######## load_store_ctrl_flat ########
File: config.mk
export PLATFORM = sky130hd
export DESIGN_NAME = load_store_ctrl_flat
export DESIGN_NICKNAME = d
export VERILOG_FILES = /design/src/rtl/lsu_pkg.sv /design/src/rtl/load_store_ctrl_if.sv /design/src/rtl/lsu_align.sv /design/src/rtl/load_store_ctrl.sv /design/src/flat_wrapper.sv
export SDC_FILE = /design/constraint.sdc
export NUM_CORES = 1
export LEC_CHECK = 0
export CORE_ASPECT_RATIO = 1.25
export CORE_UTILIZATION = 40
export DETAILED_ROUTE_END_ITERATION = 10
export PLACE_DENSITY_LB_ADDON = 0.25
export SLEW_MARGIN = 5
export SYNTH_ARGS = -nofsm -noshare
export SYNTH_HDL_FRONTEND = slang
export SYNTH_SLANG_ARGS = --single-unit
File: constraint.sdc
create_clock -name clk -period 3.9 [get_ports clk]
set_input_delay 0.585 -clock clk [delete_from_list [all_inputs] [get_ports clk]]
set_output_delay 0.585 -clock clk [all_outputs]
set_load 0.01 [all_outputs]
File: src/rtl/lsu_pkg.sv
// Shared definitions for the load/store controller: RISC-V width codes,
// FSM state encoding and access-size helpers.
package lsu_pkg;

    typedef enum logic [2:0] {
        IDLE  = 3'd0,
        BEAT0 = 3'd1,
        BEAT1 = 3'd2,
        CAPT  = 3'd3,
        RESP  = 3'd4
    } state_t;

    localparam logic [2:0] F3_B  = 3'b000;
    localparam logic [2:0] F3_H  = 3'b001;
    localparam logic [2:0] F3_W  = 3'b010;
    localparam logic [2:0] F3_BU = 3'b100;
    localparam logic [2:0] F3_HU = 3'b101;

    // Size encodings are funct3[1:0].
    localparam logic [1:0] SZ_B = 2'b00;
    localparam logic [1:0] SZ_H = 2'b01;
    localparam logic [1:0] SZ_W = 2'b10;

    function automatic logic [2:0] size_bytes(input logic [1:0] sz);
        case (sz)
            SZ_B:    return 3'd1;
            SZ_H:    return 3'd2;
            default: return 3'd4;
        endcase
    endfunction

    function automatic logic [3:0] size_mask(input logic [1:0] sz);
        case (sz)
            SZ_B:    return 4'b0001;
            SZ_H:    return 4'b0011;
            default: return 4'b1111;
        endcase
    endfunction

    // An access is split when it runs past the end of its first word.
    function automatic logic is_split(input logic [2:0] f3, input logic [1:0] offset);
        return ({2'b00, offset} + {1'b0, size_bytes(f3[1:0])}) > 4'd4;
    endfunction

    function automatic logic bad_funct3(input logic wr, input logic [2:0] f3);
        if (wr)
            return f3 > F3_W;
        return (f3 == 3'b011) || (f3[2:1] == 2'b11);
    endfunction

endpackage

File: src/rtl/load_store_ctrl_if.sv
// Request/response and RAM-side signal bundle of the load/store controller.
interface load_store_ctrl_if #(
    parameter int MEM_AW = 9
);
    logic              req_valid;
    logic              req_ready;
    logic              req_wr;
    logic [2:0]        req_funct3;
    logic [31:0]       req_addr;
    logic [31:0]       req_wdata;
    logic              resp_valid;
    logic [31:0]       resp_rdata;
    logic              resp_err;
    logic [MEM_AW-1:0] mem_addr;
    logic [3:0]        mem_be;
    logic              mem_we;
    logic [31:0]       mem_wdata;
    logic [31:0]       mem_rdata;

    // Controller side.
    modport slave (
        input  req_valid, req_wr, req_funct3, req_addr, req_wdata, mem_rdata,
        output req_ready, resp_valid, resp_rdata, resp_err,
               mem_addr, mem_be, mem_we, mem_wdata
    );

    // Requester plus RAM side.
    modport master (
        output req_valid, req_wr, req_funct3, req_addr, req_wdata, mem_rdata,
        input  req_ready, resp_valid, resp_rdata, resp_err,
               mem_addr, mem_be, mem_we, mem_wdata
    );
endinterface

File: src/rtl/lsu_align.sv
// Byte-lane steering for the load/store controller: store byte enables and
// data for both beats, and load word merge with sign/zero extension.
module lsu_align
    import lsu_pkg::*;
(
    input  logic [2:0]  funct3,
    input  logic [1:0]  offset,
    input  logic [31:0] wdata,
    input  logic [31:0] word0,
    input  logic [31:0] word1,
    output logic [3:0]  be0,
    output logic [3:0]  be1,
    output logic [31:0] wdata0,
    output logic [31:0] wdata1,
    output logic [31:0] rdata
);
    logic [5:0]  bit_shift;
    logic [7:0]  be_wide;
    logic [63:0] wdata_wide;
    logic [31:0] rdata_lo;

    always_comb begin
        // NOTE: every output gets a value on every path, otherwise a latch is inferred.
        bit_shift  = {offset, 3'b000};
        be_wide    = {4'b0000, size_mask(funct3[1:0])} << offset;
        wdata_wide = {32'h0, wdata} << bit_shift;
        rdata_lo   = 32'({word1, word0} >> bit_shift);

        be0    = be_wide[3:0];
        be1    = be_wide[7:4];
        wdata0 = wdata_wide[31:0];
        wdata1 = wdata_wide[63:32];

        case (funct3)
            F3_B:    rdata = {{24{rdata_lo[7]}},  rdata_lo[7:0]};
            F3_H:    rdata = {{16{rdata_lo[15]}}, rdata_lo[15:0]};
            F3_BU:   rdata = {24'h0, rdata_lo[7:0]};
            F3_HU:   rdata = {16'h0, rdata_lo[15:0]};
            default: rdata = rdata_lo;
        endcase
    end
endmodule

File: src/rtl/load_store_ctrl.sv
// Load/store controller: turns byte-addressed RISC-V loads/stores into one or
// two beats on a single-port synchronous 32-bit RAM.
module load_store_ctrl
    import lsu_pkg::*;
#(
    parameter int MEM_AW      = 9,
    parameter int MISALIGN_EN = 1
) (
    input  logic              clk,
    input  logic              rst_n,
    load_store_ctrl_if.slave  bus
);
    state_t state, state_nx;

    logic              wr_q;
    logic              err_q;
    logic [2:0]        funct3_q;
    logic [MEM_AW+1:0] addr_q;
    logic [31:0]       wdata_q;
    logic [31:0]       word0_q;
    logic [31:0]       word1_q;

    logic              accept;
    logic              req_illegal;
    logic              split;
    logic [MEM_AW-1:0] word_addr;
    logic [3:0]        be0, be1;
    logic [31:0]       wdata0, wdata1, load_data;
    logic              unused_addr_hi;

    // Address bits above the attached RAM are ignored.
    assign unused_addr_hi = ^bus.req_addr[31:MEM_AW+2];

    assign accept      = (state == IDLE) && bus.req_valid;
    assign req_illegal = bad_funct3(bus.req_wr, bus.req_funct3) ||
                         ((MISALIGN_EN == 0) && is_split(bus.req_funct3, bus.req_addr[1:0]));
    assign split       = is_split(funct3_q, addr_q[1:0]);
    assign word_addr   = addr_q[MEM_AW+1:2];

    lsu_align u_align (
        .funct3 (funct3_q),
        .offset (addr_q[1:0]),
        .wdata  (wdata_q),
        .word0  (word0_q),
        .word1  (word1_q),
        .be0    (be0),
        .be1    (be1),
        .wdata0 (wdata0),
        .wdata1 (wdata1),
        .rdata  (load_data)
    );

    always_ff @(posedge clk or negedge rst_n) begin
        // NOTE: sequential state uses non-blocking assignments only.
        if (!rst_n) state <= IDLE;
        else        state <= state_nx;
    end

    always_ff @(posedge clk or negedge rst_n) begin
        if (!rst_n) begin
            wr_q     <= 1'b0;
            err_q    <= 1'b0;
            funct3_q <= 3'b000;
            addr_q   <= '0;
            wdata_q  <= 32'h0;
            word0_q  <= 32'h0;
            word1_q  <= 32'h0;
        end else begin
            if (accept) begin
                wr_q     <= bus.req_wr;
                err_q    <= req_illegal;
                funct3_q <= bus.req_funct3;
                addr_q   <= bus.req_addr[MEM_AW+1:0];
                wdata_q  <= bus.req_wdata;
            end
            // RAM data lags its address by one cycle: word0 shows up in the
            // state after BEAT0, the last word in CAPT.
            if (state == BEAT1)
                word0_q <= bus.mem_rdata;
            if (state == CAPT) begin
                if (split) word1_q <= bus.mem_rdata;
                else       word0_q <= bus.mem_rdata;
            end
        end
    end

    always_comb begin
        state_nx       = state;
        bus.req_ready  = 1'b0;
        bus.resp_valid = 1'b0;
        bus.resp_err   = 1'b0;
        bus.resp_rdata = 32'h0;
        bus.mem_addr   = '0;
        bus.mem_be     = 4'b0000;
        bus.mem_we     = 1'b0;
        bus.mem_wdata  = 32'h0;

        case (state)
            IDLE: begin
                bus.req_ready = 1'b1;
                if (bus.req_valid)
                    state_nx = req_illegal ? RESP : BEAT0;
            end
            BEAT0: begin
                bus.mem_addr  = word_addr;
                bus.mem_be    = be0;
                bus.mem_we    = wr_q;
                bus.mem_wdata = wdata0;
                if (split)     state_nx = BEAT1;
                else if (wr_q) state_nx = RESP;
                else           state_nx = CAPT;
            end
            BEAT1: begin
                bus.mem_addr  = word_addr + MEM_AW'(1);
                bus.mem_be    = be1;
                bus.mem_we    = wr_q;
                bus.mem_wdata = wdata1;
                state_nx      = wr_q ? RESP : CAPT;
            end
            CAPT: begin
                state_nx = RESP;
            end
            RESP: begin
                bus.resp_valid = 1'b1;
                bus.resp_err   = err_q;
                bus.resp_rdata = (wr_q || err_q) ? 32'h0 : load_data;
                state_nx       = IDLE;
            end
            default: state_nx = IDLE;
        endcase
    end
endmodule

File: src/flat_wrapper.sv
// flat-port wrapper written by rule: the top's interface ports become plain ports
module load_store_ctrl_flat import lsu_pkg::*;
#(
    parameter int MEM_AW      = 9,
    parameter int MISALIGN_EN = 1
)
  (clk, rst_n, bus_req_valid, bus_req_wr, bus_req_funct3, bus_req_addr, bus_req_wdata, bus_mem_rdata, bus_req_ready, bus_resp_valid, bus_resp_rdata, bus_resp_err, bus_mem_addr, bus_mem_be, bus_mem_we, bus_mem_wdata);
  load_store_ctrl_if #(.MEM_AW(MEM_AW)) bus_i ();
  input  logic clk;
  input  logic rst_n;
  input wire logic [$bits(bus_i.req_valid)-1:0] bus_req_valid;
  input wire logic [$bits(bus_i.req_wr)-1:0] bus_req_wr;
  input wire logic [$bits(bus_i.req_funct3)-1:0] bus_req_funct3;
  input wire logic [$bits(bus_i.req_addr)-1:0] bus_req_addr;
  input wire logic [$bits(bus_i.req_wdata)-1:0] bus_req_wdata;
  input wire logic [$bits(bus_i.mem_rdata)-1:0] bus_mem_rdata;
  output wire logic [$bits(bus_i.req_ready)-1:0] bus_req_ready;
  output wire logic [$bits(bus_i.resp_valid)-1:0] bus_resp_valid;
  output wire logic [$bits(bus_i.resp_rdata)-1:0] bus_resp_rdata;
  output wire logic [$bits(bus_i.resp_err)-1:0] bus_resp_err;
  output wire logic [$bits(bus_i.mem_addr)-1:0] bus_mem_addr;
  output wire logic [$bits(bus_i.mem_be)-1:0] bus_mem_be;
  output wire logic [$bits(bus_i.mem_we)-1:0] bus_mem_we;
  output wire logic [$bits(bus_i.mem_wdata)-1:0] bus_mem_wdata;
  assign bus_i.req_valid = bus_req_valid;
  assign bus_i.req_wr = bus_req_wr;
  assign bus_i.req_funct3 = bus_req_funct3;
  assign bus_i.req_addr = bus_req_addr;
  assign bus_i.req_wdata = bus_req_wdata;
  assign bus_i.mem_rdata = bus_mem_rdata;
  assign bus_req_ready = bus_i.req_ready;
  assign bus_resp_valid = bus_i.resp_valid;
  assign bus_resp_rdata = bus_i.resp_rdata;
  assign bus_resp_err = bus_i.resp_err;
  assign bus_mem_addr = bus_i.mem_addr;
  assign bus_mem_be = bus_i.mem_be;
  assign bus_mem_we = bus_i.mem_we;
  assign bus_mem_wdata = bus_i.mem_wdata;
  load_store_ctrl #(.MEM_AW(MEM_AW), .MISALIGN_EN(MISALIGN_EN)) u_core (.clk(clk), .rst_n(rst_n), .bus(bus_i));
endmodule
######## mem_access_unit ########
[src/rtl/mem_access_unit.sv]
// Load/store access unit: turns one core memory request into a valid/ready bus
// transaction with byte-lane strobes, returning extended load data and done/err.
module mem_access_unit #(
  parameter int unsigned TIMEOUT_CYCLES = 255
) (
  input  logic        clk,
  input  logic        resetn,
  input  logic        req_valid,
  output logic        req_ready,
  input  logic        req_we,
  input  logic [2:0]  req_funct3,
  input  logic [31:0] req_addr,
  input  logic [31:0] req_wdata,
  output logic        done,
  output logic        err,
  output logic [31:0] load_data,
  output logic        mem_valid,
  input  logic        mem_ready,
  output logic [31:0] mem_addr,
  output logic [31:0] mem_wdata,
  output logic [3:0]  mem_wstrb,
  input  logic [31:0] mem_rdata
);

  typedef enum logic [1:0] {IDLE, ACCESS, RESP} state_t;

  localparam int unsigned CW = (TIMEOUT_CYCLES > 1) ? $clog2(TIMEOUT_CYCLES + 1) : 1;
  localparam logic [CW-1:0] TIMEOUT_LIM = CW'(TIMEOUT_CYCLES);

  state_t         state_q, state_d;
  logic           we_q, we_d;
  logic [2:0]     funct3_q, funct3_d;
  logic [31:0]    addr_q, addr_d;
  logic [31:0]    wdata_q, wdata_d;
  logic           err_q, err_d;
  logic [CW-1:0]  cnt_q, cnt_d;
  logic [31:0]    load_data_q, load_data_d;

  logic           req_illegal;
  logic [7:0]     byte_sel;
  logic [15:0]    half_sel;
  logic [31:0]    load_ext;
  logic [3:0]     lane_strb;
  logic [31:0]    lane_wdata;

  // Unsupported width codes and misaligned H/W accesses never reach the bus.
  always_comb begin
    req_illegal = 1'b0;
    if (req_we) begin
      req_illegal = (req_funct3 >= 3'd3);
    end else begin
      req_illegal = (req_funct3 == 3'd3) || (req_funct3 == 3'd6) || (req_funct3 == 3'd7);
    end
    if (req_funct3[1:0] == 2'd1 && req_addr[0]) req_illegal = 1'b1;
    if (req_funct3[1:0] == 2'd2 && req_addr[1:0] != 2'd0) req_illegal = 1'b1;
  end

  always_comb begin
    case (addr_q[1:0])
      2'd0:    byte_sel = mem_rdata[7:0];
      2'd1:    byte_sel = mem_rdata[15:8];
      2'd2:    byte_sel = mem_rdata[23:16];
      default: byte_sel = mem_rdata[31:24];
    endcase
    half_sel = addr_q[1] ? mem_rdata[31:16] : mem_rdata[15:0];
    case (funct3_q)
      3'd0:    load_ext = {{24{byte_sel[7]}}, byte_sel};
      3'd1:    load_ext = {{16{half_sel[15]}}, half_sel};
      3'd4:    load_ext = {24'd0, byte_sel};
      3'd5:    load_ext = {16'd0, half_sel};
      default: load_ext = mem_rdata;
    endcase
  end

  always_comb begin
    case (funct3_q[1:0])
      2'd0: begin
        lane_strb  = 4'b0001 << addr_q[1:0];
        lane_wdata = {4{wdata_q[7:0]}};
      end
      2'd1: begin
        lane_strb  = addr_q[1] ? 4'b1100 : 4'b0011;
        lane_wdata = {2{wdata_q[15:0]}};
      end
      default: begin
        lane_strb  = 4'b1111;
        lane_wdata = wdata_q;
      end
    endcase
  end

  always_comb begin
    state_d     = state_q;
    we_d        = we_q;
    funct3_d    = funct3_q;
    addr_d      = addr_q;
    wdata_d     = wdata_q;
    err_d       = err_q;
    cnt_d       = cnt_q;
    load_data_d = load_data_q;
    case (state_q)
      IDLE: begin
        if (req_valid) begin
          we_d     = req_we;
          funct3_d = req_funct3;
          addr_d   = req_addr;
          wdata_d  = req_wdata;
          err_d    = req_illegal;
          state_d  = req_illegal ? RESP : ACCESS;
        end
      end
      ACCESS: begin
        if (mem_ready) begin
          state_d = RESP;
          if (!we_q) load_data_d = load_ext;
        end else begin
          cnt_d = cnt_q + CW'(1);
          if (TIMEOUT_CYCLES != 0 && cnt_d == TIMEOUT_LIM) begin
            state_d = RESP;
            err_d   = 1'b1;
          end
        end
      end
      default: begin
        state_d = IDLE;
        cnt_d   = '0;
        err_d   = 1'b0;
      end
    endcase
  end

  always_ff @(posedge clk) begin
    if (!resetn) begin
      state_q     <= IDLE;
      we_q        <= 1'b0;
      funct3_q    <= '0;
      addr_q      <= '0;
      wdata_q     <= '0;
      err_q       <= 1'b0;
      cnt_q       <= '0;
      load_data_q <= '0;
    end else begin
      state_q     <= state_d;
      we_q        <= we_d;
      funct3_q    <= funct3_d;
      addr_q      <= addr_d;
      wdata_q     <= wdata_d;
      err_q       <= err_d;
      cnt_q       <= cnt_d;
      load_data_q <= load_data_d;
    end
  end

  assign req_ready = (state_q == IDLE);
  assign mem_valid = (state_q == ACCESS);
  assign done      = (state_q == RESP);
  assign err       = (state_q == RESP) && err_q;
  assign load_data = load_data_q;
  assign mem_addr  = {addr_q[31:2], 2'b00};
  assign mem_wdata = lane_wdata;
  assign mem_wstrb = (state_q == ACCESS && we_q) ? lane_strb : 4'b0000;

endmodule

[config.mk]
export PLATFORM = sky130hd
export DESIGN_NAME = mem_access_unit
export DESIGN_NICKNAME = d
export VERILOG_FILES = /design/src/rtl/mem_access_unit.sv
export SDC_FILE = /design/constraint.sdc
export NUM_CORES = 1
export LEC_CHECK = 0
export ABC_AREA = 1
export CORE_ASPECT_RATIO = 1.5
export CORE_MARGIN = 4
export CORE_UTILIZATION = 48
export DETAILED_ROUTE_END_ITERATION = 6
export PLACE_DENSITY = 0.93
export REMOVE_ABC_BUFFERS = 1
export SLEW_MARGIN = 10
export SYNTH_ARGS = -nofsm -noshare
export SYNTH_HDL_FRONTEND = slang
export SYNTH_SLANG_ARGS = --single-unit
[constraint.sdc]
create_clock -name clk -period 2.4 [get_ports clk]
set_input_delay 0.48 -clock clk [delete_from_list [all_inputs] [get_ports clk]]
set_output_delay 0.48 -clock clk [all_outputs]
set_load 0.01 [all_outputs]
######## sddac_mod2_stereo ########
===== config.mk =====
export PLATFORM = sky130hd
export DESIGN_NAME = sddac_mod2_stereo
export DESIGN_NICKNAME = d
export VERILOG_FILES = /design/src/rtl/sddac_mod2_stereo_pkg.sv /design/src/rtl/sddac_mod2_stereo_ch.sv /design/src/rtl/sddac_mod2_stereo.sv
export SDC_FILE = /design/constraint.sdc
export NUM_CORES = 1
export LEC_CHECK = 0
export ABC_AREA = 0
export CAP_MARGIN = 10
export CORE_MARGIN = 2
export CORE_UTILIZATION = 55
export DETAILED_ROUTE_END_ITERATION = 6
export MAX_ROUTING_LAYER = met4
export PLACE_DENSITY = 0.75
export SLEW_MARGIN = 0
export SYNTH_ARGS = -nofsm -noshare
export SYNTH_HDL_FRONTEND = slang
export SYNTH_SLANG_ARGS = --single-unit

===== constraint.sdc =====
create_clock -name clk -period 10.45 [get_ports clk]
set_input_delay 1.045 -clock clk [delete_from_list [all_inputs] [get_ports clk]]
set_output_delay 1.045 -clock clk [all_outputs]
set_load 0.03 [all_outputs]

===== src/rtl/sddac_mod2_stereo_pkg.sv =====
// rtl/sddac_mod2_stereo_pkg.sv - shared constants and saturating add for the sddac modulator
package sddac_mod2_stereo_pkg;

  localparam int SDDAC_SAMPLE_W  = 18;
  localparam int SDDAC_FS        = 2**17;
  localparam int SDDAC_MAX_ACC_W = 32;
  localparam int SDDAC_SUM_W     = SDDAC_MAX_ACC_W + 2;

  // Wide enough to hold any integrator sum without wrapping before the clamp.
  typedef logic signed [SDDAC_SUM_W-1:0] sddac_sum_t;

  // Adds two operands and clamps the result to the signed range of an acc_w-bit integrator.
  function automatic sddac_sum_t sddac_sat_add(input sddac_sum_t a, input sddac_sum_t b,
                                               input int acc_w);
    sddac_sum_t sum;
    sddac_sum_t hi;
    sddac_sum_t lo;
    sum = a + b;
    hi  = (sddac_sum_t'(1) <<< (acc_w - 1)) - sddac_sum_t'(1);
    lo  = -(sddac_sum_t'(1) <<< (acc_w - 1));
    if (sum > hi) return hi;
    if (sum < lo) return lo;
    return sum;
  endfunction

endpackage


===== src/rtl/sddac_mod2_stereo_ch.sv =====
// rtl/sddac_mod2_stereo_ch.sv - one channel of the 2nd-order 1-bit delta-sigma modulator
module sddac_mod2_ch
  import sddac_mod2_stereo_pkg::*;
#(
  parameter int ACC_W = 24
) (
  input  logic                             clk,
  input  logic                             reset,
  input  logic                             en,
  input  logic                             tick,
  input  logic                             ld,
  input  logic signed [SDDAC_SAMPLE_W-1:0] din,
  input  logic                             ovl_clr,
  output logic                             dac_out,
  output logic                             ovl
);

  logic signed [SDDAC_SAMPLE_W-1:0] hold;
  logic signed [ACC_W-1:0]          v1;
  logic signed [ACC_W-1:0]          v2;
  sddac_sum_t                       x;
  sddac_sum_t                       fb;
  sddac_sum_t                       v1_sum;
  sddac_sum_t                       v1_sat;
  sddac_sum_t                       v2_sum;
  sddac_sum_t                       v2_sat;
  logic                             clip;

  // Next integrator values for the pending tick; a clamp is any sum the saturation altered.
  always_comb begin
    x      = sddac_sum_t'(hold);
    fb     = dac_out ? sddac_sum_t'(SDDAC_FS) : -sddac_sum_t'(SDDAC_FS);
    v1_sum = sddac_sum_t'(v1) + x - fb;
    v1_sat = sddac_sat_add(sddac_sum_t'(v1), x - fb, ACC_W);
    v2_sum = sddac_sum_t'(v2) + v1_sat - fb;
    v2_sat = sddac_sat_add(sddac_sum_t'(v2), v1_sat - fb, ACC_W);
    clip   = (v1_sum != v1_sat) || (v2_sum != v2_sat);
  end

  // Zero-order hold; a capture on a tick cycle is only seen by the following tick.
  always_ff @(posedge clk or posedge reset) begin
    if (reset)   hold <= '0;
    else if (ld) hold <= din;
  end

  // Integrators and bitstream advance once per tick; disabled ticks clear and toggle.
  always_ff @(posedge clk or posedge reset) begin
    if (reset) begin
      v1      <= '0;
      v2      <= '0;
      dac_out <= 1'b0;
    end else if (tick) begin
      if (en) begin
        v1      <= v1_sat[ACC_W-1:0];
        v2      <= v2_sat[ACC_W-1:0];
        dac_out <= ~v2_sat[SDDAC_SUM_W-1];
      end else begin
        v1      <= '0;
        v2      <= '0;
        dac_out <= ~dac_out;
      end
    end
  end

  // Sticky overload flag; a new clamp outranks a simultaneous clear.
  always_ff @(posedge clk or posedge reset) begin
    if (reset)                    ovl <= 1'b0;
    else if (tick && en && clip)  ovl <= 1'b1;
    else if (ovl_clr)             ovl <= 1'b0;
  end

endmodule


===== src/rtl/sddac_mod2_stereo.sv =====
// rtl/sddac_mod2_stereo.sv - stereo 2nd-order delta-sigma DAC modulator with tick and request pacing
module sddac_mod2_stereo
  import sddac_mod2_stereo_pkg::*;
#(
  parameter int OSR_DIV   = 16,
  parameter int REQ_TICKS = 32,
  parameter int ACC_W     = 24
) (
  input  logic                             clk,
  input  logic                             reset,
  input  logic                             en,
  input  logic                             sample_in_rdy,
  input  logic signed [SDDAC_SAMPLE_W-1:0] sample_in_l,
  input  logic signed [SDDAC_SAMPLE_W-1:0] sample_in_r,
  output logic                             sample_req,
  output logic                             mod_tick,
  output logic                             dac_out_l,
  output logic                             dac_out_r,
  input  logic                             ovl_clr,
  output logic                             ovl_l,
  output logic                             ovl_r
);

  localparam int TCNT_W = $clog2(OSR_DIV);
  localparam int RCNT_W = $clog2(REQ_TICKS);
  localparam logic [TCNT_W-1:0] TCNT_LAST = TCNT_W'(OSR_DIV - 1);
  localparam logic [RCNT_W-1:0] RCNT_LAST = RCNT_W'(REQ_TICKS - 1);

  logic [TCNT_W-1:0] tcnt;
  logic [RCNT_W-1:0] rcnt;
  logic              tick;
  logic              rwrap;

  assign tick  = (tcnt == TCNT_LAST);
  assign rwrap = (rcnt == RCNT_LAST);

  // Free-running tick divider, independent of en.
  always_ff @(posedge clk or posedge reset) begin
    if (reset)     tcnt <= '0;
    else if (tick) tcnt <= '0;
    else           tcnt <= tcnt + 1'b1;
  end

  // Counts ticks between upstream sample requests.
  always_ff @(posedge clk or posedge reset) begin
    if (reset)      rcnt <= '0;
    else if (tick)  rcnt <= rwrap ? '0 : rcnt + 1'b1;
  end

  // Strobes registered so they line up with the new dac_out values.
  always_ff @(posedge clk or posedge reset) begin
    if (reset) begin
      mod_tick   <= 1'b0;
      sample_req <= 1'b0;
    end else begin
      mod_tick   <= tick;
      sample_req <= tick && rwrap;
    end
  end

  sddac_mod2_ch #(.ACC_W(ACC_W)) u_ch_l (
    .clk     (clk),
    .reset   (reset),
    .en      (en),
    .tick    (tick),
    .ld      (sample_in_rdy),
    .din     (sample_in_l),
    .ovl_clr (ovl_clr),
    .dac_out (dac_out_l),
    .ovl     (ovl_l)
  );

  sddac_mod2_ch #(.ACC_W(ACC_W)) u_ch_r (
    .clk     (clk),
    .reset   (reset),
    .en      (en),
    .tick    (tick),
    .ld      (sample_in_rdy),
    .din     (sample_in_r),
    .ovl_clr (ovl_clr),
    .dac_out (dac_out_r),
    .ovl     (ovl_r)
  );

endmodule


######## prog_clk_div_flat ########
<file path="config.mk">
export PLATFORM = sky130hd
export DESIGN_NAME = prog_clk_div_flat
export DESIGN_NICKNAME = d
export VERILOG_FILES = /design/src/rtl/prog_clk_div_if.sv /design/src/rtl/prog_clk_div.sv /design/src/flat_wrapper.sv
export SDC_FILE = /design/constraint.sdc
export NUM_CORES = 1
export LEC_CHECK = 0
export CORE_ASPECT_RATIO = 0.5
export CORE_MARGIN = 2
export CORE_UTILIZATION = 45
export DETAILED_ROUTE_END_ITERATION = 16
export PLACE_DENSITY = 0.62
export SYNTH_ARGS = -nofsm -noshare
export SYNTH_HDL_FRONTEND = slang
export SYNTH_SLANG_ARGS = --single-unit
</file>
<file path="constraint.sdc">
create_clock -name clk -period 6.9 [get_ports clk]
set_clock_uncertainty 0.2 [all_clocks]
set_input_delay 1.38 -clock clk [delete_from_list [all_inputs] [get_ports clk]]
set_output_delay 1.38 -clock clk [all_outputs]
set_load 0.03 [all_outputs]
</file>
<file path="src/rtl/prog_clk_div_if.sv">
// Configuration and output bundle for prog_clk_div; slave side is the divider.
// Adds clk_en when PROG_CLK_DIV_GATE_EN is defined.
interface prog_clk_div_if #(
    parameter int W = 4
);
    logic [W-1:0] cfg_n;
    logic [W:0]   cfg_h;
    logic         cfg_load;
    logic         cfg_pend;
    logic         cfg_ack;
    logic         cfg_err;
    logic         clk_out;
    logic         tick;
`ifdef PROG_CLK_DIV_GATE_EN
    logic         clk_en;

    modport master (
        output cfg_n, cfg_h, cfg_load, clk_en,
        input  cfg_pend, cfg_ack, cfg_err, clk_out, tick
    );
    modport slave (
        input  cfg_n, cfg_h, cfg_load, clk_en,
        output cfg_pend, cfg_ack, cfg_err, clk_out, tick
    );
`else
    modport master (
        output cfg_n, cfg_h, cfg_load,
        input  cfg_pend, cfg_ack, cfg_err, clk_out, tick
    );
    modport slave (
        input  cfg_n, cfg_h, cfg_load,
        output cfg_pend, cfg_ack, cfg_err, clk_out, tick
    );
`endif
endinterface

</file>
<file path="src/rtl/prog_clk_div.sv">
// Integer clock divider: clk_out = clk/N, high for H half-periods; N/H reload only at period starts.
// Latency: rise one posedge after period start is sampled; cfg_ack/cfg_err/tick are 1-cycle registered pulses.
// No backpressure: loads always accepted or rejected. PROG_CLK_DIV_GATE_EN adds clk_en period suppression.
module prog_clk_div #(
    parameter int W     = 4,
    parameter int DEF_N = 5,
    parameter int DEF_H = 4
) (
    input  logic          clk,
    input  logic          rst,
    prog_clk_div_if.slave bus
);
    localparam logic [W-1:0] RST_N = W'(DEF_N);
    localparam logic [W:0]   RST_H = (W+1)'(DEF_H);

    logic [W-1:0] cnt, act_n, pend_n, nxt_cnt;
    logic [W:0]   act_h, pend_h, nxt_h;
    logic         pend, wrap, legal, en_q, nxt_en;
    logic         p_t, n_t, want_p, want_n;

    always_comb begin
        wrap    = (cnt == act_n - W'(1));
        nxt_cnt = wrap ? '0 : cnt + W'(1);
        nxt_h   = (wrap && pend) ? pend_h : act_h;
`ifdef PROG_CLK_DIV_GATE_EN
        nxt_en  = wrap ? bus.clk_en : en_q;
`else
        nxt_en  = 1'b1;
`endif
        legal   = (bus.cfg_n >= W'(2)) && (bus.cfg_h != '0) && (bus.cfg_h < {bus.cfg_n, 1'b0});
        // Desired output level for the half-period that follows each edge.
        want_p  = nxt_en && ({nxt_cnt, 1'b0} < nxt_h);
        want_n  = en_q && ({cnt, 1'b1} < act_h);
    end

    always_ff @(posedge clk or negedge rst) begin
        if (!rst) begin
            cnt         <= RST_N - W'(1);
            act_n       <= RST_N;
            act_h       <= RST_H;
            pend        <= 1'b0;
            pend_n      <= '0;
            pend_h      <= '0;
            en_q        <= 1'b0;
            p_t         <= 1'b0;
            bus.tick    <= 1'b0;
            bus.cfg_ack <= 1'b0;
            bus.cfg_err <= 1'b0;
        end else begin
            cnt         <= nxt_cnt;
            en_q        <= nxt_en;
            p_t         <= want_p ^ n_t;
            bus.tick    <= wrap && nxt_en;
            bus.cfg_ack <= wrap && pend;
            bus.cfg_err <= bus.cfg_load && !legal;
            if (wrap && pend) begin
                act_n <= pend_n;
                act_h <= pend_h;
            end
            // A legal load on the apply edge re-arms pending with the new request.
            if (bus.cfg_load && legal) begin
                pend   <= 1'b1;
                pend_n <= bus.cfg_n;
                pend_h <= bus.cfg_h;
            end else if (wrap) begin
                pend <= 1'b0;
            end
        end
    end

    always_ff @(negedge clk or negedge rst) begin
        if (!rst) begin
            n_t <= 1'b0;
        end else begin
            n_t <= want_n ^ p_t;
        end
    end

    // H=1 needs a rise and a fall on adjacent edges, so the two edge flops are
    // combined by XOR; only one input ever changes per edge, keeping it glitch-free.
    assign bus.clk_out  = p_t ^ n_t;
    assign bus.cfg_pend = pend;

endmodule
</file>
<file path="src/flat_wrapper.sv">
// flat-port wrapper written by rule: the top's interface ports become plain ports
module prog_clk_div_flat 
#(
    parameter int W     = 4,
    parameter int DEF_N = 5,
    parameter int DEF_H = 4
)
  (clk, rst, bus_cfg_n, bus_cfg_h, bus_cfg_load, bus_cfg_pend, bus_cfg_ack, bus_cfg_err, bus_clk_out, bus_tick);
  prog_clk_div_if #(.W(W)) bus_i ();
  input  logic clk;
  input  logic rst;
  input wire logic [$bits(bus_i.cfg_n)-1:0] bus_cfg_n;
  input wire logic [$bits(bus_i.cfg_h)-1:0] bus_cfg_h;
  input wire logic [$bits(bus_i.cfg_load)-1:0] bus_cfg_load;
  output wire logic [$bits(bus_i.cfg_pend)-1:0] bus_cfg_pend;
  output wire logic [$bits(bus_i.cfg_ack)-1:0] bus_cfg_ack;
  output wire logic [$bits(bus_i.cfg_err)-1:0] bus_cfg_err;
  output wire logic [$bits(bus_i.clk_out)-1:0] bus_clk_out;
  output wire logic [$bits(bus_i.tick)-1:0] bus_tick;
  assign bus_i.cfg_n = bus_cfg_n;
  assign bus_i.cfg_h = bus_cfg_h;
  assign bus_i.cfg_load = bus_cfg_load;
  assign bus_cfg_pend = bus_i.cfg_pend;
  assign bus_cfg_ack = bus_i.cfg_ack;
  assign bus_cfg_err = bus_i.cfg_err;
  assign bus_clk_out = bus_i.clk_out;
  assign bus_tick = bus_i.tick;
  prog_clk_div #(.W(W), .DEF_N(DEF_N), .DEF_H(DEF_H)) u_core (.clk(clk), .rst(rst), .bus(bus_i));
endmodule
</file>

==> notes/layouts.md <==
Pictures saved along the way, in no particular order.

Port wiring.
Plate I
Drawn at 2 px/um.
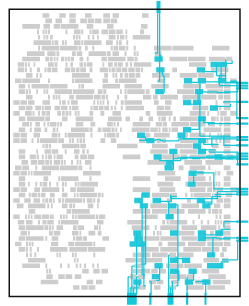
Plate II
Drawn at 2 px/um.
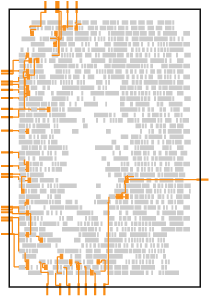
Plate III
Drawn at 4 px/um.
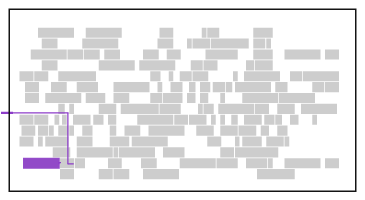
Plate IV
Drawn at 1.5 px/um.
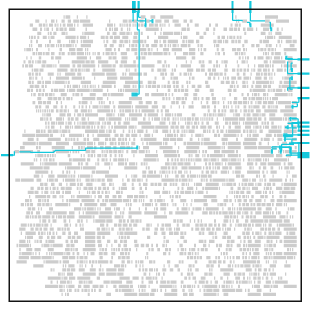
| picture | from |
|---|---|
| Plate IV | sddac_mod2_stereo |
| Plate I | load_store_ctrl_flat |
| Plate III | prog_clk_div_flat |
| Plate II | mem_access_unit |
Of these, largest die: Plate IV
Of these, most cells: Plate IV

Key to Plate III:
Key: bus_cfg_err = purple [direction output, end cells 1, buffers 1, wire 29.0 um]

==> prog_clk_div_flat/sizing.png <==
Drawn at 8 px/um.
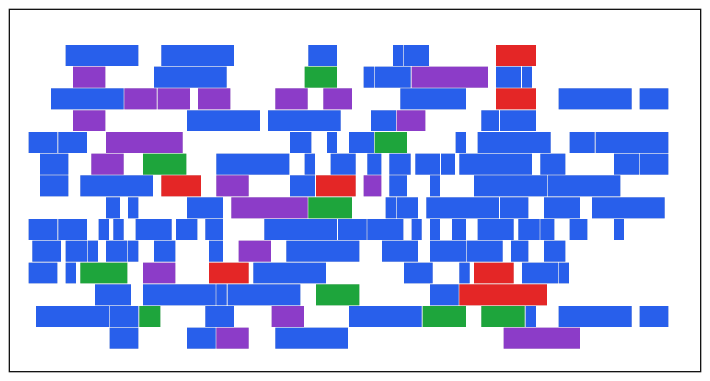
Key: x1 and smaller = blue [cells 109, share 76%]; x6 and larger = red [cells 7, share 4.9%]; x3 and x4 = green [cells 9, share 6.3%]; x2 = purple [cells 19, share 13%]
final critical-path setup slack: 331.7 ps
Layout Area Growth over Synthesis: 21.22%

==> impl_metrics.json, prog_clk_div_flat <==
{
  "final_util": 0.5915,
  "syn-instance-count": 120,
  "synthXorXnorAreaFrac": 0.06661,
  "crit_chain": "xor2_1, clkdlybuf4s50_1",
  "status": "completed",
  "place_congestion": 0.7416,
  "wl_per_cell_um": 14.40,
  "worstSetupPathType": "reg2out",
  "synth_flops": 29,
  "ys_area_um2": 1521,
  "synth-simple-area-share": 0.08799,
  "clkbuf_count": 7,
  "inv_count": 10,
  "fin_area_um2": 1844,
  "min_path_cells": 1,
  "top_cells_by_area": "dfrtp_1 39%, ha_1 9.9%, mux2_2 8.9%, dfstp_2 6.9%, mux2_4 4.9%",
  "grt_pass1_wl_um": 4450,
  "worstRegToRegCells": 6,
  "timing.rr.start": "u_core.act_h[2]",
  "ys_async_sr_fraction": 1.000,
  "crit_path_start": "u_core.n_t",
  "path_max_fanout": 2,
  "slew_violations": 0,
  "fp_util": 0.4880,
  "logic_gates": 80,
  "regArea_um2": 730.7,
  "setup_tns_ps": 0,
  "lay_top_count": "dfrtp_1"
}
==> prog_clk_div_flat: per-layer routing <==
metal | wire, um | track usage | share of wire
met1 | 1404 | 0.2222 | 0.53
met2 | 1081 | 0.2341 | 0.41
met3 | 131 | 0.06399 | 0.049
met4 | 32 | 0.06563 | 0.012
met5 | 0 | 0 | 0
==> prog_clk_div_flat: flip-flops by register name (all words and copies together), names as in the netlist <==
name / count
u_core.act_h: 5
u_core.pend_h: 5
u_core.act_n: 4
u_core.cnt: 4
u_core.pend_n: 4
u_core.bus.cfg_ack: 1
u_core.bus.cfg_err: 1
u_core.bus.cfg_pend: 1
u_core.bus.tick: 1
u_core.en_q: 1
u_core.n_t: 1
u_core.p_t: 1
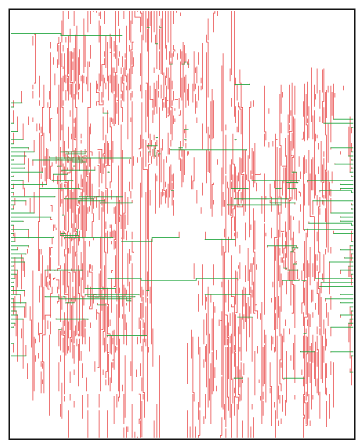
(load_store_ctrl_flat/layers.png)
Drawn at 3 px/um. Two of the layers only.
Key: M3 = green [wire length 1010 um]; M2 = red [wire length 9350 um]
routed len/inst: 18.11 um
drt total wl: 18270 um

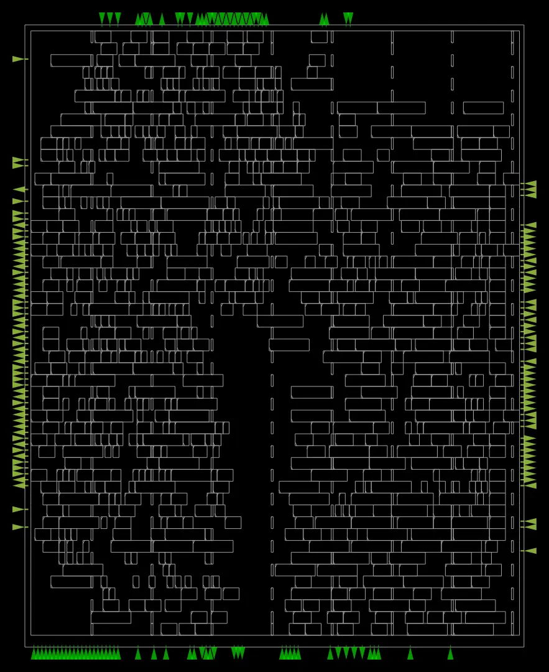
(load_store_ctrl_flat/placed.png)
Tapcells: 212
Seq cells: 107
Cell Rows: 51

==> impl_metrics.json, load_store_ctrl_flat <==
{
  "fin_crit_ps": 3733,
  "grt_pass1_vias": 5594,
  "r2r-end": "u_core.word0_q[12]",
  "clk_pin_slew_ps": 80,
  "route.layer.met1.wl_um": 7339,
  "die_h_um": 142.8,
  "final_util": 0.5460,
  "path_delay_family": "simple AND/OR/NAND/NOR gates",
  "worstSetupEndpointType": "output pin",
  "reg.largest.list": "u_core.wdata_q (32), u_core.word0_q (32), u_core.word1_q (24)",
  "critPathBufInv": 2,
  "ios": 184,
  "area_growth_pct": 33.97,
  "syn_area_um2": 6346,
  "place_congestion": 0.8618,
  "hp-class": "in2async",
  "nNonClkBuffers": 179,
  "crit_chain": "or3b_1, or3_1, or4_1, buf_4, nand2_1, clkdlybuf4s50_1",
  "edf_count": 0,
  "numPortBuffers": 162,
  "regArea_um2": 2683,
  "avgViaCountPerCell": 5.476,
  "drive_above_1_share": 0.1706,
  "cts.repair.resized": 0,
  "setup_ws_ps": 167.4,
  "grt.met2_usage": 0.4105,
  "status": "completed",
  "place_hpwl_um": 12990,
  "finalNonFillerCells": 1009,
  "fp.dieW_um": 114.7
}
-- load_store_ctrl_flat: Yosys cell counts (all sizes together), types with 10 or more instances --
| library cell | count | area [um^2] |
|---|---|---|
| and3 | 10 | 62.56 |
| nand2 | 218 | 818.3 |
| nor2 | 15 | 56.30 |
| o21ai | 25 | 125.1 |
| mux4 | 31 | 698.2 |
| mux2 | 61 | 686.9 |
| clkbuf | 31 | 117.6 |
| o22ai | 12 | 75.07 |
| mux2i | 23 | 230.2 |
| a21oi | 17 | 85.08 |
| dfrtp | 107 | 2678 |
| buf | 18 | 91.33 |
-- load_store_ctrl_flat: how the worst max path moves through the flow --
| stage | end | slack (ps) | cells after the start |
|---|---|---|---|
| floorplan | u_core.word1_q[10] | 930 | 11 |
| global placement | bus_resp_rdata[16] | 610 | 6 |
| detailed placement | bus_resp_rdata[17] | 550 | 6 |
| CTS | bus_resp_rdata[17] | 150 | 6 |
| global route | bus_resp_rdata[16] | 60 | 6 |
| finish | bus_resp_rdata[17] | 170 | 6 |
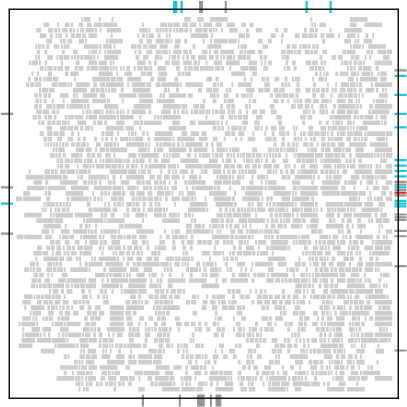
(sddac_mod2_stereo/pinout.png)
Drawn at 2 px/um. Pins as bars across the die edge, other pins in grey.
Key: sample_in_r = cyan [pins 18, direction input, edge 12 right, 5 top, 1 left]; sample_in_rdy = red [pins 1, direction input, edge right]
All pins by edge: 25 right, 10 bottom, 8 top, 4 left.
die width: 193.7 um
Die Y: 193.7 um
# port buffers: 46

==> impl_metrics.json, sddac_mod2_stereo <==
{
  "seq_share": 0.1727,
  "setup_tns_ps": 0,
  "routed_wl_um": 60060,
  "hp-start": "rcnt[4]",
  "path_max_fanout": 22,
  "seq_cells": 147,
  "route.detailed.drc": 0,
  "rsz0062_at_grt": "false",
  "r2r-end": "u_ch_r.v2[11]",
  "clk_latency_ps": 460,
  "status": "completed",
  "chipArea_um2": 37530,
  "placed_cells": 3047,
  "fillers": 3264,
  "grt_usage": 0.3272,
  "regArea_um2": 3679,
  "vias": 19310,
  "top_logic_kind": "AND-OR/OR-AND gates",
  "inv_count": 363,
  "syn-instance-count": 2592,
  "fin_area_um2": 21300,
  "nets": 2950,
  "worstSetupEndpointType": "register",
  "final_cell_mix": "360 x inv_1, 247 x ha_1, 206 x nand2_1",
  "coreArea_um2": 35480,
  "crit_end": "u_ch_r.v2[11]",
  "use_met1": 0.4783,
  "synth_stat.cells": 2592,
  "finalClockPeriodUsage": 0.9301,
  "grt-busiest-layer": "met1",
  "hold_end": "rcnt[4]",
  "yosysUniqueCellTypes": 94,
  "antenna_found_initial": 1,
  "top_layer_used": "met4",
  "grt_pass1_vias": 18180,
  "drt_first_pass_iters": 6,
  "tool_warnings": 68,
  "drive_above_1_share": 0.03971,
  "worstPathRequired_ps": 10790
}
==> sddac_mod2_stereo: synth_stat cells (all sizes together) (20+ instances only) <==
master,count,area (um^2)
inv,362,1359
o21ai,250,1251
ha,249,3115
nand2,207,777.0
nor2,199,747.0
a21oi,159,799.5
dfrtp,147,3679
xnor2,78,690.7
clkbuf,72,270.3
nor3,58,290.3
fa,54,1081
o22ai,50,312.8
a21o,49,367.9
nand3,47,235.2
xor2,44,385.4
o21a,39,292.8
a211oi,33,252.7
nor2b,28,175.2
nand2b,23,143.9
nand4,23,143.9
o31ai,22,170.2
o211ai,21,157.7
a21boi,20,153.9
a31oi,20,140.1
and2,20,125.1
==> sddac_mod2_stereo: critical path: cells and delay by family, from the launching register on <==
kind	cells	cell delay [ps]
buf+inv	4	900
simple gates	6	1220
flops	1	700
compound gates	15	4000
fa+ha+maj	6	2760
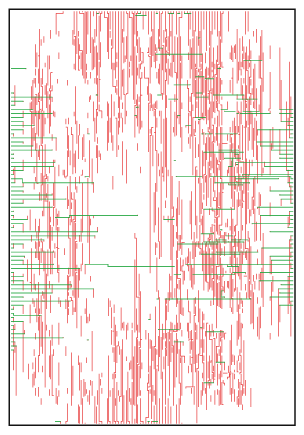
(mem_access_unit/layers.png)
Drawn at 3 px/um. Two of the layers only.
Key: M2 = red [wire length 8170 um]; M3 = green [wire length 1230 um]
drt total wl: 16070 um
total track usage: 0.2403
routed len/inst: 14.70 um
via count of the routed design: 5556

==> impl_metrics.json, mem_access_unit <==
{
  "cts.repair.resized": 1,
  "status": "completed",
  "cpPeakStageDelay_ps": 580,
  "coreArea_um2": 11060,
  "worstSetupEndpointType": "output pin",
  "area_share_nonclk_buffers": 0.2914,
  "grt-busiest-layer": "met2",
  "worstSetupPathType": "reg2out",
  "route.detailed.drc": 0,
  "hold_ws_ps": 475.1,
  "nets": 1047,
  "drt_first_pass_iters": 4,
  "hold_end": "err_q",
  "cp_num_cells": 5,
  "top_layer_used": "met4",
  "setup_viol": 0,
  "place_area_um2": 7276,
  "timing.rr.start": "addr_q[1]",
  "cts_tree": "done",
  "seq_cells": 111,
  "worstRegToRegCells": 6,
  "tightest_slew_ps": 496.7,
  "regArea_um2": 2226
}
-- mem_access_unit: cell usage in the layout, fill, tap and decap left out, types with 3 or more instances in the layout --
cell type / netlist / final
nor2_2: 4 / 4
nand3_1: 23 / 23
nand2_1: 156 / 155
o21ai_0: 108 / 108
clkbuf_16: 0 / 9
nor2_1: 173 / 172
clkdlybuf4s50_1: 0 / 200
buf_4: 43 / 12
dlymetal6s2s_1: 0 / 4
o21ai_2: 10 / 10
dfxtp_2: 0 / 3
o31ai_1: 7 / 7
dfxtp_1: 111 / 108
inv_2: 5 / 5
a21oi_1: 44 / 44
o21ai_1: 5 / 5
inv_1: 38 / 38
nor2_4: 3 / 4
-- mem_access_unit: flip-flops by register name, summed over array words and instances, names as in the netlist --
| register | flops |
|---|---|
| cnt_q | 8 |
| state_q | 2 |
| we_q | 1 |
| addr_q | 32 |
| wdata_q | 32 |
| err_q | 1 |
| funct3_q | 3 |
| load_data | 32 |
-- mem_access_unit: cells in the mapped netlist (all sizes together), types with 4 or more instances --
cell type	number
clkbuf	21
nand2	158
buf	61
a21oi	44
o211ai	4
o21ai	123
inv	45
nor2	180
dfxtp	111
o31ai	7
nand3	24

######## seven_seg_to_binary_decoder_flat ########
==> seven_seg_to_binary_decoder_flat/pinout.png <==
Drawn at 6 px/um. Pins as bars across the die edge, other pins in grey.
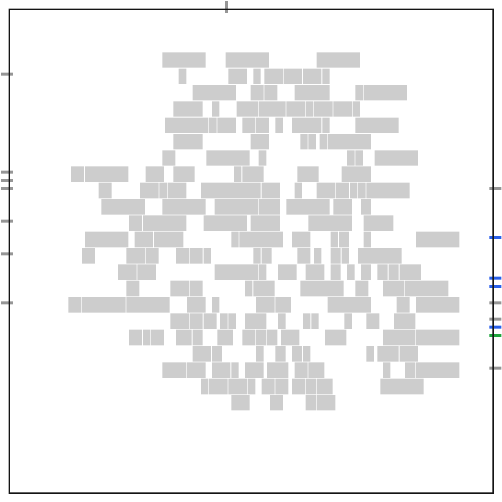

===== src/rtl/seven_seg_to_binary_decoder_if.sv =====
// Segment bus and decoded-result signals between a segment source and the decoder.
interface seven_seg_to_binary_decoder_if;
  logic       i_SEG_0;
  logic       i_SEG_1;
  logic       i_SEG_2;
  logic       i_SEG_3;
  logic       i_SEG_4;
  logic       i_SEG_5;
  logic       i_SEG_6;
  logic [3:0] o_BINARY;
  logic       o_VALID;
  logic       o_ERROR;
  logic       o_BLANK;
  logic       o_LOCKED;

  // Segment source: drives the segment lines, observes the decode results
  modport master (
    output i_SEG_0, i_SEG_1, i_SEG_2, i_SEG_3, i_SEG_4, i_SEG_5, i_SEG_6,
    input  o_BINARY, o_VALID, o_ERROR, o_BLANK, o_LOCKED
  );

  // Decoder: samples the segment lines, produces the decode results
  modport slave (
    input  i_SEG_0, i_SEG_1, i_SEG_2, i_SEG_3, i_SEG_4, i_SEG_5, i_SEG_6,
    output o_BINARY, o_VALID, o_ERROR, o_BLANK, o_LOCKED
  );
endinterface


===== src/rtl/seven_seg_to_binary_decoder.sv =====
// Debounced 7-segment to hex decoder: a pattern is decoded only after it has
// been sampled unchanged for STABLE_CYCLES consecutive cycles.
module seven_seg_to_binary_decoder #(
  parameter int unsigned STABLE_CYCLES = 4
) (
  input  logic                           i_CLK,
  input  logic                           i_RST,
  seven_seg_to_binary_decoder_if.slave   bus
);

  typedef enum logic {SETTLING, LOCKED} state_t;

  localparam logic [7:0] LAST_CNT = 8'(STABLE_CYCLES - 1);

  logic [6:0] seg_in;
  assign seg_in = {bus.i_SEG_6, bus.i_SEG_5, bus.i_SEG_4, bus.i_SEG_3,
                   bus.i_SEG_2, bus.i_SEG_1, bus.i_SEG_0};

  state_t     state, state_nxt;
  logic [6:0] r_SEG, seg_nxt;
  logic [7:0] r_CNT, cnt_nxt;
  logic [6:0] r_LAST, last_nxt;
  logic       r_LAST_OK, last_ok_nxt;
  logic [3:0] r_BINARY, binary_nxt;
  logic       r_VALID, valid_nxt;
  logic       r_ERROR, error_nxt;
  logic       r_BLANK, blank_nxt;
  logic       r_LOCKED, locked_nxt;

  logic       hit;
  logic [3:0] value;
  logic       accept;

  // Table lookup of the held sample ({SEG_6..SEG_0} -> hex digit)
  always_comb begin
    hit   = 1'b1;
    value = '0;
    unique case (r_SEG)
      7'b0111111: value = 4'h0;
      7'b0000110: value = 4'h1;
      7'b1011011: value = 4'h2;
      7'b1001111: value = 4'h3;
      7'b1100110: value = 4'h4;
      7'b1101101: value = 4'h5;
      7'b1111101: value = 4'h6;
      7'b0000111: value = 4'h7;
      7'b1111111: value = 4'h8;
      7'b1100111: value = 4'h9;
      7'b1110111: value = 4'hA;
      7'b1111100: value = 4'hB;
      7'b1011000: value = 4'hC;
      7'b1011110: value = 4'hD;
      7'b1111001: value = 4'hE;
      7'b1110001: value = 4'hF;
      default:    hit   = 1'b0;
    endcase
  end

  // Next state: restart on any change, count while steady, accept on lock
  always_comb begin
    state_nxt   = state;
    seg_nxt     = r_SEG;
    cnt_nxt     = r_CNT;
    last_nxt    = r_LAST;
    last_ok_nxt = r_LAST_OK;
    binary_nxt  = r_BINARY;
    valid_nxt   = 1'b0;
    error_nxt   = 1'b0;
    blank_nxt   = r_BLANK;
    locked_nxt  = r_LOCKED;
    accept      = 1'b0;

    if (seg_in != r_SEG) begin
      seg_nxt    = seg_in;
      cnt_nxt    = '0;
      state_nxt  = SETTLING;
      locked_nxt = 1'b0;
    end else begin
      unique case (state)
        SETTLING: begin
          if (r_CNT == LAST_CNT) begin
            state_nxt  = LOCKED;
            locked_nxt = 1'b1;
            accept     = 1'b1;
          end else begin
            cnt_nxt = r_CNT + 8'd1;
          end
        end
        LOCKED: ;
        default: state_nxt = SETTLING;
      endcase
    end

    // A re-lock onto the previously accepted pattern is a recovered glitch: stay silent
    if (accept && !(r_LAST_OK && (r_SEG == r_LAST))) begin
      last_nxt    = r_SEG;
      last_ok_nxt = 1'b1;
      if (hit) begin
        binary_nxt = value;
        valid_nxt  = 1'b1;
        blank_nxt  = 1'b0;
      end else if (r_SEG == '0) begin
        blank_nxt  = 1'b1;
      end else begin
        error_nxt  = 1'b1;
        blank_nxt  = 1'b0;
      end
    end
  end

  // State and output registers with synchronous reset
  always_ff @(posedge i_CLK) begin
    if (i_RST) begin
      state     <= SETTLING;
      r_SEG     <= '0;
      r_CNT     <= '0;
      r_LAST    <= '0;
      r_LAST_OK <= 1'b0;
      r_BINARY  <= '0;
      r_VALID   <= 1'b0;
      r_ERROR   <= 1'b0;
      r_BLANK   <= 1'b0;
      r_LOCKED  <= 1'b0;
    end else begin
      state     <= state_nxt;
      r_SEG     <= seg_nxt;
      r_CNT     <= cnt_nxt;
      r_LAST    <= last_nxt;
      r_LAST_OK <= last_ok_nxt;
      r_BINARY  <= binary_nxt;
      r_VALID   <= valid_nxt;
      r_ERROR   <= error_nxt;
      r_BLANK   <= blank_nxt;
      r_LOCKED  <= locked_nxt;
    end
  end

  assign bus.o_BINARY = r_BINARY;
  assign bus.o_VALID  = r_VALID;
  assign bus.o_ERROR  = r_ERROR;
  assign bus.o_BLANK  = r_BLANK;
  assign bus.o_LOCKED = r_LOCKED;

endmodule


===== src/flat_wrapper.sv =====
// flat-port wrapper written by rule: the top's interface ports become plain ports
module seven_seg_to_binary_decoder_flat 
#(
  parameter int unsigned STABLE_CYCLES = 4
)
  (i_CLK, i_RST, bus_i_SEG_0, bus_i_SEG_1, bus_i_SEG_2, bus_i_SEG_3, bus_i_SEG_4, bus_i_SEG_5, bus_i_SEG_6, bus_o_BINARY, bus_o_VALID, bus_o_ERROR, bus_o_BLANK, bus_o_LOCKED);
  seven_seg_to_binary_decoder_if bus_i ();
  input  logic i_CLK;
  input  logic i_RST;
  input wire logic [$bits(bus_i.i_SEG_0)-1:0] bus_i_SEG_0;
  input wire logic [$bits(bus_i.i_SEG_1)-1:0] bus_i_SEG_1;
  input wire logic [$bits(bus_i.i_SEG_2)-1:0] bus_i_SEG_2;
  input wire logic [$bits(bus_i.i_SEG_3)-1:0] bus_i_SEG_3;
  input wire logic [$bits(bus_i.i_SEG_4)-1:0] bus_i_SEG_4;
  input wire logic [$bits(bus_i.i_SEG_5)-1:0] bus_i_SEG_5;
  input wire logic [$bits(bus_i.i_SEG_6)-1:0] bus_i_SEG_6;
  output wire logic [$bits(bus_i.o_BINARY)-1:0] bus_o_BINARY;
  output wire logic [$bits(bus_i.o_VALID)-1:0] bus_o_VALID;
  output wire logic [$bits(bus_i.o_ERROR)-1:0] bus_o_ERROR;
  output wire logic [$bits(bus_i.o_BLANK)-1:0] bus_o_BLANK;
  output wire logic [$bits(bus_i.o_LOCKED)-1:0] bus_o_LOCKED;
  assign bus_i.i_SEG_0 = bus_i_SEG_0;
  assign bus_i.i_SEG_1 = bus_i_SEG_1;
  assign bus_i.i_SEG_2 = bus_i_SEG_2;
  assign bus_i.i_SEG_3 = bus_i_SEG_3;
  assign bus_i.i_SEG_4 = bus_i_SEG_4;
  assign bus_i.i_SEG_5 = bus_i_SEG_5;
  assign bus_i.i_SEG_6 = bus_i_SEG_6;
  assign bus_o_BINARY = bus_i.o_BINARY;
  assign bus_o_VALID = bus_i.o_VALID;
  assign bus_o_ERROR = bus_i.o_ERROR;
  assign bus_o_BLANK = bus_i.o_BLANK;
  assign bus_o_LOCKED = bus_i.o_LOCKED;
  seven_seg_to_binary_decoder #(.STABLE_CYCLES(STABLE_CYCLES)) u_core (.i_CLK(i_CLK), .i_RST(i_RST), .bus(bus_i));
endmodule

===== config.mk =====
export PLATFORM = sky130hd
export DESIGN_NAME = seven_seg_to_binary_decoder_flat
export DESIGN_NICKNAME = d
export VERILOG_FILES = /design/src/rtl/seven_seg_to_binary_decoder_if.sv /design/src/rtl/seven_seg_to_binary_decoder.sv /design/src/flat_wrapper.sv
export SDC_FILE = /design/constraint.sdc
export NUM_CORES = 1
export LEC_CHECK = 0
export ABC_CLOCK_PERIOD_IN_PS = 3200
export CAP_MARGIN = 20
export CORE_MARGIN = 5
export CORE_UTILIZATION = 35
export DETAILED_ROUTE_END_ITERATION = 6
export DONT_BUFFER_PORTS = 1
export SYNTH_ARGS = -nofsm -noshare
export SYNTH_HDL_FRONTEND = slang
export SYNTH_SLANG_ARGS = --single-unit

===== constraint.sdc =====
create_clock -name i_CLK -period 3.2 [get_ports i_CLK]
set_clock_uncertainty 0.1 [all_clocks]
set_input_delay 0.64 -clock i_CLK [delete_from_list [all_inputs] [get_ports i_CLK]]
set_output_delay 0.64 -clock i_CLK [all_outputs]
set_load 0.01 [all_outputs]

######## round_sequencer ########
$ cat config.mk
export PLATFORM = sky130hd
export DESIGN_NAME = round_sequencer
export DESIGN_NICKNAME = d
export VERILOG_FILES = /design/src/rtl/round_sequencer.sv
export SDC_FILE = /design/constraint.sdc
export NUM_CORES = 1
export LEC_CHECK = 0
export CAP_MARGIN = 20
export CORE_ASPECT_RATIO = 1.4
export CORE_UTILIZATION = 30
export DETAILED_ROUTE_END_ITERATION = 10
export DONT_BUFFER_PORTS = 1
export GPL_TIMING_DRIVEN = 0
export PLACE_DENSITY = 0.48
export SYNTH_ARGS = -nofsm -noshare
export SYNTH_HDL_FRONTEND = slang
export SYNTH_SLANG_ARGS = --single-unit
$ cat constraint.sdc
create_clock -name clk -period 5.6 [get_ports clk]
set_input_delay 1.68 -clock clk [delete_from_list [all_inputs] [get_ports clk]]
set_output_delay 1.68 -clock clk [all_outputs]
set_load 0.005 [all_outputs]
$ cat src/rtl/round_sequencer.sv
// Round sequencer for the reaction game: random LEDs-off delay, lit window,
// first-push arbitration, one-cycle result pulse, then wait for button release.
module round_sequencer #(
  parameter int                 CNT_W     = 24,
  parameter logic [CNT_W-1:0]   MIN_DELAY = CNT_W'(2000000),
  parameter int                 DLY_SHIFT = 14,
  parameter logic [CNT_W-1:0]   ON_TIME   = CNT_W'(8000000)
) (
  input  logic       clk,
  input  logic       rst,
  input  logic       push_l,
  input  logic       push_r,
  input  logic       game_over,
  output logic       leds_on,
  output logic       winrnd,
  output logic       right,
  output logic       tie,
  output logic [2:0] state_dbg
);

  typedef enum logic [2:0] {
    HOLD  = 3'd0,
    WAIT  = 3'd1,
    ON    = 3'd2,
    SCORE = 3'd3,
    DONE  = 3'd4
  } state_t;

  state_t           state;
  logic [CNT_W-1:0] cnt;
  logic [7:0]       lfsr;
  logic [CNT_W-1:0] delay_load;
  logic             any_push;

  // Random part of the delay uses the lfsr value seen in the HOLD cycle.
  assign delay_load = MIN_DELAY + (CNT_W'(lfsr) << DLY_SHIFT);
  assign any_push   = push_l | push_r;
  assign state_dbg  = state;

  always_ff @(posedge clk) begin
    if (rst) begin
      state   <= HOLD;
      cnt     <= '0;
      lfsr    <= 8'h01;
      leds_on <= 1'b0;
      winrnd  <= 1'b0;
      right   <= 1'b0;
      tie     <= 1'b0;
    end else begin
      lfsr <= {lfsr[6:0], lfsr[7] ^ lfsr[5] ^ lfsr[4] ^ lfsr[3]};
      case (state)
        HOLD: begin
          leds_on <= 1'b0;
          winrnd  <= 1'b0;
          right   <= 1'b0;
          tie     <= 1'b0;
          if (!any_push) begin
            if (game_over) begin
              state <= DONE;
            end else begin
              state <= WAIT;
              cnt   <= delay_load;
            end
          end
        end
        WAIT: begin
          if (any_push) begin
            // Jump-the-light: scored with leds_on low so the scorer can tell.
            state   <= SCORE;
            winrnd  <= 1'b1;
            right   <= push_r & ~push_l;
            tie     <= push_r & push_l;
            leds_on <= 1'b0;
          end else if (cnt == '0) begin
            state   <= ON;
            cnt     <= ON_TIME;
            leds_on <= 1'b1;
          end else begin
            cnt <= cnt - CNT_W'(1);
          end
        end
        ON: begin
          if (any_push) begin
            state   <= SCORE;
            winrnd  <= 1'b1;
            right   <= push_r & ~push_l;
            tie     <= push_r & push_l;
            leds_on <= 1'b1;
          end else if (cnt == '0) begin
            state   <= HOLD;
            leds_on <= 1'b0;
          end else begin
            cnt <= cnt - CNT_W'(1);
          end
        end
        SCORE: begin
          state   <= HOLD;
          leds_on <= 1'b0;
          winrnd  <= 1'b0;
          right   <= 1'b0;
          tie     <= 1'b0;
        end
        DONE: begin
          leds_on <= 1'b0;
          winrnd  <= 1'b0;
          right   <= 1'b0;
          tie     <= 1'b0;
        end
        default: begin
          state   <= HOLD;
          leds_on <= 1'b0;
          winrnd  <= 1'b0;
          right   <= 1'b0;
          tie     <= 1'b0;
        end
      endcase
    end
  end

endmodule
######## vga_sync_controller_flat ########
==> config.mk <==
export PLATFORM = sky130hd
export DESIGN_NAME = vga_sync_controller_flat
export DESIGN_NICKNAME = d
export VERILOG_FILES = /design/src/rtl/vga_sync_controller_if.sv /design/src/rtl/vga_sync_controller.sv /design/src/flat_wrapper.sv
export SDC_FILE = /design/constraint.sdc
export NUM_CORES = 1
export LEC_CHECK = 0
export CORE_UTILIZATION = 55
export CTS_CLUSTER_DIAMETER = 80
export CTS_CLUSTER_SIZE = 30
export DETAILED_ROUTE_END_ITERATION = 7
export PLACE_DENSITY = 0.85
export SLEW_MARGIN = 20
export SYNTH_ARGS = -nofsm -noshare
export SYNTH_HDL_FRONTEND = slang
export SYNTH_SLANG_ARGS = --single-unit
==> constraint.sdc <==
create_clock -name clk -period 4.3 [get_ports clk]
set_clock_uncertainty 0.2 [all_clocks]
set_input_delay 1.075 -clock clk [delete_from_list [all_inputs] [get_ports clk]]
set_output_delay 1.075 -clock clk [all_outputs]
set_load 0.02 [all_outputs]
==> src/rtl/vga_sync_controller_if.sv <==
`default_nettype none
// ============================================================================
//  Module      : vga_sync_controller_if
//  Description : Bundle of raster timing signals between the VGA sync
//                controller (master) and its consumers (slave): the external
//                vertical line counter and the pixel generator.
//                  v_count     line number from the vertical counter
//                  enable_v    1-clk step request to the vertical counter
//                  pixel_tick  1-clk pixel-rate strobe
//                  h_count     current pixel column
//                  hsync/vsync active-low sync outputs
//                  video_on    visible-area flag
//                  x, y        visible coordinates (0 during blanking)
//                  frame_start 1-clk strobe at pixel (0,0)
//  Revision    : 1.0  initial release
// ============================================================================
interface vga_sync_controller_if;
    logic [9:0] v_count;
    logic       enable_v;
    logic       pixel_tick;
    logic [9:0] h_count;
    logic       hsync;
    logic       vsync;
    logic       video_on;
    logic [9:0] x;
    logic [9:0] y;
    logic       frame_start;

    modport master (
        input  v_count,
        output enable_v, pixel_tick, h_count, hsync, vsync,
               video_on, x, y, frame_start
    );

    modport slave (
        output v_count,
        input  enable_v, pixel_tick, h_count, hsync, vsync,
               video_on, x, y, frame_start
    );
endinterface
`default_nettype wire

==> src/rtl/vga_sync_controller.sv <==
`default_nettype none
// ============================================================================
//  Module      : vga_sync_controller
//  Description : VGA raster sequencer. Divides clk down to a pixel tick, runs
//                the horizontal pixel counter and its porch/sync FSM, pulses
//                enable_v at each line wrap to step an external vertical
//                counter, and decodes that counter's v_count into vsync,
//                video_on, y and frame_start.
//  Ports       : clk    system clock (posedge)
//                reset  asynchronous active-high reset
//                bus    vga_sync_controller_if.master (see interface file)
//  Revision    : 1.0  initial release
// ============================================================================
module vga_sync_controller #(
    parameter int CLK_DIV  = 4,
    parameter int H_ACTIVE = 640,
    parameter int H_FRONT  = 16,
    parameter int H_SYNC   = 96,
    parameter int H_BACK   = 48,
    parameter int V_ACTIVE = 480,
    parameter int V_FRONT  = 10,
    parameter int V_SYNC   = 2,
    parameter int V_BACK   = 33
) (
    input  wire logic               clk,
    input  wire logic               reset,
    vga_sync_controller_if.master   bus
);

    localparam int DIV_W = (CLK_DIV > 1) ? $clog2(CLK_DIV) : 1;
    localparam logic [DIV_W-1:0] DIV_LAST = DIV_W'(CLK_DIV - 1);

    localparam logic [9:0] H_FP_START   = 10'(H_ACTIVE);
    localparam logic [9:0] H_SYNC_START = 10'(H_ACTIVE + H_FRONT);
    localparam logic [9:0] H_BP_START   = 10'(H_ACTIVE + H_FRONT + H_SYNC);
    localparam logic [9:0] H_LAST       = 10'(H_ACTIVE + H_FRONT + H_SYNC + H_BACK - 1);
    localparam logic [9:0] V_VIS_END    = 10'(V_ACTIVE);
    localparam logic [9:0] VS_START     = 10'(V_ACTIVE + V_FRONT);
    localparam logic [9:0] VS_END       = 10'(V_ACTIVE + V_FRONT + V_SYNC);
    // Frame length is implied: any v_count outside [0,V_ACTIVE) and outside the
    // sync window already decodes as blanking with vsync high.
    localparam int V_TOTAL = V_ACTIVE + V_FRONT + V_SYNC + V_BACK;

    typedef enum logic [1:0] {
        ST_H_ACT  = 2'd0,
        ST_H_FP   = 2'd1,
        ST_H_SYNC = 2'd2,
        ST_H_BP   = 2'd3
    } h_state_t;

    h_state_t         r_state;
    h_state_t         w_state_nxt;
    logic [DIV_W-1:0] r_div;
    logic [DIV_W-1:0] w_div_nxt;
    logic             w_tick;
    logic [9:0]       r_h_count;
    logic [9:0]       w_h_nxt;
    logic             w_video_nxt;
    logic             w_vsync_nxt;
    logic             w_line_wrap;
    logic             r_pixel_tick;
    logic             r_enable_v;
    logic             r_frame_start;
    logic             r_hsync;
    logic             r_vsync;
    logic             r_video_on;
    logic [9:0]       r_x;
    logic [9:0]       r_y;

    // Next-state and next-output decode. Everything tied to h_count is
    // computed from the *next* column so the registered outputs line up
    // with h_count in the same cycle.
    always_comb begin
        w_tick      = (r_div == DIV_LAST);
        w_div_nxt   = w_tick ? '0 : r_div + DIV_W'(1);
        w_h_nxt     = (r_h_count == H_LAST) ? 10'd0 : r_h_count + 10'd1;
        w_line_wrap = (w_h_nxt == 10'd0);

        w_state_nxt = r_state;
        case (r_state)
            ST_H_ACT:  if (w_h_nxt == H_FP_START)   w_state_nxt = ST_H_FP;
            ST_H_FP:   if (w_h_nxt == H_SYNC_START) w_state_nxt = ST_H_SYNC;
            ST_H_SYNC: if (w_h_nxt == H_BP_START)   w_state_nxt = ST_H_BP;
            ST_H_BP:   if (w_line_wrap)             w_state_nxt = ST_H_ACT;
            default:                                w_state_nxt = ST_H_ACT;
        endcase

        // Lines at or beyond V_TOTAL fall outside both ranges below and so
        // read as blanking with vsync inactive.
        w_video_nxt = (w_state_nxt == ST_H_ACT) && (bus.v_count < V_VIS_END);
        w_vsync_nxt = !((bus.v_count >= VS_START) && (bus.v_count < VS_END));
    end

    // Horizontal FSM state register; advances only on the pixel tick.
    always_ff @(posedge clk or posedge reset) begin
        if (reset) begin
            r_state <= ST_H_ACT;
        end else if (w_tick) begin
            r_state <= w_state_nxt;
        end
    end

    // Divider, counters and registered outputs.
    always_ff @(posedge clk or posedge reset) begin
        if (reset) begin
            r_div         <= '0;
            r_h_count     <= 10'd0;
            r_pixel_tick  <= 1'b0;
            r_enable_v    <= 1'b0;
            r_frame_start <= 1'b0;
            r_hsync       <= 1'b1;
            r_vsync       <= 1'b1;
            r_video_on    <= 1'b0;
            r_x           <= 10'd0;
            r_y           <= 10'd0;
        end else begin
            r_div         <= w_div_nxt;
            r_pixel_tick  <= w_tick;
            // Strobes are re-evaluated every clk so they drop after one cycle.
            r_enable_v    <= w_tick && w_line_wrap;
            r_frame_start <= w_tick && w_line_wrap && (bus.v_count == 10'd0);
            r_vsync       <= w_vsync_nxt;
            if (w_tick) begin
                r_h_count  <= w_h_nxt;
                r_hsync    <= (w_state_nxt != ST_H_SYNC);
                r_video_on <= w_video_nxt;
                r_x        <= w_video_nxt ? w_h_nxt : 10'd0;
                r_y        <= w_video_nxt ? bus.v_count : 10'd0;
            end
        end
    end

    assign bus.pixel_tick  = r_pixel_tick;
    assign bus.enable_v    = r_enable_v;
    assign bus.frame_start = r_frame_start;
    assign bus.h_count     = r_h_count;
    assign bus.hsync       = r_hsync;
    assign bus.vsync       = r_vsync;
    assign bus.video_on    = r_video_on;
    assign bus.x           = r_x;
    assign bus.y           = r_y;

    // Elaboration-time sanity on the geometry.
    if (CLK_DIV < 2) begin : g_bad_div
        $error("CLK_DIV must be at least 2");
    end
    if (V_TOTAL > 1024 || (H_ACTIVE + H_FRONT + H_SYNC + H_BACK) > 1024) begin : g_bad_total
        $error("raster totals must fit 10-bit counters");
    end

endmodule
`default_nettype wire

==> src/flat_wrapper.sv <==
// flat-port wrapper written by rule: the top's interface ports become plain ports
module vga_sync_controller_flat 
#(
    parameter int CLK_DIV  = 4,
    parameter int H_ACTIVE = 640,
    parameter int H_FRONT  = 16,
    parameter int H_SYNC   = 96,
    parameter int H_BACK   = 48,
    parameter int V_ACTIVE = 480,
    parameter int V_FRONT  = 10,
    parameter int V_SYNC   = 2,
    parameter int V_BACK   = 33
)
  (clk, reset, bus_v_count, bus_enable_v, bus_pixel_tick, bus_h_count, bus_hsync, bus_vsync, bus_video_on, bus_x, bus_y, bus_frame_start);
  vga_sync_controller_if bus_i ();
  input  wire logic clk;
  input  wire logic reset;
  input wire logic [$bits(bus_i.v_count)-1:0] bus_v_count;
  output wire logic [$bits(bus_i.enable_v)-1:0] bus_enable_v;
  output wire logic [$bits(bus_i.pixel_tick)-1:0] bus_pixel_tick;
  output wire logic [$bits(bus_i.h_count)-1:0] bus_h_count;
  output wire logic [$bits(bus_i.hsync)-1:0] bus_hsync;
  output wire logic [$bits(bus_i.vsync)-1:0] bus_vsync;
  output wire logic [$bits(bus_i.video_on)-1:0] bus_video_on;
  output wire logic [$bits(bus_i.x)-1:0] bus_x;
  output wire logic [$bits(bus_i.y)-1:0] bus_y;
  output wire logic [$bits(bus_i.frame_start)-1:0] bus_frame_start;
  assign bus_i.v_count = bus_v_count;
  assign bus_enable_v = bus_i.enable_v;
  assign bus_pixel_tick = bus_i.pixel_tick;
  assign bus_h_count = bus_i.h_count;
  assign bus_hsync = bus_i.hsync;
  assign bus_vsync = bus_i.vsync;
  assign bus_video_on = bus_i.video_on;
  assign bus_x = bus_i.x;
  assign bus_y = bus_i.y;
  assign bus_frame_start = bus_i.frame_start;
  vga_sync_controller #(.CLK_DIV(CLK_DIV), .H_ACTIVE(H_ACTIVE), .H_FRONT(H_FRONT), .H_SYNC(H_SYNC), .H_BACK(H_BACK), .V_ACTIVE(V_ACTIVE), .V_FRONT(V_FRONT), .V_SYNC(V_SYNC), .V_BACK(V_BACK)) u_core (.clk(clk), .reset(reset), .bus(bus_i));
endmodule
######## game_state_manager ########
===== config.mk =====
export PLATFORM = sky130hd
export DESIGN_NAME = game_state_manager
export DESIGN_NICKNAME = d
export VERILOG_FILES = /design/src/rtl/game_state_manager.sv
export SDC_FILE = /design/constraint.sdc
export NUM_CORES = 1
export LEC_CHECK = 0
export ABC_AREA = 1
export CORE_MARGIN = 2
export CORE_UTILIZATION = 49
export CTS_CLUSTER_SIZE = 20
export DETAILED_ROUTE_END_ITERATION = 10
export PLACE_DENSITY = 0.76
export RECOVER_POWER = 50
export SYNTH_ARGS = -nofsm -noshare
export SYNTH_HDL_FRONTEND = slang
export SYNTH_SLANG_ARGS = --single-unit

===== constraint.sdc =====
create_clock -name clk -period 1.4 [get_ports clk]
set_clock_uncertainty 0.05 [all_clocks]
set_input_delay 0.28 -clock clk [delete_from_list [all_inputs] [get_ports clk]]
set_output_delay 0.28 -clock clk [all_outputs]
set_load 0.02 [all_outputs]

===== src/rtl/game_state_manager.sv =====
`default_nettype none
// ============================================================================
// game_state_manager : frame-evaluated game FSM (score, lives, level, blink).
// Optional macro BONUS_LIFE_EN: extra life at each 100-point boundary. Rev 1.0
// ============================================================================
module game_state_manager #(
    parameter int PRIZE_POINTS       = 10,
    parameter int INVULN_FRAMES      = 60,
    parameter int LEVEL_PAUSE_FRAMES = 90
) (
    input  logic       clk,
    input  logic       resetN,
    input  logic       startOfFrame,
    input  logic       start_key,
    input  logic       tile_collision,
    input  logic       prize_collision,
    input  logic       gate_collision,
    input  logic       step_free_collision,
    output logic [9:0] score,
    output logic [1:0] lives,
    output logic [2:0] level,
    output logic       game_active,
    output logic       game_over,
    output logic       player_blink,
    output logic       sound_req
);
    localparam int CNT_MAX = (INVULN_FRAMES > LEVEL_PAUSE_FRAMES) ? INVULN_FRAMES : LEVEL_PAUSE_FRAMES;
    // At least 3 bits so the blink tap (bit 2) always exists
    localparam int CNT_W = ($clog2(CNT_MAX + 1) < 3) ? 3 : $clog2(CNT_MAX + 1);
    localparam logic [CNT_W-1:0] INVULN_LOAD = CNT_W'(INVULN_FRAMES);
    localparam logic [CNT_W-1:0] PAUSE_LOAD  = CNT_W'(LEVEL_PAUSE_FRAMES);
    localparam logic [CNT_W-1:0] CNT_ONE     = CNT_W'(1);
    localparam logic [9:0]       SCORE_MAX   = 10'd999;

    typedef enum logic [2:0] {
        IDLE       = 3'd0,
        PLAY       = 3'd1,
        HIT        = 3'd2,
        LEVEL_DONE = 3'd3,
        GAME_OVER  = 3'd4
    } state_t;

    state_t           state_q, state_d;
    logic [CNT_W-1:0] cnt_q, cnt_d;
    logic [9:0]       score_q, score_d;
    logic [1:0]       lives_q, lives_d;
    logic [2:0]       level_q, level_d;
    logic             tile_f_q, tile_f_d;
    logic             prize_f_q, prize_f_d;
    logic             gate_f_q, gate_f_d;
    logic             step_f_q, step_f_d;
    logic             key_q, key_d;
    logic             sound_q, sound_d;

    logic             key_rise;
    logic [10:0]      score_sum;
    logic [9:0]       score_add;
    logic             prize_apply;
    logic             hit_apply;

    always_comb begin
        key_d     = start_key;
        key_rise  = start_key & ~key_q;
        score_sum = {1'b0, score_q} + 11'(PRIZE_POINTS);
        score_add = (score_sum > {1'b0, SCORE_MAX}) ? SCORE_MAX : score_sum[9:0];

        state_d     = state_q;
        cnt_d       = cnt_q;
        score_d     = score_q;
        lives_d     = lives_q;
        level_d     = level_q;
        sound_d     = 1'b0;
        prize_apply = 1'b0;
        hit_apply   = 1'b0;

        // Flags are consumed on startOfFrame; a same-clk collision seeds the next frame
        if (startOfFrame) begin
            tile_f_d  = tile_collision;
            prize_f_d = prize_collision;
            gate_f_d  = gate_collision;
            step_f_d  = step_free_collision;
        end else begin
            tile_f_d  = tile_f_q  | tile_collision;
            prize_f_d = prize_f_q | prize_collision;
            gate_f_d  = gate_f_q  | gate_collision;
            step_f_d  = step_f_q  | step_free_collision;
        end

        case (state_q)
            IDLE: begin
                if (key_rise) begin
                    state_d   = PLAY;
                    score_d   = 10'd0;
                    lives_d   = 2'd3;
                    level_d   = 3'd0;
                    cnt_d     = '0;
                    tile_f_d  = 1'b0;
                    prize_f_d = 1'b0;
                    gate_f_d  = 1'b0;
                    step_f_d  = 1'b0;
                end
            end
            PLAY: begin
                if (startOfFrame) begin
                    if (gate_f_q) begin
                        state_d = LEVEL_DONE;
                        cnt_d   = PAUSE_LOAD;
                        sound_d = 1'b1;
                    end else begin
                        prize_apply = prize_f_q;
                        hit_apply   = tile_f_q & ~step_f_q;
                        if (hit_apply) begin
                            lives_d = lives_q - 2'd1;
                            if (lives_q == 2'd1) begin
                                state_d = GAME_OVER;
                            end else begin
                                state_d = HIT;
                                cnt_d   = INVULN_LOAD;
                            end
                        end
                    end
                end
            end
            HIT: begin
                if (startOfFrame) begin
                    prize_apply = prize_f_q;
                    if (cnt_q <= CNT_ONE) begin
                        cnt_d   = '0;
                        state_d = PLAY;
                    end else begin
                        cnt_d = cnt_q - CNT_ONE;
                    end
                end
            end
            LEVEL_DONE: begin
                if (startOfFrame) begin
                    if (cnt_q <= CNT_ONE) begin
                        cnt_d   = '0;
                        state_d = PLAY;
                        if (level_q != 3'd7) level_d = level_q + 3'd1;
                    end else begin
                        cnt_d = cnt_q - CNT_ONE;
                    end
                end
            end
            GAME_OVER: begin
                if (key_rise) state_d = IDLE;
            end
            default: state_d = IDLE;
        endcase

        if (prize_apply) score_d = score_add;
        if (prize_apply || hit_apply) sound_d = 1'b1;

`ifdef BONUS_LIFE_EN
        // A lost last life wins over a simultaneous bonus
        if (prize_apply && ((score_add / 10'd100) != (score_q / 10'd100)) &&
            (state_d != GAME_OVER) && (lives_d != 2'd3)) begin
            lives_d = lives_d + 2'd1;
        end
`endif
    end

    always_ff @(posedge clk or negedge resetN) begin
        if (!resetN) begin
            state_q   <= IDLE;
            cnt_q     <= '0;
            score_q   <= 10'd0;
            lives_q   <= 2'd3;
            level_q   <= 3'd0;
            tile_f_q  <= 1'b0;
            prize_f_q <= 1'b0;
            gate_f_q  <= 1'b0;
            step_f_q  <= 1'b0;
            key_q     <= 1'b0;
            sound_q   <= 1'b0;
        end else begin
            state_q   <= state_d;
            cnt_q     <= cnt_d;
            score_q   <= score_d;
            lives_q   <= lives_d;
            level_q   <= level_d;
            tile_f_q  <= tile_f_d;
            prize_f_q <= prize_f_d;
            gate_f_q  <= gate_f_d;
            step_f_q  <= step_f_d;
            key_q     <= key_d;
            sound_q   <= sound_d;
        end
    end

    assign score        = score_q;
    assign lives        = lives_q;
    assign level        = level_q;
    assign game_active  = (state_q == PLAY) || (state_q == HIT);
    assign game_over    = (state_q == GAME_OVER);
    assign player_blink = (state_q == HIT) & cnt_q[2];
    assign sound_req    = sound_q;

endmodule
`default_nettype wire


==> seven_seg_to_binary_decoder_flat/port_trees.png <==
Drawn at 3 px/um.
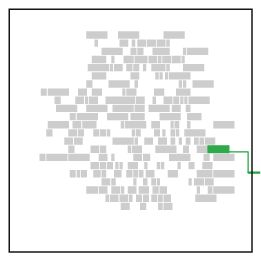
Key: bus_o_ERROR = green [direction output, end cells 1, buffers 0, wire 14.1 um]
# port buffers: 0
IO Pins: 17

Notes on seven_seg_to_binary_decoder_flat/pinout.png above:
Key: bus_o_ERROR = green [pins 1, direction output, edge right]; bus_o_BINARY = blue [pins 4, direction output, edge right]
All pins by edge: 9 right, 7 left, 1 top.
Die Y: 80.42 um
die width: 80.42 um

==> impl_metrics.json, seven_seg_to_binary_decoder_flat <==
{
  "top_logic_kind": "simple AND/OR/NAND/NOR gates",
  "status": "completed",
  "cts_buffers": 5,
  "grtUsageMet3": 0.04260,
  "fp_util": 0.3650,
  "fp_nets": 207,
  "hold_ws_ps": 324.5,
  "hp-class": "in2reg",
  "ys_sh_adder": 0.007210,
  "switchingPower_mw": 0.1765,
  "place_congestion": 0.8947,
  "wl_per_cell_um": 13.05,
  "leakagePower_nw": 0.6434,
  "grt_pass1_wl_um": 5913,
  "rows": 25,
  "synthXorXnorAreaFrac": 0.1262,
  "avgViaCountPerCell": 5.039,
  "pwr-share-clk": 0.396,
  "logic_gates": 148,
  "nets": 201,
  "grt-busiest-layer": "met1",
  "crit_path_start": "u_core.r_CNT[0]"
}
## seven_seg_to_binary_decoder_flat: synth_stat cells (all sizes together), types with 2 or more instances
cell,number,area share
a21oi,9,0.028
nand2,13,0.028
dfxtp,32,0.37
or3,2,0.0072
a311oi,2,0.014
clkbuf,5,0.011
a21bo,2,0.012
mux2i,7,0.040
o32ai,2,0.010
xnor2,13,0.066
nand4,5,0.018
buf,8,0.022
nor2,28,0.070
nand4bb,2,0.022
xor2,12,0.061
nor4,2,0.0072
nor3,10,0.038
or4b,2,0.014
nand2b,7,0.025
and3,2,0.0072
o22ai,2,0.0072
inv,4,0.0086
nand4b,2,0.010
a31oi,2,0.0072
nor2b,8,0.029
## seven_seg_to_binary_decoder_flat: per-stage QoR
stage,setup WS (ps),power (mW),instances
finish,759.9,0.7812,259
global route,569.9,0.8127,259
CTS,752.5,0.7906,259
detailed placement,771.6,0.4802,251
global placement,853.0,0.4812,251
floorplan,1085,0.4762,197
## seven_seg_to_binary_decoder_flat: critical path, stage by stage, from the launching register on
cell	delay, ps
dfxtp_1	410
ha_1	230
or4b_4	500
nor3_4	250
nand4bb_4	300
nor2_8	270
a21oi_2	80
a311oi_2	220
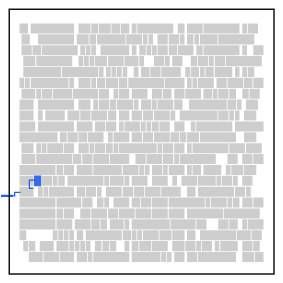
(game_state_manager/port_trees.png)
Drawn at 4 px/um.
Key: step_free_collision = blue [direction input, end cells 1, buffers 1, wire 7.30 um]
# port buffers: 26
IO Pins: 27

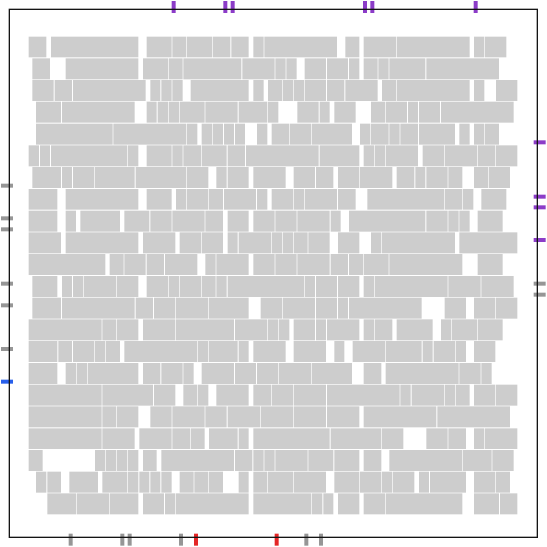
(game_state_manager/pinout.png)
Drawn at 8 px/um. Pins as bars across the die edge, other pins in grey.
Key: score = purple [pins 10, direction output, edge 6 top, 4 right]; step_free_collision = blue [pins 1, direction input, edge left]; lives = red [pins 2, direction output, edge bottom]
Die Y: 65.83 um
die width: 65.83 um

==> impl_metrics.json, game_state_manager <==
{
  "ys_sh_adder": 0.04676,
  "hold_ws_ps": 460.4,
  "pre_cts_ws_ps": -394.5,
  "critPathBufInv": 4,
  "setup_ws_ps": -404.6,
  "comb_power_mw": 4.96,
  "clk_latency_ps": 290,
  "cp-start-kind": "register",
  "status": "finished with violations",
  "slew_violations": 0,
  "grt_overflow": 0,
  "setup_viol": 34,
  "setup_tns_ps": -9095,
  "netlist.area_leader.share": 0.3874,
  "timing.slew.headroom": 0.4646,
  "grt_pass1_vias": 2151,
  "grt_usage": 0.3094,
  "worstPathRequired_ps": 1510,
  "drt_first_pass_iters": 4,
  "ys_seq_frac": 0.4155,
  "sw_frac_of_total": 0.4518,
  "maxPowerGroup": "combinational logic",
  "antenna_found_initial": 0,
  "cts_tree": "done",
  "final_hold_viol_count": 0,
  "switchingPower_mw": 3.380,
  "regArea_um2": 785.8,
  "crit_path_start": "state_q[0]",
  "timing.rr.start": "state_q[0]",
  "routed_wl_um": 8048,
  "violations": "setup timing",
  "place_area_um2": 2723,
  "yosysTopAreaCell": "dfrtp_1",
  "seq-power_mw": 1.60,
  "cts_buffers": 5,
  "internal_power_mw": 4.102,
  "r2r-end": "score[5]",
  "place_congestion": 0.8966,
  "cts_num_sinks": 31,
  "route.detailed.drc": 0,
  "grt_max_degree": 32,
  "p_per_area_nw_per_um2": 2210,
  "synth-simple-area-share": 0.3186,
  "worstRegToRegCells": 11,
  "path_max_fanout": 8,
  "tightest_slew_ps": 803.1,
  "largest_reg_flops": 10,
  "edf_count": 0,
  "chipArea_um2": 4333,
  "seqPwrFrac": 0.214
}
game_state_manager: area by class of cell:
type / count / area share
tap: 48 / 0.01774
clock buffer: 6 / 0.02440
clock inverter: 2 / 0.01035
sequential: 31 / 0.2322
timing repair buffer: 107 / 0.2702
inverter: 41 / 0.05065
multi-input combinational: 175 / 0.3945
game_state_manager: worst min-delay path by stage:
stage	to	slack, ps
after floorplan	cnt_q[0]	-70
after global placement	lives[1]	430
after detailed placement	score[0]	450
after CTS	state_q[1]	310
after global routing	lives[1]	480
final	lives[1]	460
game_state_manager: per-layer routing:
layer	up-vias	global-route usage	wire length, um
met1	1127	0.3841	3112
met5	-	0	0
met2	139	0.5328	4018
li1	1011	-	-
met3	52	0.03918	534
met4	0	0.1432	383
game_state_manager: synth_stat cells, types with 4 or more instances:
cell and n:
nand3_1 11, dfrtp_1 29, inv_1 31, inv_2 8, o21ai_0 11, ha_1 7, o22ai_1 6, nand2_2 5
nor2_2 4, o211ai_1 4, nand2_1 66, nor2_1 27, a21oi_1 8
game_state_manager: tightest hold or removal path: stages, from the launching register on:
cell and delay [ps]:
dfstp_2 380, inv_2 70, a21oi_1 70
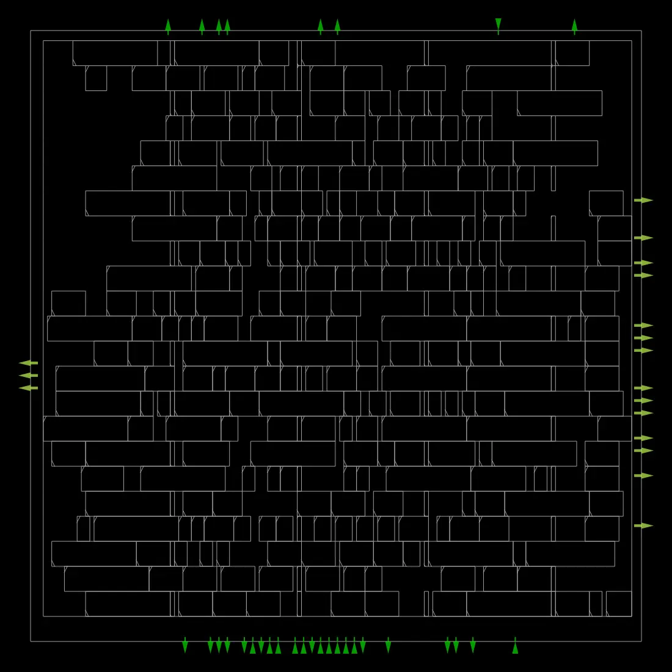
(vga_sync_controller_flat/placed.png)
post-route insts no fill: 325
Final Core Density: 0.7063
Seq/total area: 0.3552

==> impl_metrics.json, vga_sync_controller_flat <==
{
  "status": "completed",
  "yosysTopAreaCell": "dfrtp_1",
  "fin_crit_ps": 3201,
  "route.detailed.drc": 0,
  "yosysUniqueCellTypes": 54,
  "avgViaCountPerCell": 6.098,
  "cts_buffers": 5,
  "timing.slew.headroom": 0.4659,
  "timing.rr.start": "u_core.bus.h_count[0]",
  "rsz0062_at_grt": "false",
  "fp_util": 0.5699,
  "worstPathRequired_ps": 4290,
  "leakagePower_nw": 1.082,
  "grt_usage": 0.2780,
  "syn-instance-count": 236,
  "hp-class": "reg2reg",
  "min_path_cells": 1,
  "cts_num_sinks": 40,
  "syn_area_um2": 2280,
  "reg2reg_slack_ps": 1100,
  "grt_overflow": 0,
  "path_max_fanout": 17,
  "synth_warnings": 0,
  "grt_pass1_vias": 1880,
  "antenna_left": 0,
  "worstSetupPathType": "reg2reg",
  "fmaxAchievable_mhz": 312.4,
  "rows": 23,
  "top_layer_used": "met4",
  "grt-busiest-layer": "met2",
  "p_per_area_nw_per_um2": 239.4,
  "setup_tns_ps": 0,
  "drive_above_1_share": 0.09455,
  "numPortBuffers": 47,
  "cts_tree": "done",
  "synth_flops": 40,
  "setup_viol": 0,
  "grt.met2_usage": 0.4133,
  "wl_met2_um": 2522,
  "die_h_um": 66.38
}
vga_sync_controller_flat: cell type report:
class | count | area, um^2 | area share
repair buffers | 51 | 500.5 | 0.1771
well taps | 50 | 62.56 | 0.02214
flip-flops and latches | 40 | 1003 | 0.3552
inverters | 20 | 75.07 | 0.02657
multi-input cells | 157 | 1102 | 0.3902
clock buffers | 5 | 68.82 | 0.02436
clock inverters | 2 | 12.51 | 0.004429
vga_sync_controller_flat: worst max-delay path: stages (launching register included):
cell,delay (ps)
dfrtp_1,460
ha_1,460
and4_1,400
nand3_1,270
o21ai_0,290
and4_1,350
a31oi_4,240
o41ai_1,410
vga_sync_controller_flat: cell families after synthesis:
kind of cell,share of synthesized area
xor+xnor,0.05379
compound gates,0.2190
flops,0.4402
fa+ha+maj,0.01098
buf+inv,0.07628
mux,0.01921
simple gates,0.1806
vga_sync_controller_flat: metrics by stage:
stage,instances,hold slack [ps],area [um^2],utilization
2_1_floorplan,236,203.1,2280,-
3_3_place_gp,318,218.9,2744,0.6860
3_5_place_dp,318,228.4,2744,0.6860
4_1_cts,325,238.9,2825,0.7063
5_1_grt,325,250.8,2825,0.7063
6_report,325,231.7,2825,0.7063
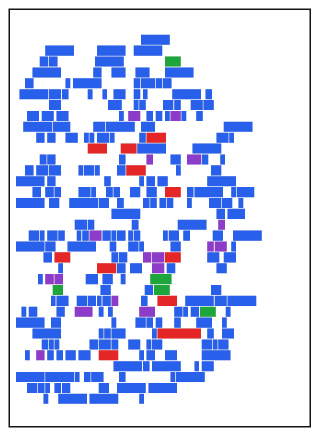
(round_sequencer/sizing.png)
Drawn at 4 px/um.
Key: x1 and smaller = blue [cells 241, share 88%]; x3 and x4 = green [cells 5, share 1.8%]; x2 = purple [cells 17, share 6.2%]; x6 and larger = red [cells 11, share 4.0%]
Layout Area Growth over Synthesis: 10.83%
design area: 2471 um^2
nonclk buf count: 14
final critical-path setup slack: 2196 ps

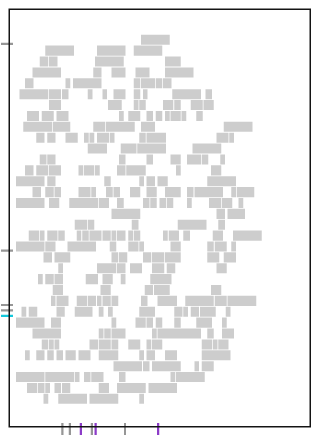
(round_sequencer/pinout.png)
Drawn at 4 px/um. Pins as bars across the die edge, other pins in grey.
Key: push_r = cyan [pins 1, direction input, edge left]; state_dbg = purple [pins 3, direction output, edge bottom]
All pins by edge: 7 bottom, 5 left.
die width: 74.86 um
Die Y: 104.0 um
# port buffers: 0

==> impl_metrics.json, round_sequencer <==
{
  "status": "completed",
  "cp_slowest_cell": "a211oi_2",
  "crit_end": "cnt[13]",
  "largest_reg_flops": 24,
  "chipArea_um2": 7786,
  "crit_chain": "or3_1, a211oi_2, o21ai_2, buf_6, o41ai_1, a21oi_1",
  "grt_pass1_wl_um": 9991,
  "ys_seq_frac": 0.3502,
  "vias": 2039,
  "area_share_nonclk_buffers": 0.03646,
  "syn-instance-count": 265,
  "clk_path_buf_depth": 2,
  "placed_cells": 360,
  "grt_usage": 0.1681,
  "antenna_found_initial": 0,
  "synth_area_per_cell_um2": 8.414,
  "critPathBufInv": 1,
  "setup_tns_ps": 0,
  "final-clk-cell-share": 0.04759,
  "synth_warnings": 0,
  "coreArea_um2": 7072,
  "ios": 12,
  "cts.repair.resized": 0,
  "antenna_left": 0,
  "clk_latency_ps": 300,
  "maxCapViolations": 0,
  "edf_count": 0,
  "hp-class": "reg2reg",
  "taps": 95,
  "hold_end": "lfsr[1]",
  "drt_iter0_drc": 106,
  "largest-register": "cnt",
  "ir_drop_mv": 0.1737,
  "cts_hold_buffers": 0,
  "drt_first_pass_iters": 4
}
-- round_sequencer: synth_stat cells (3+ instances only) --
library cell | instances | area (um^2)
a211oi_1 | 5 | 37.54
or4_4 | 3 | 33.78
clkbuf_1 | 6 | 22.52
nor4_1 | 8 | 50.05
nand2_1 | 19 | 71.32
nand4_1 | 3 | 18.77
o41ai_1 | 4 | 35.03
dfxtp_1 | 39 | 780.8
nand3_1 | 7 | 35.03
nor3_1 | 13 | 65.06
xor2_1 | 10 | 87.58
or3_1 | 4 | 25.02
a32o_1 | 4 | 40.04
or4_1 | 3 | 22.52
o21ai_0 | 12 | 60.06
nor2b_1 | 10 | 62.56
xnor2_1 | 4 | 35.03
o31ai_1 | 4 | 30.03
ha_1 | 3 | 37.54
buf_6 | 4 | 45.04
a221oi_1 | 3 | 26.28
inv_1 | 6 | 22.52
a21oi_1 | 14 | 70.07
nor3b_1 | 5 | 37.54
o211ai_1 | 8 | 60.06
nor2_1 | 22 | 82.58
-- round_sequencer: where the power goes --
group	switching (mW)	total (mW)	internal [mW]
logic	0.284	0.450	0.166
registers	0.0349	0.342	0.307
clock network	0.104	0.248	0.144
total	0.423	1.04	0.617

==> gallery <==
Routed metal, one colour a layer.
panel A
Drawn at 8 px/um. Two of the layers only.
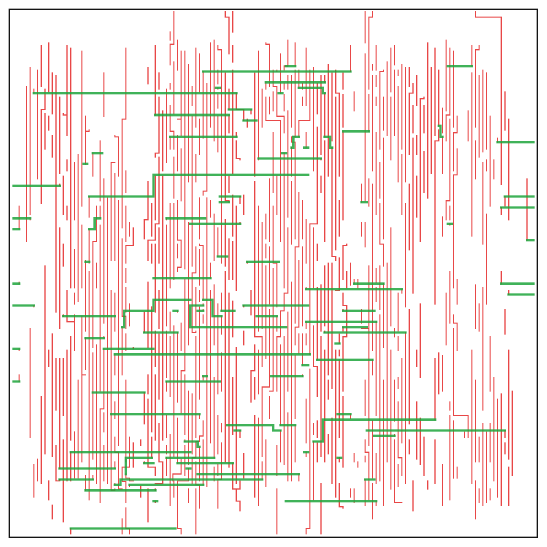
panel B
Drawn at 4 px/um. Two of the layers only.
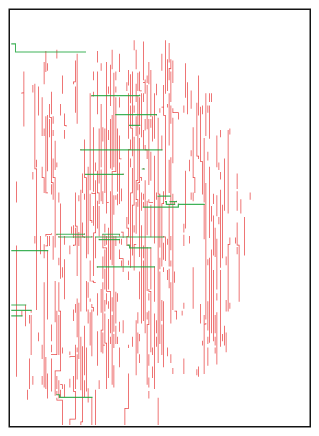
panel C
Drawn at 6 px/um. Two of the layers only.
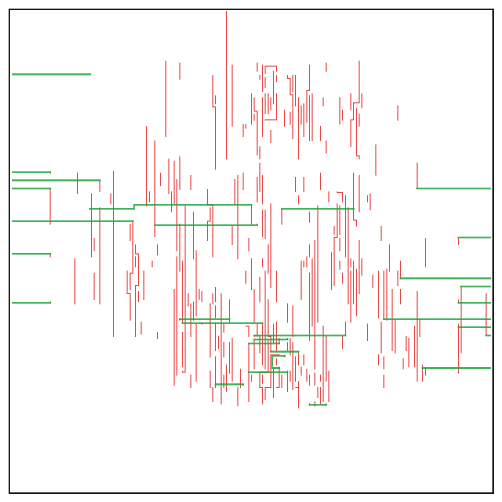
panel D
Drawn at 8 px/um. Two of the layers only.
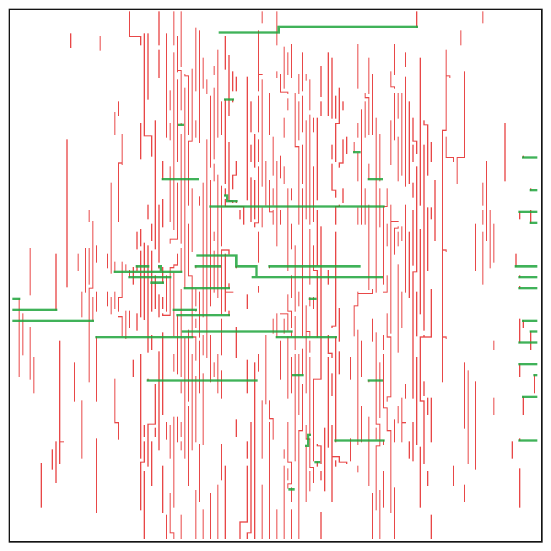
- round_sequencer = panel B
- seven_seg_to_binary_decoder_flat = panel C
- game_state_manager = panel A
- vga_sync_controller_flat = panel D
The one with the largest die is panel B.
The one with the least wire is panel C.

Key to panel B:
Key: M3 = green [wire length 189 um]; M2 = red [wire length 3130 um]


######## bcd_converter_flat ########
==> bcd_converter_flat/placed.png <==
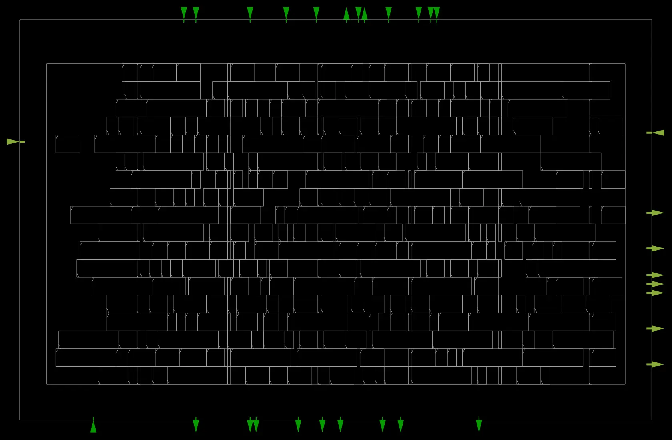

$ cat config.mk
export PLATFORM = sky130hd
export DESIGN_NAME = bcd_converter_flat
export DESIGN_NICKNAME = d
export VERILOG_FILES = /design/src/rtl/bcd_converter_if.sv /design/src/rtl/bcd_converter.sv /design/src/flat_wrapper.sv
export SDC_FILE = /design/constraint.sdc
export NUM_CORES = 1
export LEC_CHECK = 0
export CAP_MARGIN = 40
export CORE_ASPECT_RATIO = 0.6
export CORE_MARGIN = 4
export CORE_UTILIZATION = 49
export CTS_CLUSTER_DIAMETER = 150
export DETAILED_ROUTE_END_ITERATION = 12
export PLACE_DENSITY = 0.75
export SLEW_MARGIN = 0
export SYNTH_ARGS = -nofsm -noshare
export SYNTH_HDL_FRONTEND = slang
export SYNTH_SLANG_ARGS = --single-unit
export TNS_END_PERCENT = 5
$ cat constraint.sdc
create_clock -name clk -period 1.4 [get_ports clk]
set_input_delay 0.14 -clock clk [delete_from_list [all_inputs] [get_ports clk]]
set_output_delay 0.14 -clock clk [all_outputs]
set_load 0.01 [all_outputs]
$ cat src/rtl/bcd_converter_if.sv
// Handshake bundle for bcd_converter: start/operand in, busy/done/digits out.
interface bcd_converter_if #(
  parameter int WIDTH  = 10,
  parameter int DIGITS = 4
);
  logic                  start;
  logic [WIDTH-1:0]      bin;
  logic                  busy;
  logic                  done;
  logic [4*DIGITS-1:0]   bcd;

  modport master (output start, output bin, input busy, input done, input bcd);
  modport slave  (input start, input bin, output busy, output done, output bcd);
endinterface

$ cat src/rtl/bcd_converter.sv
// Sequential binary-to-BCD converter (shift-and-add-3), one operand bit per clock.
// Optional macro BCD_BLANK_LEADING_EN replaces leading zero digits with 4'hF on output.
//
// state   | meaning
// --------+-----------------------------------------------------------
// S_IDLE  | waiting for start; operand latched and scratch cleared on start
// S_SHIFT | one add-3/shift step per clock, cnt counts remaining bits down
// S_DONE  | copy scratch to the held output, pulse done
module bcd_converter #(
  parameter int WIDTH  = 10,
  parameter int DIGITS = 4
) (
  input  logic             clk,
  input  logic             rst,
  bcd_converter_if.slave   bus
);
  localparam int BW = 4 * DIGITS;
  localparam int SW = BW + WIDTH;
  localparam int CW = $clog2(WIDTH + 1);

`ifdef BCD_BLANK_LEADING_EN
  localparam logic [BW-1:0] BCD_RST = {{(DIGITS-1){4'hF}}, 4'h0};
`else
  localparam logic [BW-1:0] BCD_RST = '0;
`endif

  typedef enum logic [1:0] {
    S_IDLE  = 2'd0,
    S_SHIFT = 2'd1,
    S_DONE  = 2'd2
  } state_t;

  state_t          state_q, state_d;
  logic [CW-1:0]   cnt_q, cnt_d;
  logic [SW-1:0]   sr_q, sr_d, sr_adj;
  logic [BW-1:0]   bcd_q, bcd_d;
  logic            done_q, done_d;

  function automatic logic [3:0] add3(input logic [3:0] n);
    return (n >= 4'd5) ? n + 4'd3 : n;
  endfunction

  function automatic logic [BW-1:0] format_digits(input logic [BW-1:0] v);
`ifdef BCD_BLANK_LEADING_EN
    logic lead;
    lead          = 1'b1;
    format_digits = v;
    for (int i = DIGITS - 1; i >= 1; i--) begin
      if (lead && (v[4*i +: 4] == 4'd0)) format_digits[4*i +: 4] = 4'hF;
      else                                lead = 1'b0;
    end
`else
    format_digits = v;
`endif
  endfunction

  // Scratch occupies the upper BW bits of sr, the operand the lower WIDTH bits.
  always_comb begin
    sr_adj = sr_q;
    for (int i = 0; i < DIGITS; i++) begin
      sr_adj[WIDTH + 4*i +: 4] = add3(sr_q[WIDTH + 4*i +: 4]);
    end
  end

  always_comb begin
    state_d = state_q;
    cnt_d   = cnt_q;
    sr_d    = sr_q;
    bcd_d   = bcd_q;
    done_d  = 1'b0;
    case (state_q)
      S_IDLE: begin
        if (bus.start) begin
          sr_d    = {{BW{1'b0}}, bus.bin};
          cnt_d   = CW'(WIDTH);
          state_d = S_SHIFT;
        end
      end
      S_SHIFT: begin
        sr_d  = sr_adj << 1;
        cnt_d = cnt_q - CW'(1);
        if (cnt_q == CW'(1)) state_d = S_DONE;
      end
      S_DONE: begin
        bcd_d   = format_digits(sr_q[SW-1 -: BW]);
        done_d  = 1'b1;
        state_d = S_IDLE;
      end
      default: state_d = S_IDLE;
    endcase
  end

  always_ff @(posedge clk or posedge rst) begin
    if (rst) begin
      state_q <= S_IDLE;
      cnt_q   <= '0;
      sr_q    <= '0;
      bcd_q   <= BCD_RST;
      done_q  <= 1'b0;
    end else begin
      state_q <= state_d;
      cnt_q   <= cnt_d;
      sr_q    <= sr_d;
      bcd_q   <= bcd_d;
      done_q  <= done_d;
    end
  end

  assign bus.busy = (state_q != S_IDLE);
  assign bus.done = done_q;
  assign bus.bcd  = bcd_q;
endmodule

$ cat src/flat_wrapper.sv
// flat-port wrapper written by rule: the top's interface ports become plain ports
module bcd_converter_flat 
#(
  parameter int WIDTH  = 10,
  parameter int DIGITS = 4
)
  (clk, rst, bus_start, bus_bin, bus_busy, bus_done, bus_bcd);
  bcd_converter_if #(.WIDTH(WIDTH), .DIGITS(DIGITS)) bus_i ();
  input  logic clk;
  input  logic rst;
  input wire logic [$bits(bus_i.start)-1:0] bus_start;
  input wire logic [$bits(bus_i.bin)-1:0] bus_bin;
  output wire logic [$bits(bus_i.busy)-1:0] bus_busy;
  output wire logic [$bits(bus_i.done)-1:0] bus_done;
  output wire logic [$bits(bus_i.bcd)-1:0] bus_bcd;
  assign bus_i.start = bus_start;
  assign bus_i.bin = bus_bin;
  assign bus_busy = bus_i.busy;
  assign bus_done = bus_i.done;
  assign bus_bcd = bus_i.bcd;
  bcd_converter #(.WIDTH(WIDTH), .DIGITS(DIGITS)) u_core (.clk(clk), .rst(rst), .bus(bus_i));
endmodule
######## pc_gen_flat ########
File: src/rtl/pc_gen_if.sv
// Request/response bundle between a core's control path and the PC generator.
// The master drives stall, redirect and trap requests; the slave returns PC and fetch status.
interface pc_gen_if #(
  parameter int unsigned XLEN = 32
);
  logic            stall;
  logic            br_taken;
  logic            isjalr;
  logic [XLEN-1:0] offset;
  logic [XLEN-1:0] jalr_base;
  logic            trap_valid;
  logic [XLEN-1:0] trap_vector;
  logic            fetch_ready;
  logic [XLEN-1:0] pc_now;
  logic            fetch_valid;
  logic [XLEN-1:0] pc_next;
  logic            fault;
  logic [XLEN-1:0] fault_addr;
  logic [XLEN-1:0] fetch_count;

  modport master (
    output stall, br_taken, isjalr, offset, jalr_base,
    output trap_valid, trap_vector, fetch_ready,
    input  pc_now, fetch_valid, pc_next, fault, fault_addr, fetch_count
  );

  modport slave (
    input  stall, br_taken, isjalr, offset, jalr_base,
    input  trap_valid, trap_vector, fetch_ready,
    output pc_now, fetch_valid, pc_next, fault, fault_addr, fetch_count
  );
endinterface

File: src/rtl/pc_gen.sv
// Program counter generator: sequential fetch, branch/jalr redirect with alignment
// checking, trap redirect, misaligned-target fault state and an accepted-fetch counter.
module pc_gen #(
   parameter int unsigned     XLEN     = 32,
   parameter logic [XLEN-1:0] RESET_PC = '0,
   parameter int unsigned     ILEN     = 4
) (
   input  logic     clk,
   input  logic     rst,
   pc_gen_if.slave  bus
);

   localparam logic [1:0] ST_BOOT  = 2'd0;
   localparam logic [1:0] ST_RUN   = 2'd1;
   localparam logic [1:0] ST_FAULT = 2'd2;

   // ILEN is a power of two, so its low bits form the alignment mask.
   localparam logic [XLEN-1:0] ALIGN_MASK = XLEN'(ILEN - 1);
   localparam logic [XLEN-1:0] STEP       = XLEN'(ILEN);

   logic [1:0]      state_q, state_d;
   logic [XLEN-1:0] pc_q, pc_d;
   logic            fault_q, fault_d;
   logic [XLEN-1:0] fault_addr_q, fault_addr_d;
   logic [XLEN-1:0] count_q;

   logic            in_run;
   logic            accept;
   logic            redirect;
   logic [XLEN-1:0] base;
   logic [XLEN-1:0] sum;
   logic [XLEN-1:0] target;
   logic            misaligned;
   logic [XLEN-1:0] trap_target;

   assign in_run   = (state_q == ST_RUN);
   assign accept   = in_run & bus.fetch_ready & ~bus.stall;
   assign redirect = in_run & ~bus.stall & (bus.isjalr | bus.br_taken);

   // jalr wins over br_taken when both are raised.
   assign base        = bus.isjalr ? bus.jalr_base : pc_q;
   assign sum         = base + bus.offset;
   assign target      = bus.isjalr ? {sum[XLEN-1:1], 1'b0} : sum;
   assign misaligned  = |(target & ALIGN_MASK);
   assign trap_target = bus.trap_vector & ~ALIGN_MASK;

   // NOTE: every signal assigned in always_comb gets a default first, so no
   // path through the if/else chain can leave it unassigned and infer a latch.
   always_comb begin
      pc_d         = pc_q;
      state_d      = state_q;
      fault_d      = fault_q;
      fault_addr_d = fault_addr_q;

      if (bus.trap_valid) begin
         pc_d    = trap_target;
         state_d = ST_RUN;
         fault_d = 1'b0;
      end else if (redirect) begin
         if (misaligned) begin
            state_d      = ST_FAULT;
            fault_d      = 1'b1;
            fault_addr_d = target;
         end else begin
            pc_d = target;
         end
      end else if (accept) begin
         pc_d = pc_q + STEP;
      end else if (state_q == ST_BOOT) begin
         state_d = ST_RUN;
      end
   end

   // NOTE: sequential state uses non-blocking assignments so every register
   // samples the pre-edge values regardless of statement order.
   always_ff @(posedge clk or negedge rst) begin
      if (!rst) begin
         state_q      <= ST_BOOT;
         pc_q         <= RESET_PC;
         fault_q      <= 1'b0;
         fault_addr_q <= '0;
         count_q      <= '0;
      end else begin
         state_q      <= state_d;
         pc_q         <= pc_d;
         fault_q      <= fault_d;
         fault_addr_q <= fault_addr_d;
         if (accept) begin
            count_q <= count_q + 1'b1;
         end
      end
   end

   assign bus.pc_now      = pc_q;
   assign bus.pc_next     = pc_d;
   assign bus.fetch_valid = in_run;
   assign bus.fault       = fault_q;
   assign bus.fault_addr  = fault_addr_q;
   assign bus.fetch_count = count_q;

endmodule

File: src/flat_wrapper.sv
// flat-port wrapper written by rule: the top's interface ports become plain ports
module pc_gen_flat 
#(
   parameter int unsigned     XLEN     = 32,
   parameter logic [XLEN-1:0] RESET_PC = '0,
   parameter int unsigned     ILEN     = 4
)
  (clk, rst, bus_stall, bus_br_taken, bus_isjalr, bus_offset, bus_jalr_base, bus_trap_valid, bus_trap_vector, bus_fetch_ready, bus_pc_now, bus_fetch_valid, bus_pc_next, bus_fault, bus_fault_addr, bus_fetch_count);
  pc_gen_if #(.XLEN(XLEN)) bus_i ();
  input  logic clk;
  input  logic rst;
  input wire logic [$bits(bus_i.stall)-1:0] bus_stall;
  input wire logic [$bits(bus_i.br_taken)-1:0] bus_br_taken;
  input wire logic [$bits(bus_i.isjalr)-1:0] bus_isjalr;
  input wire logic [$bits(bus_i.offset)-1:0] bus_offset;
  input wire logic [$bits(bus_i.jalr_base)-1:0] bus_jalr_base;
  input wire logic [$bits(bus_i.trap_valid)-1:0] bus_trap_valid;
  input wire logic [$bits(bus_i.trap_vector)-1:0] bus_trap_vector;
  input wire logic [$bits(bus_i.fetch_ready)-1:0] bus_fetch_ready;
  output wire logic [$bits(bus_i.pc_now)-1:0] bus_pc_now;
  output wire logic [$bits(bus_i.fetch_valid)-1:0] bus_fetch_valid;
  output wire logic [$bits(bus_i.pc_next)-1:0] bus_pc_next;
  output wire logic [$bits(bus_i.fault)-1:0] bus_fault;
  output wire logic [$bits(bus_i.fault_addr)-1:0] bus_fault_addr;
  output wire logic [$bits(bus_i.fetch_count)-1:0] bus_fetch_count;
  assign bus_i.stall = bus_stall;
  assign bus_i.br_taken = bus_br_taken;
  assign bus_i.isjalr = bus_isjalr;
  assign bus_i.offset = bus_offset;
  assign bus_i.jalr_base = bus_jalr_base;
  assign bus_i.trap_valid = bus_trap_valid;
  assign bus_i.trap_vector = bus_trap_vector;
  assign bus_i.fetch_ready = bus_fetch_ready;
  assign bus_pc_now = bus_i.pc_now;
  assign bus_fetch_valid = bus_i.fetch_valid;
  assign bus_pc_next = bus_i.pc_next;
  assign bus_fault = bus_i.fault;
  assign bus_fault_addr = bus_i.fault_addr;
  assign bus_fetch_count = bus_i.fetch_count;
  pc_gen #(.XLEN(XLEN), .RESET_PC(RESET_PC), .ILEN(ILEN)) u_core (.clk(clk), .rst(rst), .bus(bus_i));
endmodule
File: config.mk
export PLATFORM = sky130hd
export DESIGN_NAME = pc_gen_flat
export DESIGN_NICKNAME = d
export VERILOG_FILES = /design/src/rtl/pc_gen_if.sv /design/src/rtl/pc_gen.sv /design/src/flat_wrapper.sv
export SDC_FILE = /design/constraint.sdc
export NUM_CORES = 1
export LEC_CHECK = 0
export CAP_MARGIN = 15
export CORE_MARGIN = 2
export CORE_UTILIZATION = 40
export CTS_CLUSTER_DIAMETER = 200
export DETAILED_ROUTE_END_ITERATION = 12
export PLACE_DENSITY = 0.82
export SETUP_SLACK_MARGIN = 0.1
export SLEW_MARGIN = 20
export SYNTH_ARGS = -nofsm -noshare
export SYNTH_HDL_FRONTEND = slang
export SYNTH_SLANG_ARGS = --single-unit
File: constraint.sdc
create_clock -name clk -period 6.4 [get_ports clk]
set_clock_uncertainty 0.1 [all_clocks]
set_input_delay 1.28 -clock clk [delete_from_list [all_inputs] [get_ports clk]]
set_output_delay 1.28 -clock clk [all_outputs]
set_load 0.005 [all_outputs]
==> pc_gen_flat/placed.png <==
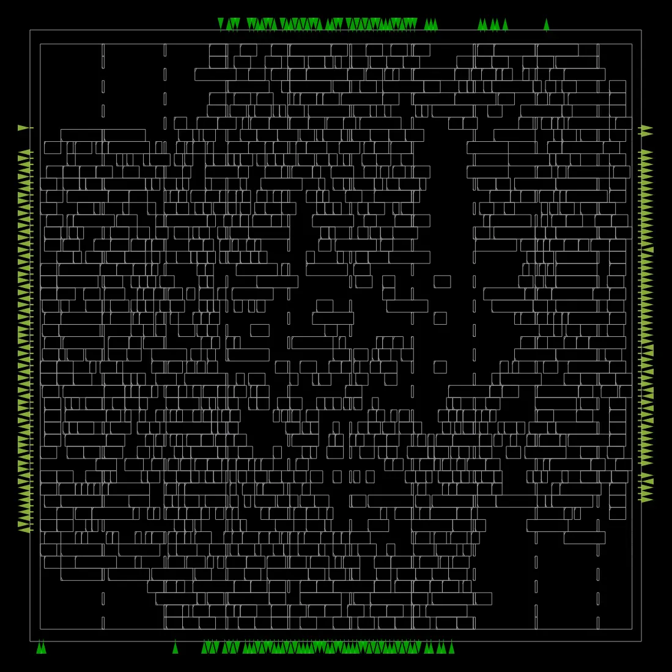
Cell Rows: 48
post-route insts no fill: 1284
Final Core Density: 0.5834

==> impl_metrics.json, pc_gen_flat <==
{
  "pg_clk_mw": 0.574,
  "status": "completed",
  "cts_num_sinks": 99,
  "syn_area_um2": 7013,
  "path_max_fanout": 4,
  "ys_async_sr_fraction": 1.000,
  "maxPowerGroup": "combinational logic",
  "worstSetupEndpointType": "output pin",
  "slew_violations": 0,
  "area_growth_pct": 43.39,
  "hold_ws_ps": 370.5,
  "final_hold_viol_count": 0,
  "syn-instance-count": 816,
  "crit_end": "bus_pc_next[26]",
  "coreArea_um2": 17240,
  "fin_area_um2": 10060,
  "drt_iter0_drc": 585,
  "hold_end": "u_core.bus.fetch_count[31]",
  "placed_cells": 1266,
  "drive_above_1_share": 0.1171,
  "grt_pass1_vias": 6853,
  "grtUsageMet3": 0.04362,
  "worstSetupPathType": "in2out",
  "reg2reg_slack_ps": 3050,
  "hp-class": "reg2reg",
  "finalClockPeriodUsage": 0.9654,
  "clk_path_buf_depth": 2
}
==> pc_gen_flat: flip-flops by register name, summed over array words and instances (netlist names) <==
signal                  cells
u_core.state_q              2
u_core.bus.fetch_count     32
u_core.bus.pc_now          32
u_core.bus.fault            1
u_core.bus.fault_addr      32
==> pc_gen_flat: layout make-up <==
type	count	area, um^2
Clock buffer	9	225.2
Clock inverter	7	88.84
Fill cell	1513	7181
Inverter	18	67.56
Multi-Input combinational cell	663	4370
Sequential cell	99	2477
Tap cell	225	281.5
Timing Repair Buffer	263	2545
==> pc_gen_flat: worst max-delay path, stage by stage <==
cell and delay (ps):
clkdlybuf4s50_1 450, mux2_2 170, ha_2 170, inv_1 60
fa_2 410, nor2b_4 130, o31ai_2 100, a211oi_4 350
o211ai_4 160, a2111oi_4 480, o21ai_0 180, a31oi_1 250
mux2i_1 130, clkdlybuf4s50_1 480
==> pc_gen_flat: cells by family (layout without fill, tap and decap cells) <==
group	count (synthesis)	in the layout	synth area share
AND/OR/NAND/NOR	312	312	0.2132
AND-OR/OR-AND	220	220	0.2000
flip-flops	99	99	0.3533
XOR/XNOR	55	55	0.06869
buffers and inverters	54	297	0.03657
multiplexers	42	42	0.06655
adder cells (fa/ha/maj)	34	34	0.06173
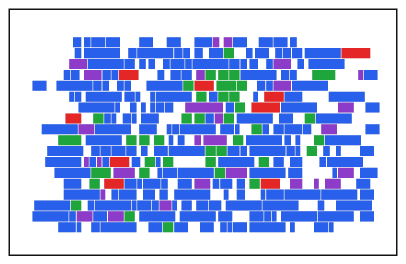
(bcd_converter_flat/sizing.png)
Drawn at 4 px/um.
Key: x2 = purple [cells 28, share 9.9%]; x6 and larger = red [cells 9, share 3.2%]; x1 and smaller = blue [cells 207, share 73%]; x3 and x4 = green [cells 39, share 14%]
design area: 3109 um^2
nonclk buf count: 69

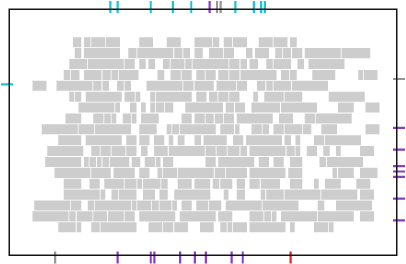
(bcd_converter_flat/pinout.png)
Drawn at 4 px/um. Pins as bars across the die edge, other pins in grey.
Key: bus_done = red [pins 1, direction output, edge bottom]; bus_bin = cyan [pins 10, direction input, edge 9 top, 1 left]; bus_bcd = purple [pins 16, direction output, edge 8 bottom, 7 right, 1 top]
# port buffers: 30
die width: 96.52 um
Die Y: 61.11 um

About bcd_converter_flat/placed.png:
Seq cells: 49
Seq/total area: 0.3948
Final Core Density: 0.7190
Cell Rows: 18

==> impl_metrics.json, bcd_converter_flat <==
{
  "violations": "setup timing",
  "synth_stat.cells": 221,
  "grt_max_degree": 50,
  "diodes": 0,
  "synth_area_per_cell_um2": 10.42,
  "largest-register": "u_core.sr_q",
  "finalClockPeriodUsage": 1.019,
  "pwr-share-clk": 0.125,
  "hold_ws_ps": 192.7,
  "status": "finished with violations",
  "final-clk-cell-share": 0.02777,
  "cts_hold_buffers": 0,
  "common_cells": "49 x dfrtp_1, 25 x o21ai_0, 16 x a21oi_1",
  "clk_latency_ps": 300,
  "antenna_found_initial": 0,
  "route.detailed.drc": 0,
  "worstSetupPathType": "reg2reg",
  "place_hpwl_um": 3594,
  "cts_buffers": 5,
  "largest_reg_flops": 26,
  "fmaxAchievable_mhz": 701.1,
  "setup_viol": 6,
  "fp_nets": 244,
  "ir_drop_mv": 1.082,
  "rsz0062_at_grt": "true",
  "switchingPower_mw": 2.506,
  "syn_area_um2": 2303,
  "logic_gates": 146,
  "p_per_area_nw_per_um2": 2135,
  "slew_violations": 0,
  "ys_sh_adder": 0.05432,
  "yosysTopAreaCell": "dfrtp_1",
  "pg_clk_mw": 0.832,
  "tool_warnings": 34,
  "critPathArrivalTime_ps": 1610,
  "largestClassByArea": "sequential cells",
  "seq-power_mw": 2.39,
  "fp_util": 0.5327,
  "setup_ws_ps": -26.25,
  "antenna_left": 0,
  "fin_crit_ps": 1426,
  "cts-root-buf": "clkbuf_8",
  "worstPathRequired_ps": 1590,
  "cp-start-kind": "register",
  "internal_power_mw": 4.133,
  "avgViaCountPerCell": 5.402,
  "finalNonFillerCells": 343
}
==> bcd_converter_flat: routing by layer <==
layer  wire (um)  up-vias  global-route usage
li1            -      905                   -
met1        2617      903              0.2782
met2        2275       36              0.2961
met3         237        9             0.04640
met4         104        0             0.09581
met5           0        -                   0
==> bcd_converter_flat: metrics by stage <==
| stage | utilization | area [um^2] |
|---|---|---|
| 2_1_floorplan | - | 2307 |
| 4_1_cts | 0.6991 | 3023 |
| 6_report | 0.7190 | 3109 |
| 5_1_grt | 0.7190 | 3109 |
| 3_3_place_gp | 0.6675 | 2887 |
| 3_5_place_dp | 0.6675 | 2887 |
==> bcd_converter_flat: final timing paths <==
path,cells past startpoint,to,slack [ps],start
max,6,u_core.sr_q[11],-30,u_core.sr_q[10]
min,3,u_core.sr_q[7],190,rst
max reg2reg,6,u_core.sr_q[11],-30,u_core.sr_q[10]
min reg2reg,2,u_core.bus.bcd[0],480,u_core.bus.bcd[0]
max in group asynchronous,3,u_core.state_q[0],970,rst
min in group clk,3,u_core.sr_q[3],450,bus_bin[3]
==> bcd_converter_flat: repair_timing <==
action	4_1_cts	5_1_grt
setup buffers	4	2
pin swaps	2	3
gates resized	10	29
cloned	0	1
setup endpoints to repair	16	30

######## ram_ctrl ########
==> ram_ctrl/pinout.png <==
Drawn at 4 px/um. Pins as bars across the die edge, other pins in grey.
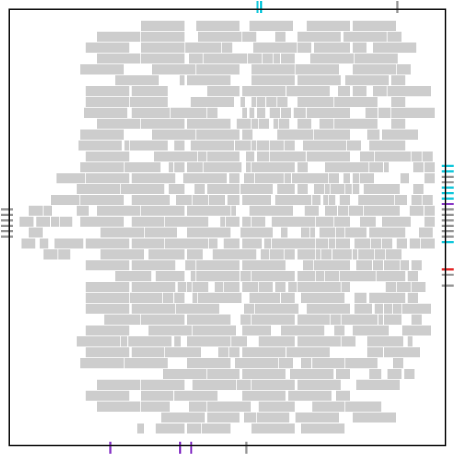

--- src/rtl/ram_ctrl.sv ---
// Single-port synchronous RAM with req/ready handshake, pipelined reads, and a clear sequencer that runs after reset.
// Ports: clock, reset_n, req/we/address/dataIn in; ready, dataOut/dataValid, busy, overrun, ledState out.
module ram_ctrl #(
  parameter int DATA_WIDTH = 8,
  parameter int ADDR_WIDTH = 4,
  parameter int READ_LATENCY = 1,
  parameter bit CLEAR_ON_RESET = 1'b1,
  parameter logic [DATA_WIDTH-1:0] INIT_VALUE = '0
) (
  input  logic                  clock,
  input  logic                  reset_n,
  input  logic                  req,
  input  logic                  we,
  input  logic [ADDR_WIDTH-1:0] address,
  input  logic [DATA_WIDTH-1:0] dataIn,
  output logic                  ready,
  output logic [DATA_WIDTH-1:0] dataOut,
  output logic                  dataValid,
  output logic                  busy,
  output logic                  overrun,
  output logic [2:0]            ledState
);

  localparam int DEPTH = 1 << ADDR_WIDTH;
  localparam logic [ADDR_WIDTH:0] LAST = (ADDR_WIDTH+1)'(DEPTH-1);

  typedef enum logic {CLEAR, IDLE} state_t;

  state_t state_q;
  state_t state_d;

  logic [ADDR_WIDTH:0]   clr_cnt;
  logic [DATA_WIDTH-1:0] mem [DEPTH];

  logic [READ_LATENCY-1:0] pipe_v;
  logic [DATA_WIDTH-1:0]   pipe_d [READ_LATENCY];

  logic accept;
  logic rd;
  logic wr;

  // ready is gated by reset_n so it is low while reset is held,
  // even when the reset state is IDLE.
  assign ready  = reset_n & (state_q == IDLE);
  assign busy   = (state_q == CLEAR);
  assign accept = req & ready;
  assign rd     = accept & ~we;
  assign wr     = accept & we;

  always_comb begin
    state_d = state_q;
    case (state_q)
      CLEAR: if (clr_cnt == LAST) state_d = IDLE;
      IDLE:  state_d = IDLE;
      default: state_d = IDLE;
    endcase
  end

  always_ff @(posedge clock or negedge reset_n) begin
    if (!reset_n) begin
      state_q <= CLEAR_ON_RESET ? CLEAR : IDLE;
      clr_cnt <= '0;
      overrun <= 1'b0;
    end else begin
      state_q <= state_d;
      if (busy) clr_cnt <= clr_cnt + 1'b1;
      if (req & ~ready) overrun <= 1'b1;
    end
  end

  // No reset on the array; contents survive reset unless cleared.
  always_ff @(posedge clock) begin
    if (busy & reset_n)
      mem[clr_cnt[ADDR_WIDTH-1:0]] <= INIT_VALUE;
    else if (wr)
      mem[address] <= dataIn;
  end

  // Stage data only loads on a read, so the last stage holds the
  // most recent read result between strobes.
  always_ff @(posedge clock or negedge reset_n) begin
    if (!reset_n) begin
      pipe_v <= '0;
      for (int i = 0; i < READ_LATENCY; i++)
        pipe_d[i] <= '0;
    end else begin
      pipe_v[0] <= rd;
      if (rd) pipe_d[0] <= mem[address];
      for (int i = 1; i < READ_LATENCY; i++) begin
        pipe_v[i] <= pipe_v[i-1];
        pipe_d[i] <= pipe_d[i-1];
      end
    end
  end

  assign dataValid = pipe_v[READ_LATENCY-1];
  assign dataOut   = pipe_d[READ_LATENCY-1];
  assign ledState  = {overrun, busy, dataValid};

endmodule

--- config.mk ---
export PLATFORM = sky130hd
export DESIGN_NAME = ram_ctrl
export DESIGN_NICKNAME = d
export VERILOG_FILES = /design/src/rtl/ram_ctrl.sv
export SDC_FILE = /design/constraint.sdc
export NUM_CORES = 1
export LEC_CHECK = 0
export CAP_MARGIN = 10
export CORE_MARGIN = 2
export CORE_UTILIZATION = 53
export CTS_CLUSTER_DIAMETER = 40
export DETAILED_ROUTE_END_ITERATION = 10
export PLACE_DENSITY = 0.76
export SYNTH_ARGS = -nofsm -noshare
export SYNTH_HDL_FRONTEND = slang
export SYNTH_SLANG_ARGS = --single-unit
--- constraint.sdc ---
create_clock -name clock -period 1.7 [get_ports clock]
set_input_delay 0.255 -clock clock [delete_from_list [all_inputs] [get_ports clock]]
set_output_delay 0.255 -clock clock [all_outputs]
set_load 0.05 [all_outputs]
######## sr_cmd_debounce ########
<file path="src/rtl/sr_cmd_debounce.sv">
// Command front end for SR flip-flops: synchronises and debounces raw set/clear
// request lines and emits mutually exclusive single-cycle S / R pulses.
module sr_cmd_debounce #(
    parameter int DB_CYCLES = 8,
    parameter int CNT_W     = 4
) (
    input  logic CLK,
    input  logic CLR_N,
    input  logic SET_IN,
    input  logic RST_IN,
    output logic S,
    output logic R,
    output logic SET_LVL,
    output logic RST_LVL,
    output logic CONFLICT
);

    // Channel index 0 is the set request, index 1 the clear request.
    localparam logic [CNT_W-1:0] DB_MAX = CNT_W'(DB_CYCLES - 1);

    logic [1:0]            raw;
    logic [1:0]            sync1_q, sync1_d;
    logic [1:0]            sync2_q, sync2_d;
    logic [1:0]            lvl_q, lvl_d;
    logic [1:0]            lvl_dly_q, lvl_dly_d;
    logic [1:0][CNT_W-1:0] cnt_q, cnt_d;
    logic [1:0]            rise;
    logic                  s_q, s_d;
    logic                  r_q, r_d;
    logic                  conflict_q, conflict_d;

    // NOTE: every combinational output is assigned a default first, so no path
    // through the block leaves a signal unassigned and no latch is inferred.
    always_comb begin
        raw       = {RST_IN, SET_IN};
        sync1_d   = raw;
        sync2_d   = sync1_q;
        lvl_dly_d = lvl_q;
        lvl_d     = lvl_q;
        cnt_d     = '0;

        for (int ch = 0; ch < 2; ch++) begin
            if (sync2_q[ch] != lvl_q[ch]) begin
                if (cnt_q[ch] == DB_MAX) begin
                    lvl_d[ch] = sync2_q[ch];
                end else begin
                    cnt_d[ch] = cnt_q[ch] + 1'b1;
                end
            end
        end

        // Only presses produce pulses; on a simultaneous press clear wins and
        // the set request is dropped, so S and R can never both be high.
        rise       = lvl_q & ~lvl_dly_q;
        s_d        = rise[0] & ~rise[1];
        r_d        = rise[1];
        conflict_d = rise[0] & rise[1];
    end

    // NOTE: state registers use non-blocking assignments so every flop samples
    // the pre-edge value of its neighbours, matching real hardware.
    always_ff @(posedge CLK or negedge CLR_N) begin
        if (!CLR_N) begin
            sync1_q    <= '0;
            sync2_q    <= '0;
            lvl_q      <= '0;
            lvl_dly_q  <= '0;
            cnt_q      <= '0;
            s_q        <= 1'b0;
            r_q        <= 1'b0;
            conflict_q <= 1'b0;
        end else begin
            sync1_q    <= sync1_d;
            sync2_q    <= sync2_d;
            lvl_q      <= lvl_d;
            lvl_dly_q  <= lvl_dly_d;
            cnt_q      <= cnt_d;
            s_q        <= s_d;
            r_q        <= r_d;
            conflict_q <= conflict_d;
        end
    end

    assign S        = s_q;
    assign R        = r_q;
    assign CONFLICT = conflict_q;
    assign SET_LVL  = lvl_q[0];
    assign RST_LVL  = lvl_q[1];

endmodule

</file>
<file path="config.mk">
export PLATFORM = sky130hd
export DESIGN_NAME = sr_cmd_debounce
export DESIGN_NICKNAME = d
export VERILOG_FILES = /design/src/rtl/sr_cmd_debounce.sv
export SDC_FILE = /design/constraint.sdc
export NUM_CORES = 1
export LEC_CHECK = 0
export ABC_CLOCK_PERIOD_IN_PS = 2200
export CORE_MARGIN = 10
export CORE_UTILIZATION = 25
export CTS_CLUSTER_SIZE = 40
export DETAILED_ROUTE_END_ITERATION = 8
export PLACE_DENSITY = 0.41
export SYNTH_ARGS = -nofsm -noshare
export SYNTH_HDL_FRONTEND = slang
export SYNTH_SLANG_ARGS = --single-unit
</file>
<file path="constraint.sdc">
create_clock -name CLK -period 2.2 [get_ports CLK]
set_input_delay 0.22 -clock CLK [delete_from_list [all_inputs] [get_ports CLK]]
set_output_delay 0.22 -clock CLK [all_outputs]
set_load 0.1 [all_outputs]
</file>
######## ramio_arbiter_flat ########
==> config.mk <==
export PLATFORM = sky130hd
export DESIGN_NAME = ramio_arbiter_flat
export DESIGN_NICKNAME = d
export VERILOG_FILES = /design/src/rtl/ramio_arbiter_if.sv /design/src/rtl/ramio_arbiter.sv /design/src/flat_wrapper.sv
export SDC_FILE = /design/constraint.sdc
export NUM_CORES = 1
export LEC_CHECK = 0
export CAP_MARGIN = 20
export CORE_ASPECT_RATIO = 0.6
export CORE_MARGIN = 2
export CORE_UTILIZATION = 30
export CTS_CLUSTER_SIZE = 28
export DETAILED_ROUTE_END_ITERATION = 8
export PLACE_DENSITY = 0.62
export SLEW_MARGIN = 20
export SYNTH_ARGS = -nofsm -noshare
export SYNTH_HDL_FRONTEND = slang
export SYNTH_SLANG_ARGS = --single-unit
==> constraint.sdc <==
create_clock -name clk -period 2.45 [get_ports clk]
set_input_delay 0.49 -clock clk [delete_from_list [all_inputs] [get_ports clk]]
set_output_delay 0.49 -clock clk [all_outputs]
set_load 0.005 [all_outputs]
==> src/rtl/ramio_arbiter_if.sv <==
// Request port of one RAMIO master and the shared RAMIO bus.
// The arbiter is the slave of each request port and the master of the bus.
interface ramio_req_if;
  logic        enable;
  logic [1:0]  write_type;
  logic [2:0]  read_type;
  logic [31:0] address;
  logic [31:0] data_in;
  logic [31:0] data_out;
  logic        done;
  logic        err;

  modport master (
    output enable, write_type, read_type,
    output address, data_in,
    input  data_out, done, err
  );
  modport slave (
    input  enable, write_type, read_type,
    input  address, data_in,
    output data_out, done, err
  );
endinterface

interface ramio_bus_if;
  logic        enable;
  logic [1:0]  write_type;
  logic [2:0]  read_type;
  logic [31:0] address;
  logic [31:0] data_in;
  logic [31:0] data_out;
  logic        data_out_ready;
  logic        busy;

  modport master (
    output enable, write_type, read_type,
    output address, data_in,
    input  data_out, data_out_ready, busy
  );
  modport slave (
    input  enable, write_type, read_type,
    input  address, data_in,
    output data_out, data_out_ready, busy
  );
endinterface

==> src/rtl/ramio_arbiter.sv <==
// Two-master arbiter/sequencer for the single RAMIO port.
// Serialises whole transactions, round-robin or fixed priority.
module ramio_arbiter #(
  parameter int FIXED_PRIORITY = 0,
  parameter int unsigned TIMEOUT_CYCLES = 1024
) (
  input logic         clk,
  input logic         rst,
  ramio_req_if.slave  m0,
  ramio_req_if.slave  m1,
  ramio_bus_if.master ramio
);

  typedef enum logic [1:0] {
    IDLE  = 2'd0,
    ISSUE = 2'd1,
    WAIT  = 2'd2,
    DONE  = 2'd3
  } state_e;

  localparam logic [31:0] TMO = 32'(TIMEOUT_CYCLES);

  state_e      state_q;
  logic        grant_q, last_q;
  logic [1:0]  wt_q;
  logic [2:0]  rt_q;
  logic [31:0] addr_q, din_q, cnt_q;
  logic        en_q;
  logic        d0_q, d1_q, e0_q, e1_q;
  logic [31:0] do0_q, do1_q;

  logic        pick1;
  logic [1:0]  c_wt;
  logic [2:0]  c_rt;
  logic [31:0] c_addr, c_din;
  logic        is_wr, is_null, xfer_ok;

  // On a tie round-robin favours the master not served last
  assign pick1 = (m0.enable && m1.enable)
               ? (FIXED_PRIORITY == 0 && !last_q)
               : m1.enable;

  assign c_wt   = pick1 ? m1.write_type : m0.write_type;
  assign c_rt   = pick1 ? m1.read_type  : m0.read_type;
  assign c_addr = pick1 ? m1.address    : m0.address;
  assign c_din  = pick1 ? m1.data_in    : m0.data_in;

  assign is_wr   = (wt_q != 2'b00);
  assign is_null = !is_wr && (rt_q == 3'b000);
  assign xfer_ok = is_wr ? !ramio.busy
                         : ramio.data_out_ready;

  always_ff @(posedge clk) begin
    if (rst) begin
      state_q <= IDLE;
      grant_q <= 1'b0;
      last_q  <= 1'b1;
      wt_q    <= '0;
      rt_q    <= '0;
      addr_q  <= '0;
      din_q   <= '0;
      cnt_q   <= '0;
      en_q    <= 1'b0;
      d0_q    <= 1'b0;
      d1_q    <= 1'b0;
      e0_q    <= 1'b0;
      e1_q    <= 1'b0;
      do0_q   <= '0;
      do1_q   <= '0;
    end else begin
      unique case (state_q)
        IDLE: begin
          if (m0.enable || m1.enable) begin
            grant_q <= pick1;
            last_q  <= pick1;
            wt_q    <= c_wt;
            rt_q    <= (c_wt != 2'b00) ? 3'b000 : c_rt;
            addr_q  <= c_addr;
            din_q   <= c_din;
            state_q <= ISSUE;
          end
        end
        ISSUE: begin
          if (is_null) begin
            d0_q    <= !grant_q;
            d1_q    <= grant_q;
            e0_q    <= !grant_q;
            e1_q    <= grant_q;
            state_q <= DONE;
          end else if (!ramio.busy) begin
            en_q    <= 1'b1;
            cnt_q   <= '0;
            state_q <= WAIT;
          end
        end
        WAIT: begin
          if (cnt_q != '1) cnt_q <= cnt_q + 32'd1;
          // cnt_q == 0 marks the cycle before RAMIO raises busy
          if (cnt_q != '0 && xfer_ok) begin
            en_q    <= 1'b0;
            d0_q    <= !grant_q;
            d1_q    <= grant_q;
            state_q <= DONE;
            if (!is_wr && !grant_q) do0_q <= ramio.data_out;
            if (!is_wr && grant_q)  do1_q <= ramio.data_out;
          end else if (TMO != '0 && cnt_q == TMO) begin
            en_q    <= 1'b0;
            d0_q    <= !grant_q;
            d1_q    <= grant_q;
            e0_q    <= !grant_q;
            e1_q    <= grant_q;
            state_q <= DONE;
          end
        end
        DONE: begin
          d0_q    <= 1'b0;
          d1_q    <= 1'b0;
          e0_q    <= 1'b0;
          e1_q    <= 1'b0;
          state_q <= IDLE;
        end
      endcase
    end
  end

  assign ramio.enable     = en_q;
  assign ramio.write_type = wt_q;
  assign ramio.read_type  = rt_q;
  assign ramio.address    = addr_q;
  assign ramio.data_in    = din_q;

  assign m0.done     = d0_q;
  assign m0.err      = e0_q;
  assign m0.data_out = do0_q;
  assign m1.done     = d1_q;
  assign m1.err      = e1_q;
  assign m1.data_out = do1_q;

endmodule

==> src/flat_wrapper.sv <==
// flat-port wrapper written by rule: the top's interface ports become plain ports
module ramio_arbiter_flat 
#(
  parameter int FIXED_PRIORITY = 0,
  parameter int unsigned TIMEOUT_CYCLES = 1024
)
  (clk, rst, m0_enable, m0_write_type, m0_read_type, m0_address, m0_data_in, m0_data_out, m0_done, m0_err, m1_enable, m1_write_type, m1_read_type, m1_address, m1_data_in, m1_data_out, m1_done, m1_err, ramio_enable, ramio_write_type, ramio_read_type, ramio_address, ramio_data_in, ramio_data_out, ramio_data_out_ready, ramio_busy);
  ramio_req_if m0_i ();
  ramio_req_if m1_i ();
  ramio_bus_if ramio_i ();
  input logic clk;
  input logic rst;
  input wire logic [$bits(m0_i.enable)-1:0] m0_enable;
  input wire logic [$bits(m0_i.write_type)-1:0] m0_write_type;
  input wire logic [$bits(m0_i.read_type)-1:0] m0_read_type;
  input wire logic [$bits(m0_i.address)-1:0] m0_address;
  input wire logic [$bits(m0_i.data_in)-1:0] m0_data_in;
  output wire logic [$bits(m0_i.data_out)-1:0] m0_data_out;
  output wire logic [$bits(m0_i.done)-1:0] m0_done;
  output wire logic [$bits(m0_i.err)-1:0] m0_err;
  input wire logic [$bits(m1_i.enable)-1:0] m1_enable;
  input wire logic [$bits(m1_i.write_type)-1:0] m1_write_type;
  input wire logic [$bits(m1_i.read_type)-1:0] m1_read_type;
  input wire logic [$bits(m1_i.address)-1:0] m1_address;
  input wire logic [$bits(m1_i.data_in)-1:0] m1_data_in;
  output wire logic [$bits(m1_i.data_out)-1:0] m1_data_out;
  output wire logic [$bits(m1_i.done)-1:0] m1_done;
  output wire logic [$bits(m1_i.err)-1:0] m1_err;
  output wire logic [$bits(ramio_i.enable)-1:0] ramio_enable;
  output wire logic [$bits(ramio_i.write_type)-1:0] ramio_write_type;
  output wire logic [$bits(ramio_i.read_type)-1:0] ramio_read_type;
  output wire logic [$bits(ramio_i.address)-1:0] ramio_address;
  output wire logic [$bits(ramio_i.data_in)-1:0] ramio_data_in;
  input wire logic [$bits(ramio_i.data_out)-1:0] ramio_data_out;
  input wire logic [$bits(ramio_i.data_out_ready)-1:0] ramio_data_out_ready;
  input wire logic [$bits(ramio_i.busy)-1:0] ramio_busy;
  assign m0_i.enable = m0_enable;
  assign m0_i.write_type = m0_write_type;
  assign m0_i.read_type = m0_read_type;
  assign m0_i.address = m0_address;
  assign m0_i.data_in = m0_data_in;
  assign m0_data_out = m0_i.data_out;
  assign m0_done = m0_i.done;
  assign m0_err = m0_i.err;
  assign m1_i.enable = m1_enable;
  assign m1_i.write_type = m1_write_type;
  assign m1_i.read_type = m1_read_type;
  assign m1_i.address = m1_address;
  assign m1_i.data_in = m1_data_in;
  assign m1_data_out = m1_i.data_out;
  assign m1_done = m1_i.done;
  assign m1_err = m1_i.err;
  assign ramio_enable = ramio_i.enable;
  assign ramio_write_type = ramio_i.write_type;
  assign ramio_read_type = ramio_i.read_type;
  assign ramio_address = ramio_i.address;
  assign ramio_data_in = ramio_i.data_in;
  assign ramio_i.data_out = ramio_data_out;
  assign ramio_i.data_out_ready = ramio_data_out_ready;
  assign ramio_i.busy = ramio_busy;
  ramio_arbiter #(.FIXED_PRIORITY(FIXED_PRIORITY), .TIMEOUT_CYCLES(TIMEOUT_CYCLES)) u_core (.clk(clk), .rst(rst), .m0(m0_i), .m1(m1_i), .ramio(ramio_i));
endmodule
######## pulse1_controller ########
**src/rtl/pulse1_controller.sv**
```systemverilog
// Pulse channel 1 register file and sequencing front end.
// Holds NR10..NR14 and decodes them into the channel-1 field outputs. Turns an
// NR14 trigger write into a clean one-cycle trigger pulse. Runs the 512 Hz frame
// sequencer that produces the length, sweep and envelope strobes.
//
// Ports:
//   clk, reset            system clock, synchronous active-high reset
//   power_en              APU master enable; low holds the block cleared
//   wr_en/wr_addr/wr_data register write port (0..4 = NR10..NR14)
//   rd_en/rd_addr/rd_data registered, masked register read port
//   clk_256/128/64        one-cycle frame-sequencer strobes
//   sweep_period..freq    decoded channel fields
//   length_enable         NR14[6]
//   trigger               one-cycle trigger pulse
module pulse1_controller #(
    parameter int unsigned CLK_DIV = 8192
) (
    input  logic        clk,
    input  logic        reset,
    input  logic        power_en,
    input  logic        wr_en,
    input  logic [2:0]  wr_addr,
    input  logic [7:0]  wr_data,
    input  logic        rd_en,
    input  logic [2:0]  rd_addr,
    output logic [7:0]  rd_data,
    output logic        clk_256,
    output logic        clk_128,
    output logic        clk_64,
    output logic [2:0]  sweep_period,
    output logic        negate,
    output logic [2:0]  shift,
    output logic [1:0]  duty_cycle,
    output logic [5:0]  length_load,
    output logic [3:0]  starting_volume,
    output logic        env_add,
    output logic [2:0]  period,
    output logic [10:0] freq,
    output logic        length_enable,
    output logic        trigger
);

    localparam int unsigned DivW = (CLK_DIV > 1) ? $clog2(CLK_DIV) : 1;
    localparam logic [DivW-1:0] DivLast = DivW'(CLK_DIV - 1);

    logic [6:0]      nr10_q, nr10_d;
    logic [7:0]      nr11_q, nr11_d;
    logic [7:0]      nr12_q, nr12_d;
    logic [7:0]      nr13_q, nr13_d;
    logic [3:0]      nr14_q, nr14_d;   // {length_enable, freq[10:8]}
    logic [7:0]      rd_data_q, rd_data_d;
    logic [DivW-1:0] div_q, div_d;
    logic [2:0]      step_q, step_d;
    logic [2:0]      strobe_q, strobe_d; // {clk_256, clk_128, clk_64}
    logic [2:0]      defer_q, defer_d;   // strobe set pushed back by a trigger
    logic            trig_pend_q, trig_pend_d;
    logic            trigger_q, trigger_d;

    logic            wr_ok, trig_wr, trig_fire, wrap;
    logic [2:0]      set_now;

    function automatic logic [2:0] step_strobes(input logic [2:0] s);
        step_strobes = {~s[0], (s == 3'd2) || (s == 3'd6), s == 3'd7};
    endfunction

    function automatic logic [7:0] rd_mux(input logic [2:0] a, input logic [6:0] r10,
                                          input logic [7:0] r11, input logic [7:0] r12,
                                          input logic len);
        case (a)
            3'd0:    rd_mux = {1'b1, r10};
            3'd1:    rd_mux = {r11[7:6], 6'h3F};
            3'd2:    rd_mux = r12;
            3'd4:    rd_mux = {1'b1, len, 6'h3F};
            default: rd_mux = 8'hFF;
        endcase
    endfunction

    always_comb begin
        nr10_d      = nr10_q;
        nr11_d      = nr11_q;
        nr12_d      = nr12_q;
        nr13_d      = nr13_q;
        nr14_d      = nr14_q;
        rd_data_d   = rd_data_q;
        defer_d     = 3'b000;
        strobe_d    = 3'b000;

        wr_ok = power_en && wr_en;
        if (wr_ok) begin
            case (wr_addr)
                3'd0:    nr10_d = wr_data[6:0];
                3'd1:    nr11_d = wr_data;
                3'd2:    nr12_d = wr_data;
                3'd3:    nr13_d = wr_data;
                3'd4:    nr14_d = {wr_data[6], wr_data[2:0]};
                default: ;
            endcase
        end

        // Reads see the pre-write register contents.
        if (rd_en) begin
            if (power_en) begin
                rd_data_d = rd_mux(rd_addr, nr10_q, nr11_q, nr12_q, nr14_q[3]);
            end else begin
                rd_data_d = rd_mux(rd_addr, 7'd0, 8'd0, 8'd0, 1'b0);
            end
        end

        // A pulse only fires after a low cycle, so back-to-back triggers
        // come out as 1,0,1; the single pending flag merges extra writes.
        trig_wr     = wr_ok && (wr_addr == 3'd4) && wr_data[7];
        trig_fire   = trig_pend_q && !trigger_q;
        trigger_d   = trig_fire;
        trig_pend_d = (trig_pend_q && !trig_fire) || trig_wr;

        wrap    = (div_q == DivLast);
        div_d   = wrap ? '0 : div_q + 1'b1;
        step_d  = wrap ? step_q + 3'd1 : step_q;
        set_now = defer_q | (wrap ? step_strobes(step_q + 3'd1) : 3'b000);

        // Never let a strobe share a cycle with trigger; the divider is not
        // touched, so later strobes keep their nominal timing.
        if (trigger_d && (set_now != 3'b000)) begin
            defer_d = set_now;
        end else begin
            strobe_d = set_now;
        end

        if (!power_en) begin
            nr10_d      = '0;
            nr11_d      = '0;
            nr12_d      = '0;
            nr13_d      = '0;
            nr14_d      = '0;
            div_d       = '0;
            step_d      = '0;
            strobe_d    = '0;
            defer_d     = '0;
            trig_pend_d = 1'b0;
            trigger_d   = 1'b0;
        end
    end

    always_ff @(posedge clk) begin
        if (reset) begin
            nr10_q      <= '0;
            nr11_q      <= '0;
            nr12_q      <= '0;
            nr13_q      <= '0;
            nr14_q      <= '0;
            rd_data_q   <= '0;
            div_q       <= '0;
            step_q      <= '0;
            strobe_q    <= '0;
            defer_q     <= '0;
            trig_pend_q <= 1'b0;
            trigger_q   <= 1'b0;
        end else begin
            nr10_q      <= nr10_d;
            nr11_q      <= nr11_d;
            nr12_q      <= nr12_d;
            nr13_q      <= nr13_d;
            nr14_q      <= nr14_d;
            rd_data_q   <= rd_data_d;
            div_q       <= div_d;
            step_q      <= step_d;
            strobe_q    <= strobe_d;
            defer_q     <= defer_d;
            trig_pend_q <= trig_pend_d;
            trigger_q   <= trigger_d;
        end
    end

    assign rd_data         = rd_data_q;
    assign clk_256         = strobe_q[2];
    assign clk_128         = strobe_q[1];
    assign clk_64          = strobe_q[0];
    assign sweep_period    = nr10_q[6:4];
    assign negate          = nr10_q[3];
    assign shift           = nr10_q[2:0];
    assign duty_cycle      = nr11_q[7:6];
    assign length_load     = nr11_q[5:0];
    assign starting_volume = nr12_q[7:4];
    assign env_add         = nr12_q[3];
    assign period          = nr12_q[2:0];
    assign freq            = {nr14_q[2:0], nr13_q};
    assign length_enable   = nr14_q[3];
    assign trigger         = trigger_q;

endmodule

```
**config.mk**
```make
export PLATFORM = sky130hd
export DESIGN_NAME = pulse1_controller
export DESIGN_NICKNAME = d
export VERILOG_FILES = /design/src/rtl/pulse1_controller.sv
export SDC_FILE = /design/constraint.sdc
export NUM_CORES = 1
export LEC_CHECK = 0
export ABC_AREA = 1
export CAP_MARGIN = 20
export CORE_MARGIN = 10
export CORE_UTILIZATION = 53
export CTS_CLUSTER_SIZE = 16
export DETAILED_ROUTE_END_ITERATION = 8
export GPL_TIMING_DRIVEN = 0
export PLACE_DENSITY = 0.89
export SETUP_SLACK_MARGIN = 0.3
export SYNTH_ARGS = -nofsm -noshare
export SYNTH_HDL_FRONTEND = slang
export SYNTH_SLANG_ARGS = --single-unit
```
**constraint.sdc**
```tcl
create_clock -name clk -period 1.97 [get_ports clk]
set_input_delay 0.591 -clock clk [delete_from_list [all_inputs] [get_ports clk]]
set_output_delay 0.591 -clock clk [all_outputs]
set_load 0.02 [all_outputs]
```
######## kamacore_pipeline_elastic ########
### config.mk
export PLATFORM = sky130hd
export DESIGN_NAME = kamacore_pipeline_elastic
export DESIGN_NICKNAME = d
export VERILOG_FILES = /design/src/rtl/kamacore_pkg.sv /design/src/rtl/kamacore_sat_counter.sv /design/src/rtl/kamacore_pipeline_elastic.sv
export SDC_FILE = /design/constraint.sdc
export NUM_CORES = 1
export LEC_CHECK = 0
export ABC_AREA = 1
export CAP_MARGIN = 20
export CORE_AREA = 2 2 113 115
export DETAILED_ROUTE_END_ITERATION = 16
export DIE_AREA = 0 0 115 117
export GPL_ROUTABILITY_DRIVEN = 0
export SLEW_MARGIN = 15
export SYNTH_ARGS = -nofsm -noshare
export SYNTH_HDL_FRONTEND = slang
export SYNTH_SLANG_ARGS = --single-unit
### constraint.sdc
create_clock -name clk -period 3.7 [get_ports clk]
set_input_delay 0.925 -clock clk [delete_from_list [all_inputs] [get_ports clk]]
set_output_delay 0.925 -clock clk [all_outputs]
set_load 0.1 [all_outputs]
### src/rtl/kamacore_pkg.sv
// Shared kamacore types and constants used by pipeline and perf-counter blocks.
package kamacore_pkg;

  localparam int unsigned CPU_WIDTH = 32;

  typedef enum logic [1:0] {
    ST_EMPTY,
    ST_ONE,
    ST_TWO
  } stage_state_e;

endpackage

### src/rtl/kamacore_sat_counter.sv
// Saturating up-counter with synchronous clear; shared by kamacore perf counters.
module kamacore_sat_counter #(
  parameter int unsigned W = 16
) (
  input  logic         clk,
  input  logic         rst,
  input  logic         inc,
  input  logic         clr,
  output logic [W-1:0] cnt
);

  always_ff @(posedge clk or negedge rst) begin
    if (!rst) begin
      cnt <= '0;
    end else if (clr) begin
      cnt <= '0;
    end else if (inc && (cnt != '1)) begin
      cnt <= cnt + 1'b1;
    end
  end

endmodule

### src/rtl/kamacore_pipeline_elastic.sv
// Elastic valid/ready pipeline register between kamacore stages, with optional
// skid entry, hold/flush control and a saturating back-pressure counter.
module kamacore_pipeline_elastic
  import kamacore_pkg::*;
#(
  parameter int unsigned WIDTH     = CPU_WIDTH,
  parameter int unsigned SKID      = 1,
  parameter int unsigned CNT_WIDTH = 16
) (
  input  logic                 clk,
  input  logic                 rst,
  input  logic                 hold,
  input  logic                 flush,
  input  logic                 in_valid,
  output logic                 in_ready,
  input  logic [WIDTH-1:0]     in_data,
  output logic                 out_valid,
  input  logic                 out_ready,
  output logic [WIDTH-1:0]     out_data,
  input  logic                 stat_clr,
  output logic [CNT_WIDTH-1:0] stall_cnt
);

  stage_state_e     state_q;
  stage_state_e     state_d;
  logic [WIDTH-1:0] main_q;
  logic [WIDTH-1:0] skid_data;
  logic             in_fire;
  logic             out_fire;
  logic             load_main_in;
  logic             load_main_skid;
  logic             stall;

  // Ready is gated by reset so upstream sees no acceptance while rst is low.
  always_comb begin
    if (SKID != 0) begin
      in_ready = rst & ~hold & (state_q != ST_TWO);
    end else begin
      in_ready = rst & ~hold & ((state_q == ST_EMPTY) | out_ready);
    end
    out_valid = ~hold & (state_q != ST_EMPTY);
    out_data  = main_q;
    in_fire   = in_valid & in_ready;
    out_fire  = out_valid & out_ready;
  end

  always_ff @(posedge clk or negedge rst) begin
    if (!rst) begin
      state_q <= ST_EMPTY;
    end else begin
      state_q <= state_d;
    end
  end

  always_comb begin
    state_d        = state_q;
    load_main_in   = 1'b0;
    load_main_skid = 1'b0;
    if (flush) begin
      state_d = ST_EMPTY;
    end else begin
      unique case (state_q)
        ST_EMPTY: begin
          if (in_fire) begin
            state_d      = ST_ONE;
            load_main_in = 1'b1;
          end
        end
        ST_ONE: begin
          if (in_fire && out_fire) begin
            load_main_in = 1'b1;
          end else if (in_fire && (SKID != 0)) begin
            state_d = ST_TWO;
          end else if (out_fire) begin
            state_d = ST_EMPTY;
          end
        end
        ST_TWO: begin
          if (out_fire) begin
            state_d        = ST_ONE;
            load_main_skid = 1'b1;
          end
        end
        default: state_d = ST_EMPTY;
      endcase
    end
  end

  always_ff @(posedge clk or negedge rst) begin
    if (!rst) begin
      main_q <= '0;
    end else if (load_main_in) begin
      main_q <= in_data;
    end else if (load_main_skid) begin
      main_q <= skid_data;
    end
  end

  generate
    if (SKID != 0) begin : g_skid
      logic [WIDTH-1:0] skid_q;
      logic             load_skid;

      // Second beat arrives while the main entry is still back-pressured.
      assign load_skid = ~flush & (state_q == ST_ONE) & in_fire & ~out_fire;

      always_ff @(posedge clk or negedge rst) begin
        if (!rst) begin
          skid_q <= '0;
        end else if (load_skid) begin
          skid_q <= in_data;
        end
      end

      assign skid_data = skid_q;
    end else begin : g_no_skid
      assign skid_data = '0;
    end
  endgenerate

  assign stall = (state_q != ST_EMPTY) & ~hold & ~out_ready;

  kamacore_sat_counter #(
    .W (CNT_WIDTH)
  ) u_stall_cnt (
    .clk (clk),
    .rst (rst),
    .inc (stall),
    .clr (stat_clr),
    .cnt (stall_cnt)
  );

endmodule

==> ram_ctrl/layers.png <==
Drawn at 4 px/um. Two of the layers only.
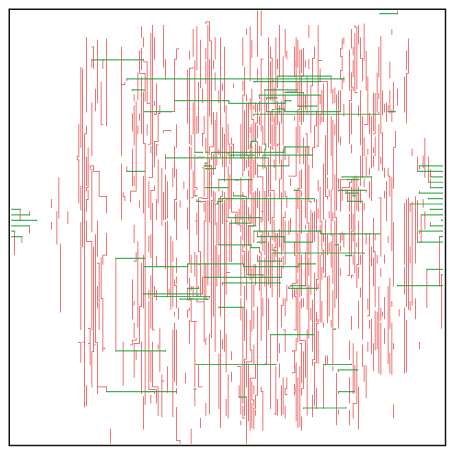
Key: M2 = red [wire length 6400 um]; M3 = green [wire length 833 um]
via count of the routed design: 3287
drt total wl: 12690 um
total track usage: 0.2283
routed len/inst: 22.70 um

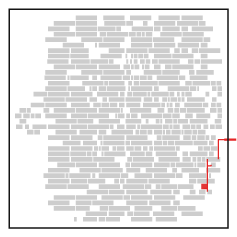
(ram_ctrl/port_trees.png)
Drawn at 2 px/um.
Key: busy = red [direction output, end cells 1, buffers 1, wire 33.9 um]
IO Pins: 31
# port buffers: 30

## Picture notes: ram_ctrl/pinout.png
Key: address = purple [pins 4, direction input, edge 3 bottom, 1 right]; dataOut = cyan [pins 8, direction output, edge 6 right, 2 top]; busy = red [pins 1, direction output, edge right]
Die Y: 108.7 um
die width: 108.7 um

==> impl_metrics.json, ram_ctrl <==
{
  "status": "finished with violations",
  "violations": "setup timing",
  "edf_count": 128,
  "top_logic_kind": "multiplexers",
  "synth_area_per_cell_um2": 18.44,
  "route.layer.met1.wl_um": 5073,
  "clk_path_buf_depth": 2,
  "synth-simple-area-share": 0.05601,
  "worstSetupEndpointType": "register",
  "final-clk-cell-share": 0.07478,
  "setup_ws_ps": -237.5,
  "fp_util": 0.5405,
  "grt.met2_usage": 0.3531,
  "worstSetupPathType": "reg2reg",
  "avgViaCountPerCell": 5.880,
  "regArea_um2": 4244,
  "crit_end": "mem[14][6]",
  "setup_viol": 131,
  "pg_clk_mw": 3.52
}
==> ram_ctrl: placed cells by master (no fill, tap or decap), types with 4 or more instances in the layout <==
| master | instances |
|---|---|
| nor2_1 | 14 |
| and2_4 | 4 |
| a221o_1 | 7 |
| mux2i_1 | 26 |
| nor3_1 | 7 |
| mux4_2 | 18 |
| a221oi_1 | 7 |
| clkinvlp_4 | 5 |
| clkbuf_16 | 16 |
| buf_12 | 14 |
| dfrtp_1 | 16 |
| clkdlybuf4s50_1 | 13 |
| nor2_4 | 6 |
| nor2_2 | 6 |
| edfxtp_1 | 128 |
| inv_1 | 5 |
| buf_6 | 12 |
| buf_4 | 51 |
| and2_1 | 5 |
| mux4_1 | 5 |
| clkinv_2 | 4 |
==> ram_ctrl: worst max-delay path, cell delays in order (launching register included) <==
cell      delay, ps
dfrtp_1         400
buf_6           130
buf_6           110
nand2b_1        180
a21boi_2        180
nand2b_1        200
nor2_2          230
buf_4           210
==> ram_ctrl: flip-flops by register name, summed over array words and instances (netlist names) <==
signal and flops:
clr_cnt 5, dataOut 8, dataValid 1, mem 128, overrun 1, state_q 1
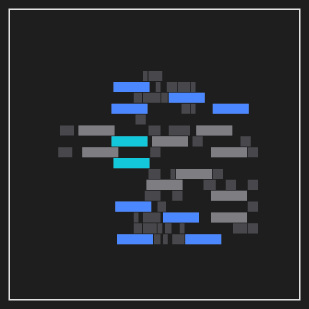
(sr_cmd_debounce/ff_map.png)
Drawn at 4 px/um.
Key: sync2_q = cyan [placed flops 2]; cnt_q = blue [placed flops 8]
Another 9 sequential cells are not coloured.
Final Core Density: 0.3230
register area: 475.5 um^2
Seq. pwr: 0.507 mW
Seq/total area: 0.5784

==> impl_metrics.json, sr_cmd_debounce <==
{
  "comb_power_mw": 0.461,
  "tool_warnings": 26,
  "grt_max_degree": 20,
  "switchingPower_mw": 0.4910,
  "die_h_um": 72.28,
  "slew_violations": 0,
  "status": "completed",
  "fmaxAchievable_mhz": 780.8,
  "finalNonFillerCells": 91,
  "synth_warnings": 0,
  "area_growth_pct": 20.33,
  "path_max_fanout": 6,
  "fillers": 263,
  "cp-start-kind": "register",
  "syn_area_um2": 683.2,
  "cts_tree": "done"
}
==> sr_cmd_debounce: cell families (layout without fill, tap and decap cells) <==
family	count (synthesis)	after routing
flops	19	19
simple gates	19	19
xor+xnor	4	4
mux	4	4
fa+ha+maj	2	2
buf+inv	0	13
==> sr_cmd_debounce: sequential cells by signal, summed over array words and instances (netlist names) <==
name / count
CONFLICT: 1
R: 1
S: 1
cnt_q: 8
lvl_dly_d: 2
lvl_dly_q: 2
sync1_q: 2
sync2_q: 2
==> sr_cmd_debounce: Yosys cell counts <==
cell type	number	area share
dfrtp_1	19	0.70
nor2_1	7	0.038
xnor2_1	4	0.051
ha_1	2	0.037
mux2i_1	2	0.029
nand3_1	2	0.015
nor2b_1	2	0.018
and2_1	1	0.0092
and2b_1	1	0.011
and3b_1	1	0.013
mux2_2	1	0.016
mux2_4	1	0.022
nand2_1	1	0.0055
nand3b_1	1	0.011
nor2_2	1	0.0092
nor3_1	1	0.0073
nor3b_1	1	0.011
==> sr_cmd_debounce: worst reg2reg max path, stage by stage, from the launching register on <==
cell	delay [ps]
dfrtp_1	390
ha_1	210
nand2_1	80
nor2_2	110
mux2_2	340
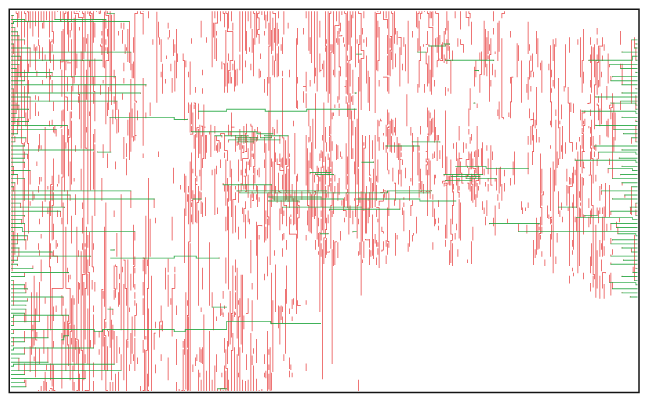
(ramio_arbiter_flat/layers.png)
Drawn at 3 px/um. Two of the layers only.
Key: M3 = green [wire length 2200 um]; M2 = red [wire length 11700 um]
routed len/inst: 16.88 um
via count of the routed design: 7536
total track usage: 0.1941
drt total wl: 26160 um

==> impl_metrics.json, ramio_arbiter_flat <==
{
  "muxShareOfSynthArea": 0.09503,
  "grt-busiest-layer": "met2",
  "grt_overflow": 0,
  "clkbuf_count": 17,
  "fillers": 2412,
  "hold_ws_ps": 453.6,
  "fin_area_um2": 11940,
  "synthXorXnorAreaFrac": 0,
  "synth_flops": 174,
  "clk_path_buf_depth": 2,
  "avgViaCountPerCell": 4.862,
  "syn-instance-count": 892,
  "final-clk-cell-share": 0.04843,
  "critPathBufInv": 2,
  "path_delay_family": "simple AND/OR/NAND/NOR gates",
  "ys_seq_frac": 0.4585,
  "clk_pin_slew_ps": 80,
  "nNonClkBuffers": 360,
  "finalClockPeriodUsage": 0.9351,
  "synth_warnings": 0,
  "area_share_nonclk_buffers": 0.2992,
  "cp_slowest_cell": "ha_1",
  "cp-start-kind": "register",
  "synth_stat.cells": 892,
  "regArea_um2": 3483,
  "worstPathRequired_ps": 2800,
  "cts_hold_buffers": 0,
  "taps": 329,
  "antenna_found_initial": 0,
  "largestClassByArea": "combinational gates",
  "aoi_share": 0.2019,
  "route.layer.met1.wl_um": 12060,
  "nets": 1391,
  "status": "completed",
  "netlist.area_leader.share": 0.4585,
  "antenna_left": 0,
  "top_cells_by_area": "dfxtp_1 46%, mux2i_1 9.4%, nand2_1 7.7%, a211oi_1 6.7%, a21oi_1 5.5%",
  "critPathArrivalTime_ps": 2640
}
ramio_arbiter_flat: what timing repair did:
item | 4_1_cts | 5_1_grt
resized | 0 | 3
endpoints found under the setup margin | 0 | 16
hold endpoints to repair | 0 | 0
ramio_arbiter_flat: power by group:
group          switching [mW]  internal, mW
registers               0.227          3.25
logic                    1.61          1.65
clock network            1.28          1.44
total                    3.11          6.34
ramio_arbiter_flat: worst paths after layout:
path,start,end,slack (ps),depth (start not counted)
setup / recovery,u_core.state_q[0],u_core.cnt_q[16],160,8
hold / removal,u_core.m1.data_out[16],u_core.m1.data_out[16],450,2
setup reg to reg,u_core.state_q[0],u_core.cnt_q[16],160,8
hold reg to reg,u_core.m1.data_out[16],u_core.m1.data_out[16],450,2
ramio_arbiter_flat: state kept, by name, summed over array words and instances, names as in the netlist, 2 cells and up:
| signal | cells |
|---|---|
| u_core.state_q | 2 |
| u_core.ramio.data_in | 32 |
| u_core.ramio.write_type | 2 |
| u_core.m1.data_out | 32 |
| u_core.cnt_q | 32 |
| u_core.ramio.address | 32 |
| u_core.m0.data_out | 32 |
| u_core.ramio.read_type | 3 |
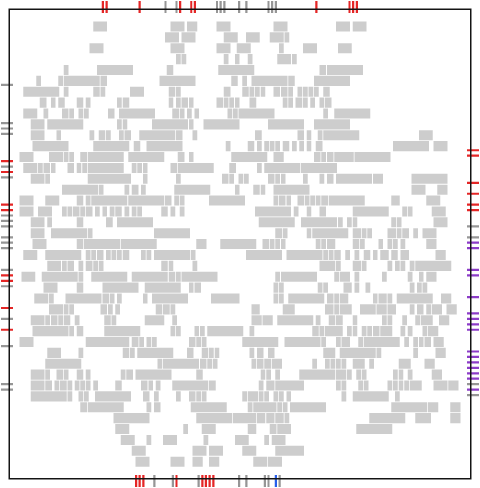
(kamacore_pipeline_elastic/pinout.png)
Drawn at 4 px/um. Pins as bars across the die edge, other pins in grey.
Key: out_ready = blue [pins 1, direction input, edge bottom]; stall_cnt = purple [pins 16, direction output, edge right]; out_data = red [pins 32, direction output, edge 10 top, 8 bottom, 8 left, 6 right]
# port buffers: 88
Die Y: 117 um

==> impl_metrics.json, kamacore_pipeline_elastic <==
{
  "crit_path_start": "hold",
  "route.detailed.drc": 0,
  "inv_count": 52,
  "tool_warnings": 26,
  "place_hpwl_um": 7130,
  "coreArea_um2": 12310,
  "fp_nets": 604,
  "seq_cells": 82,
  "synth_flops": 82,
  "status": "completed",
  "critPathArrivalTime_ps": 1930,
  "sw_frac_of_total": 0.4113,
  "grt_overflow": 0,
  "final_cell_mix": "225 x nand2_1, 82 x dfrtp_1, 75 x nand3_1",
  "ys_sh_adder": 0.002990,
  "drt_iter0_drc": 233
}
kamacore_pipeline_elastic: worst register-to-register path, stage by stage (launching register included):
cell and delay (ps):
dfrtp_1 440, nor2_1 250, nor2_2 100, nand2_2 160, nor3_4 50, inv_1 790
nand3_1 190, nand2_1 120
kamacore_pipeline_elastic: state kept, by name (all words and copies together), names as in the netlist:
| signal | cells |
|---|---|
| g_skid.skid_q | 32 |
| out_data | 32 |
| u_stall_cnt.cnt | 16 |
| state_q | 2 |
kamacore_pipeline_elastic: logic make-up (layout without fill, tap and decap cells):
family          count (synthesis)  in the layout
flops                          82             82
buf+inv                        80            162
xor+xnor                        6              6
fa+ha+maj                       1              1
simple gates                  354            354
compound gates                 41             41
kamacore_pipeline_elastic: metrics by stage:
stage,setup slack (ps),instances,power (mW),instance area [um^2],hold slack (ps)
final,847.0,796,3.320,5487,485.6
after global routing,817.3,796,3.460,5487,498.3
after floorplan,603.3,564,2.008,4189,453.4
after CTS,837.5,796,3.354,5483,489.8
after global placement,738.8,780,2.321,5145,465.2
after detailed placement,644.1,780,2.337,5145,473.8
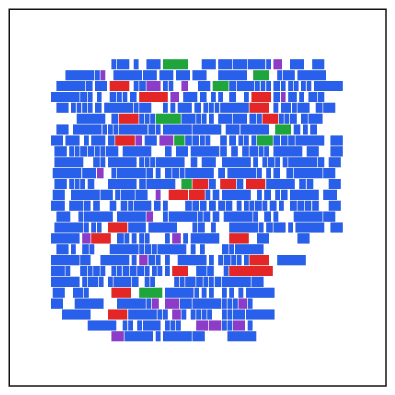
(pulse1_controller/sizing.png)
Drawn at 4 px/um.
Key: x6 and larger = red [cells 20, share 4.3%]; x3 and x4 = green [cells 9, share 2.0%]; x1 and smaller = blue [cells 409, share 89%]; x2 = purple [cells 22, share 4.8%]
final critical-path setup slack: 314.1 ps
design area: 3804 um^2
Layout Area Growth over Synthesis: 31.72%
nonclk buf count: 73

==> impl_metrics.json, pulse1_controller <==
{
  "htreeDepth": 3,
  "fp_util": 0.5548,
  "antenna_left": 0,
  "worstSetupPathType": "reg2out",
  "final_util": 0.7308,
  "status": "completed",
  "avgViaCountPerCell": 5.089,
  "clk_path_buf_depth": 2,
  "cts_tree": "done",
  "final_cell_mix": "72 x nor2_1, 67 x dfxtp_1, 50 x inv_1",
  "inv_count": 55,
  "route.detailed.drc": 0,
  "leakagePower_nw": 1.660,
  "numPortBuffers": 64,
  "p_per_area_nw_per_um2": 743.4,
  "largestClassByArea": "sequential cells",
  "r2r-end": "div_q[11]",
  "crit_path_start": "nr12_q[2]",
  "lay_top_count": "nor2_1",
  "cts-root-buf": "clkbuf_8",
  "grt_usage": 0.1779,
  "cts_hold_buffers": 0,
  "hp-start": "div_q[0]",
  "cp_num_cells": 1,
  "top_logic_kind": "simple AND/OR/NAND/NOR gates",
  "cp_slowest_cell": "dlygate4sd2_1",
  "largest_reg_flops": 13,
  "regArea_um2": 1341,
  "synth_warnings": 0,
  "yosysUniqueCellTypes": 35,
  "ys_area_um2": 2888,
  "drt_first_pass_iters": 6,
  "synth_area_per_cell_um2": 7.579,
  "aoi_share": 0.1564,
  "fmaxAchievable_mhz": 603.9,
  "ios": 66,
  "clk_latency_ps": 350,
  "cts_num_sinks": 67,
  "die_h_um": 93.82,
  "fin_crit_ps": 1656,
  "drive_above_1_share": 0.1109,
  "synth-simple-area-share": 0.2526,
  "cts_buffers": 9,
  "place_area_um2": 3616,
  "ir_drop_mv": 0.5012,
  "chipArea_um2": 8801,
  "final_hold_viol_count": 0
}
## pulse1_controller: metal layers
metal | vias to the layer above | track usage | wire length, um
met5 | - | 0 | 0
met4 | 0 | 0.08228 | 125
met3 | 10 | 0.05596 | 555
met2 | 74 | 0.2834 | 3629
met1 | 1254 | 0.2131 | 3414
li1 | 1359 | - | -
## pulse1_controller: where the power goes
part | internal [mW] | switching [mW]
registers | 1.37 | 0.00943
clock network | 0.717 | 0.497
logic | 0.0894 | 0.140
total | 2.18 | 0.646
## pulse1_controller: cell usage after synthesis (all sizes together), types with 2 or more instances
| cell type | number | area [um^2] |
|---|---|---|
| inv | 53 | 198.9 |
| nand3 | 20 | 130.1 |
| xnor2 | 2 | 17.52 |
| buf | 8 | 76.31 |
| a21boi | 3 | 22.52 |
| ha | 4 | 50.05 |
| nor3 | 3 | 31.28 |
| nand4 | 2 | 12.51 |
| dfxtp | 67 | 1341 |
| a21oi | 31 | 170.2 |
| o21bai | 2 | 15.01 |
| clkinv | 2 | 10.01 |
| o21ai | 47 | 235.2 |
| nand2 | 54 | 220.2 |
| nor2 | 77 | 315.3 |

######## bcd_serial_addsub_flat ########
==> bcd_serial_addsub_flat/sizing.png <==
Drawn at 8 px/um.
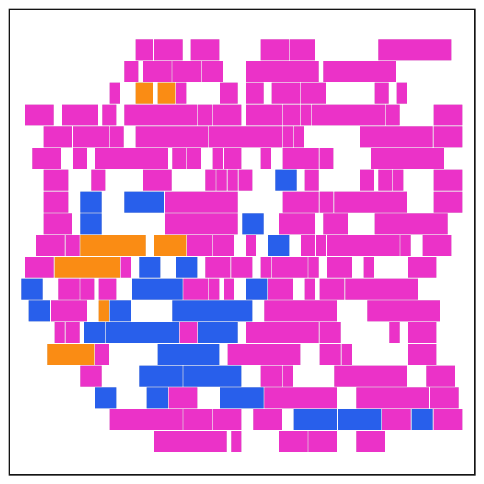

**config.mk**
```make
export PLATFORM = sky130hd
export DESIGN_NAME = bcd_serial_addsub_flat
export DESIGN_NICKNAME = d
export VERILOG_FILES = /design/src/rtl/bcd_serial_addsub_if.sv /design/src/rtl/bcd_serial_addsub.sv /design/src/flat_wrapper.sv
export SDC_FILE = /design/constraint.sdc
export NUM_CORES = 1
export LEC_CHECK = 0
export CAP_MARGIN = 20
export CORE_UTILIZATION = 43
export DETAILED_ROUTE_END_ITERATION = 8
export PLACE_DENSITY = 0.74
export SYNTH_ARGS = -nofsm -noshare
export SYNTH_HDL_FRONTEND = slang
export SYNTH_SLANG_ARGS = --single-unit
export TNS_END_PERCENT = 50
```
**constraint.sdc**
```tcl
create_clock -name clk -period 2.91 [get_ports clk]
set_clock_uncertainty 0.15 [all_clocks]
set_input_delay 0.4365 -clock clk [delete_from_list [all_inputs] [get_ports clk]]
set_output_delay 0.4365 -clock clk [all_outputs]
set_load 0.02 [all_outputs]
```
**src/rtl/bcd_serial_addsub_if.sv**
```systemverilog
// Handshake and result bus for the serial 4-digit BCD adder/subtractor.
// The slave side is the datapath; the master side drives digits and consumes results.
interface bcd_serial_addsub_if;
  logic        start;
  logic        sub;
  logic [3:0]  a_dig;
  logic [3:0]  b_dig;
  logic        dig_valid;
  logic        busy;
  logic        done;
  logic [15:0] result;
  logic        cout;
  logic        neg;
  logic        err;

  modport slave (
    input  start, sub, a_dig, b_dig, dig_valid,
    output busy, done, result, cout, neg, err
  );

  modport master (
    output start, sub, a_dig, b_dig, dig_valid,
    input  busy, done, result, cout, neg, err
  );
endinterface

```
**src/rtl/bcd_serial_addsub.sv**
```systemverilog
// Digit-serial 4-digit BCD adder/subtractor, LSD first. Subtraction expects B already
// 9's-complemented upstream; the +1 enters through the initial carry.
module bcd_serial_addsub (
  input  logic                  clk,
  input  logic                  rst_n,
  bcd_serial_addsub_if.slave    bus
);

  localparam logic [1:0] S_IDLE = 2'd0;
  localparam logic [1:0] S_RUN  = 2'd1;
  localparam logic [1:0] S_DONE = 2'd2;

  logic [1:0]  state_q,  state_d;
  logic [1:0]  cnt_q,    cnt_d;
  logic        carry_q,  carry_d;
  logic        sub_q,    sub_d;
  logic [15:0] result_q, result_d;
  logic        cout_q,   cout_d;
  logic        neg_q,    neg_d;
  logic        err_q,    err_d;

  logic [4:0]  dig_sum;
  logic [4:0]  dig_adj;

  // Decimal adjust of a raw 5-bit digit sum: returns {carry, digit}.
  // Out-of-range inputs still wrap to the low 4 bits of s-10.
  function automatic logic [4:0] bcd_digit_adj(input logic [4:0] sum);
    logic [4:0] wrapped;
    wrapped = sum - 5'd10;
    if (sum > 5'd9) return {1'b1, wrapped[3:0]};
    else            return {1'b0, sum[3:0]};
  endfunction

  assign dig_sum = {1'b0, bus.a_dig} + {1'b0, bus.b_dig} + {4'b0000, carry_q};
  assign dig_adj = bcd_digit_adj(dig_sum);

  always_comb begin
    state_d  = state_q;
    cnt_d    = cnt_q;
    carry_d  = carry_q;
    sub_d    = sub_q;
    result_d = result_q;
    cout_d   = cout_q;
    neg_d    = neg_q;
    err_d    = err_q;

    case (state_q)
      S_IDLE: begin
        if (bus.start) begin
          state_d  = S_RUN;
          carry_d  = bus.sub;
          sub_d    = bus.sub;
          cnt_d    = 2'd0;
          result_d = 16'h0000;
          cout_d   = 1'b0;
          neg_d    = 1'b0;
          err_d    = 1'b0;
        end
      end

      S_RUN: begin
        if (bus.dig_valid) begin
          case (cnt_q)
            2'd0:    result_d[3:0]   = dig_adj[3:0];
            2'd1:    result_d[7:4]   = dig_adj[3:0];
            2'd2:    result_d[11:8]  = dig_adj[3:0];
            default: result_d[15:12] = dig_adj[3:0];
          endcase
          carry_d = dig_adj[4];
          cnt_d   = cnt_q + 2'd1;
          if ((bus.a_dig > 4'd9) || (bus.b_dig > 4'd9)) err_d = 1'b1;
          if (cnt_q == 2'd3) begin
            state_d = S_DONE;
            cout_d  = dig_adj[4];
            neg_d   = sub_q & ~dig_adj[4];
          end
        end
      end

      S_DONE:  state_d = S_IDLE;
      default: state_d = S_IDLE;
    endcase
  end

  always_ff @(posedge clk or negedge rst_n) begin
    if (!rst_n) begin
      state_q  <= S_IDLE;
      cnt_q    <= 2'd0;
      carry_q  <= 1'b0;
      sub_q    <= 1'b0;
      result_q <= 16'h0000;
      cout_q   <= 1'b0;
      neg_q    <= 1'b0;
      err_q    <= 1'b0;
    end else begin
      state_q  <= state_d;
      cnt_q    <= cnt_d;
      carry_q  <= carry_d;
      sub_q    <= sub_d;
      result_q <= result_d;
      cout_q   <= cout_d;
      neg_q    <= neg_d;
      err_q    <= err_d;
    end
  end

  assign bus.busy   = (state_q != S_IDLE);
  assign bus.done   = (state_q == S_DONE);
  assign bus.result = result_q;
  assign bus.cout   = cout_q;
  assign bus.neg    = neg_q;
  assign bus.err    = err_q;

endmodule
```
**src/flat_wrapper.sv**
```systemverilog
// flat-port wrapper written by rule: the top's interface ports become plain ports
module bcd_serial_addsub_flat 
  (clk, rst_n, bus_start, bus_sub, bus_a_dig, bus_b_dig, bus_dig_valid, bus_busy, bus_done, bus_result, bus_cout, bus_neg, bus_err);
  bcd_serial_addsub_if bus_i ();
  input  logic clk;
  input  logic rst_n;
  input wire logic [$bits(bus_i.start)-1:0] bus_start;
  input wire logic [$bits(bus_i.sub)-1:0] bus_sub;
  input wire logic [$bits(bus_i.a_dig)-1:0] bus_a_dig;
  input wire logic [$bits(bus_i.b_dig)-1:0] bus_b_dig;
  input wire logic [$bits(bus_i.dig_valid)-1:0] bus_dig_valid;
  output wire logic [$bits(bus_i.busy)-1:0] bus_busy;
  output wire logic [$bits(bus_i.done)-1:0] bus_done;
  output wire logic [$bits(bus_i.result)-1:0] bus_result;
  output wire logic [$bits(bus_i.cout)-1:0] bus_cout;
  output wire logic [$bits(bus_i.neg)-1:0] bus_neg;
  output wire logic [$bits(bus_i.err)-1:0] bus_err;
  assign bus_i.start = bus_start;
  assign bus_i.sub = bus_sub;
  assign bus_i.a_dig = bus_a_dig;
  assign bus_i.b_dig = bus_b_dig;
  assign bus_i.dig_valid = bus_dig_valid;
  assign bus_busy = bus_i.busy;
  assign bus_done = bus_i.done;
  assign bus_result = bus_i.result;
  assign bus_cout = bus_i.cout;
  assign bus_neg = bus_i.neg;
  assign bus_err = bus_i.err;
  bcd_serial_addsub u_core (.clk(clk), .rst_n(rst_n), .bus(bus_i));
endmodule
```
######## mmss_time_counter ########
--- config.mk ---
export PLATFORM = sky130hd
export DESIGN_NAME = mmss_time_counter
export DESIGN_NICKNAME = d
export VERILOG_FILES = /design/src/rtl/mmss_time_counter_pkg.sv /design/src/rtl/mmss_time_counter_bcd_digit_counter.sv /design/src/rtl/mmss_time_counter.sv
export SDC_FILE = /design/constraint.sdc
export NUM_CORES = 1
export LEC_CHECK = 0
export ABC_CLOCK_PERIOD_IN_PS = 2100
export CAP_MARGIN = 20
export CORE_MARGIN = 2
export CORE_UTILIZATION = 46
export CTS_CLUSTER_SIZE = 40
export DETAILED_ROUTE_END_ITERATION = 12
export GPL_TIMING_DRIVEN = 0
export PLACE_DENSITY_LB_ADDON = 0.25
export SLEW_MARGIN = 0
export SYNTH_ARGS = -nofsm -noshare
export SYNTH_HDL_FRONTEND = slang
export SYNTH_SLANG_ARGS = --single-unit
--- constraint.sdc ---
create_clock -name clk -period 2.1 [get_ports clk]
set_clock_uncertainty 0.1 [all_clocks]
set_input_delay 0.315 -clock clk [delete_from_list [all_inputs] [get_ports clk]]
set_output_delay 0.315 -clock clk [all_outputs]
set_load 0.03 [all_outputs]
--- src/rtl/mmss_time_counter_pkg.sv ---
// mmss_time_counter_pkg
// Shared constants for the MM:SS BCD time counter: digit limits, the
// 59:59 rollover value, and the bit positions of each BCD field.
package mmss_time_counter_pkg;

  localparam int DIGIT_W = 4;

  localparam logic [3:0] UNITS_MAX = 4'd9;
  localparam logic [3:0] TENS_MAX  = 4'd5;

  localparam logic [15:0] ROLLOVER_BCD = 16'h5959;

  localparam int SEC_UNITS_LSB = 0;
  localparam int SEC_TENS_LSB  = 4;
  localparam int MIN_UNITS_LSB = 8;
  localparam int MIN_TENS_LSB  = 12;

  // True when every digit of an MMSS word is inside its legal range.
  function automatic logic bcdTimeValid(input logic [15:0] value);
    return (value[SEC_UNITS_LSB +: DIGIT_W] <= UNITS_MAX) &&
           (value[SEC_TENS_LSB  +: DIGIT_W] <= TENS_MAX)  &&
           (value[MIN_UNITS_LSB +: DIGIT_W] <= UNITS_MAX) &&
           (value[MIN_TENS_LSB  +: DIGIT_W] <= TENS_MAX);
  endfunction

endpackage

--- src/rtl/mmss_time_counter_bcd_digit_counter.sv ---
// bcd_digit_counter
// One BCD digit with a configurable maximum. Increments on carry-in,
// wraps to 0 after MAX_VAL, and raises carry-out combinationally when the
// incoming carry will wrap it. A load overwrites the digit outright.
module bcd_digit_counter
  import mmss_time_counter_pkg::*;
#(
  parameter logic [3:0] MAX_VAL = UNITS_MAX
) (
  input  logic       clk_i,
  input  logic       reset_i,
  input  logic       load_i,
  input  logic [3:0] loadValue_i,
  input  logic       carry_i,
  output logic [3:0] digit_o,
  output logic       carry_o
);

  logic [3:0] digit_q;
  logic [3:0] digit_d;

  // Next digit value: load wins, otherwise step on carry with wrap at MAX_VAL.
  always_comb begin
    digit_d = digit_q;
    if (load_i) begin
      digit_d = loadValue_i;
    end else if (carry_i) begin
      digit_d = (digit_q == MAX_VAL) ? 4'd0 : digit_q + 4'd1;
    end
  end

  // Digit register with synchronous reset to zero.
  always_ff @(posedge clk_i) begin
    if (reset_i) begin
      digit_q <= 4'd0;
    end else begin
      digit_q <= digit_d;
    end
  end

  assign digit_o = digit_q;
  assign carry_o = carry_i && (digit_q == MAX_VAL);

endmodule

--- src/rtl/mmss_time_counter.sv ---
// mmss_time_counter
// MM:SS BCD time counter driven by a prescaler that produces one tick every
// CLK_DIV clock cycles. Supports validated loads and single-cycle status
// pulses. Optional alarm comparator is compiled in with ALARM_MATCH_EN.
module mmss_time_counter
  import mmss_time_counter_pkg::*;
#(
  parameter int CLK_DIV = 100000000
) (
  input  logic        clk,
  input  logic        reset,
  input  logic        run,
  input  logic        load,
  input  logic [15:0] load_bcd,
  input  logic [15:0] alarm_bcd,
  output logic [15:0] time_bcd,
  output logic        sec_pulse,
  output logic        wrap,
  output logic        load_err,
  output logic        alarm_hit
);

  localparam int PRE_W = (CLK_DIV > 2) ? $clog2(CLK_DIV) : 1;
  localparam logic [PRE_W-1:0] PRE_LAST = PRE_W'(CLK_DIV - 1);

  logic [PRE_W-1:0] prescaler_q;
  logic [PRE_W-1:0] prescaler_d;
  logic             secPulse_q;
  logic             secPulse_d;
  logic             wrap_q;
  logic             wrap_d;
  logic             loadErr_q;
  logic             loadErr_d;

  logic tick;
  logic loadOk;
  logic incr;
  logic carrySecTens;
  logic carryMinUnits;
  logic carryMinTens;
  logic unusedTopCarry;

  assign tick   = run && (prescaler_q == PRE_LAST);
  assign loadOk = load && bcdTimeValid(load_bcd);
  assign incr   = tick && !loadOk;

  // Prescaler: cleared by a valid load, frozen when not running.
  always_comb begin
    prescaler_d = prescaler_q;
    if (loadOk) begin
      prescaler_d = '0;
    end else if (run) begin
      prescaler_d = tick ? '0 : prescaler_q + PRE_W'(1);
    end
  end

  // Prescaler register.
  always_ff @(posedge clk) begin
    if (reset) begin
      prescaler_q <= '0;
    end else begin
      prescaler_q <= prescaler_d;
    end
  end

  bcd_digit_counter #(.MAX_VAL(UNITS_MAX)) u_secUnits (
    .clk_i(clk), .reset_i(reset), .load_i(loadOk),
    .loadValue_i(load_bcd[SEC_UNITS_LSB +: DIGIT_W]), .carry_i(incr),
    .digit_o(time_bcd[SEC_UNITS_LSB +: DIGIT_W]), .carry_o(carrySecTens)
  );

  bcd_digit_counter #(.MAX_VAL(TENS_MAX)) u_secTens (
    .clk_i(clk), .reset_i(reset), .load_i(loadOk),
    .loadValue_i(load_bcd[SEC_TENS_LSB +: DIGIT_W]), .carry_i(carrySecTens),
    .digit_o(time_bcd[SEC_TENS_LSB +: DIGIT_W]), .carry_o(carryMinUnits)
  );

  bcd_digit_counter #(.MAX_VAL(UNITS_MAX)) u_minUnits (
    .clk_i(clk), .reset_i(reset), .load_i(loadOk),
    .loadValue_i(load_bcd[MIN_UNITS_LSB +: DIGIT_W]), .carry_i(carryMinUnits),
    .digit_o(time_bcd[MIN_UNITS_LSB +: DIGIT_W]), .carry_o(carryMinTens)
  );

  bcd_digit_counter #(.MAX_VAL(TENS_MAX)) u_minTens (
    .clk_i(clk), .reset_i(reset), .load_i(loadOk),
    .loadValue_i(load_bcd[MIN_TENS_LSB +: DIGIT_W]), .carry_i(carryMinTens),
    .digit_o(time_bcd[MIN_TENS_LSB +: DIGIT_W]), .carry_o(unusedTopCarry)
  );

  // Status pulses are derived from this cycle's decisions and land with the
  // updated time one cycle later.
  always_comb begin
    secPulse_d = incr;
    wrap_d     = incr && (time_bcd == ROLLOVER_BCD);
    loadErr_d  = load && !loadOk;
  end

  // Status pulse registers.
  always_ff @(posedge clk) begin
    if (reset) begin
      secPulse_q <= 1'b0;
      wrap_q     <= 1'b0;
      loadErr_q  <= 1'b0;
    end else begin
      secPulse_q <= secPulse_d;
      wrap_q     <= wrap_d;
      loadErr_q  <= loadErr_d;
    end
  end

  assign sec_pulse = secPulse_q;
  assign wrap      = wrap_q;
  assign load_err  = loadErr_q;

`ifdef ALARM_MATCH_EN
  logic update_q;
  logic alarmHit_q;

  // Compare only in the cycle right after the time register was written, so
  // a held matching time produces a single pulse.
  always_ff @(posedge clk) begin
    if (reset) begin
      update_q   <= 1'b0;
      alarmHit_q <= 1'b0;
    end else begin
      update_q   <= incr || loadOk;
      alarmHit_q <= update_q && (time_bcd == alarm_bcd);
    end
  end

  assign alarm_hit = alarmHit_q;
`else
  logic unusedAlarmBcd;
  assign unusedAlarmBcd = ^alarm_bcd;
  assign alarm_hit      = 1'b0;
`endif

endmodule

######## add_sub_seq ########
<file path="src/rtl/add_sub_seq.sv">
// Word-serial adder/subtractor: one WIDTH-bit ripple adder is reused across
// WORDS cycles, least-significant word first, behind a valid/ready handshake.

module param_adder #(
   parameter int WIDTH = 4
) (
   input  logic [WIDTH-1:0] a_i,
   input  logic [WIDTH-1:0] b_i,
   input  logic             c_i,
   output logic [WIDTH-1:0] s_o,
   output logic             c_o
);
   logic [WIDTH:0] c;

   assign c[0] = c_i;
   for (genvar g = 0; g < WIDTH; g++) begin : g_fa
      assign s_o[g]   = a_i[g] ^ b_i[g] ^ c[g];
      assign c[g+1]   = (a_i[g] & b_i[g]) | (c[g] & (a_i[g] ^ b_i[g]));
   end
   assign c_o = c[WIDTH];
endmodule

module add_sub_seq #(
   parameter int WIDTH = 4,
   parameter int WORDS = 4
) (
   input  logic                   i_clk,
   input  logic                   i_rst_n,
   input  logic                   i_valid,
   output logic                   o_ready,
   input  logic                   i_sub,
   input  logic [WIDTH*WORDS-1:0] i_op1,
   input  logic [WIDTH*WORDS-1:0] i_op2,
   output logic                   o_valid,
   input  logic                   i_ready,
   output logic [WIDTH*WORDS-1:0] o_res,
   output logic                   o_carry_borrow
);
   localparam int IDXW = (WORDS > 1) ? $clog2(WORDS) : 1;
   localparam logic [1:0] IDLE = 2'd0;
   localparam logic [1:0] RUN  = 2'd1;
   localparam logic [1:0] DONE = 2'd2;

   if (WIDTH < 1 || WORDS < 1) begin : g_bad_param
      $fatal(1, "add_sub_seq: WIDTH (%0d) and WORDS (%0d) must both be >= 1", WIDTH, WORDS);
   end

   logic [1:0]                  state_q, state_d;
   logic [WORDS-1:0][WIDTH-1:0] op1_q, op1_d, op2_q, op2_d, res_q, res_d;
   logic                        sub_q, sub_d, carry_q, carry_d, cb_q, cb_d;
   logic [IDXW-1:0]             idx_q, idx_d;
   logic [WIDTH-1:0]            add_a, add_b, add_s;
   logic                        add_co;

   // Subtraction is op1 + ~op2 + 1; the +1 enters as the initial carry.
   assign add_a = op1_q[idx_q];
   assign add_b = op2_q[idx_q] ^ {WIDTH{sub_q}};

   param_adder #(.WIDTH(WIDTH)) u_adder (
      .a_i (add_a),
      .b_i (add_b),
      .c_i (carry_q),
      .s_o (add_s),
      .c_o (add_co)
   );

   always_comb begin
      state_d = state_q;
      op1_d   = op1_q;
      op2_d   = op2_q;
      sub_d   = sub_q;
      carry_d = carry_q;
      idx_d   = idx_q;
      res_d   = res_q;
      cb_d    = cb_q;
      case (state_q)
         IDLE: begin
            if (i_valid) begin
               op1_d   = i_op1;
               op2_d   = i_op2;
               sub_d   = i_sub;
               carry_d = i_sub;
               idx_d   = '0;
               state_d = RUN;
            end
         end
         RUN: begin
            res_d[idx_q] = add_s;
            carry_d      = add_co;
            idx_d        = idx_q + 1'b1;
            if (idx_q == IDXW'(WORDS - 1)) begin
               cb_d    = add_co;
               state_d = DONE;
            end
         end
         DONE: begin
            if (i_ready) state_d = IDLE;
         end
         default: state_d = IDLE;
      endcase
   end

   always_ff @(posedge i_clk or negedge i_rst_n) begin
      if (!i_rst_n) begin
         state_q <= IDLE;
         op1_q   <= '0;
         op2_q   <= '0;
         sub_q   <= 1'b0;
         carry_q <= 1'b0;
         idx_q   <= '0;
         res_q   <= '0;
         cb_q    <= 1'b0;
      end else begin
         state_q <= state_d;
         op1_q   <= op1_d;
         op2_q   <= op2_d;
         sub_q   <= sub_d;
         carry_q <= carry_d;
         idx_q   <= idx_d;
         res_q   <= res_d;
         cb_q    <= cb_d;
      end
   end

   assign o_ready        = (state_q == IDLE);
   assign o_valid        = (state_q == DONE);
   assign o_res          = res_q;
   assign o_carry_borrow = cb_q;
endmodule
</file>
<file path="config.mk">
export PLATFORM = sky130hd
export DESIGN_NAME = add_sub_seq
export DESIGN_NICKNAME = d
export VERILOG_FILES = /design/src/rtl/add_sub_seq.sv
export SDC_FILE = /design/constraint.sdc
export NUM_CORES = 1
export LEC_CHECK = 0
export ABC_CLOCK_PERIOD_IN_PS = 6300
export CAP_MARGIN = 40
export CORE_ASPECT_RATIO = 0.75
export CORE_MARGIN = 1.5
export CORE_UTILIZATION = 54
export DETAILED_ROUTE_END_ITERATION = 12
export PLACE_DENSITY_LB_ADDON = 0.2
export SLEW_MARGIN = 20
export SYNTH_ARGS = -nofsm -noshare
export SYNTH_HDL_FRONTEND = slang
export SYNTH_SLANG_ARGS = --single-unit
</file>
<file path="constraint.sdc">
create_clock -name i_clk -period 6.3 [get_ports i_clk]
set_clock_uncertainty 0.15 [all_clocks]
set_input_delay 1.575 -clock i_clk [delete_from_list [all_inputs] [get_ports i_clk]]
set_output_delay 1.575 -clock i_clk [all_outputs]
set_load 0.02 [all_outputs]
</file>
######## ntlm_md4_driver_flat ########
==> config.mk <==
export PLATFORM = sky130hd
export DESIGN_NAME = ntlm_md4_driver_flat
export DESIGN_NICKNAME = d
export VERILOG_FILES = /design/src/rtl/ntlm_md4_driver_if.sv /design/src/rtl/ntlm_md4_driver.sv /design/src/flat_wrapper.sv
export SDC_FILE = /design/constraint.sdc
export NUM_CORES = 2
export LEC_CHECK = 0
export ABC_AREA = 1
export CAP_MARGIN = 20
export CORE_AREA = 4 4 441 443
export CTS_CLUSTER_DIAMETER = 100
export DETAILED_ROUTE_END_ITERATION = 7
export DIE_AREA = 0 0 445 447
export DONT_BUFFER_PORTS = 1
export PLACE_DENSITY_LB_ADDON = 0.05
export RECOVER_POWER = 50
export SETUP_SLACK_MARGIN = 0.2
export SYNTH_ARGS = -nofsm -noshare
export SYNTH_HDL_FRONTEND = slang
export SYNTH_SLANG_ARGS = --single-unit
==> constraint.sdc <==
create_clock -name clk -period 49 [get_ports clk]
set_clock_uncertainty 0.2 [all_clocks]
set_input_delay 7.35 -clock clk [delete_from_list [all_inputs] [get_ports clk]]
set_output_delay 7.35 -clock clk [all_outputs]
set_load 0.01 [all_outputs]
==> src/rtl/ntlm_md4_driver_if.sv <==
// Request/result side and md4block handshake of ntlm_md4_driver, bundled as one interface.
// The slave modport is the driver's view; master is the view of its surroundings.
interface ntlm_md4_driver_if;
    logic         start;
    logic [4:0]   pw_len;
    logic [215:0] pw_data;
    logic         busy;
    logic         done;
    logic         err;
    logic [127:0] hash;

    logic         md4_irdy;
    logic [31:0]  md4_state_a;
    logic [31:0]  md4_state_b;
    logic [31:0]  md4_state_c;
    logic [31:0]  md4_state_d;
    logic [511:0] md4_data;
    logic         md4_ordy;
    logic [31:0]  md4_newstate_a;
    logic [31:0]  md4_newstate_b;
    logic [31:0]  md4_newstate_c;
    logic [31:0]  md4_newstate_d;

    modport slave (
        input  start, pw_len, pw_data, md4_ordy,
               md4_newstate_a, md4_newstate_b, md4_newstate_c, md4_newstate_d,
        output busy, done, err, hash, md4_irdy,
               md4_state_a, md4_state_b, md4_state_c, md4_state_d, md4_data
    );

    modport master (
        output start, pw_len, pw_data, md4_ordy,
               md4_newstate_a, md4_newstate_b, md4_newstate_c, md4_newstate_d,
        input  busy, done, err, hash, md4_irdy,
               md4_state_a, md4_state_b, md4_state_c, md4_state_d, md4_data
    );
endinterface

==> src/rtl/ntlm_md4_driver.sv <==
// NTLM front end: expands an ASCII candidate to UTF-16LE, builds the padded MD4 block,
// drives md4block through irdy/ordy and presents the digest in canonical byte order.
module ntlm_md4_driver #(
    parameter int unsigned MAX_CHARS = 27
) (
    input logic              clk,
    input logic              reset,
    ntlm_md4_driver_if.slave bus
);

    typedef enum logic [2:0] {
        StIdle,
        StCheck,
        StBuild,
        StPad,
        StGo1,
        StGo2,
        StWait,
        StFin
    } state_e;

    state_e       state_q, state_d;
    logic [4:0]   len_q, len_d;
    logic [4:0]   idx_q, idx_d;
    logic [215:0] pw_q, pw_d;
    logic [511:0] data_q, data_d;
    logic [31:0]  sa_q, sa_d;
    logic [31:0]  sb_q, sb_d;
    logic [31:0]  sc_q, sc_d;
    logic [31:0]  sd_q, sd_d;
    logic [127:0] hash_q, hash_d;
    logic         err_q, err_d;

    // Bit offsets: each UTF-16 char occupies 16 block bits, each ASCII char 8 input bits.
    // len_pos doubles as the message bit length L = 16 * len.
    logic [8:0]   char_pos;
    logic [8:0]   len_pos;
    logic [7:0]   pw_pos;

    function automatic logic [31:0] bswap32(input logic [31:0] w);
        return {w[7:0], w[15:8], w[23:16], w[31:24]};
    endfunction

    assign char_pos = {idx_q, 4'b0000};
    assign len_pos  = {len_q, 4'b0000};
    assign pw_pos   = {idx_q, 3'b000};

    always_ff @(posedge clk or posedge reset) begin
        if (reset) begin
            state_q <= StIdle;
            len_q   <= '0;
            idx_q   <= '0;
            pw_q    <= '0;
            data_q  <= '0;
            sa_q    <= '0;
            sb_q    <= '0;
            sc_q    <= '0;
            sd_q    <= '0;
            hash_q  <= '0;
            err_q   <= 1'b0;
        end else begin
            state_q <= state_d;
            len_q   <= len_d;
            idx_q   <= idx_d;
            pw_q    <= pw_d;
            data_q  <= data_d;
            sa_q    <= sa_d;
            sb_q    <= sb_d;
            sc_q    <= sc_d;
            sd_q    <= sd_d;
            hash_q  <= hash_d;
            err_q   <= err_d;
        end
    end

    always_comb begin
        state_d = state_q;
        len_d   = len_q;
        idx_d   = idx_q;
        pw_d    = pw_q;
        data_d  = data_q;
        sa_d    = sa_q;
        sb_d    = sb_q;
        sc_d    = sc_q;
        sd_d    = sd_q;
        hash_d  = hash_q;
        err_d   = err_q;

        unique case (state_q)
            StIdle: begin
                if (bus.start) begin
                    len_d   = bus.pw_len;
                    pw_d    = bus.pw_data;
                    state_d = StCheck;
                end
            end
            StCheck: begin
                if ({27'b0, len_q} > MAX_CHARS) begin
                    err_d   = 1'b1;
                    state_d = StFin;
                end else begin
                    data_d  = '0;
                    idx_d   = '0;
                    state_d = (len_q == 5'd0) ? StPad : StBuild;
                end
            end
            StBuild: begin
                data_d[9'd511 - char_pos -: 8] = pw_q[8'd215 - pw_pos -: 8];
                data_d[9'd503 - char_pos -: 8] = 8'h00;
                idx_d = idx_q + 5'd1;
                if (idx_q == len_q - 5'd1) begin
                    state_d = StPad;
                end
            end
            StPad: begin
                data_d[9'd511 - len_pos -: 8] = 8'h80;
                data_d[63:56] = len_pos[7:0];
                data_d[55:48] = {7'b0, len_pos[8]};
                sa_d    = 32'h67452301;
                sb_d    = 32'hEFCDAB89;
                sc_d    = 32'h98BADCFE;
                sd_d    = 32'h10325476;
                state_d = StGo1;
            end
            StGo1: begin
                state_d = StGo2;
            end
            StGo2: begin
                state_d = StWait;
            end
            StWait: begin
                if (bus.md4_ordy) begin
                    hash_d  = {bswap32(bus.md4_newstate_a), bswap32(bus.md4_newstate_b),
                               bswap32(bus.md4_newstate_c), bswap32(bus.md4_newstate_d)};
                    err_d   = 1'b0;
                    state_d = StFin;
                end
            end
            StFin: begin
                state_d = StIdle;
            end
            default: begin
                state_d = StIdle;
            end
        endcase
    end

    // Decoded from the state register so irdy falls asynchronously with reset.
    assign bus.md4_irdy    = (state_q == StGo1) || (state_q == StGo2);
    assign bus.busy        = (state_q != StIdle);
    assign bus.done        = (state_q == StFin);
    assign bus.err         = err_q;
    assign bus.hash        = hash_q;
    assign bus.md4_data    = data_q;
    assign bus.md4_state_a = sa_q;
    assign bus.md4_state_b = sb_q;
    assign bus.md4_state_c = sc_q;
    assign bus.md4_state_d = sd_q;

endmodule

==> src/flat_wrapper.sv <==
// flat-port wrapper written by rule: the top's interface ports become plain ports
module ntlm_md4_driver_flat 
#(
    parameter int unsigned MAX_CHARS = 27
)
  (clk, reset, bus_start, bus_pw_len, bus_pw_data, bus_md4_ordy, bus_md4_newstate_a, bus_md4_newstate_b, bus_md4_newstate_c, bus_md4_newstate_d, bus_busy, bus_done, bus_err, bus_hash, bus_md4_irdy, bus_md4_state_a, bus_md4_state_b, bus_md4_state_c, bus_md4_state_d, bus_md4_data);
  ntlm_md4_driver_if bus_i ();
  input logic clk;
  input logic reset;
  input wire logic [$bits(bus_i.start)-1:0] bus_start;
  input wire logic [$bits(bus_i.pw_len)-1:0] bus_pw_len;
  input wire logic [$bits(bus_i.pw_data)-1:0] bus_pw_data;
  input wire logic [$bits(bus_i.md4_ordy)-1:0] bus_md4_ordy;
  input wire logic [$bits(bus_i.md4_newstate_a)-1:0] bus_md4_newstate_a;
  input wire logic [$bits(bus_i.md4_newstate_b)-1:0] bus_md4_newstate_b;
  input wire logic [$bits(bus_i.md4_newstate_c)-1:0] bus_md4_newstate_c;
  input wire logic [$bits(bus_i.md4_newstate_d)-1:0] bus_md4_newstate_d;
  output wire logic [$bits(bus_i.busy)-1:0] bus_busy;
  output wire logic [$bits(bus_i.done)-1:0] bus_done;
  output wire logic [$bits(bus_i.err)-1:0] bus_err;
  output wire logic [$bits(bus_i.hash)-1:0] bus_hash;
  output wire logic [$bits(bus_i.md4_irdy)-1:0] bus_md4_irdy;
  output wire logic [$bits(bus_i.md4_state_a)-1:0] bus_md4_state_a;
  output wire logic [$bits(bus_i.md4_state_b)-1:0] bus_md4_state_b;
  output wire logic [$bits(bus_i.md4_state_c)-1:0] bus_md4_state_c;
  output wire logic [$bits(bus_i.md4_state_d)-1:0] bus_md4_state_d;
  output wire logic [$bits(bus_i.md4_data)-1:0] bus_md4_data;
  assign bus_i.start = bus_start;
  assign bus_i.pw_len = bus_pw_len;
  assign bus_i.pw_data = bus_pw_data;
  assign bus_i.md4_ordy = bus_md4_ordy;
  assign bus_i.md4_newstate_a = bus_md4_newstate_a;
  assign bus_i.md4_newstate_b = bus_md4_newstate_b;
  assign bus_i.md4_newstate_c = bus_md4_newstate_c;
  assign bus_i.md4_newstate_d = bus_md4_newstate_d;
  assign bus_busy = bus_i.busy;
  assign bus_done = bus_i.done;
  assign bus_err = bus_i.err;
  assign bus_hash = bus_i.hash;
  assign bus_md4_irdy = bus_i.md4_irdy;
  assign bus_md4_state_a = bus_i.md4_state_a;
  assign bus_md4_state_b = bus_i.md4_state_b;
  assign bus_md4_state_c = bus_i.md4_state_c;
  assign bus_md4_state_d = bus_i.md4_state_d;
  assign bus_md4_data = bus_i.md4_data;
  ntlm_md4_driver #(.MAX_CHARS(MAX_CHARS)) u_core (.clk(clk), .reset(reset), .bus(bus_i));
endmodule
==> add_sub_seq/layers.png <==
Drawn at 6 px/um. Two of the layers only.
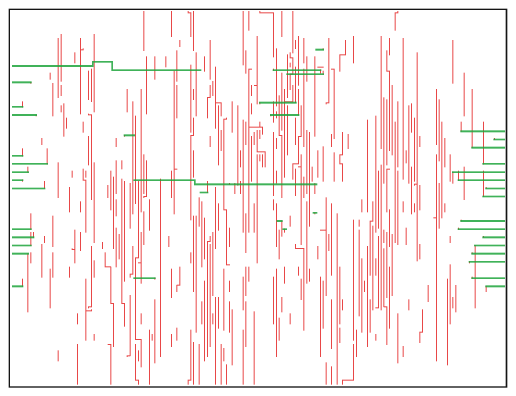
Key: M2 = red [wire length 2370 um]; M3 = green [wire length 219 um]
total track usage: 0.2104
drt total wl: 4655 um
via count of the routed design: 1500
routed len/inst: 16.57 um

==> impl_metrics.json, add_sub_seq <==
{
  "status": "completed",
  "clk_path_buf_depth": 2,
  "fillers": 295,
  "common_cells": "55 x dfrtp_1, 43 x mux2_2, 18 x inv_1",
  "route.layer.met1.wl_um": 1951,
  "crit_end": "o_res[7]",
  "clk_pin_slew_ps": 90,
  "hp-class": "reg2reg",
  "place_congestion": 0.7940,
  "wl_met2_um": 2374,
  "cts_buffers": 5,
  "maxPowerGroup": "combinational logic",
  "fin_crit_ps": 3618,
  "grt_max_degree": 37,
  "setup_viol": 0,
  "grtUsageMet3": 0.03942,
  "antenna_found_initial": 0,
  "yosysTopAreaCell": "dfrtp_1",
  "synth_stat.cells": 168,
  "syn-instance-count": 168,
  "worstPathRequired_ps": 6350,
  "path_max_fanout": 12,
  "pg_clk_mw": 0.208,
  "slew_violations": 0,
  "internal_power_mw": 1.211,
  "die_h_um": 62.72,
  "fp.dieW_um": 82.62,
  "grt-busiest-layer": "met2",
  "p_per_area_nw_per_um2": 598.0,
  "ys_seq_frac": 0.5361,
  "top_layer_used": "met4"
}
==> add_sub_seq: per-stage QoR <==
stage	total power [mW]	instances
2_1_floorplan	1.414	168
3_3_place_gp	1.667	272
3_5_place_dp	1.755	273
4_1_cts	1.960	281
5_1_grt	2.093	281
6_report	1.940	281
==> add_sub_seq: cells by family after synthesis <==
logic type,after synthesis,share of synthesized area
DFF,55,0.5361
buffers and inverters,27,0.05506
and+or+nand+nor,10,0.03412
adders and majority gates,8,0.05068
xor gates and xnor gates,4,0.01365
muxes,59,0.2958
AOI/OAI and AO/OA,5,0.01462
==> add_sub_seq: worst max-delay path, cell delays in order, from the launching register on <==
cell     delay, ps
dfrtp_1        720
mux4_2         610
xnor2_1        160
fa_1           370
inv_1           80
fa_1           160
inv_1           50
fa_1           350
inv_1           80
fa_1           470
mux2_2         300
==> add_sub_seq: final cells by class <==
| class | instances | area (um^2) | area share |
|---|---|---|---|
| clock buffers | 8 | 100.1 | 0.03085 |
| inverters | 18 | 67.56 | 0.02083 |
| multi-input cells | 86 | 1056 | 0.3255 |
| flip-flops and latches | 55 | 1376 | 0.4242 |
| well taps | 57 | 71.32 | 0.02198 |
| repair buffers | 57 | 573.1 | 0.1766 |
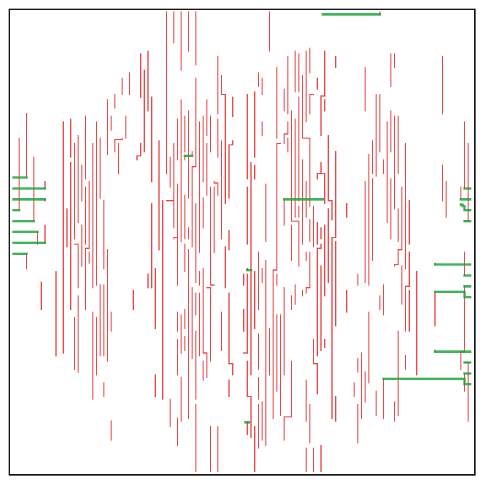
(bcd_serial_addsub_flat/layers.png)
Drawn at 8 px/um. Two of the layers only.
Key: M2 = red [wire length 1710 um]; M3 = green [wire length 66.9 um]
total track usage: 0.1943
drt total wl: 3089 um
routed len/inst: 15.14 um
via count of the routed design: 1131

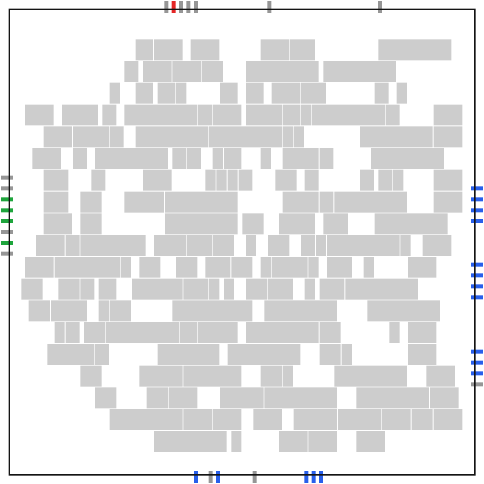
(bcd_serial_addsub_flat/pinout.png)
Drawn at 8 px/um. Pins as bars across the die edge, other pins in grey.
Key: bus_done = red [pins 1, direction output, edge top]; bus_result = blue [pins 16, direction output, edge 11 right, 5 bottom]; bus_b_dig = green [pins 4, direction input, edge left]
All pins by edge: 12 right, 8 left, 7 top, 7 bottom.
# port buffers: 33
Die Y: 58.01 um
die width: 58.01 um

## Picture notes: bcd_serial_addsub_flat/sizing.png
Key: x1 and smaller = magenta [cells 140, share 81%]; x2 = orange [cells 7, share 4.0%]; x3 and x4 = blue [cells 26, share 15%]
design area: 1902 um^2
final critical-path setup slack: 46.57 ps
Layout Area Growth over Synthesis: 41.00%

==> impl_metrics.json, bcd_serial_addsub_flat <==
{
  "status": "finished with violations",
  "ir_drop_mv": 0.3979,
  "top_cells_by_area": "dfrtp_1 46%, ha_1 8.3%, a22o_1 4.5%, o21ai_0 4.5%, mux2_2 4.2%",
  "grtUsageMet3": 0.01563,
  "ff_type": "dfrtp_1",
  "grt_pass1_wl_um": 5050,
  "drt_first_pass_iters": 6,
  "violations": "DRC",
  "rsz0062_at_grt": "true",
  "cpPeakStageDelay_ps": 430,
  "use_met1": 0.2344,
  "largestClassByArea": "combinational gates",
  "antenna_found_initial": 0,
  "synth_warnings": 0,
  "seq_share": 0.3289,
  "synth_area_per_cell_um2": 10.62,
  "clkbuf_count": 3,
  "route.detailed.drc": 3,
  "ys_sh_adder": 0.1132
}
bcd_serial_addsub_flat: registers in the layout, indices dropped and copies added (netlist names):
register,flops
u_core.bus.cout,1
u_core.bus.err,1
u_core.bus.neg,1
u_core.bus.result,16
u_core.carry_q,1
u_core.cnt_q,2
u_core.state_q,2
u_core.sub_q,1
bcd_serial_addsub_flat: how the worst max path moves through the flow:
stage / from / end / slack, ps
after global routing: u_core.carry_q / u_core.bus.result[9] / -30
after floorplan: bus_b_dig[0] / u_core.bus.result[10] / 20
after CTS: u_core.carry_q / u_core.bus.result[10] / 1
final: u_core.carry_q / u_core.bus.result[10] / 50
after detailed placement: bus_b_dig[0] / u_core.bus.result[10] / -560
after global placement: bus_b_dig[0] / u_core.bus.result[10] / -510
bcd_serial_addsub_flat: metal layers:
| layer | part of all wire | routed length [um] | up-vias |
|---|---|---|---|
| met2 | 0.55 | 1709 | 26 |
| met5 | 0 | 0 | - |
| met3 | 0.021 | 66 | 4 |
| met1 | 0.41 | 1270 | 558 |
| li1 | - | - | 543 |
| met4 | 0.014 | 42 | 0 |
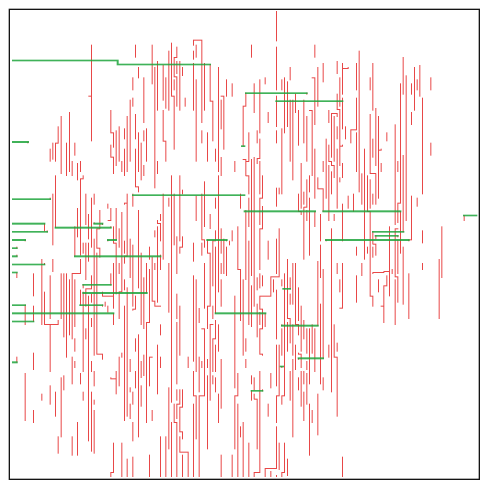
(mmss_time_counter/layers.png)
Drawn at 6 px/um. Two of the layers only.
Key: M2 = red [wire length 2900 um]; M3 = green [wire length 245 um]
drt total wl: 6156 um
routed len/inst: 14.55 um
total track usage: 0.2030

==> impl_metrics.json, mmss_time_counter <==
{
  "wl_met2_um": 2900,
  "grt_pass1_vias": 2211,
  "area_growth_pct": 29.42,
  "grtUsageMet3": 0.04368,
  "ff_type": "dfxtp_1",
  "worstSetupEndpointType": "register",
  "yosysTopAreaCell": "dfxtp_1",
  "clk_path_buf_depth": 2,
  "htreeDepth": 2,
  "place_area_um2": 2994,
  "synth_flops": 46,
  "status": "completed",
  "cp_num_cells": 7,
  "use_met1": 0.2855,
  "fin_area_um2": 3269,
  "min_path_cells": 3,
  "critPathBufInv": 2,
  "post_cts_buffers": 3,
  "grt.met2_usage": 0.3241,
  "wl_met3_um": 244,
  "cp_slowest_cell": "dfxtp_1",
  "cts-root-buf": "clkbuf_8",
  "syn-instance-count": 299,
  "avgViaCountPerCell": 5.515,
  "chipArea_um2": 6100,
  "synth_warnings": 0,
  "finalClockPeriodUsage": 0.9594,
  "synthXorXnorAreaFrac": 0.09708,
  "cts.repair.resized": 10,
  "ir_drop_mv": 0.3909,
  "ys_async_sr_fraction": 0,
  "comb_power_mw": 0.144,
  "place_hpwl_um": 4303,
  "finalNonFillerCells": 423,
  "internal_power_mw": 1.183,
  "path_max_fanout": 7,
  "syn_area_um2": 2526,
  "clk_pin_slew_ps": 90,
  "pg_clk_mw": 0.539,
  "rows": 26,
  "hp-start": "run",
  "fp_util": 0.4853,
  "pwr-share-clk": 0.342
}
[mmss_time_counter: synth_stat cells (6+ instances only)]
cell type / instances
buf_2: 6
nor2_1: 41
nand4_1: 13
a21oi_1: 10
xor2_1: 10
nand2_1: 24
inv_1: 9
o21ai_0: 10
xnor2_1: 18
nor4_1: 10
dfxtp_1: 46
nand3_1: 13
and4_1: 8
nor3_1: 9
[mmss_time_counter: final cells by class]
class                      instances  area, um^2
multi-input combinational        228        1577
fill                             458        1936
clock inverter                     1       7.507
inverter                           9       33.78
tap                               70       87.58
buffer                            14       100.1
timing repair buffer              49       461.7
sequential                        46       929.6
clock buffer                       6       72.57
[mmss_time_counter: worst register-to-register path, stage by stage (launching register included)]
cell and delay [ps]:
dfxtp_1 390, nor4b_2 360, nand4_4 210, nor4_4 340
buf_6 160, buf_4 110, xnor2_1 60, a211oi_2 210
[mmss_time_counter: per-stage QoR]
step	hold slack, ps	TNS, ps	setup WS [ps]
6_report	388.3	0	85.19
5_1_grt	423.9	-13.36	-13.36
4_1_cts	391.5	0	17.52
3_5_place_dp	397.1	-13820	-456.7
3_3_place_gp	384.0	-13900	-451.1
2_1_floorplan	360.9	0	82.78
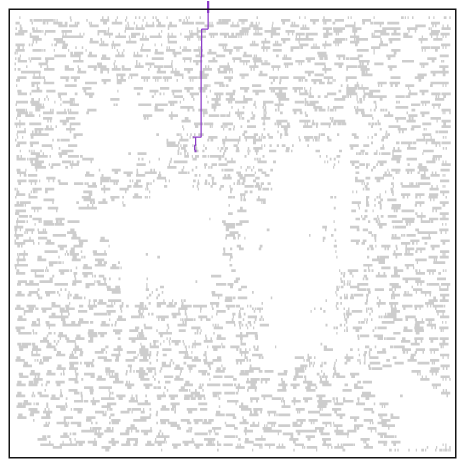
(ntlm_md4_driver_flat/port_trees.png)
Drawn at 1 px/um.
Key: bus_md4_irdy = purple [direction output, end cells 1, buffers 0, wire 156 um]
IO Pins: 1125
# port buffers: 0

==> impl_metrics.json, ntlm_md4_driver_flat <==
{
  "taps": 2511,
  "coreArea_um2": 190000,
  "violations": "capacitance limit, slew limit",
  "fin_crit_ps": 17910,
  "ff_type": "dfrtp_1",
  "final-clk-cell-share": 0.09063,
  "logic_gates": 2436,
  "drt_first_pass_iters": 5,
  "yosysTopAreaCell": "dfrtp_1",
  "muxShareOfSynthArea": 0.05967,
  "ys_sh_adder": 0.005304,
  "synthXorXnorAreaFrac": 0.003746,
  "routed_wl_um": 174700,
  "slew_violations": 828,
  "antenna_left": 0,
  "status": "finished with violations",
  "critPathBufInv": 2,
  "cp_slowest_cell": "clkbuf_1",
  "maxCapViolations": 18,
  "rsz0062_at_grt": "false",
  "route.detailed.drc": 0
}
## ntlm_md4_driver_flat: through the flow
stage               power [mW]  setup WS [ps]    util  area, um^2
CTS                      2.941          39060  0.2302       43740
global route             3.025          29100  0.2287       43460
global placement         2.023          38380  0.2095       39790
detailed placement       2.025          38390  0.2095       39790
floorplan                1.593          16970       -       37980
finish                   2.828          31090  0.2290       43510
## ntlm_md4_driver_flat: layer usage
metal  routed length (um)  track usage
met5                  208            0
met4                 4040      0.03641
met3                13220      0.05962
met2                90150       0.3071
met1                67090       0.1915
## ntlm_md4_driver_flat: worst paths after layout
kind	startpoint	to	slack, ps	cells past startpoint
max in group clk	bus_md4_ordy	u_core.bus.hash[121]	36150	7
min	u_core.pw_q[123]	u_core.pw_q[123]	300	1
max reg2reg	u_core.state_q[0]	u_core.bus.md4_data[249]	38640	13
min in group asynchronous	reset	u_core.pw_q[14]	7840	1
max	reset	u_core.bus.md4_state_a[0]	31090	2
min reg2reg	u_core.pw_q[123]	u_core.pw_q[123]	300	1
## ntlm_md4_driver_flat: power breakdown
part	switching, mW	leakage (nW)	internal, mW
Clock	0.355	1.93	0.536
Combinational	0.658	6.18	0.242
Sequential	0.158	11.4	0.879

==> gallery <==
Cell outlines without signal wires.
image #1
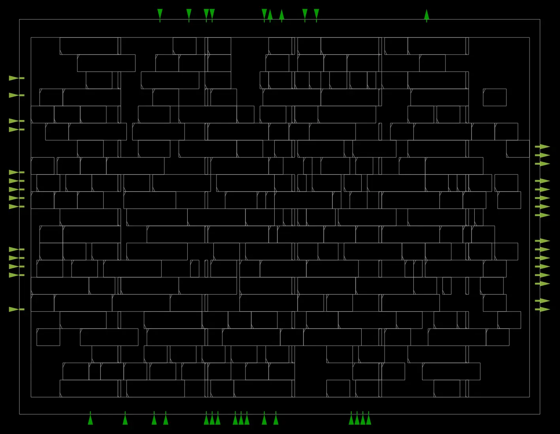
image #2
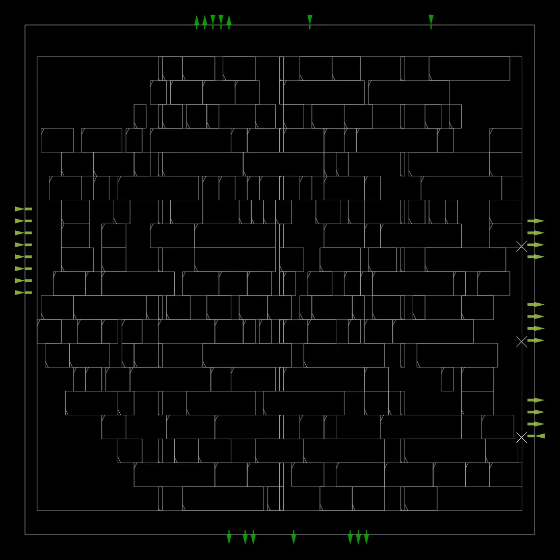
image #3
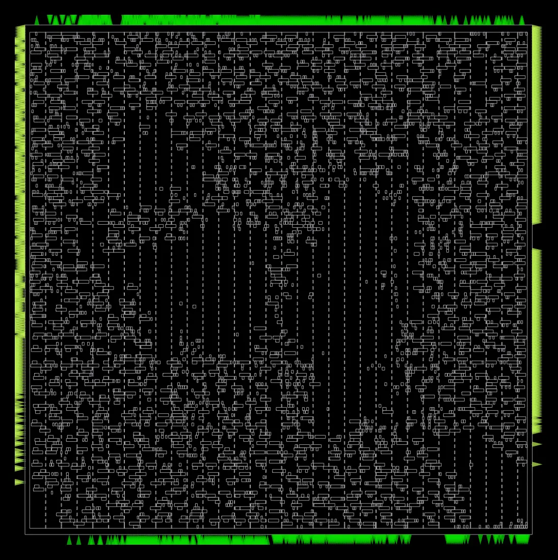
image #4
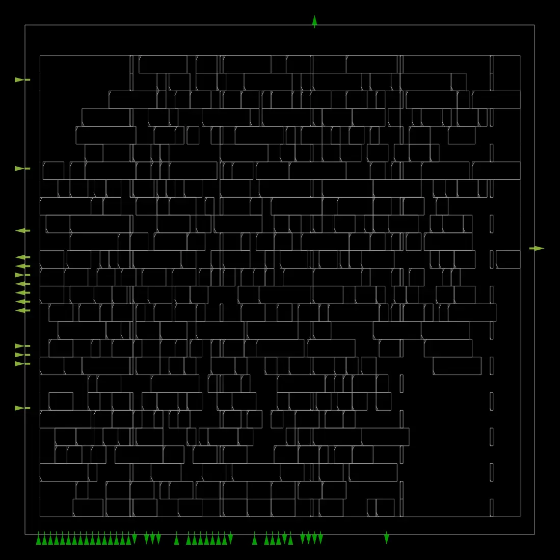
- most cells: image #3
Image #1 comes from add_sub_seq.
Image #2 comes from bcd_serial_addsub_flat.
Image #3 comes from ntlm_md4_driver_flat.
Image #4 comes from mmss_time_counter.


######## click_decoder ########
$ cat src/rtl/click_decoder.sv
// rtl/click_decoder.sv - groups debounced press pulses into single/double/triple click events
module click_decoder #(
   parameter int WINDOW_CYCLES = 50000000,
   parameter int MAX_CLICKS    = 3,
   parameter int CNT_W         = 26
) (
   input  logic       clk,
   input  logic       reset,
   input  logic       pulse_in,
   output logic       evt_valid,
   output logic [1:0] evt_count,
   input  logic       evt_ready,
   output logic       busy,
   output logic       overrun
);

   typedef enum logic [1:0] {IDLE, COLLECT, REPORT} state_t;

   localparam logic [CNT_W-1:0] RELOAD = CNT_W'(WINDOW_CYCLES - 1);
   localparam logic [1:0]       MAXC   = 2'(MAX_CLICKS);

   state_t           state;
   logic [1:0]       count;
   logic [CNT_W-1:0] timer;
   logic [1:0]       count_inc;

   assign count_inc = count + 2'd1;

   always_ff @(posedge clk) begin
      if (reset) begin
         state     <= IDLE;
         count     <= 2'd0;
         timer     <= '0;
         evt_valid <= 1'b0;
         evt_count <= 2'd0;
         busy      <= 1'b0;
         overrun   <= 1'b0;
      end else begin
         case (state)
            IDLE: begin
               if (pulse_in) begin
                  count <= 2'd1;
                  busy  <= 1'b1;
                  if (MAXC == 2'd1) begin
                     state     <= REPORT;
                     evt_valid <= 1'b1;
                     evt_count <= 2'd1;
                  end else begin
                     state <= COLLECT;
                     timer <= RELOAD;
                  end
               end
            end
            COLLECT: begin
               // a pulse on the timer==0 edge still counts: pulse branches come first
               if (pulse_in && count_inc == MAXC) begin
                  state     <= REPORT;
                  count     <= MAXC;
                  evt_valid <= 1'b1;
                  evt_count <= MAXC;
               end else if (pulse_in) begin
                  count <= count_inc;
                  timer <= RELOAD;
               end else if (timer == '0) begin
                  state     <= REPORT;
                  evt_valid <= 1'b1;
                  evt_count <= count;
               end else begin
                  timer <= timer - CNT_W'(1);
               end
            end
            REPORT: begin
               if (pulse_in)
                  overrun <= 1'b1;
               if (evt_ready) begin
                  state     <= IDLE;
                  count     <= 2'd0;
                  evt_valid <= 1'b0;
                  evt_count <= 2'd0;
                  busy      <= 1'b0;
               end
            end
            default: begin
               state <= IDLE;
               busy  <= 1'b0;
            end
         endcase
      end
   end

endmodule

$ cat config.mk
export PLATFORM = sky130hd
export DESIGN_NAME = click_decoder
export DESIGN_NICKNAME = d
export VERILOG_FILES = /design/src/rtl/click_decoder.sv
export SDC_FILE = /design/constraint.sdc
export NUM_CORES = 1
export LEC_CHECK = 0
export CORE_UTILIZATION = 59
export CTS_CLUSTER_DIAMETER = 100
export DETAILED_ROUTE_END_ITERATION = 10
export PLACE_DENSITY = 0.79
export SYNTH_ARGS = -nofsm -noshare
export SYNTH_HDL_FRONTEND = slang
export SYNTH_SLANG_ARGS = --single-unit
export TNS_END_PERCENT = 50
$ cat constraint.sdc
create_clock -name clk -period 3.8 [get_ports clk]
set_clock_uncertainty 0.15 [all_clocks]
set_input_delay 0.38 -clock clk [delete_from_list [all_inputs] [get_ports clk]]
set_output_delay 0.38 -clock clk [all_outputs]
set_load 0.1 [all_outputs]
######## i2c_init_sequencer_flat ########
--- config.mk ---
export PLATFORM = sky130hd
export DESIGN_NAME = i2c_init_sequencer_flat
export DESIGN_NICKNAME = d
export VERILOG_FILES = /design/src/rtl/i2c_init_sequencer_pkg.sv /design/src/rtl/i2c_init_sequencer_if.sv /design/src/rtl/i2c_init_table.sv /design/src/rtl/i2c_init_sequencer.sv /design/src/flat_wrapper.sv
export SDC_FILE = /design/constraint.sdc
export NUM_CORES = 1
export LEC_CHECK = 0
export ABC_AREA = 1
export CAP_MARGIN = 20
export CORE_MARGIN = 2
export CORE_UTILIZATION = 30
export CTS_CLUSTER_DIAMETER = 150
export DETAILED_ROUTE_END_ITERATION = 16
export MAX_ROUTING_LAYER = met4
export PLACE_DENSITY_LB_ADDON = 0.2
export SETUP_SLACK_MARGIN = 0.5
export SLEW_MARGIN = 10
export SYNTH_ARGS = -nofsm -noshare
export SYNTH_HDL_FRONTEND = slang
export SYNTH_SLANG_ARGS = --single-unit
--- constraint.sdc ---
create_clock -name clock_i -period 2.19 [get_ports clock_i]
set_input_delay 0.3285 -clock clock_i [delete_from_list [all_inputs] [get_ports clock_i]]
set_output_delay 0.3285 -clock clock_i [all_outputs]
set_load 0.005 [all_outputs]
--- src/rtl/i2c_init_sequencer_pkg.sv ---
// Shared definitions for the I2C init sequencer: state encoding, table word
// layout and index width.
package i2c_init_sequencer_pkg;

    localparam int IDX_W       = 8;
    localparam int TD_W        = 23;
    localparam int TD_ADDR_LSB = 16;
    localparam int TD_REG_LSB  = 8;
    localparam int TD_DATA_LSB = 0;

    typedef enum logic [3:0] {
        ST_IDLE,
        ST_STARTUP,
        ST_FETCH,
        ST_LOAD,
        ST_ISSUE,
        ST_WAIT,
        ST_RETRY,
        ST_DONE,
        ST_ERROR
    } state_e;

    typedef struct packed {
        logic [6:0] addr;
        logic [7:0] regaddr;
        logic [7:0] data;
    } entry_t;

    function automatic entry_t td_unpack(input logic [TD_W-1:0] td);
        entry_t e;
        e.addr    = td[TD_ADDR_LSB +: 7];
        e.regaddr = td[TD_REG_LSB  +: 8];
        e.data    = td[TD_DATA_LSB +: 8];
        return e;
    endfunction

endpackage

--- src/rtl/i2c_init_sequencer_if.sv ---
// Host + I2C-master facing signals of the init sequencer; the master modport
// is the sequencer's view, the slave modport the surrounding logic's view.
interface i2c_init_sequencer_if;
    import i2c_init_sequencer_pkg::*;

    logic             start;
    logic             busy;
    logic             done;
    logic             error;
    logic [IDX_W-1:0] error_index;
    logic [IDX_W-1:0] table_index;
    logic             i2c_ready;
    logic [6:0]       i2c_address;
    logic             i2c_rw;
    logic [7:0]       i2c_register;
    logic [7:0]       i2c_data;
    logic             i2c_valid;
    logic             i2c_ack;

    modport master (
        input  start, i2c_valid, i2c_ack,
        output busy, done, error, error_index, table_index,
               i2c_ready, i2c_address, i2c_rw, i2c_register, i2c_data
    );

    modport slave (
        output start, i2c_valid, i2c_ack,
        input  busy, done, error, error_index, table_index,
               i2c_ready, i2c_address, i2c_rw, i2c_register, i2c_data
    );

endinterface

--- src/rtl/i2c_init_table.sv ---
// Registered init ROM: data_o holds the entry addressed by index_i one cycle
// earlier. Contents arrive through TABLE_INIT, entry i at bits [i*23 +: 23].
module i2c_init_table
    import i2c_init_sequencer_pkg::*;
#(
    parameter int                          ENTRY_COUNT = 16,
    parameter logic [ENTRY_COUNT*TD_W-1:0] TABLE_INIT  = '0
) (
    input  logic             clock_i,
    input  logic             reset_i,
    input  logic [IDX_W-1:0] index_i,
    output logic [TD_W-1:0]  data_o
);

    logic [TD_W-1:0] data_q;

    always_ff @(posedge clock_i) begin
        if (reset_i) begin
            data_q <= '0;
        end else begin
            data_q <= TABLE_INIT[int'(index_i) * TD_W +: TD_W];
        end
    end

    assign data_o = data_q;

endmodule

--- src/rtl/i2c_init_sequencer.sv ---
// Walks the init table, issuing one I2C write per entry, retrying NACKed
// entries after an idle gap and stopping in DONE or ERROR.
module i2c_init_sequencer
    import i2c_init_sequencer_pkg::*;
#(
    parameter int                          ENTRY_COUNT   = 16,
    parameter int                          RETRY_LIMIT   = 3,
    parameter int                          RETRY_DELAY   = 1000,
    parameter int                          STARTUP_DELAY = 0,
    parameter logic [ENTRY_COUNT*TD_W-1:0] TABLE_INIT    = '0
) (
    input  logic                  clock_i,
    input  logic                  reset_i,
    i2c_init_sequencer_if.master  bus
);

    localparam logic [IDX_W-1:0] LAST_IDX  = IDX_W'(ENTRY_COUNT - 1);
    localparam logic [3:0]       RETRY_MAX = 4'(RETRY_LIMIT);

    state_e           state_q,   state_d;
    logic [31:0]      delay_q,   delay_d;
    logic [3:0]       retry_q,   retry_d;
    logic [IDX_W-1:0] index_q,   index_d;
    logic [IDX_W-1:0] err_idx_q, err_idx_d;
    logic [6:0]       addr_q,    addr_d;
    logic [7:0]       reg_q,     reg_d;
    logic [7:0]       data_q,    data_d;

    logic [TD_W-1:0]  table_data;
    entry_t           entry;

    i2c_init_table #(
        .ENTRY_COUNT (ENTRY_COUNT),
        .TABLE_INIT  (TABLE_INIT)
    ) u_table (
        .clock_i (clock_i),
        .reset_i (reset_i),
        .index_i (index_q),
        .data_o  (table_data)
    );

    assign entry = td_unpack(table_data);

    always_ff @(posedge clock_i) begin
        if (reset_i) begin
            state_q   <= ST_IDLE;
            delay_q   <= '0;
            retry_q   <= '0;
            index_q   <= '0;
            err_idx_q <= '0;
            addr_q    <= '0;
            reg_q     <= '0;
            data_q    <= '0;
        end else begin
            state_q   <= state_d;
            delay_q   <= delay_d;
            retry_q   <= retry_d;
            index_q   <= index_d;
            err_idx_q <= err_idx_d;
            addr_q    <= addr_d;
            reg_q     <= reg_d;
            data_q    <= data_d;
        end
    end

    always_comb begin
        state_d   = state_q;
        delay_d   = delay_q;
        retry_d   = retry_q;
        index_d   = index_q;
        err_idx_d = err_idx_q;
        addr_d    = addr_q;
        reg_d     = reg_q;
        data_d    = data_q;

        case (state_q)
            ST_IDLE, ST_DONE, ST_ERROR: begin
                if (bus.start) begin
                    index_d = '0;
                    retry_d = '0;
                    if (STARTUP_DELAY == 0) begin
                        state_d = ST_FETCH;
                    end else begin
                        delay_d = 32'(STARTUP_DELAY - 1);
                        state_d = ST_STARTUP;
                    end
                end
            end
            ST_STARTUP: begin
                if (delay_q == 32'd0) state_d = ST_FETCH;
                else                  delay_d = delay_q - 32'd1;
            end
            // The ROM sees index_q during FETCH and presents the word in LOAD.
            ST_FETCH: state_d = ST_LOAD;
            ST_LOAD: begin
                addr_d  = entry.addr;
                reg_d   = entry.regaddr;
                data_d  = entry.data;
                state_d = ST_ISSUE;
            end
            ST_ISSUE: state_d = ST_WAIT;
            ST_WAIT: begin
                if (bus.i2c_valid) begin
                    if (!bus.i2c_ack) begin
                        if (index_q == LAST_IDX) begin
                            state_d = ST_DONE;
                        end else begin
                            index_d = index_q + 8'd1;
                            retry_d = '0;
                            state_d = ST_FETCH;
                        end
                    end else if (retry_q != RETRY_MAX) begin
                        retry_d = retry_q + 4'd1;
                        delay_d = 32'(RETRY_DELAY - 1);
                        state_d = ST_RETRY;
                    end else begin
                        err_idx_d = index_q;
                        state_d   = ST_ERROR;
                    end
                end
            end
            // Retries reuse the latched fields; the table is not read again.
            ST_RETRY: begin
                if (delay_q == 32'd0) state_d = ST_ISSUE;
                else                  delay_d = delay_q - 32'd1;
            end
            default: state_d = ST_IDLE;
        endcase
    end

    assign bus.busy         = !(state_q inside {ST_IDLE, ST_DONE, ST_ERROR});
    assign bus.done         = (state_q == ST_DONE);
    assign bus.error        = (state_q == ST_ERROR);
    assign bus.error_index  = err_idx_q;
    assign bus.table_index  = index_q;
    assign bus.i2c_ready    = (state_q == ST_ISSUE);
    assign bus.i2c_address  = addr_q;
    assign bus.i2c_rw       = 1'b0;
    assign bus.i2c_register = reg_q;
    assign bus.i2c_data     = data_q;

    a_ready_pulse: assert property (@(posedge clock_i) disable iff (reset_i)
        bus.i2c_ready |=> !bus.i2c_ready);

    a_fields_hold: assert property (@(posedge clock_i) disable iff (reset_i)
        (state_q == ST_WAIT && !bus.i2c_valid) |=> $stable({addr_q, reg_q, data_q}));

endmodule

--- src/flat_wrapper.sv ---
// flat-port wrapper written by rule: the top's interface ports become plain ports
module i2c_init_sequencer_flat import i2c_init_sequencer_pkg::*;
#(
    parameter int                          ENTRY_COUNT   = 16,
    parameter int                          RETRY_LIMIT   = 3,
    parameter int                          RETRY_DELAY   = 1000,
    parameter int                          STARTUP_DELAY = 0,
    parameter logic [ENTRY_COUNT*TD_W-1:0] TABLE_INIT    = '0
)
  (clock_i, reset_i, bus_start, bus_i2c_valid, bus_i2c_ack, bus_busy, bus_done, bus_error, bus_error_index, bus_table_index, bus_i2c_ready, bus_i2c_address, bus_i2c_rw, bus_i2c_register, bus_i2c_data);
  i2c_init_sequencer_if bus_i ();
  input  logic clock_i;
  input  logic reset_i;
  input wire logic [$bits(bus_i.start)-1:0] bus_start;
  input wire logic [$bits(bus_i.i2c_valid)-1:0] bus_i2c_valid;
  input wire logic [$bits(bus_i.i2c_ack)-1:0] bus_i2c_ack;
  output wire logic [$bits(bus_i.busy)-1:0] bus_busy;
  output wire logic [$bits(bus_i.done)-1:0] bus_done;
  output wire logic [$bits(bus_i.error)-1:0] bus_error;
  output wire logic [$bits(bus_i.error_index)-1:0] bus_error_index;
  output wire logic [$bits(bus_i.table_index)-1:0] bus_table_index;
  output wire logic [$bits(bus_i.i2c_ready)-1:0] bus_i2c_ready;
  output wire logic [$bits(bus_i.i2c_address)-1:0] bus_i2c_address;
  output wire logic [$bits(bus_i.i2c_rw)-1:0] bus_i2c_rw;
  output wire logic [$bits(bus_i.i2c_register)-1:0] bus_i2c_register;
  output wire logic [$bits(bus_i.i2c_data)-1:0] bus_i2c_data;
  assign bus_i.start = bus_start;
  assign bus_i.i2c_valid = bus_i2c_valid;
  assign bus_i.i2c_ack = bus_i2c_ack;
  assign bus_busy = bus_i.busy;
  assign bus_done = bus_i.done;
  assign bus_error = bus_i.error;
  assign bus_error_index = bus_i.error_index;
  assign bus_table_index = bus_i.table_index;
  assign bus_i2c_ready = bus_i.i2c_ready;
  assign bus_i2c_address = bus_i.i2c_address;
  assign bus_i2c_rw = bus_i.i2c_rw;
  assign bus_i2c_register = bus_i.i2c_register;
  assign bus_i2c_data = bus_i.i2c_data;
  i2c_init_sequencer #(.ENTRY_COUNT(ENTRY_COUNT), .RETRY_LIMIT(RETRY_LIMIT), .RETRY_DELAY(RETRY_DELAY), .STARTUP_DELAY(STARTUP_DELAY), .TABLE_INIT(TABLE_INIT)) u_core (.clock_i(clock_i), .reset_i(reset_i), .bus(bus_i));
endmodule
######## ultrasonic_sensor_trigger ########
==> src/rtl/ultrasonic_sensor_trigger_pkg.sv <==
// ultrasonic_sensor_trigger_pkg: shared HC-SR04 state encodings and 50 MHz default timings
package ultrasonic_sensor_trigger_pkg;
  typedef enum logic [2:0] {
    IDLE      = 3'd0,
    TRIG      = 3'd1,
    WAIT_RISE = 3'd2,
    WAIT_FALL = 3'd3,
    HOLDOFF   = 3'd4
  } state_t;
  localparam int DEF_TRIG_CYCLES         = 500;
  localparam int DEF_RISE_TIMEOUT_CYCLES = 50_000;
  localparam int DEF_ECHO_TIMEOUT_CYCLES = 1_900_000;
  localparam int DEF_PERIOD_CYCLES       = 3_000_000;
  localparam int DEF_CNT_W               = 22;
endpackage

==> src/rtl/ultrasonic_sensor_trigger_sync_2ff.sv <==
// sync_2ff: generic two-flop synchroniser, asynchronously cleared to 0
//   Clk_i   destination clock
//   Reset_i asynchronous active-low reset
//   d       asynchronous input
//   q       synchronised output, two clocks behind d
module sync_2ff #(
  parameter int W = 1
) (
  input  logic         Clk_i,
  input  logic         Reset_i,
  input  logic [W-1:0] d,
  output logic [W-1:0] q
);
  logic [W-1:0] meta;
  always_ff @(posedge Clk_i or negedge Reset_i) begin
    if (!Reset_i) begin
      meta <= '0;
      q    <= '0;
    end else begin
      meta <= d;
      q    <= meta;
    end
  end
endmodule

==> src/rtl/ultrasonic_sensor_trigger.sv <==
// ultrasonic_sensor_trigger: HC-SR04 trigger pulse generator, measurement scheduler and echo supervisor
//   Clk_i          system clock
//   Reset_i        asynchronous active-low reset
//   Enable_i       continuous measurement while high
//   Start_i        one-cycle single-measurement request
//   Echo_i         raw asynchronous echo pin
//   Trigger_o      trigger pulse to sensor
//   Busy_o         measurement cycle in progress
//   Done_o         one-cycle pulse on a valid echo fall
//   Timeout_o      one-cycle pulse on rise or echo timeout
//   Timeout_kind_o 0 = no echo rise, 1 = echo too long; held until next timeout
module ultrasonic_sensor_trigger
  import ultrasonic_sensor_trigger_pkg::*;
#(
  parameter int TRIG_CYCLES         = DEF_TRIG_CYCLES,
  parameter int RISE_TIMEOUT_CYCLES = DEF_RISE_TIMEOUT_CYCLES,
  parameter int ECHO_TIMEOUT_CYCLES = DEF_ECHO_TIMEOUT_CYCLES,
  parameter int PERIOD_CYCLES       = DEF_PERIOD_CYCLES,
  parameter int CNT_W               = DEF_CNT_W
) (
  input  logic Clk_i,
  input  logic Reset_i,
  input  logic Enable_i,
  input  logic Start_i,
  input  logic Echo_i,
  output logic Trigger_o,
  output logic Busy_o,
  output logic Done_o,
  output logic Timeout_o,
  output logic Timeout_kind_o
);
  localparam logic [CNT_W-1:0] TRIG_LAST = CNT_W'(TRIG_CYCLES - 1);
  localparam logic [CNT_W-1:0] RISE_LAST = CNT_W'(RISE_TIMEOUT_CYCLES - 1);
  localparam logic [CNT_W-1:0] ECHO_LAST = CNT_W'(ECHO_TIMEOUT_CYCLES - 1);
  localparam logic [CNT_W-1:0] PER_LAST  = CNT_W'(PERIOD_CYCLES - 1);
  state_t           state, state_nx;
  logic [CNT_W-1:0] cnt, cnt_nx, pcnt, pcnt_nx;
  logic             echo_s, echo_q, rise, fall;
  logic             done_nx, to_nx, kind_nx;
  sync_2ff #(.W(1)) u_sync (
    .Clk_i  (Clk_i),
    .Reset_i(Reset_i),
    .d      (Echo_i),
    .q      (echo_s)
  );
  // echo_q tracks echo_s in every state, so an echo already high on entry to WAIT_RISE is not a rise
  assign rise = echo_s & ~echo_q;
  assign fall = ~echo_s & echo_q;
  always_comb begin
    state_nx = state;
    cnt_nx   = cnt + 1'b1;
    pcnt_nx  = (pcnt == PER_LAST) ? pcnt : pcnt + 1'b1;
    done_nx  = 1'b0;
    to_nx    = 1'b0;
    kind_nx  = Timeout_kind_o;
    case (state)
      IDLE: begin
        cnt_nx  = '0;
        pcnt_nx = '0;
        if (Enable_i || Start_i) state_nx = TRIG;
      end
      TRIG: if (cnt == TRIG_LAST) begin
        state_nx = WAIT_RISE;
        cnt_nx   = '0;
      end
      WAIT_RISE: if (rise) begin
        state_nx = WAIT_FALL;
        cnt_nx   = '0;
      end else if (cnt == RISE_LAST) begin
        state_nx = HOLDOFF;
        to_nx    = 1'b1;
        kind_nx  = 1'b0;
      end
      WAIT_FALL: if (fall) begin
        state_nx = HOLDOFF;
        done_nx  = 1'b1;
      end else if (cnt == ECHO_LAST) begin
        state_nx = HOLDOFF;
        to_nx    = 1'b1;
        kind_nx  = 1'b1;
      end
      HOLDOFF: begin
        cnt_nx = '0;
        // pcnt was 0 on the first TRIG cycle, so leaving here keeps trigger rises exactly one period apart
        if (pcnt == PER_LAST) begin
          state_nx = Enable_i ? TRIG : IDLE;
          pcnt_nx  = '0;
        end
      end
      default: state_nx = IDLE;
    endcase
  end
  always_ff @(posedge Clk_i or negedge Reset_i) begin
    if (!Reset_i) begin
      state          <= IDLE;
      cnt            <= '0;
      pcnt           <= '0;
      echo_q         <= 1'b0;
      Trigger_o      <= 1'b0;
      Busy_o         <= 1'b0;
      Done_o         <= 1'b0;
      Timeout_o      <= 1'b0;
      Timeout_kind_o <= 1'b0;
    end else begin
      state          <= state_nx;
      cnt            <= cnt_nx;
      pcnt           <= pcnt_nx;
      echo_q         <= echo_s;
      Trigger_o      <= state_nx == TRIG;
      Busy_o         <= state_nx != IDLE;
      Done_o         <= done_nx;
      Timeout_o      <= to_nx;
      Timeout_kind_o <= kind_nx;
    end
  end
endmodule

==> config.mk <==
export PLATFORM = sky130hd
export DESIGN_NAME = ultrasonic_sensor_trigger
export DESIGN_NICKNAME = d
export VERILOG_FILES = /design/src/rtl/ultrasonic_sensor_trigger_pkg.sv /design/src/rtl/ultrasonic_sensor_trigger_sync_2ff.sv /design/src/rtl/ultrasonic_sensor_trigger.sv
export SDC_FILE = /design/constraint.sdc
export NUM_CORES = 1
export LEC_CHECK = 0
export CAP_MARGIN = 25
export CORE_MARGIN = 2
export CORE_UTILIZATION = 52
export CTS_CLUSTER_DIAMETER = 200
export CTS_CLUSTER_SIZE = 40
export DETAILED_ROUTE_END_ITERATION = 8
export PLACE_DENSITY = 0.71
export SLEW_MARGIN = 0
export SYNTH_ARGS = -nofsm -noshare
export SYNTH_HDL_FRONTEND = slang
export SYNTH_HIERARCHICAL = 1
export SYNTH_SLANG_ARGS = --single-unit
==> constraint.sdc <==
create_clock -name Clk_i -period 3.4 [get_ports Clk_i]
set_input_delay 1.02 -clock Clk_i [delete_from_list [all_inputs] [get_ports Clk_i]]
set_output_delay 1.02 -clock Clk_i [all_outputs]
set_load 0.03 [all_outputs]

==> screenshots <==
Cells by drive strength.
picture 1
Drawn at 6 px/um.
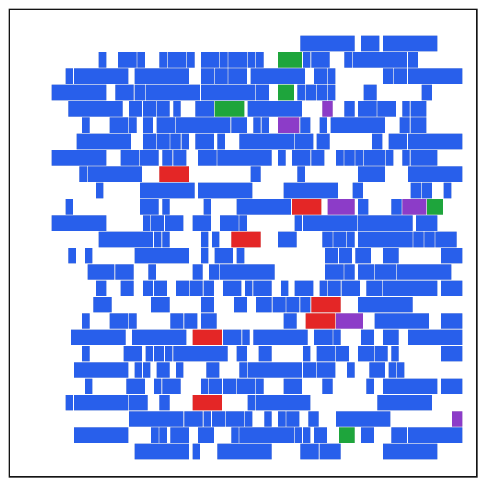
picture 2
Drawn at 8 px/um.
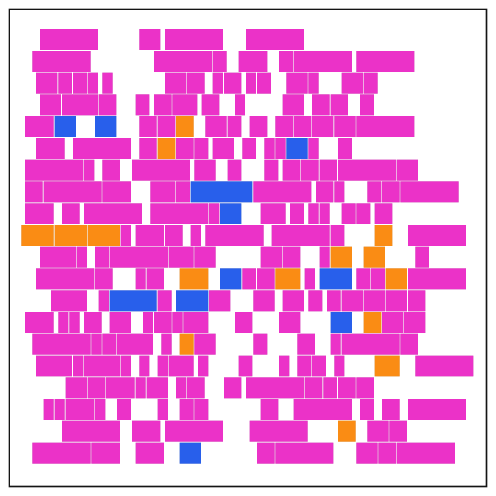
picture 3
Drawn at 4 px/um.
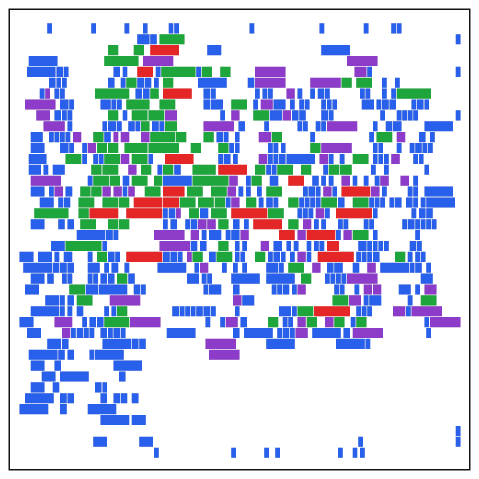
picture 3 -> i2c_init_sequencer_flat
picture 1 -> ultrasonic_sensor_trigger
picture 2 -> click_decoder
- most cells: picture 3
- smallest die: picture 2

Key to picture 2:
Key: x2 = orange [cells 15, share 6.3%]; x1 and smaller = magenta [cells 213, share 89%]; x3 and x4 = blue [cells 11, share 4.6%]

==> i2c_init_sequencer_flat/placed.png <==
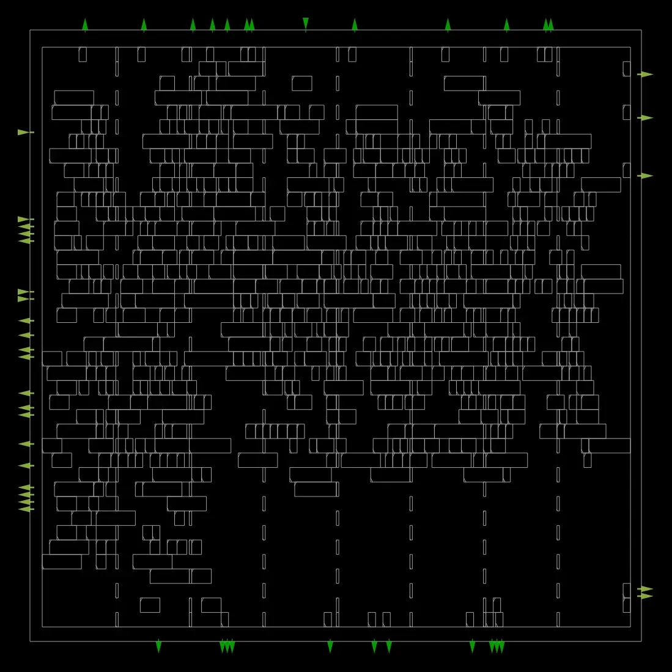
Cell Rows: 40
post-route insts no fill: 819
fillers: 1260
Seq cells: 56

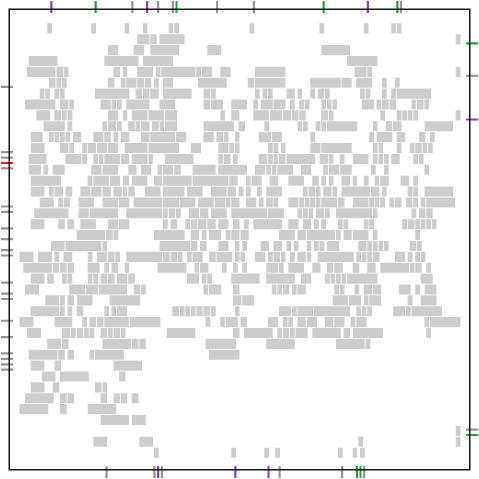
(i2c_init_sequencer_flat/pinout.png)
Drawn at 4 px/um. Pins as bars across the die edge, other pins in grey.
Key: bus_i2c_address = purple [pins 7, direction output, edge 3 bottom, 3 top, 1 right]; bus_done = red [pins 1, direction output, edge left]; bus_i2c_data = green [pins 8, direction output, edge 4 top, 2 bottom, 2 right]
All pins by edge: 20 left, 13 top, 11 bottom, 5 right.
die width: 114.8 um
Die Y: 114.8 um
# port buffers: 24

==> impl_metrics.json, i2c_init_sequencer_flat <==
{
  "tightest_slew_ps": 510.0,
  "cts_tree": "done",
  "grt.met2_usage": 0.2919,
  "syn_area_um2": 3680,
  "power_mw": 4.843,
  "clk_pin_slew_ps": 80,
  "coreArea_um2": 12010,
  "crit_path_start": "u_core.delay_q[0]",
  "edf_count": 0,
  "top_layer_used": "met4",
  "internal_power_mw": 2.674,
  "area_growth_pct": 40.33,
  "setup_ws_ps": 477.0,
  "grt_pass1_wl_um": 17320,
  "status": "completed",
  "min_path_cells": 2
}
## i2c_init_sequencer_flat: Yosys cell counts, types with 4 or more instances
master / number
nand2_2: 4
nand3_1: 30
a21oi_1: 46
nor3_1: 5
buf_4: 29
nand4_1: 9
nor2_1: 130
nor2_4: 5
clkbuf_1: 7
xor2_1: 15
inv_1: 47
dfxtp_1: 56
inv_2: 4
o21ai_0: 29
nand2_1: 150
## i2c_init_sequencer_flat: sequential cells by signal (all words and copies together) (netlist names)
signal                  flops
u_core.state_q              4
u_core.retry_q              4
u_core.delay_q             32
u_core.bus.error_index      8
u_core.bus.table_index      8
## i2c_init_sequencer_flat: per-stage QoR
| stage | std cells | hold slack, ps |
|---|---|---|
| floorplan | 617 | 444.7 |
| global placement | 767 | 458.6 |
| detailed placement | 767 | 462.3 |
| CTS | 792 | 474.0 |
| global route | 819 | 511.6 |
| finish | 819 | 467.4 |
## i2c_init_sequencer_flat: cell type report
cell class / count / area [um^2]
clock buffer: 5 / 125.1
clock inverter: 3 / 22.52
fill: 1260 / 6848
inverter: 51 / 203.9
multi-input combinational: 474 / 2691
sequential: 56 / 1165
tap: 147 / 183.9
timing repair buffer: 83 / 772.0
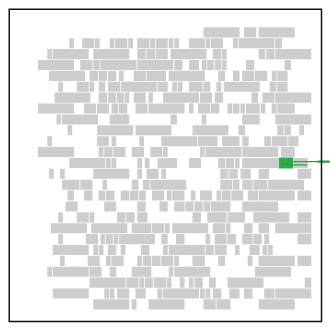
(ultrasonic_sensor_trigger/port_trees.png)
Drawn at 4 px/um.
Key: Enable_i = green [direction input, end cells 2, buffers 1, wire 13.0 um]
IO Pins: 10
# port buffers: 9

==> impl_metrics.json, ultrasonic_sensor_trigger <==
{
  "chipArea_um2": 6033,
  "mi_logic_area_um2": 1393,
  "final-clk-cell-share": 0.03238,
  "synth_warnings": 6,
  "grt_max_degree": 39,
  "taps": 70,
  "antenna_left": 0,
  "fin_crit_ps": 2555,
  "wl_per_cell_um": 14.67,
  "top_logic_kind": "simple AND/OR/NAND/NOR gates",
  "routed_wl_um": 5574,
  "yosysUniqueCellTypes": 41,
  "aoi_share": 0.05851,
  "nNonClkBuffers": 13,
  "hp-class": "reg2reg",
  "grt_pass1_wl_um": 10070,
  "pre_cts_ws_ps": 875.8,
  "final_cell_mix": "55 x dfrtp_1, 54 x nor2_1, 23 x xor2_1",
  "netlist.area_leader.share": 0.4876,
  "combPwrFrac": 0.018,
  "leakagePower_nw": 1.343,
  "clkbuf_count": 8,
  "setup_tns_ps": 0,
  "status": "completed",
  "internal_power_mw": 0.8470,
  "maxCapViolations": 0,
  "wl_met2_um": 2575,
  "ys_sh_adder": 0.01330,
  "finalClockPeriodUsage": 0.7514,
  "cts-root-buf": "clkbuf_8",
  "nets": 317,
  "cts_num_sinks": 55,
  "vias": 2125,
  "grt.met2_usage": 0.3147,
  "route.detailed.drc": 0,
  "path_max_fanout": 7,
  "switchingPower_mw": 0.2207,
  "fin_skew_ps": 9.944,
  "worstRegToRegCells": 5,
  "seq_cells": 55,
  "cts.repair.resized": 0
}
[ultrasonic_sensor_trigger: worst paths after layout]
path / start / end / slack, ps
min in group asynchronous: Reset_i / pcnt[5] / 620
max reg2reg: pcnt[6] / Busy_o / 850
max: pcnt[6] / Busy_o / 850
max in group asynchronous: Reset_i / pcnt[21] / 1960
min: u_sync/meta / u_sync/q / 350
min reg2reg: u_sync/meta / u_sync/q / 350
[ultrasonic_sensor_trigger: flip-flops by register name, summed over array words and instances, names as in the netlist]
register	cells
Timeout_o	1
Timeout_kind_o	1
state	3
u_sync/meta	1
cnt	22
echo_q	1
Busy_o	1
Trigger_o	1
pcnt	22
u_sync/q	1
Done_o	1
[ultrasonic_sensor_trigger: critical path, cell delays in order (launching register included)]
cell and delay, ps:
dfrtp_1 460, or4b_4 570, or4_4 580, o211ai_2 190, o211ai_2 130, or4b_1 500
[ultrasonic_sensor_trigger: power groups by stage]
stage          registers (mW)  clock network [mW]  logic (mW)
2_1_floorplan           0.670                   0     0.00201
3_3_place_gp            0.670                   0      0.0202
3_5_place_dp            0.670                   0      0.0204
4_1_cts                 0.657               0.401      0.0204
5_1_grt                 0.657               0.426      0.0228
6_report                0.657               0.392      0.0192
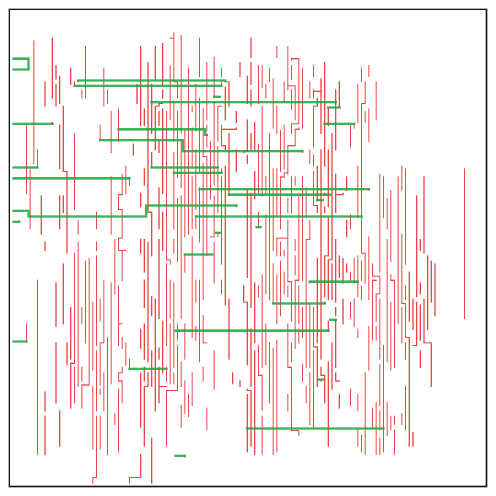
(click_decoder/layers.png)
Drawn at 8 px/um. Two of the layers only.
Key: M2 = red [wire length 2190 um]; M3 = green [wire length 292 um]
drt total wl: 4466 um
total track usage: 0.2807

==> impl_metrics.json, click_decoder <==
{
  "pwr-share-clk": 0.133,
  "cts_num_sinks": 35,
  "yosysUniqueCellTypes": 41,
  "fp_nets": 243,
  "comb_area_frac": 0.5540,
  "synth_warnings": 0,
  "wl_met2_um": 2192,
  "cts_buffers": 5,
  "grt_pass1_wl_um": 7493,
  "pre_cts_ws_ps": 927.9,
  "setup_tns_ps": 0,
  "synth_area_per_cell_um2": 8.361,
  "cts-root-buf": "clkbuf_4",
  "worstPathRequired_ps": 3900,
  "inv_count": 8,
  "rsz0062_at_grt": "false",
  "fmaxAchievable_mhz": 345.6,
  "use_met1": 0.3110,
  "rows": 20,
  "ios": 9,
  "syn_area_um2": 1948,
  "place_area_um2": 2037,
  "place_congestion": 0.8938,
  "fin_area_um2": 2087,
  "leakagePower_nw": 0.7286,
  "diodes": 0,
  "seq_share": 0.3357,
  "grt.met2_usage": 0.4687,
  "logic_gates": 178,
  "cp-start-kind": "register",
  "tightest_slew_ps": 977.6,
  "synth_stat.cells": 233,
  "cts.repair.resized": 0,
  "status": "completed",
  "lay_top_count": "dfxtp_1",
  "combPwrFrac": 0.504,
  "route.layer.met1.wl_um": 1849,
  "seq-power_mw": 0.546,
  "synth_flops": 35,
  "netlist.area_leader.share": 0.3597,
  "path_max_fanout": 8,
  "timing.slew.headroom": 0.3462,
  "clkbuf_count": 7,
  "internal_power_mw": 0.7988,
  "worstSetupPathType": "reg2reg"
}
==> click_decoder: registers in the layout (all words and copies together), names as in the netlist <==
signal	count
overrun	1
evt_valid	1
evt_count	2
state	2
timer	26
count	2
busy	1
==> click_decoder: critical path, stage by stage, from the launching register on <==
cell     delay, ps
dfxtp_1        370
or4_4          560
or4_1          600
or4_4          570
a21oi_4        190
mux2_2         350
==> click_decoder: synthesized netlist by cell type, types with 4 or more instances <==
| library cell | number |
|---|---|
| a21oi_1 | 11 |
| a31oi_1 | 14 |
| clkbuf_1 | 7 |
| dfxtp_1 | 35 |
| ha_1 | 6 |
| inv_1 | 8 |
| mux2i_1 | 4 |
| nand2_1 | 18 |
| nand2b_1 | 4 |
| nand3_1 | 6 |
| nor2_1 | 13 |
| nor2b_1 | 5 |
| nor3_1 | 10 |
| nor4_1 | 7 |
| o21ai_0 | 11 |
| o31ai_1 | 10 |
| or2_2 | 5 |
| or3_1 | 13 |
| or4_1 | 10 |
==> click_decoder: worst paths after layout <==
path	depth (start not counted)	startpoint	endpoint	slack, ps
hold reg to reg	2	busy	busy	340
setup reg to reg	5	timer[18]	evt_valid	910
setup / recovery	5	timer[18]	evt_valid	910
hold / removal	2	busy	busy	340

######## tug_referee ########
==> tug_referee/port_trees.png <==
Drawn at 4 px/um.
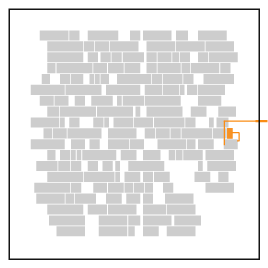
==> tug_referee/pinout.png <==
Drawn at 8 px/um. Pins as bars across the die edge, other pins in grey.
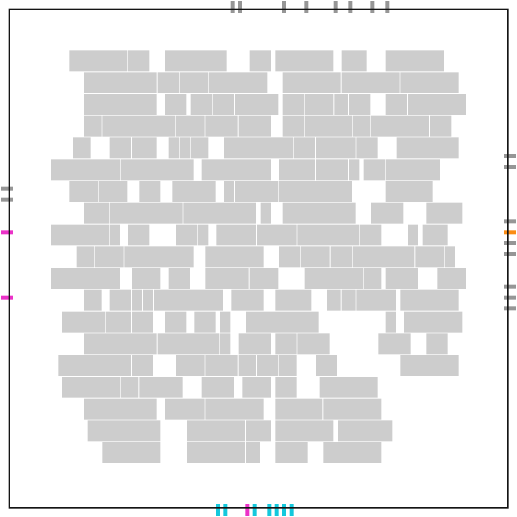
==> tug_referee/layers.png <==
Drawn at 8 px/um. Two of the layers only.
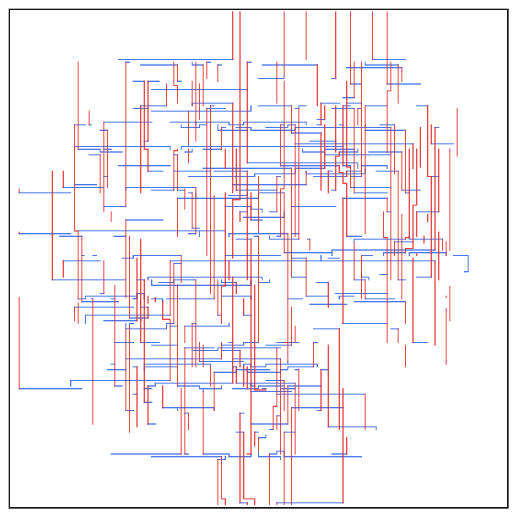
[config.mk]
export PLATFORM = sky130hd
export DESIGN_NAME = tug_referee
export DESIGN_NICKNAME = d
export VERILOG_FILES = /design/src/rtl/tug_referee.sv
export SDC_FILE = /design/constraint.sdc
export NUM_CORES = 1
export LEC_CHECK = 0
export CAP_MARGIN = 20
export CORE_MARGIN = 5
export CORE_UTILIZATION = 28
export CTS_BUF_LIST = sky130_fd_sc_hd__clkbuf_16
export DETAILED_ROUTE_END_ITERATION = 10
export PLACE_DENSITY = 0.52
export SETUP_SLACK_MARGIN = 0.2
export SLEW_MARGIN = 20
export SYNTH_ARGS = -nofsm -noshare
export SYNTH_HDL_FRONTEND = slang
export SYNTH_SLANG_ARGS = --single-unit
[constraint.sdc]
create_clock -name Clock -period 1.5 [get_ports Clock]
set_input_delay 0.15 -clock Clock [delete_from_list [all_inputs] [get_ports Clock]]
set_output_delay 0.15 -clock Clock [all_outputs]
set_load 0.1 [all_outputs]
[src/rtl/tug_referee.sv]
// Round referee for tug-of-war: scores pushes off either end, pulses roundReset, stops the game at MAX_SCORE.
// Score and roundReset update one edge after a point; hex is combinational; pulse inputs, no backpressure.
module tug_referee #(
  parameter int MAX_SCORE = 7
) (
  input  logic       Clock,
  input  logic       reset,
  input  logic       L,
  input  logic       R,
  input  logic       edgeLeft,
  input  logic       edgeRight,
  output logic       roundReset,
  output logic [2:0] leftScore,
  output logic [2:0] rightScore,
  output logic [1:0] winner,
  output logic [6:0] hexLeft,
  output logic [6:0] hexRight
);

  localparam logic [2:0] MAX = 3'(MAX_SCORE);

  typedef enum logic [1:0] {PLAY, CLEAR, OVER} state_t;

  state_t state, next_state;
  logic   left_pt, right_pt;

  function automatic logic [6:0] seg7(input logic [2:0] v);
    case (v)
      3'd0:    seg7 = 7'b1000000;
      3'd1:    seg7 = 7'b1111001;
      3'd2:    seg7 = 7'b0100100;
      3'd3:    seg7 = 7'b0110000;
      3'd4:    seg7 = 7'b0011001;
      3'd5:    seg7 = 7'b0010010;
      3'd6:    seg7 = 7'b0000010;
      default: seg7 = 7'b1111000;
    endcase
  endfunction

  always_ff @(posedge Clock) begin
    if (reset) begin
      state      <= PLAY;
      leftScore  <= 3'd0;
      rightScore <= 3'd0;
    end else begin
      state <= next_state;
      // A score below MAX is guaranteed in PLAY, since reaching MAX leads to OVER.
      if (left_pt)  leftScore  <= leftScore + 3'd1;
      if (right_pt) rightScore <= rightScore + 3'd1;
    end
  end

  always_comb begin
    left_pt    = 1'b0;
    right_pt   = 1'b0;
    next_state = state;
    roundReset = 1'b0;
    winner     = 2'b00;
    case (state)
      PLAY: begin
        // A simultaneous press holds the cells, so it never scores.
        left_pt  = edgeLeft & L & ~R;
        right_pt = edgeRight & R & ~L;
        if (left_pt | right_pt) next_state = CLEAR;
      end
      CLEAR: begin
        roundReset = 1'b1;
        if (leftScore == MAX || rightScore == MAX) next_state = OVER;
        else                                       next_state = PLAY;
      end
      OVER: begin
        winner = (leftScore == MAX) ? 2'b10 : 2'b01;
      end
      default: next_state = PLAY;
    endcase
  end

  assign hexLeft  = seg7(leftScore);
  assign hexRight = seg7(rightScore);

endmodule

==> impl_metrics.json <==
{
  "status": "finished with violations",
  "violations": "setup timing",
  "ys_seq_frac": 0.2105,
  "clk_pin_slew_ps": 40,
  "critPathArrivalTime_ps": 1530,
  "hp-start": "R",
  "lay_top_count": "buf_4",
  "pre_cts_ws_ps": -70.23,
  "hp-class": "in2reg",
  "min_path_cells": 4,
  "diodes": 0,
  "crit_path_start": "leftScore[1]",
  "setup_ws_ps": -179.0,
  "synth_area_per_cell_um2": 8.008,
  "avgViaCountPerCell": 4.815,
  "synth_stat.cells": 95,
  "nets": 177,
  "fin_area_um2": 2069,
  "cts_tree": "done",
  "ff_type": "dfxtp_1",
  "grt_usage": 0.1307,
  "final_hold_viol_count": 0,
  "crit_end": "hexLeft[5]",
  "rsz0062_at_grt": "true",
  "cts_hold_buffers": 0,
  "grtUsageMet3": 0.04685,
  "seqPwrFrac": 0.180,
  "setup_viol": 10,
  "use_met1": 0.1570,
  "maxCapViolations": 0,
  "maxPowerGroup": "combinational logic",
  "syn_area_um2": 760.7
}
About tug_referee/port_trees.png:
Key: edgeLeft = orange [direction input, end cells 1, buffers 1, wire 18.4 um]
# port buffers: 28
IO Pins: 29

About tug_referee/pinout.png:
Key: edgeLeft = orange [pins 1, direction input, edge right]; hexRight = cyan [pins 7, direction output, edge bottom]; rightScore = magenta [pins 3, direction output, edge 2 left, 1 bottom]
die width: 62.13 um
Die Y: 62.13 um

About tug_referee/layers.png:
Key: M1 = blue [wire length 1080 um]; M2 = red [wire length 1440 um]
via count of the routed design: 910
drt total wl: 2644 um
routed len/inst: 13.99 um

sequential cells by signal, indices dropped and copies added, names as in the netlist:
signal / flops
leftScore: 3
rightScore: 3
state: 2
routing by layer:
layer	wire length, um	share of wire
met3	129	0.049
met5	0	0
met1	1076	0.41
met4	0	0
met2	1439	0.54
cells in the mapped netlist (2+ instances only):
library cell	number	area share
a21oi_1	3	0.020
a31oi_1	2	0.016
dfxtp_1	8	0.21
ha_1	12	0.20
inv_1	7	0.035
mux2_2	6	0.089
mux2i_1	2	0.026
nand2_1	4	0.020
nand2b_1	5	0.041
nor2_1	20	0.099
nor2b_1	5	0.041
nor3_1	8	0.053
nor4_4	2	0.056
o21a_1	4	0.039
o21ai_0	3	0.020
o21bai_1	2	0.020
critical path, cell delays in order, from the launching register on:
cell      delay, ps
dfxtp_4         390
inv_6            50
ha_4            180
nor2_4          210
o21a_1          210
o21bai_4         70
buf_12          170
cell type report:
cell class                      instances  area, um^2
Sequential cell                         8       183.9
Clock inverter                          1       3.754
Timing Repair Buffer                   60       767.0
Fill cell                             167       616.8
Clock buffer                            3       75.07
Multi-Input combinational cell         79       949.7
Inverter                                7       51.30
Tap cell                               31       38.79


==> notes/layouts.md <==
Pictures saved along the way, in no particular order.

Cells by drive strength.
shot_01.png
Drawn at 3 px/um.
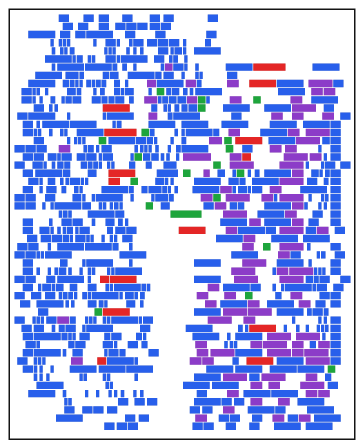
shot_02.png
Drawn at 3 px/um.
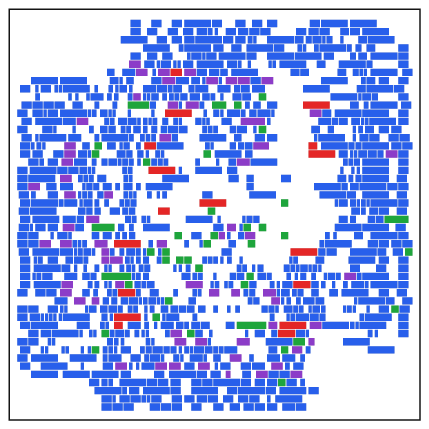
shot_03.png
Drawn at 8 px/um.
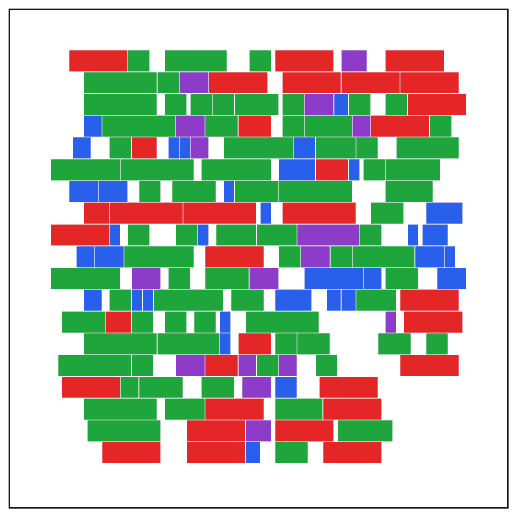
shot_04.png
Drawn at 2 px/um.
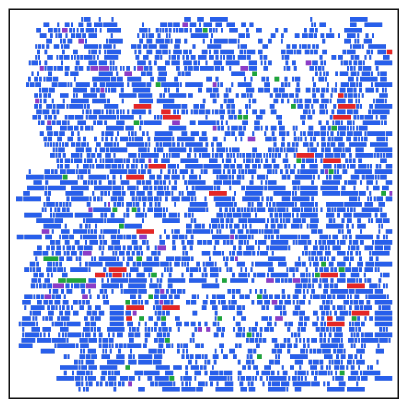
shot_05.png
Drawn at 4 px/um.
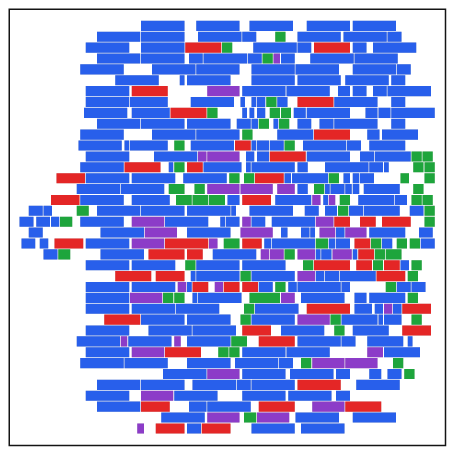
shot_06.png
Drawn at 6 px/um.
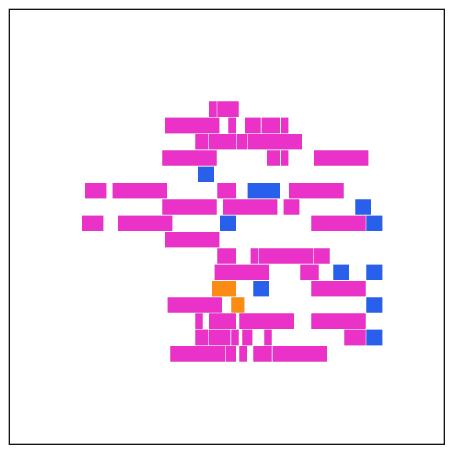
Of these, fewest cells: shot_06.png
Of these, largest die: shot_04.png
pc_gen_flat: shot_02.png
load_store_ctrl_flat: shot_01.png
sr_cmd_debounce: shot_06.png
ram_ctrl: shot_05.png
sddac_mod2_stereo: shot_04.png
tug_referee: shot_03.png

Key to shot_02.png:
Key: x1 and smaller = blue [cells 935, share 88%]; x3 and x4 = green [cells 41, share 3.9%]; x2 = purple [cells 66, share 6.2%]; x6 and larger = red [cells 17, share 1.6%]


==> gallery <==
Port wiring.
(a)
Drawn at 3 px/um.
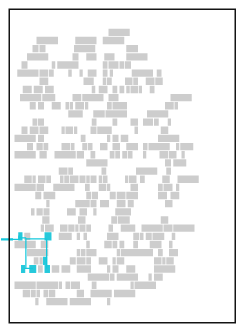
(b)
Drawn at 4 px/um.
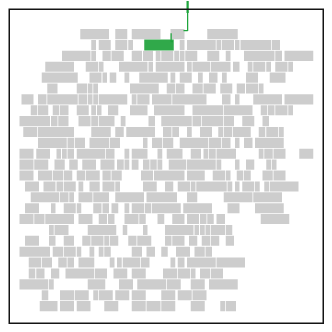
(c)
Drawn at 2 px/um.
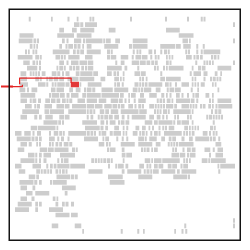
(d)
Drawn at 4 px/um.
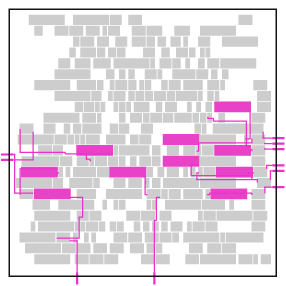
(e)
Drawn at 3 px/um.
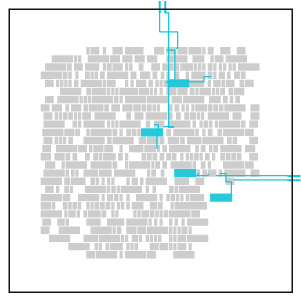
(f)
Drawn at 1.5 px/um.
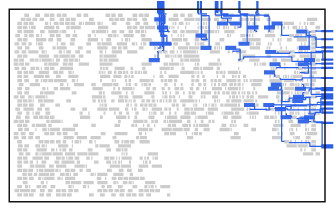
(a) is round_sequencer.
(e) is pulse1_controller.
(b) is mmss_time_counter.
(d) is vga_sync_controller_flat.
(c) is i2c_init_sequencer_flat.
(f) is ramio_arbiter_flat.
- largest die: (f)
- most cells: (f)

Key to (c):
Key: bus_done = red [direction output, end cells 1, buffers 1, wire 38.3 um]

No activity file was given, so power comes from the tool's default toggle rates.
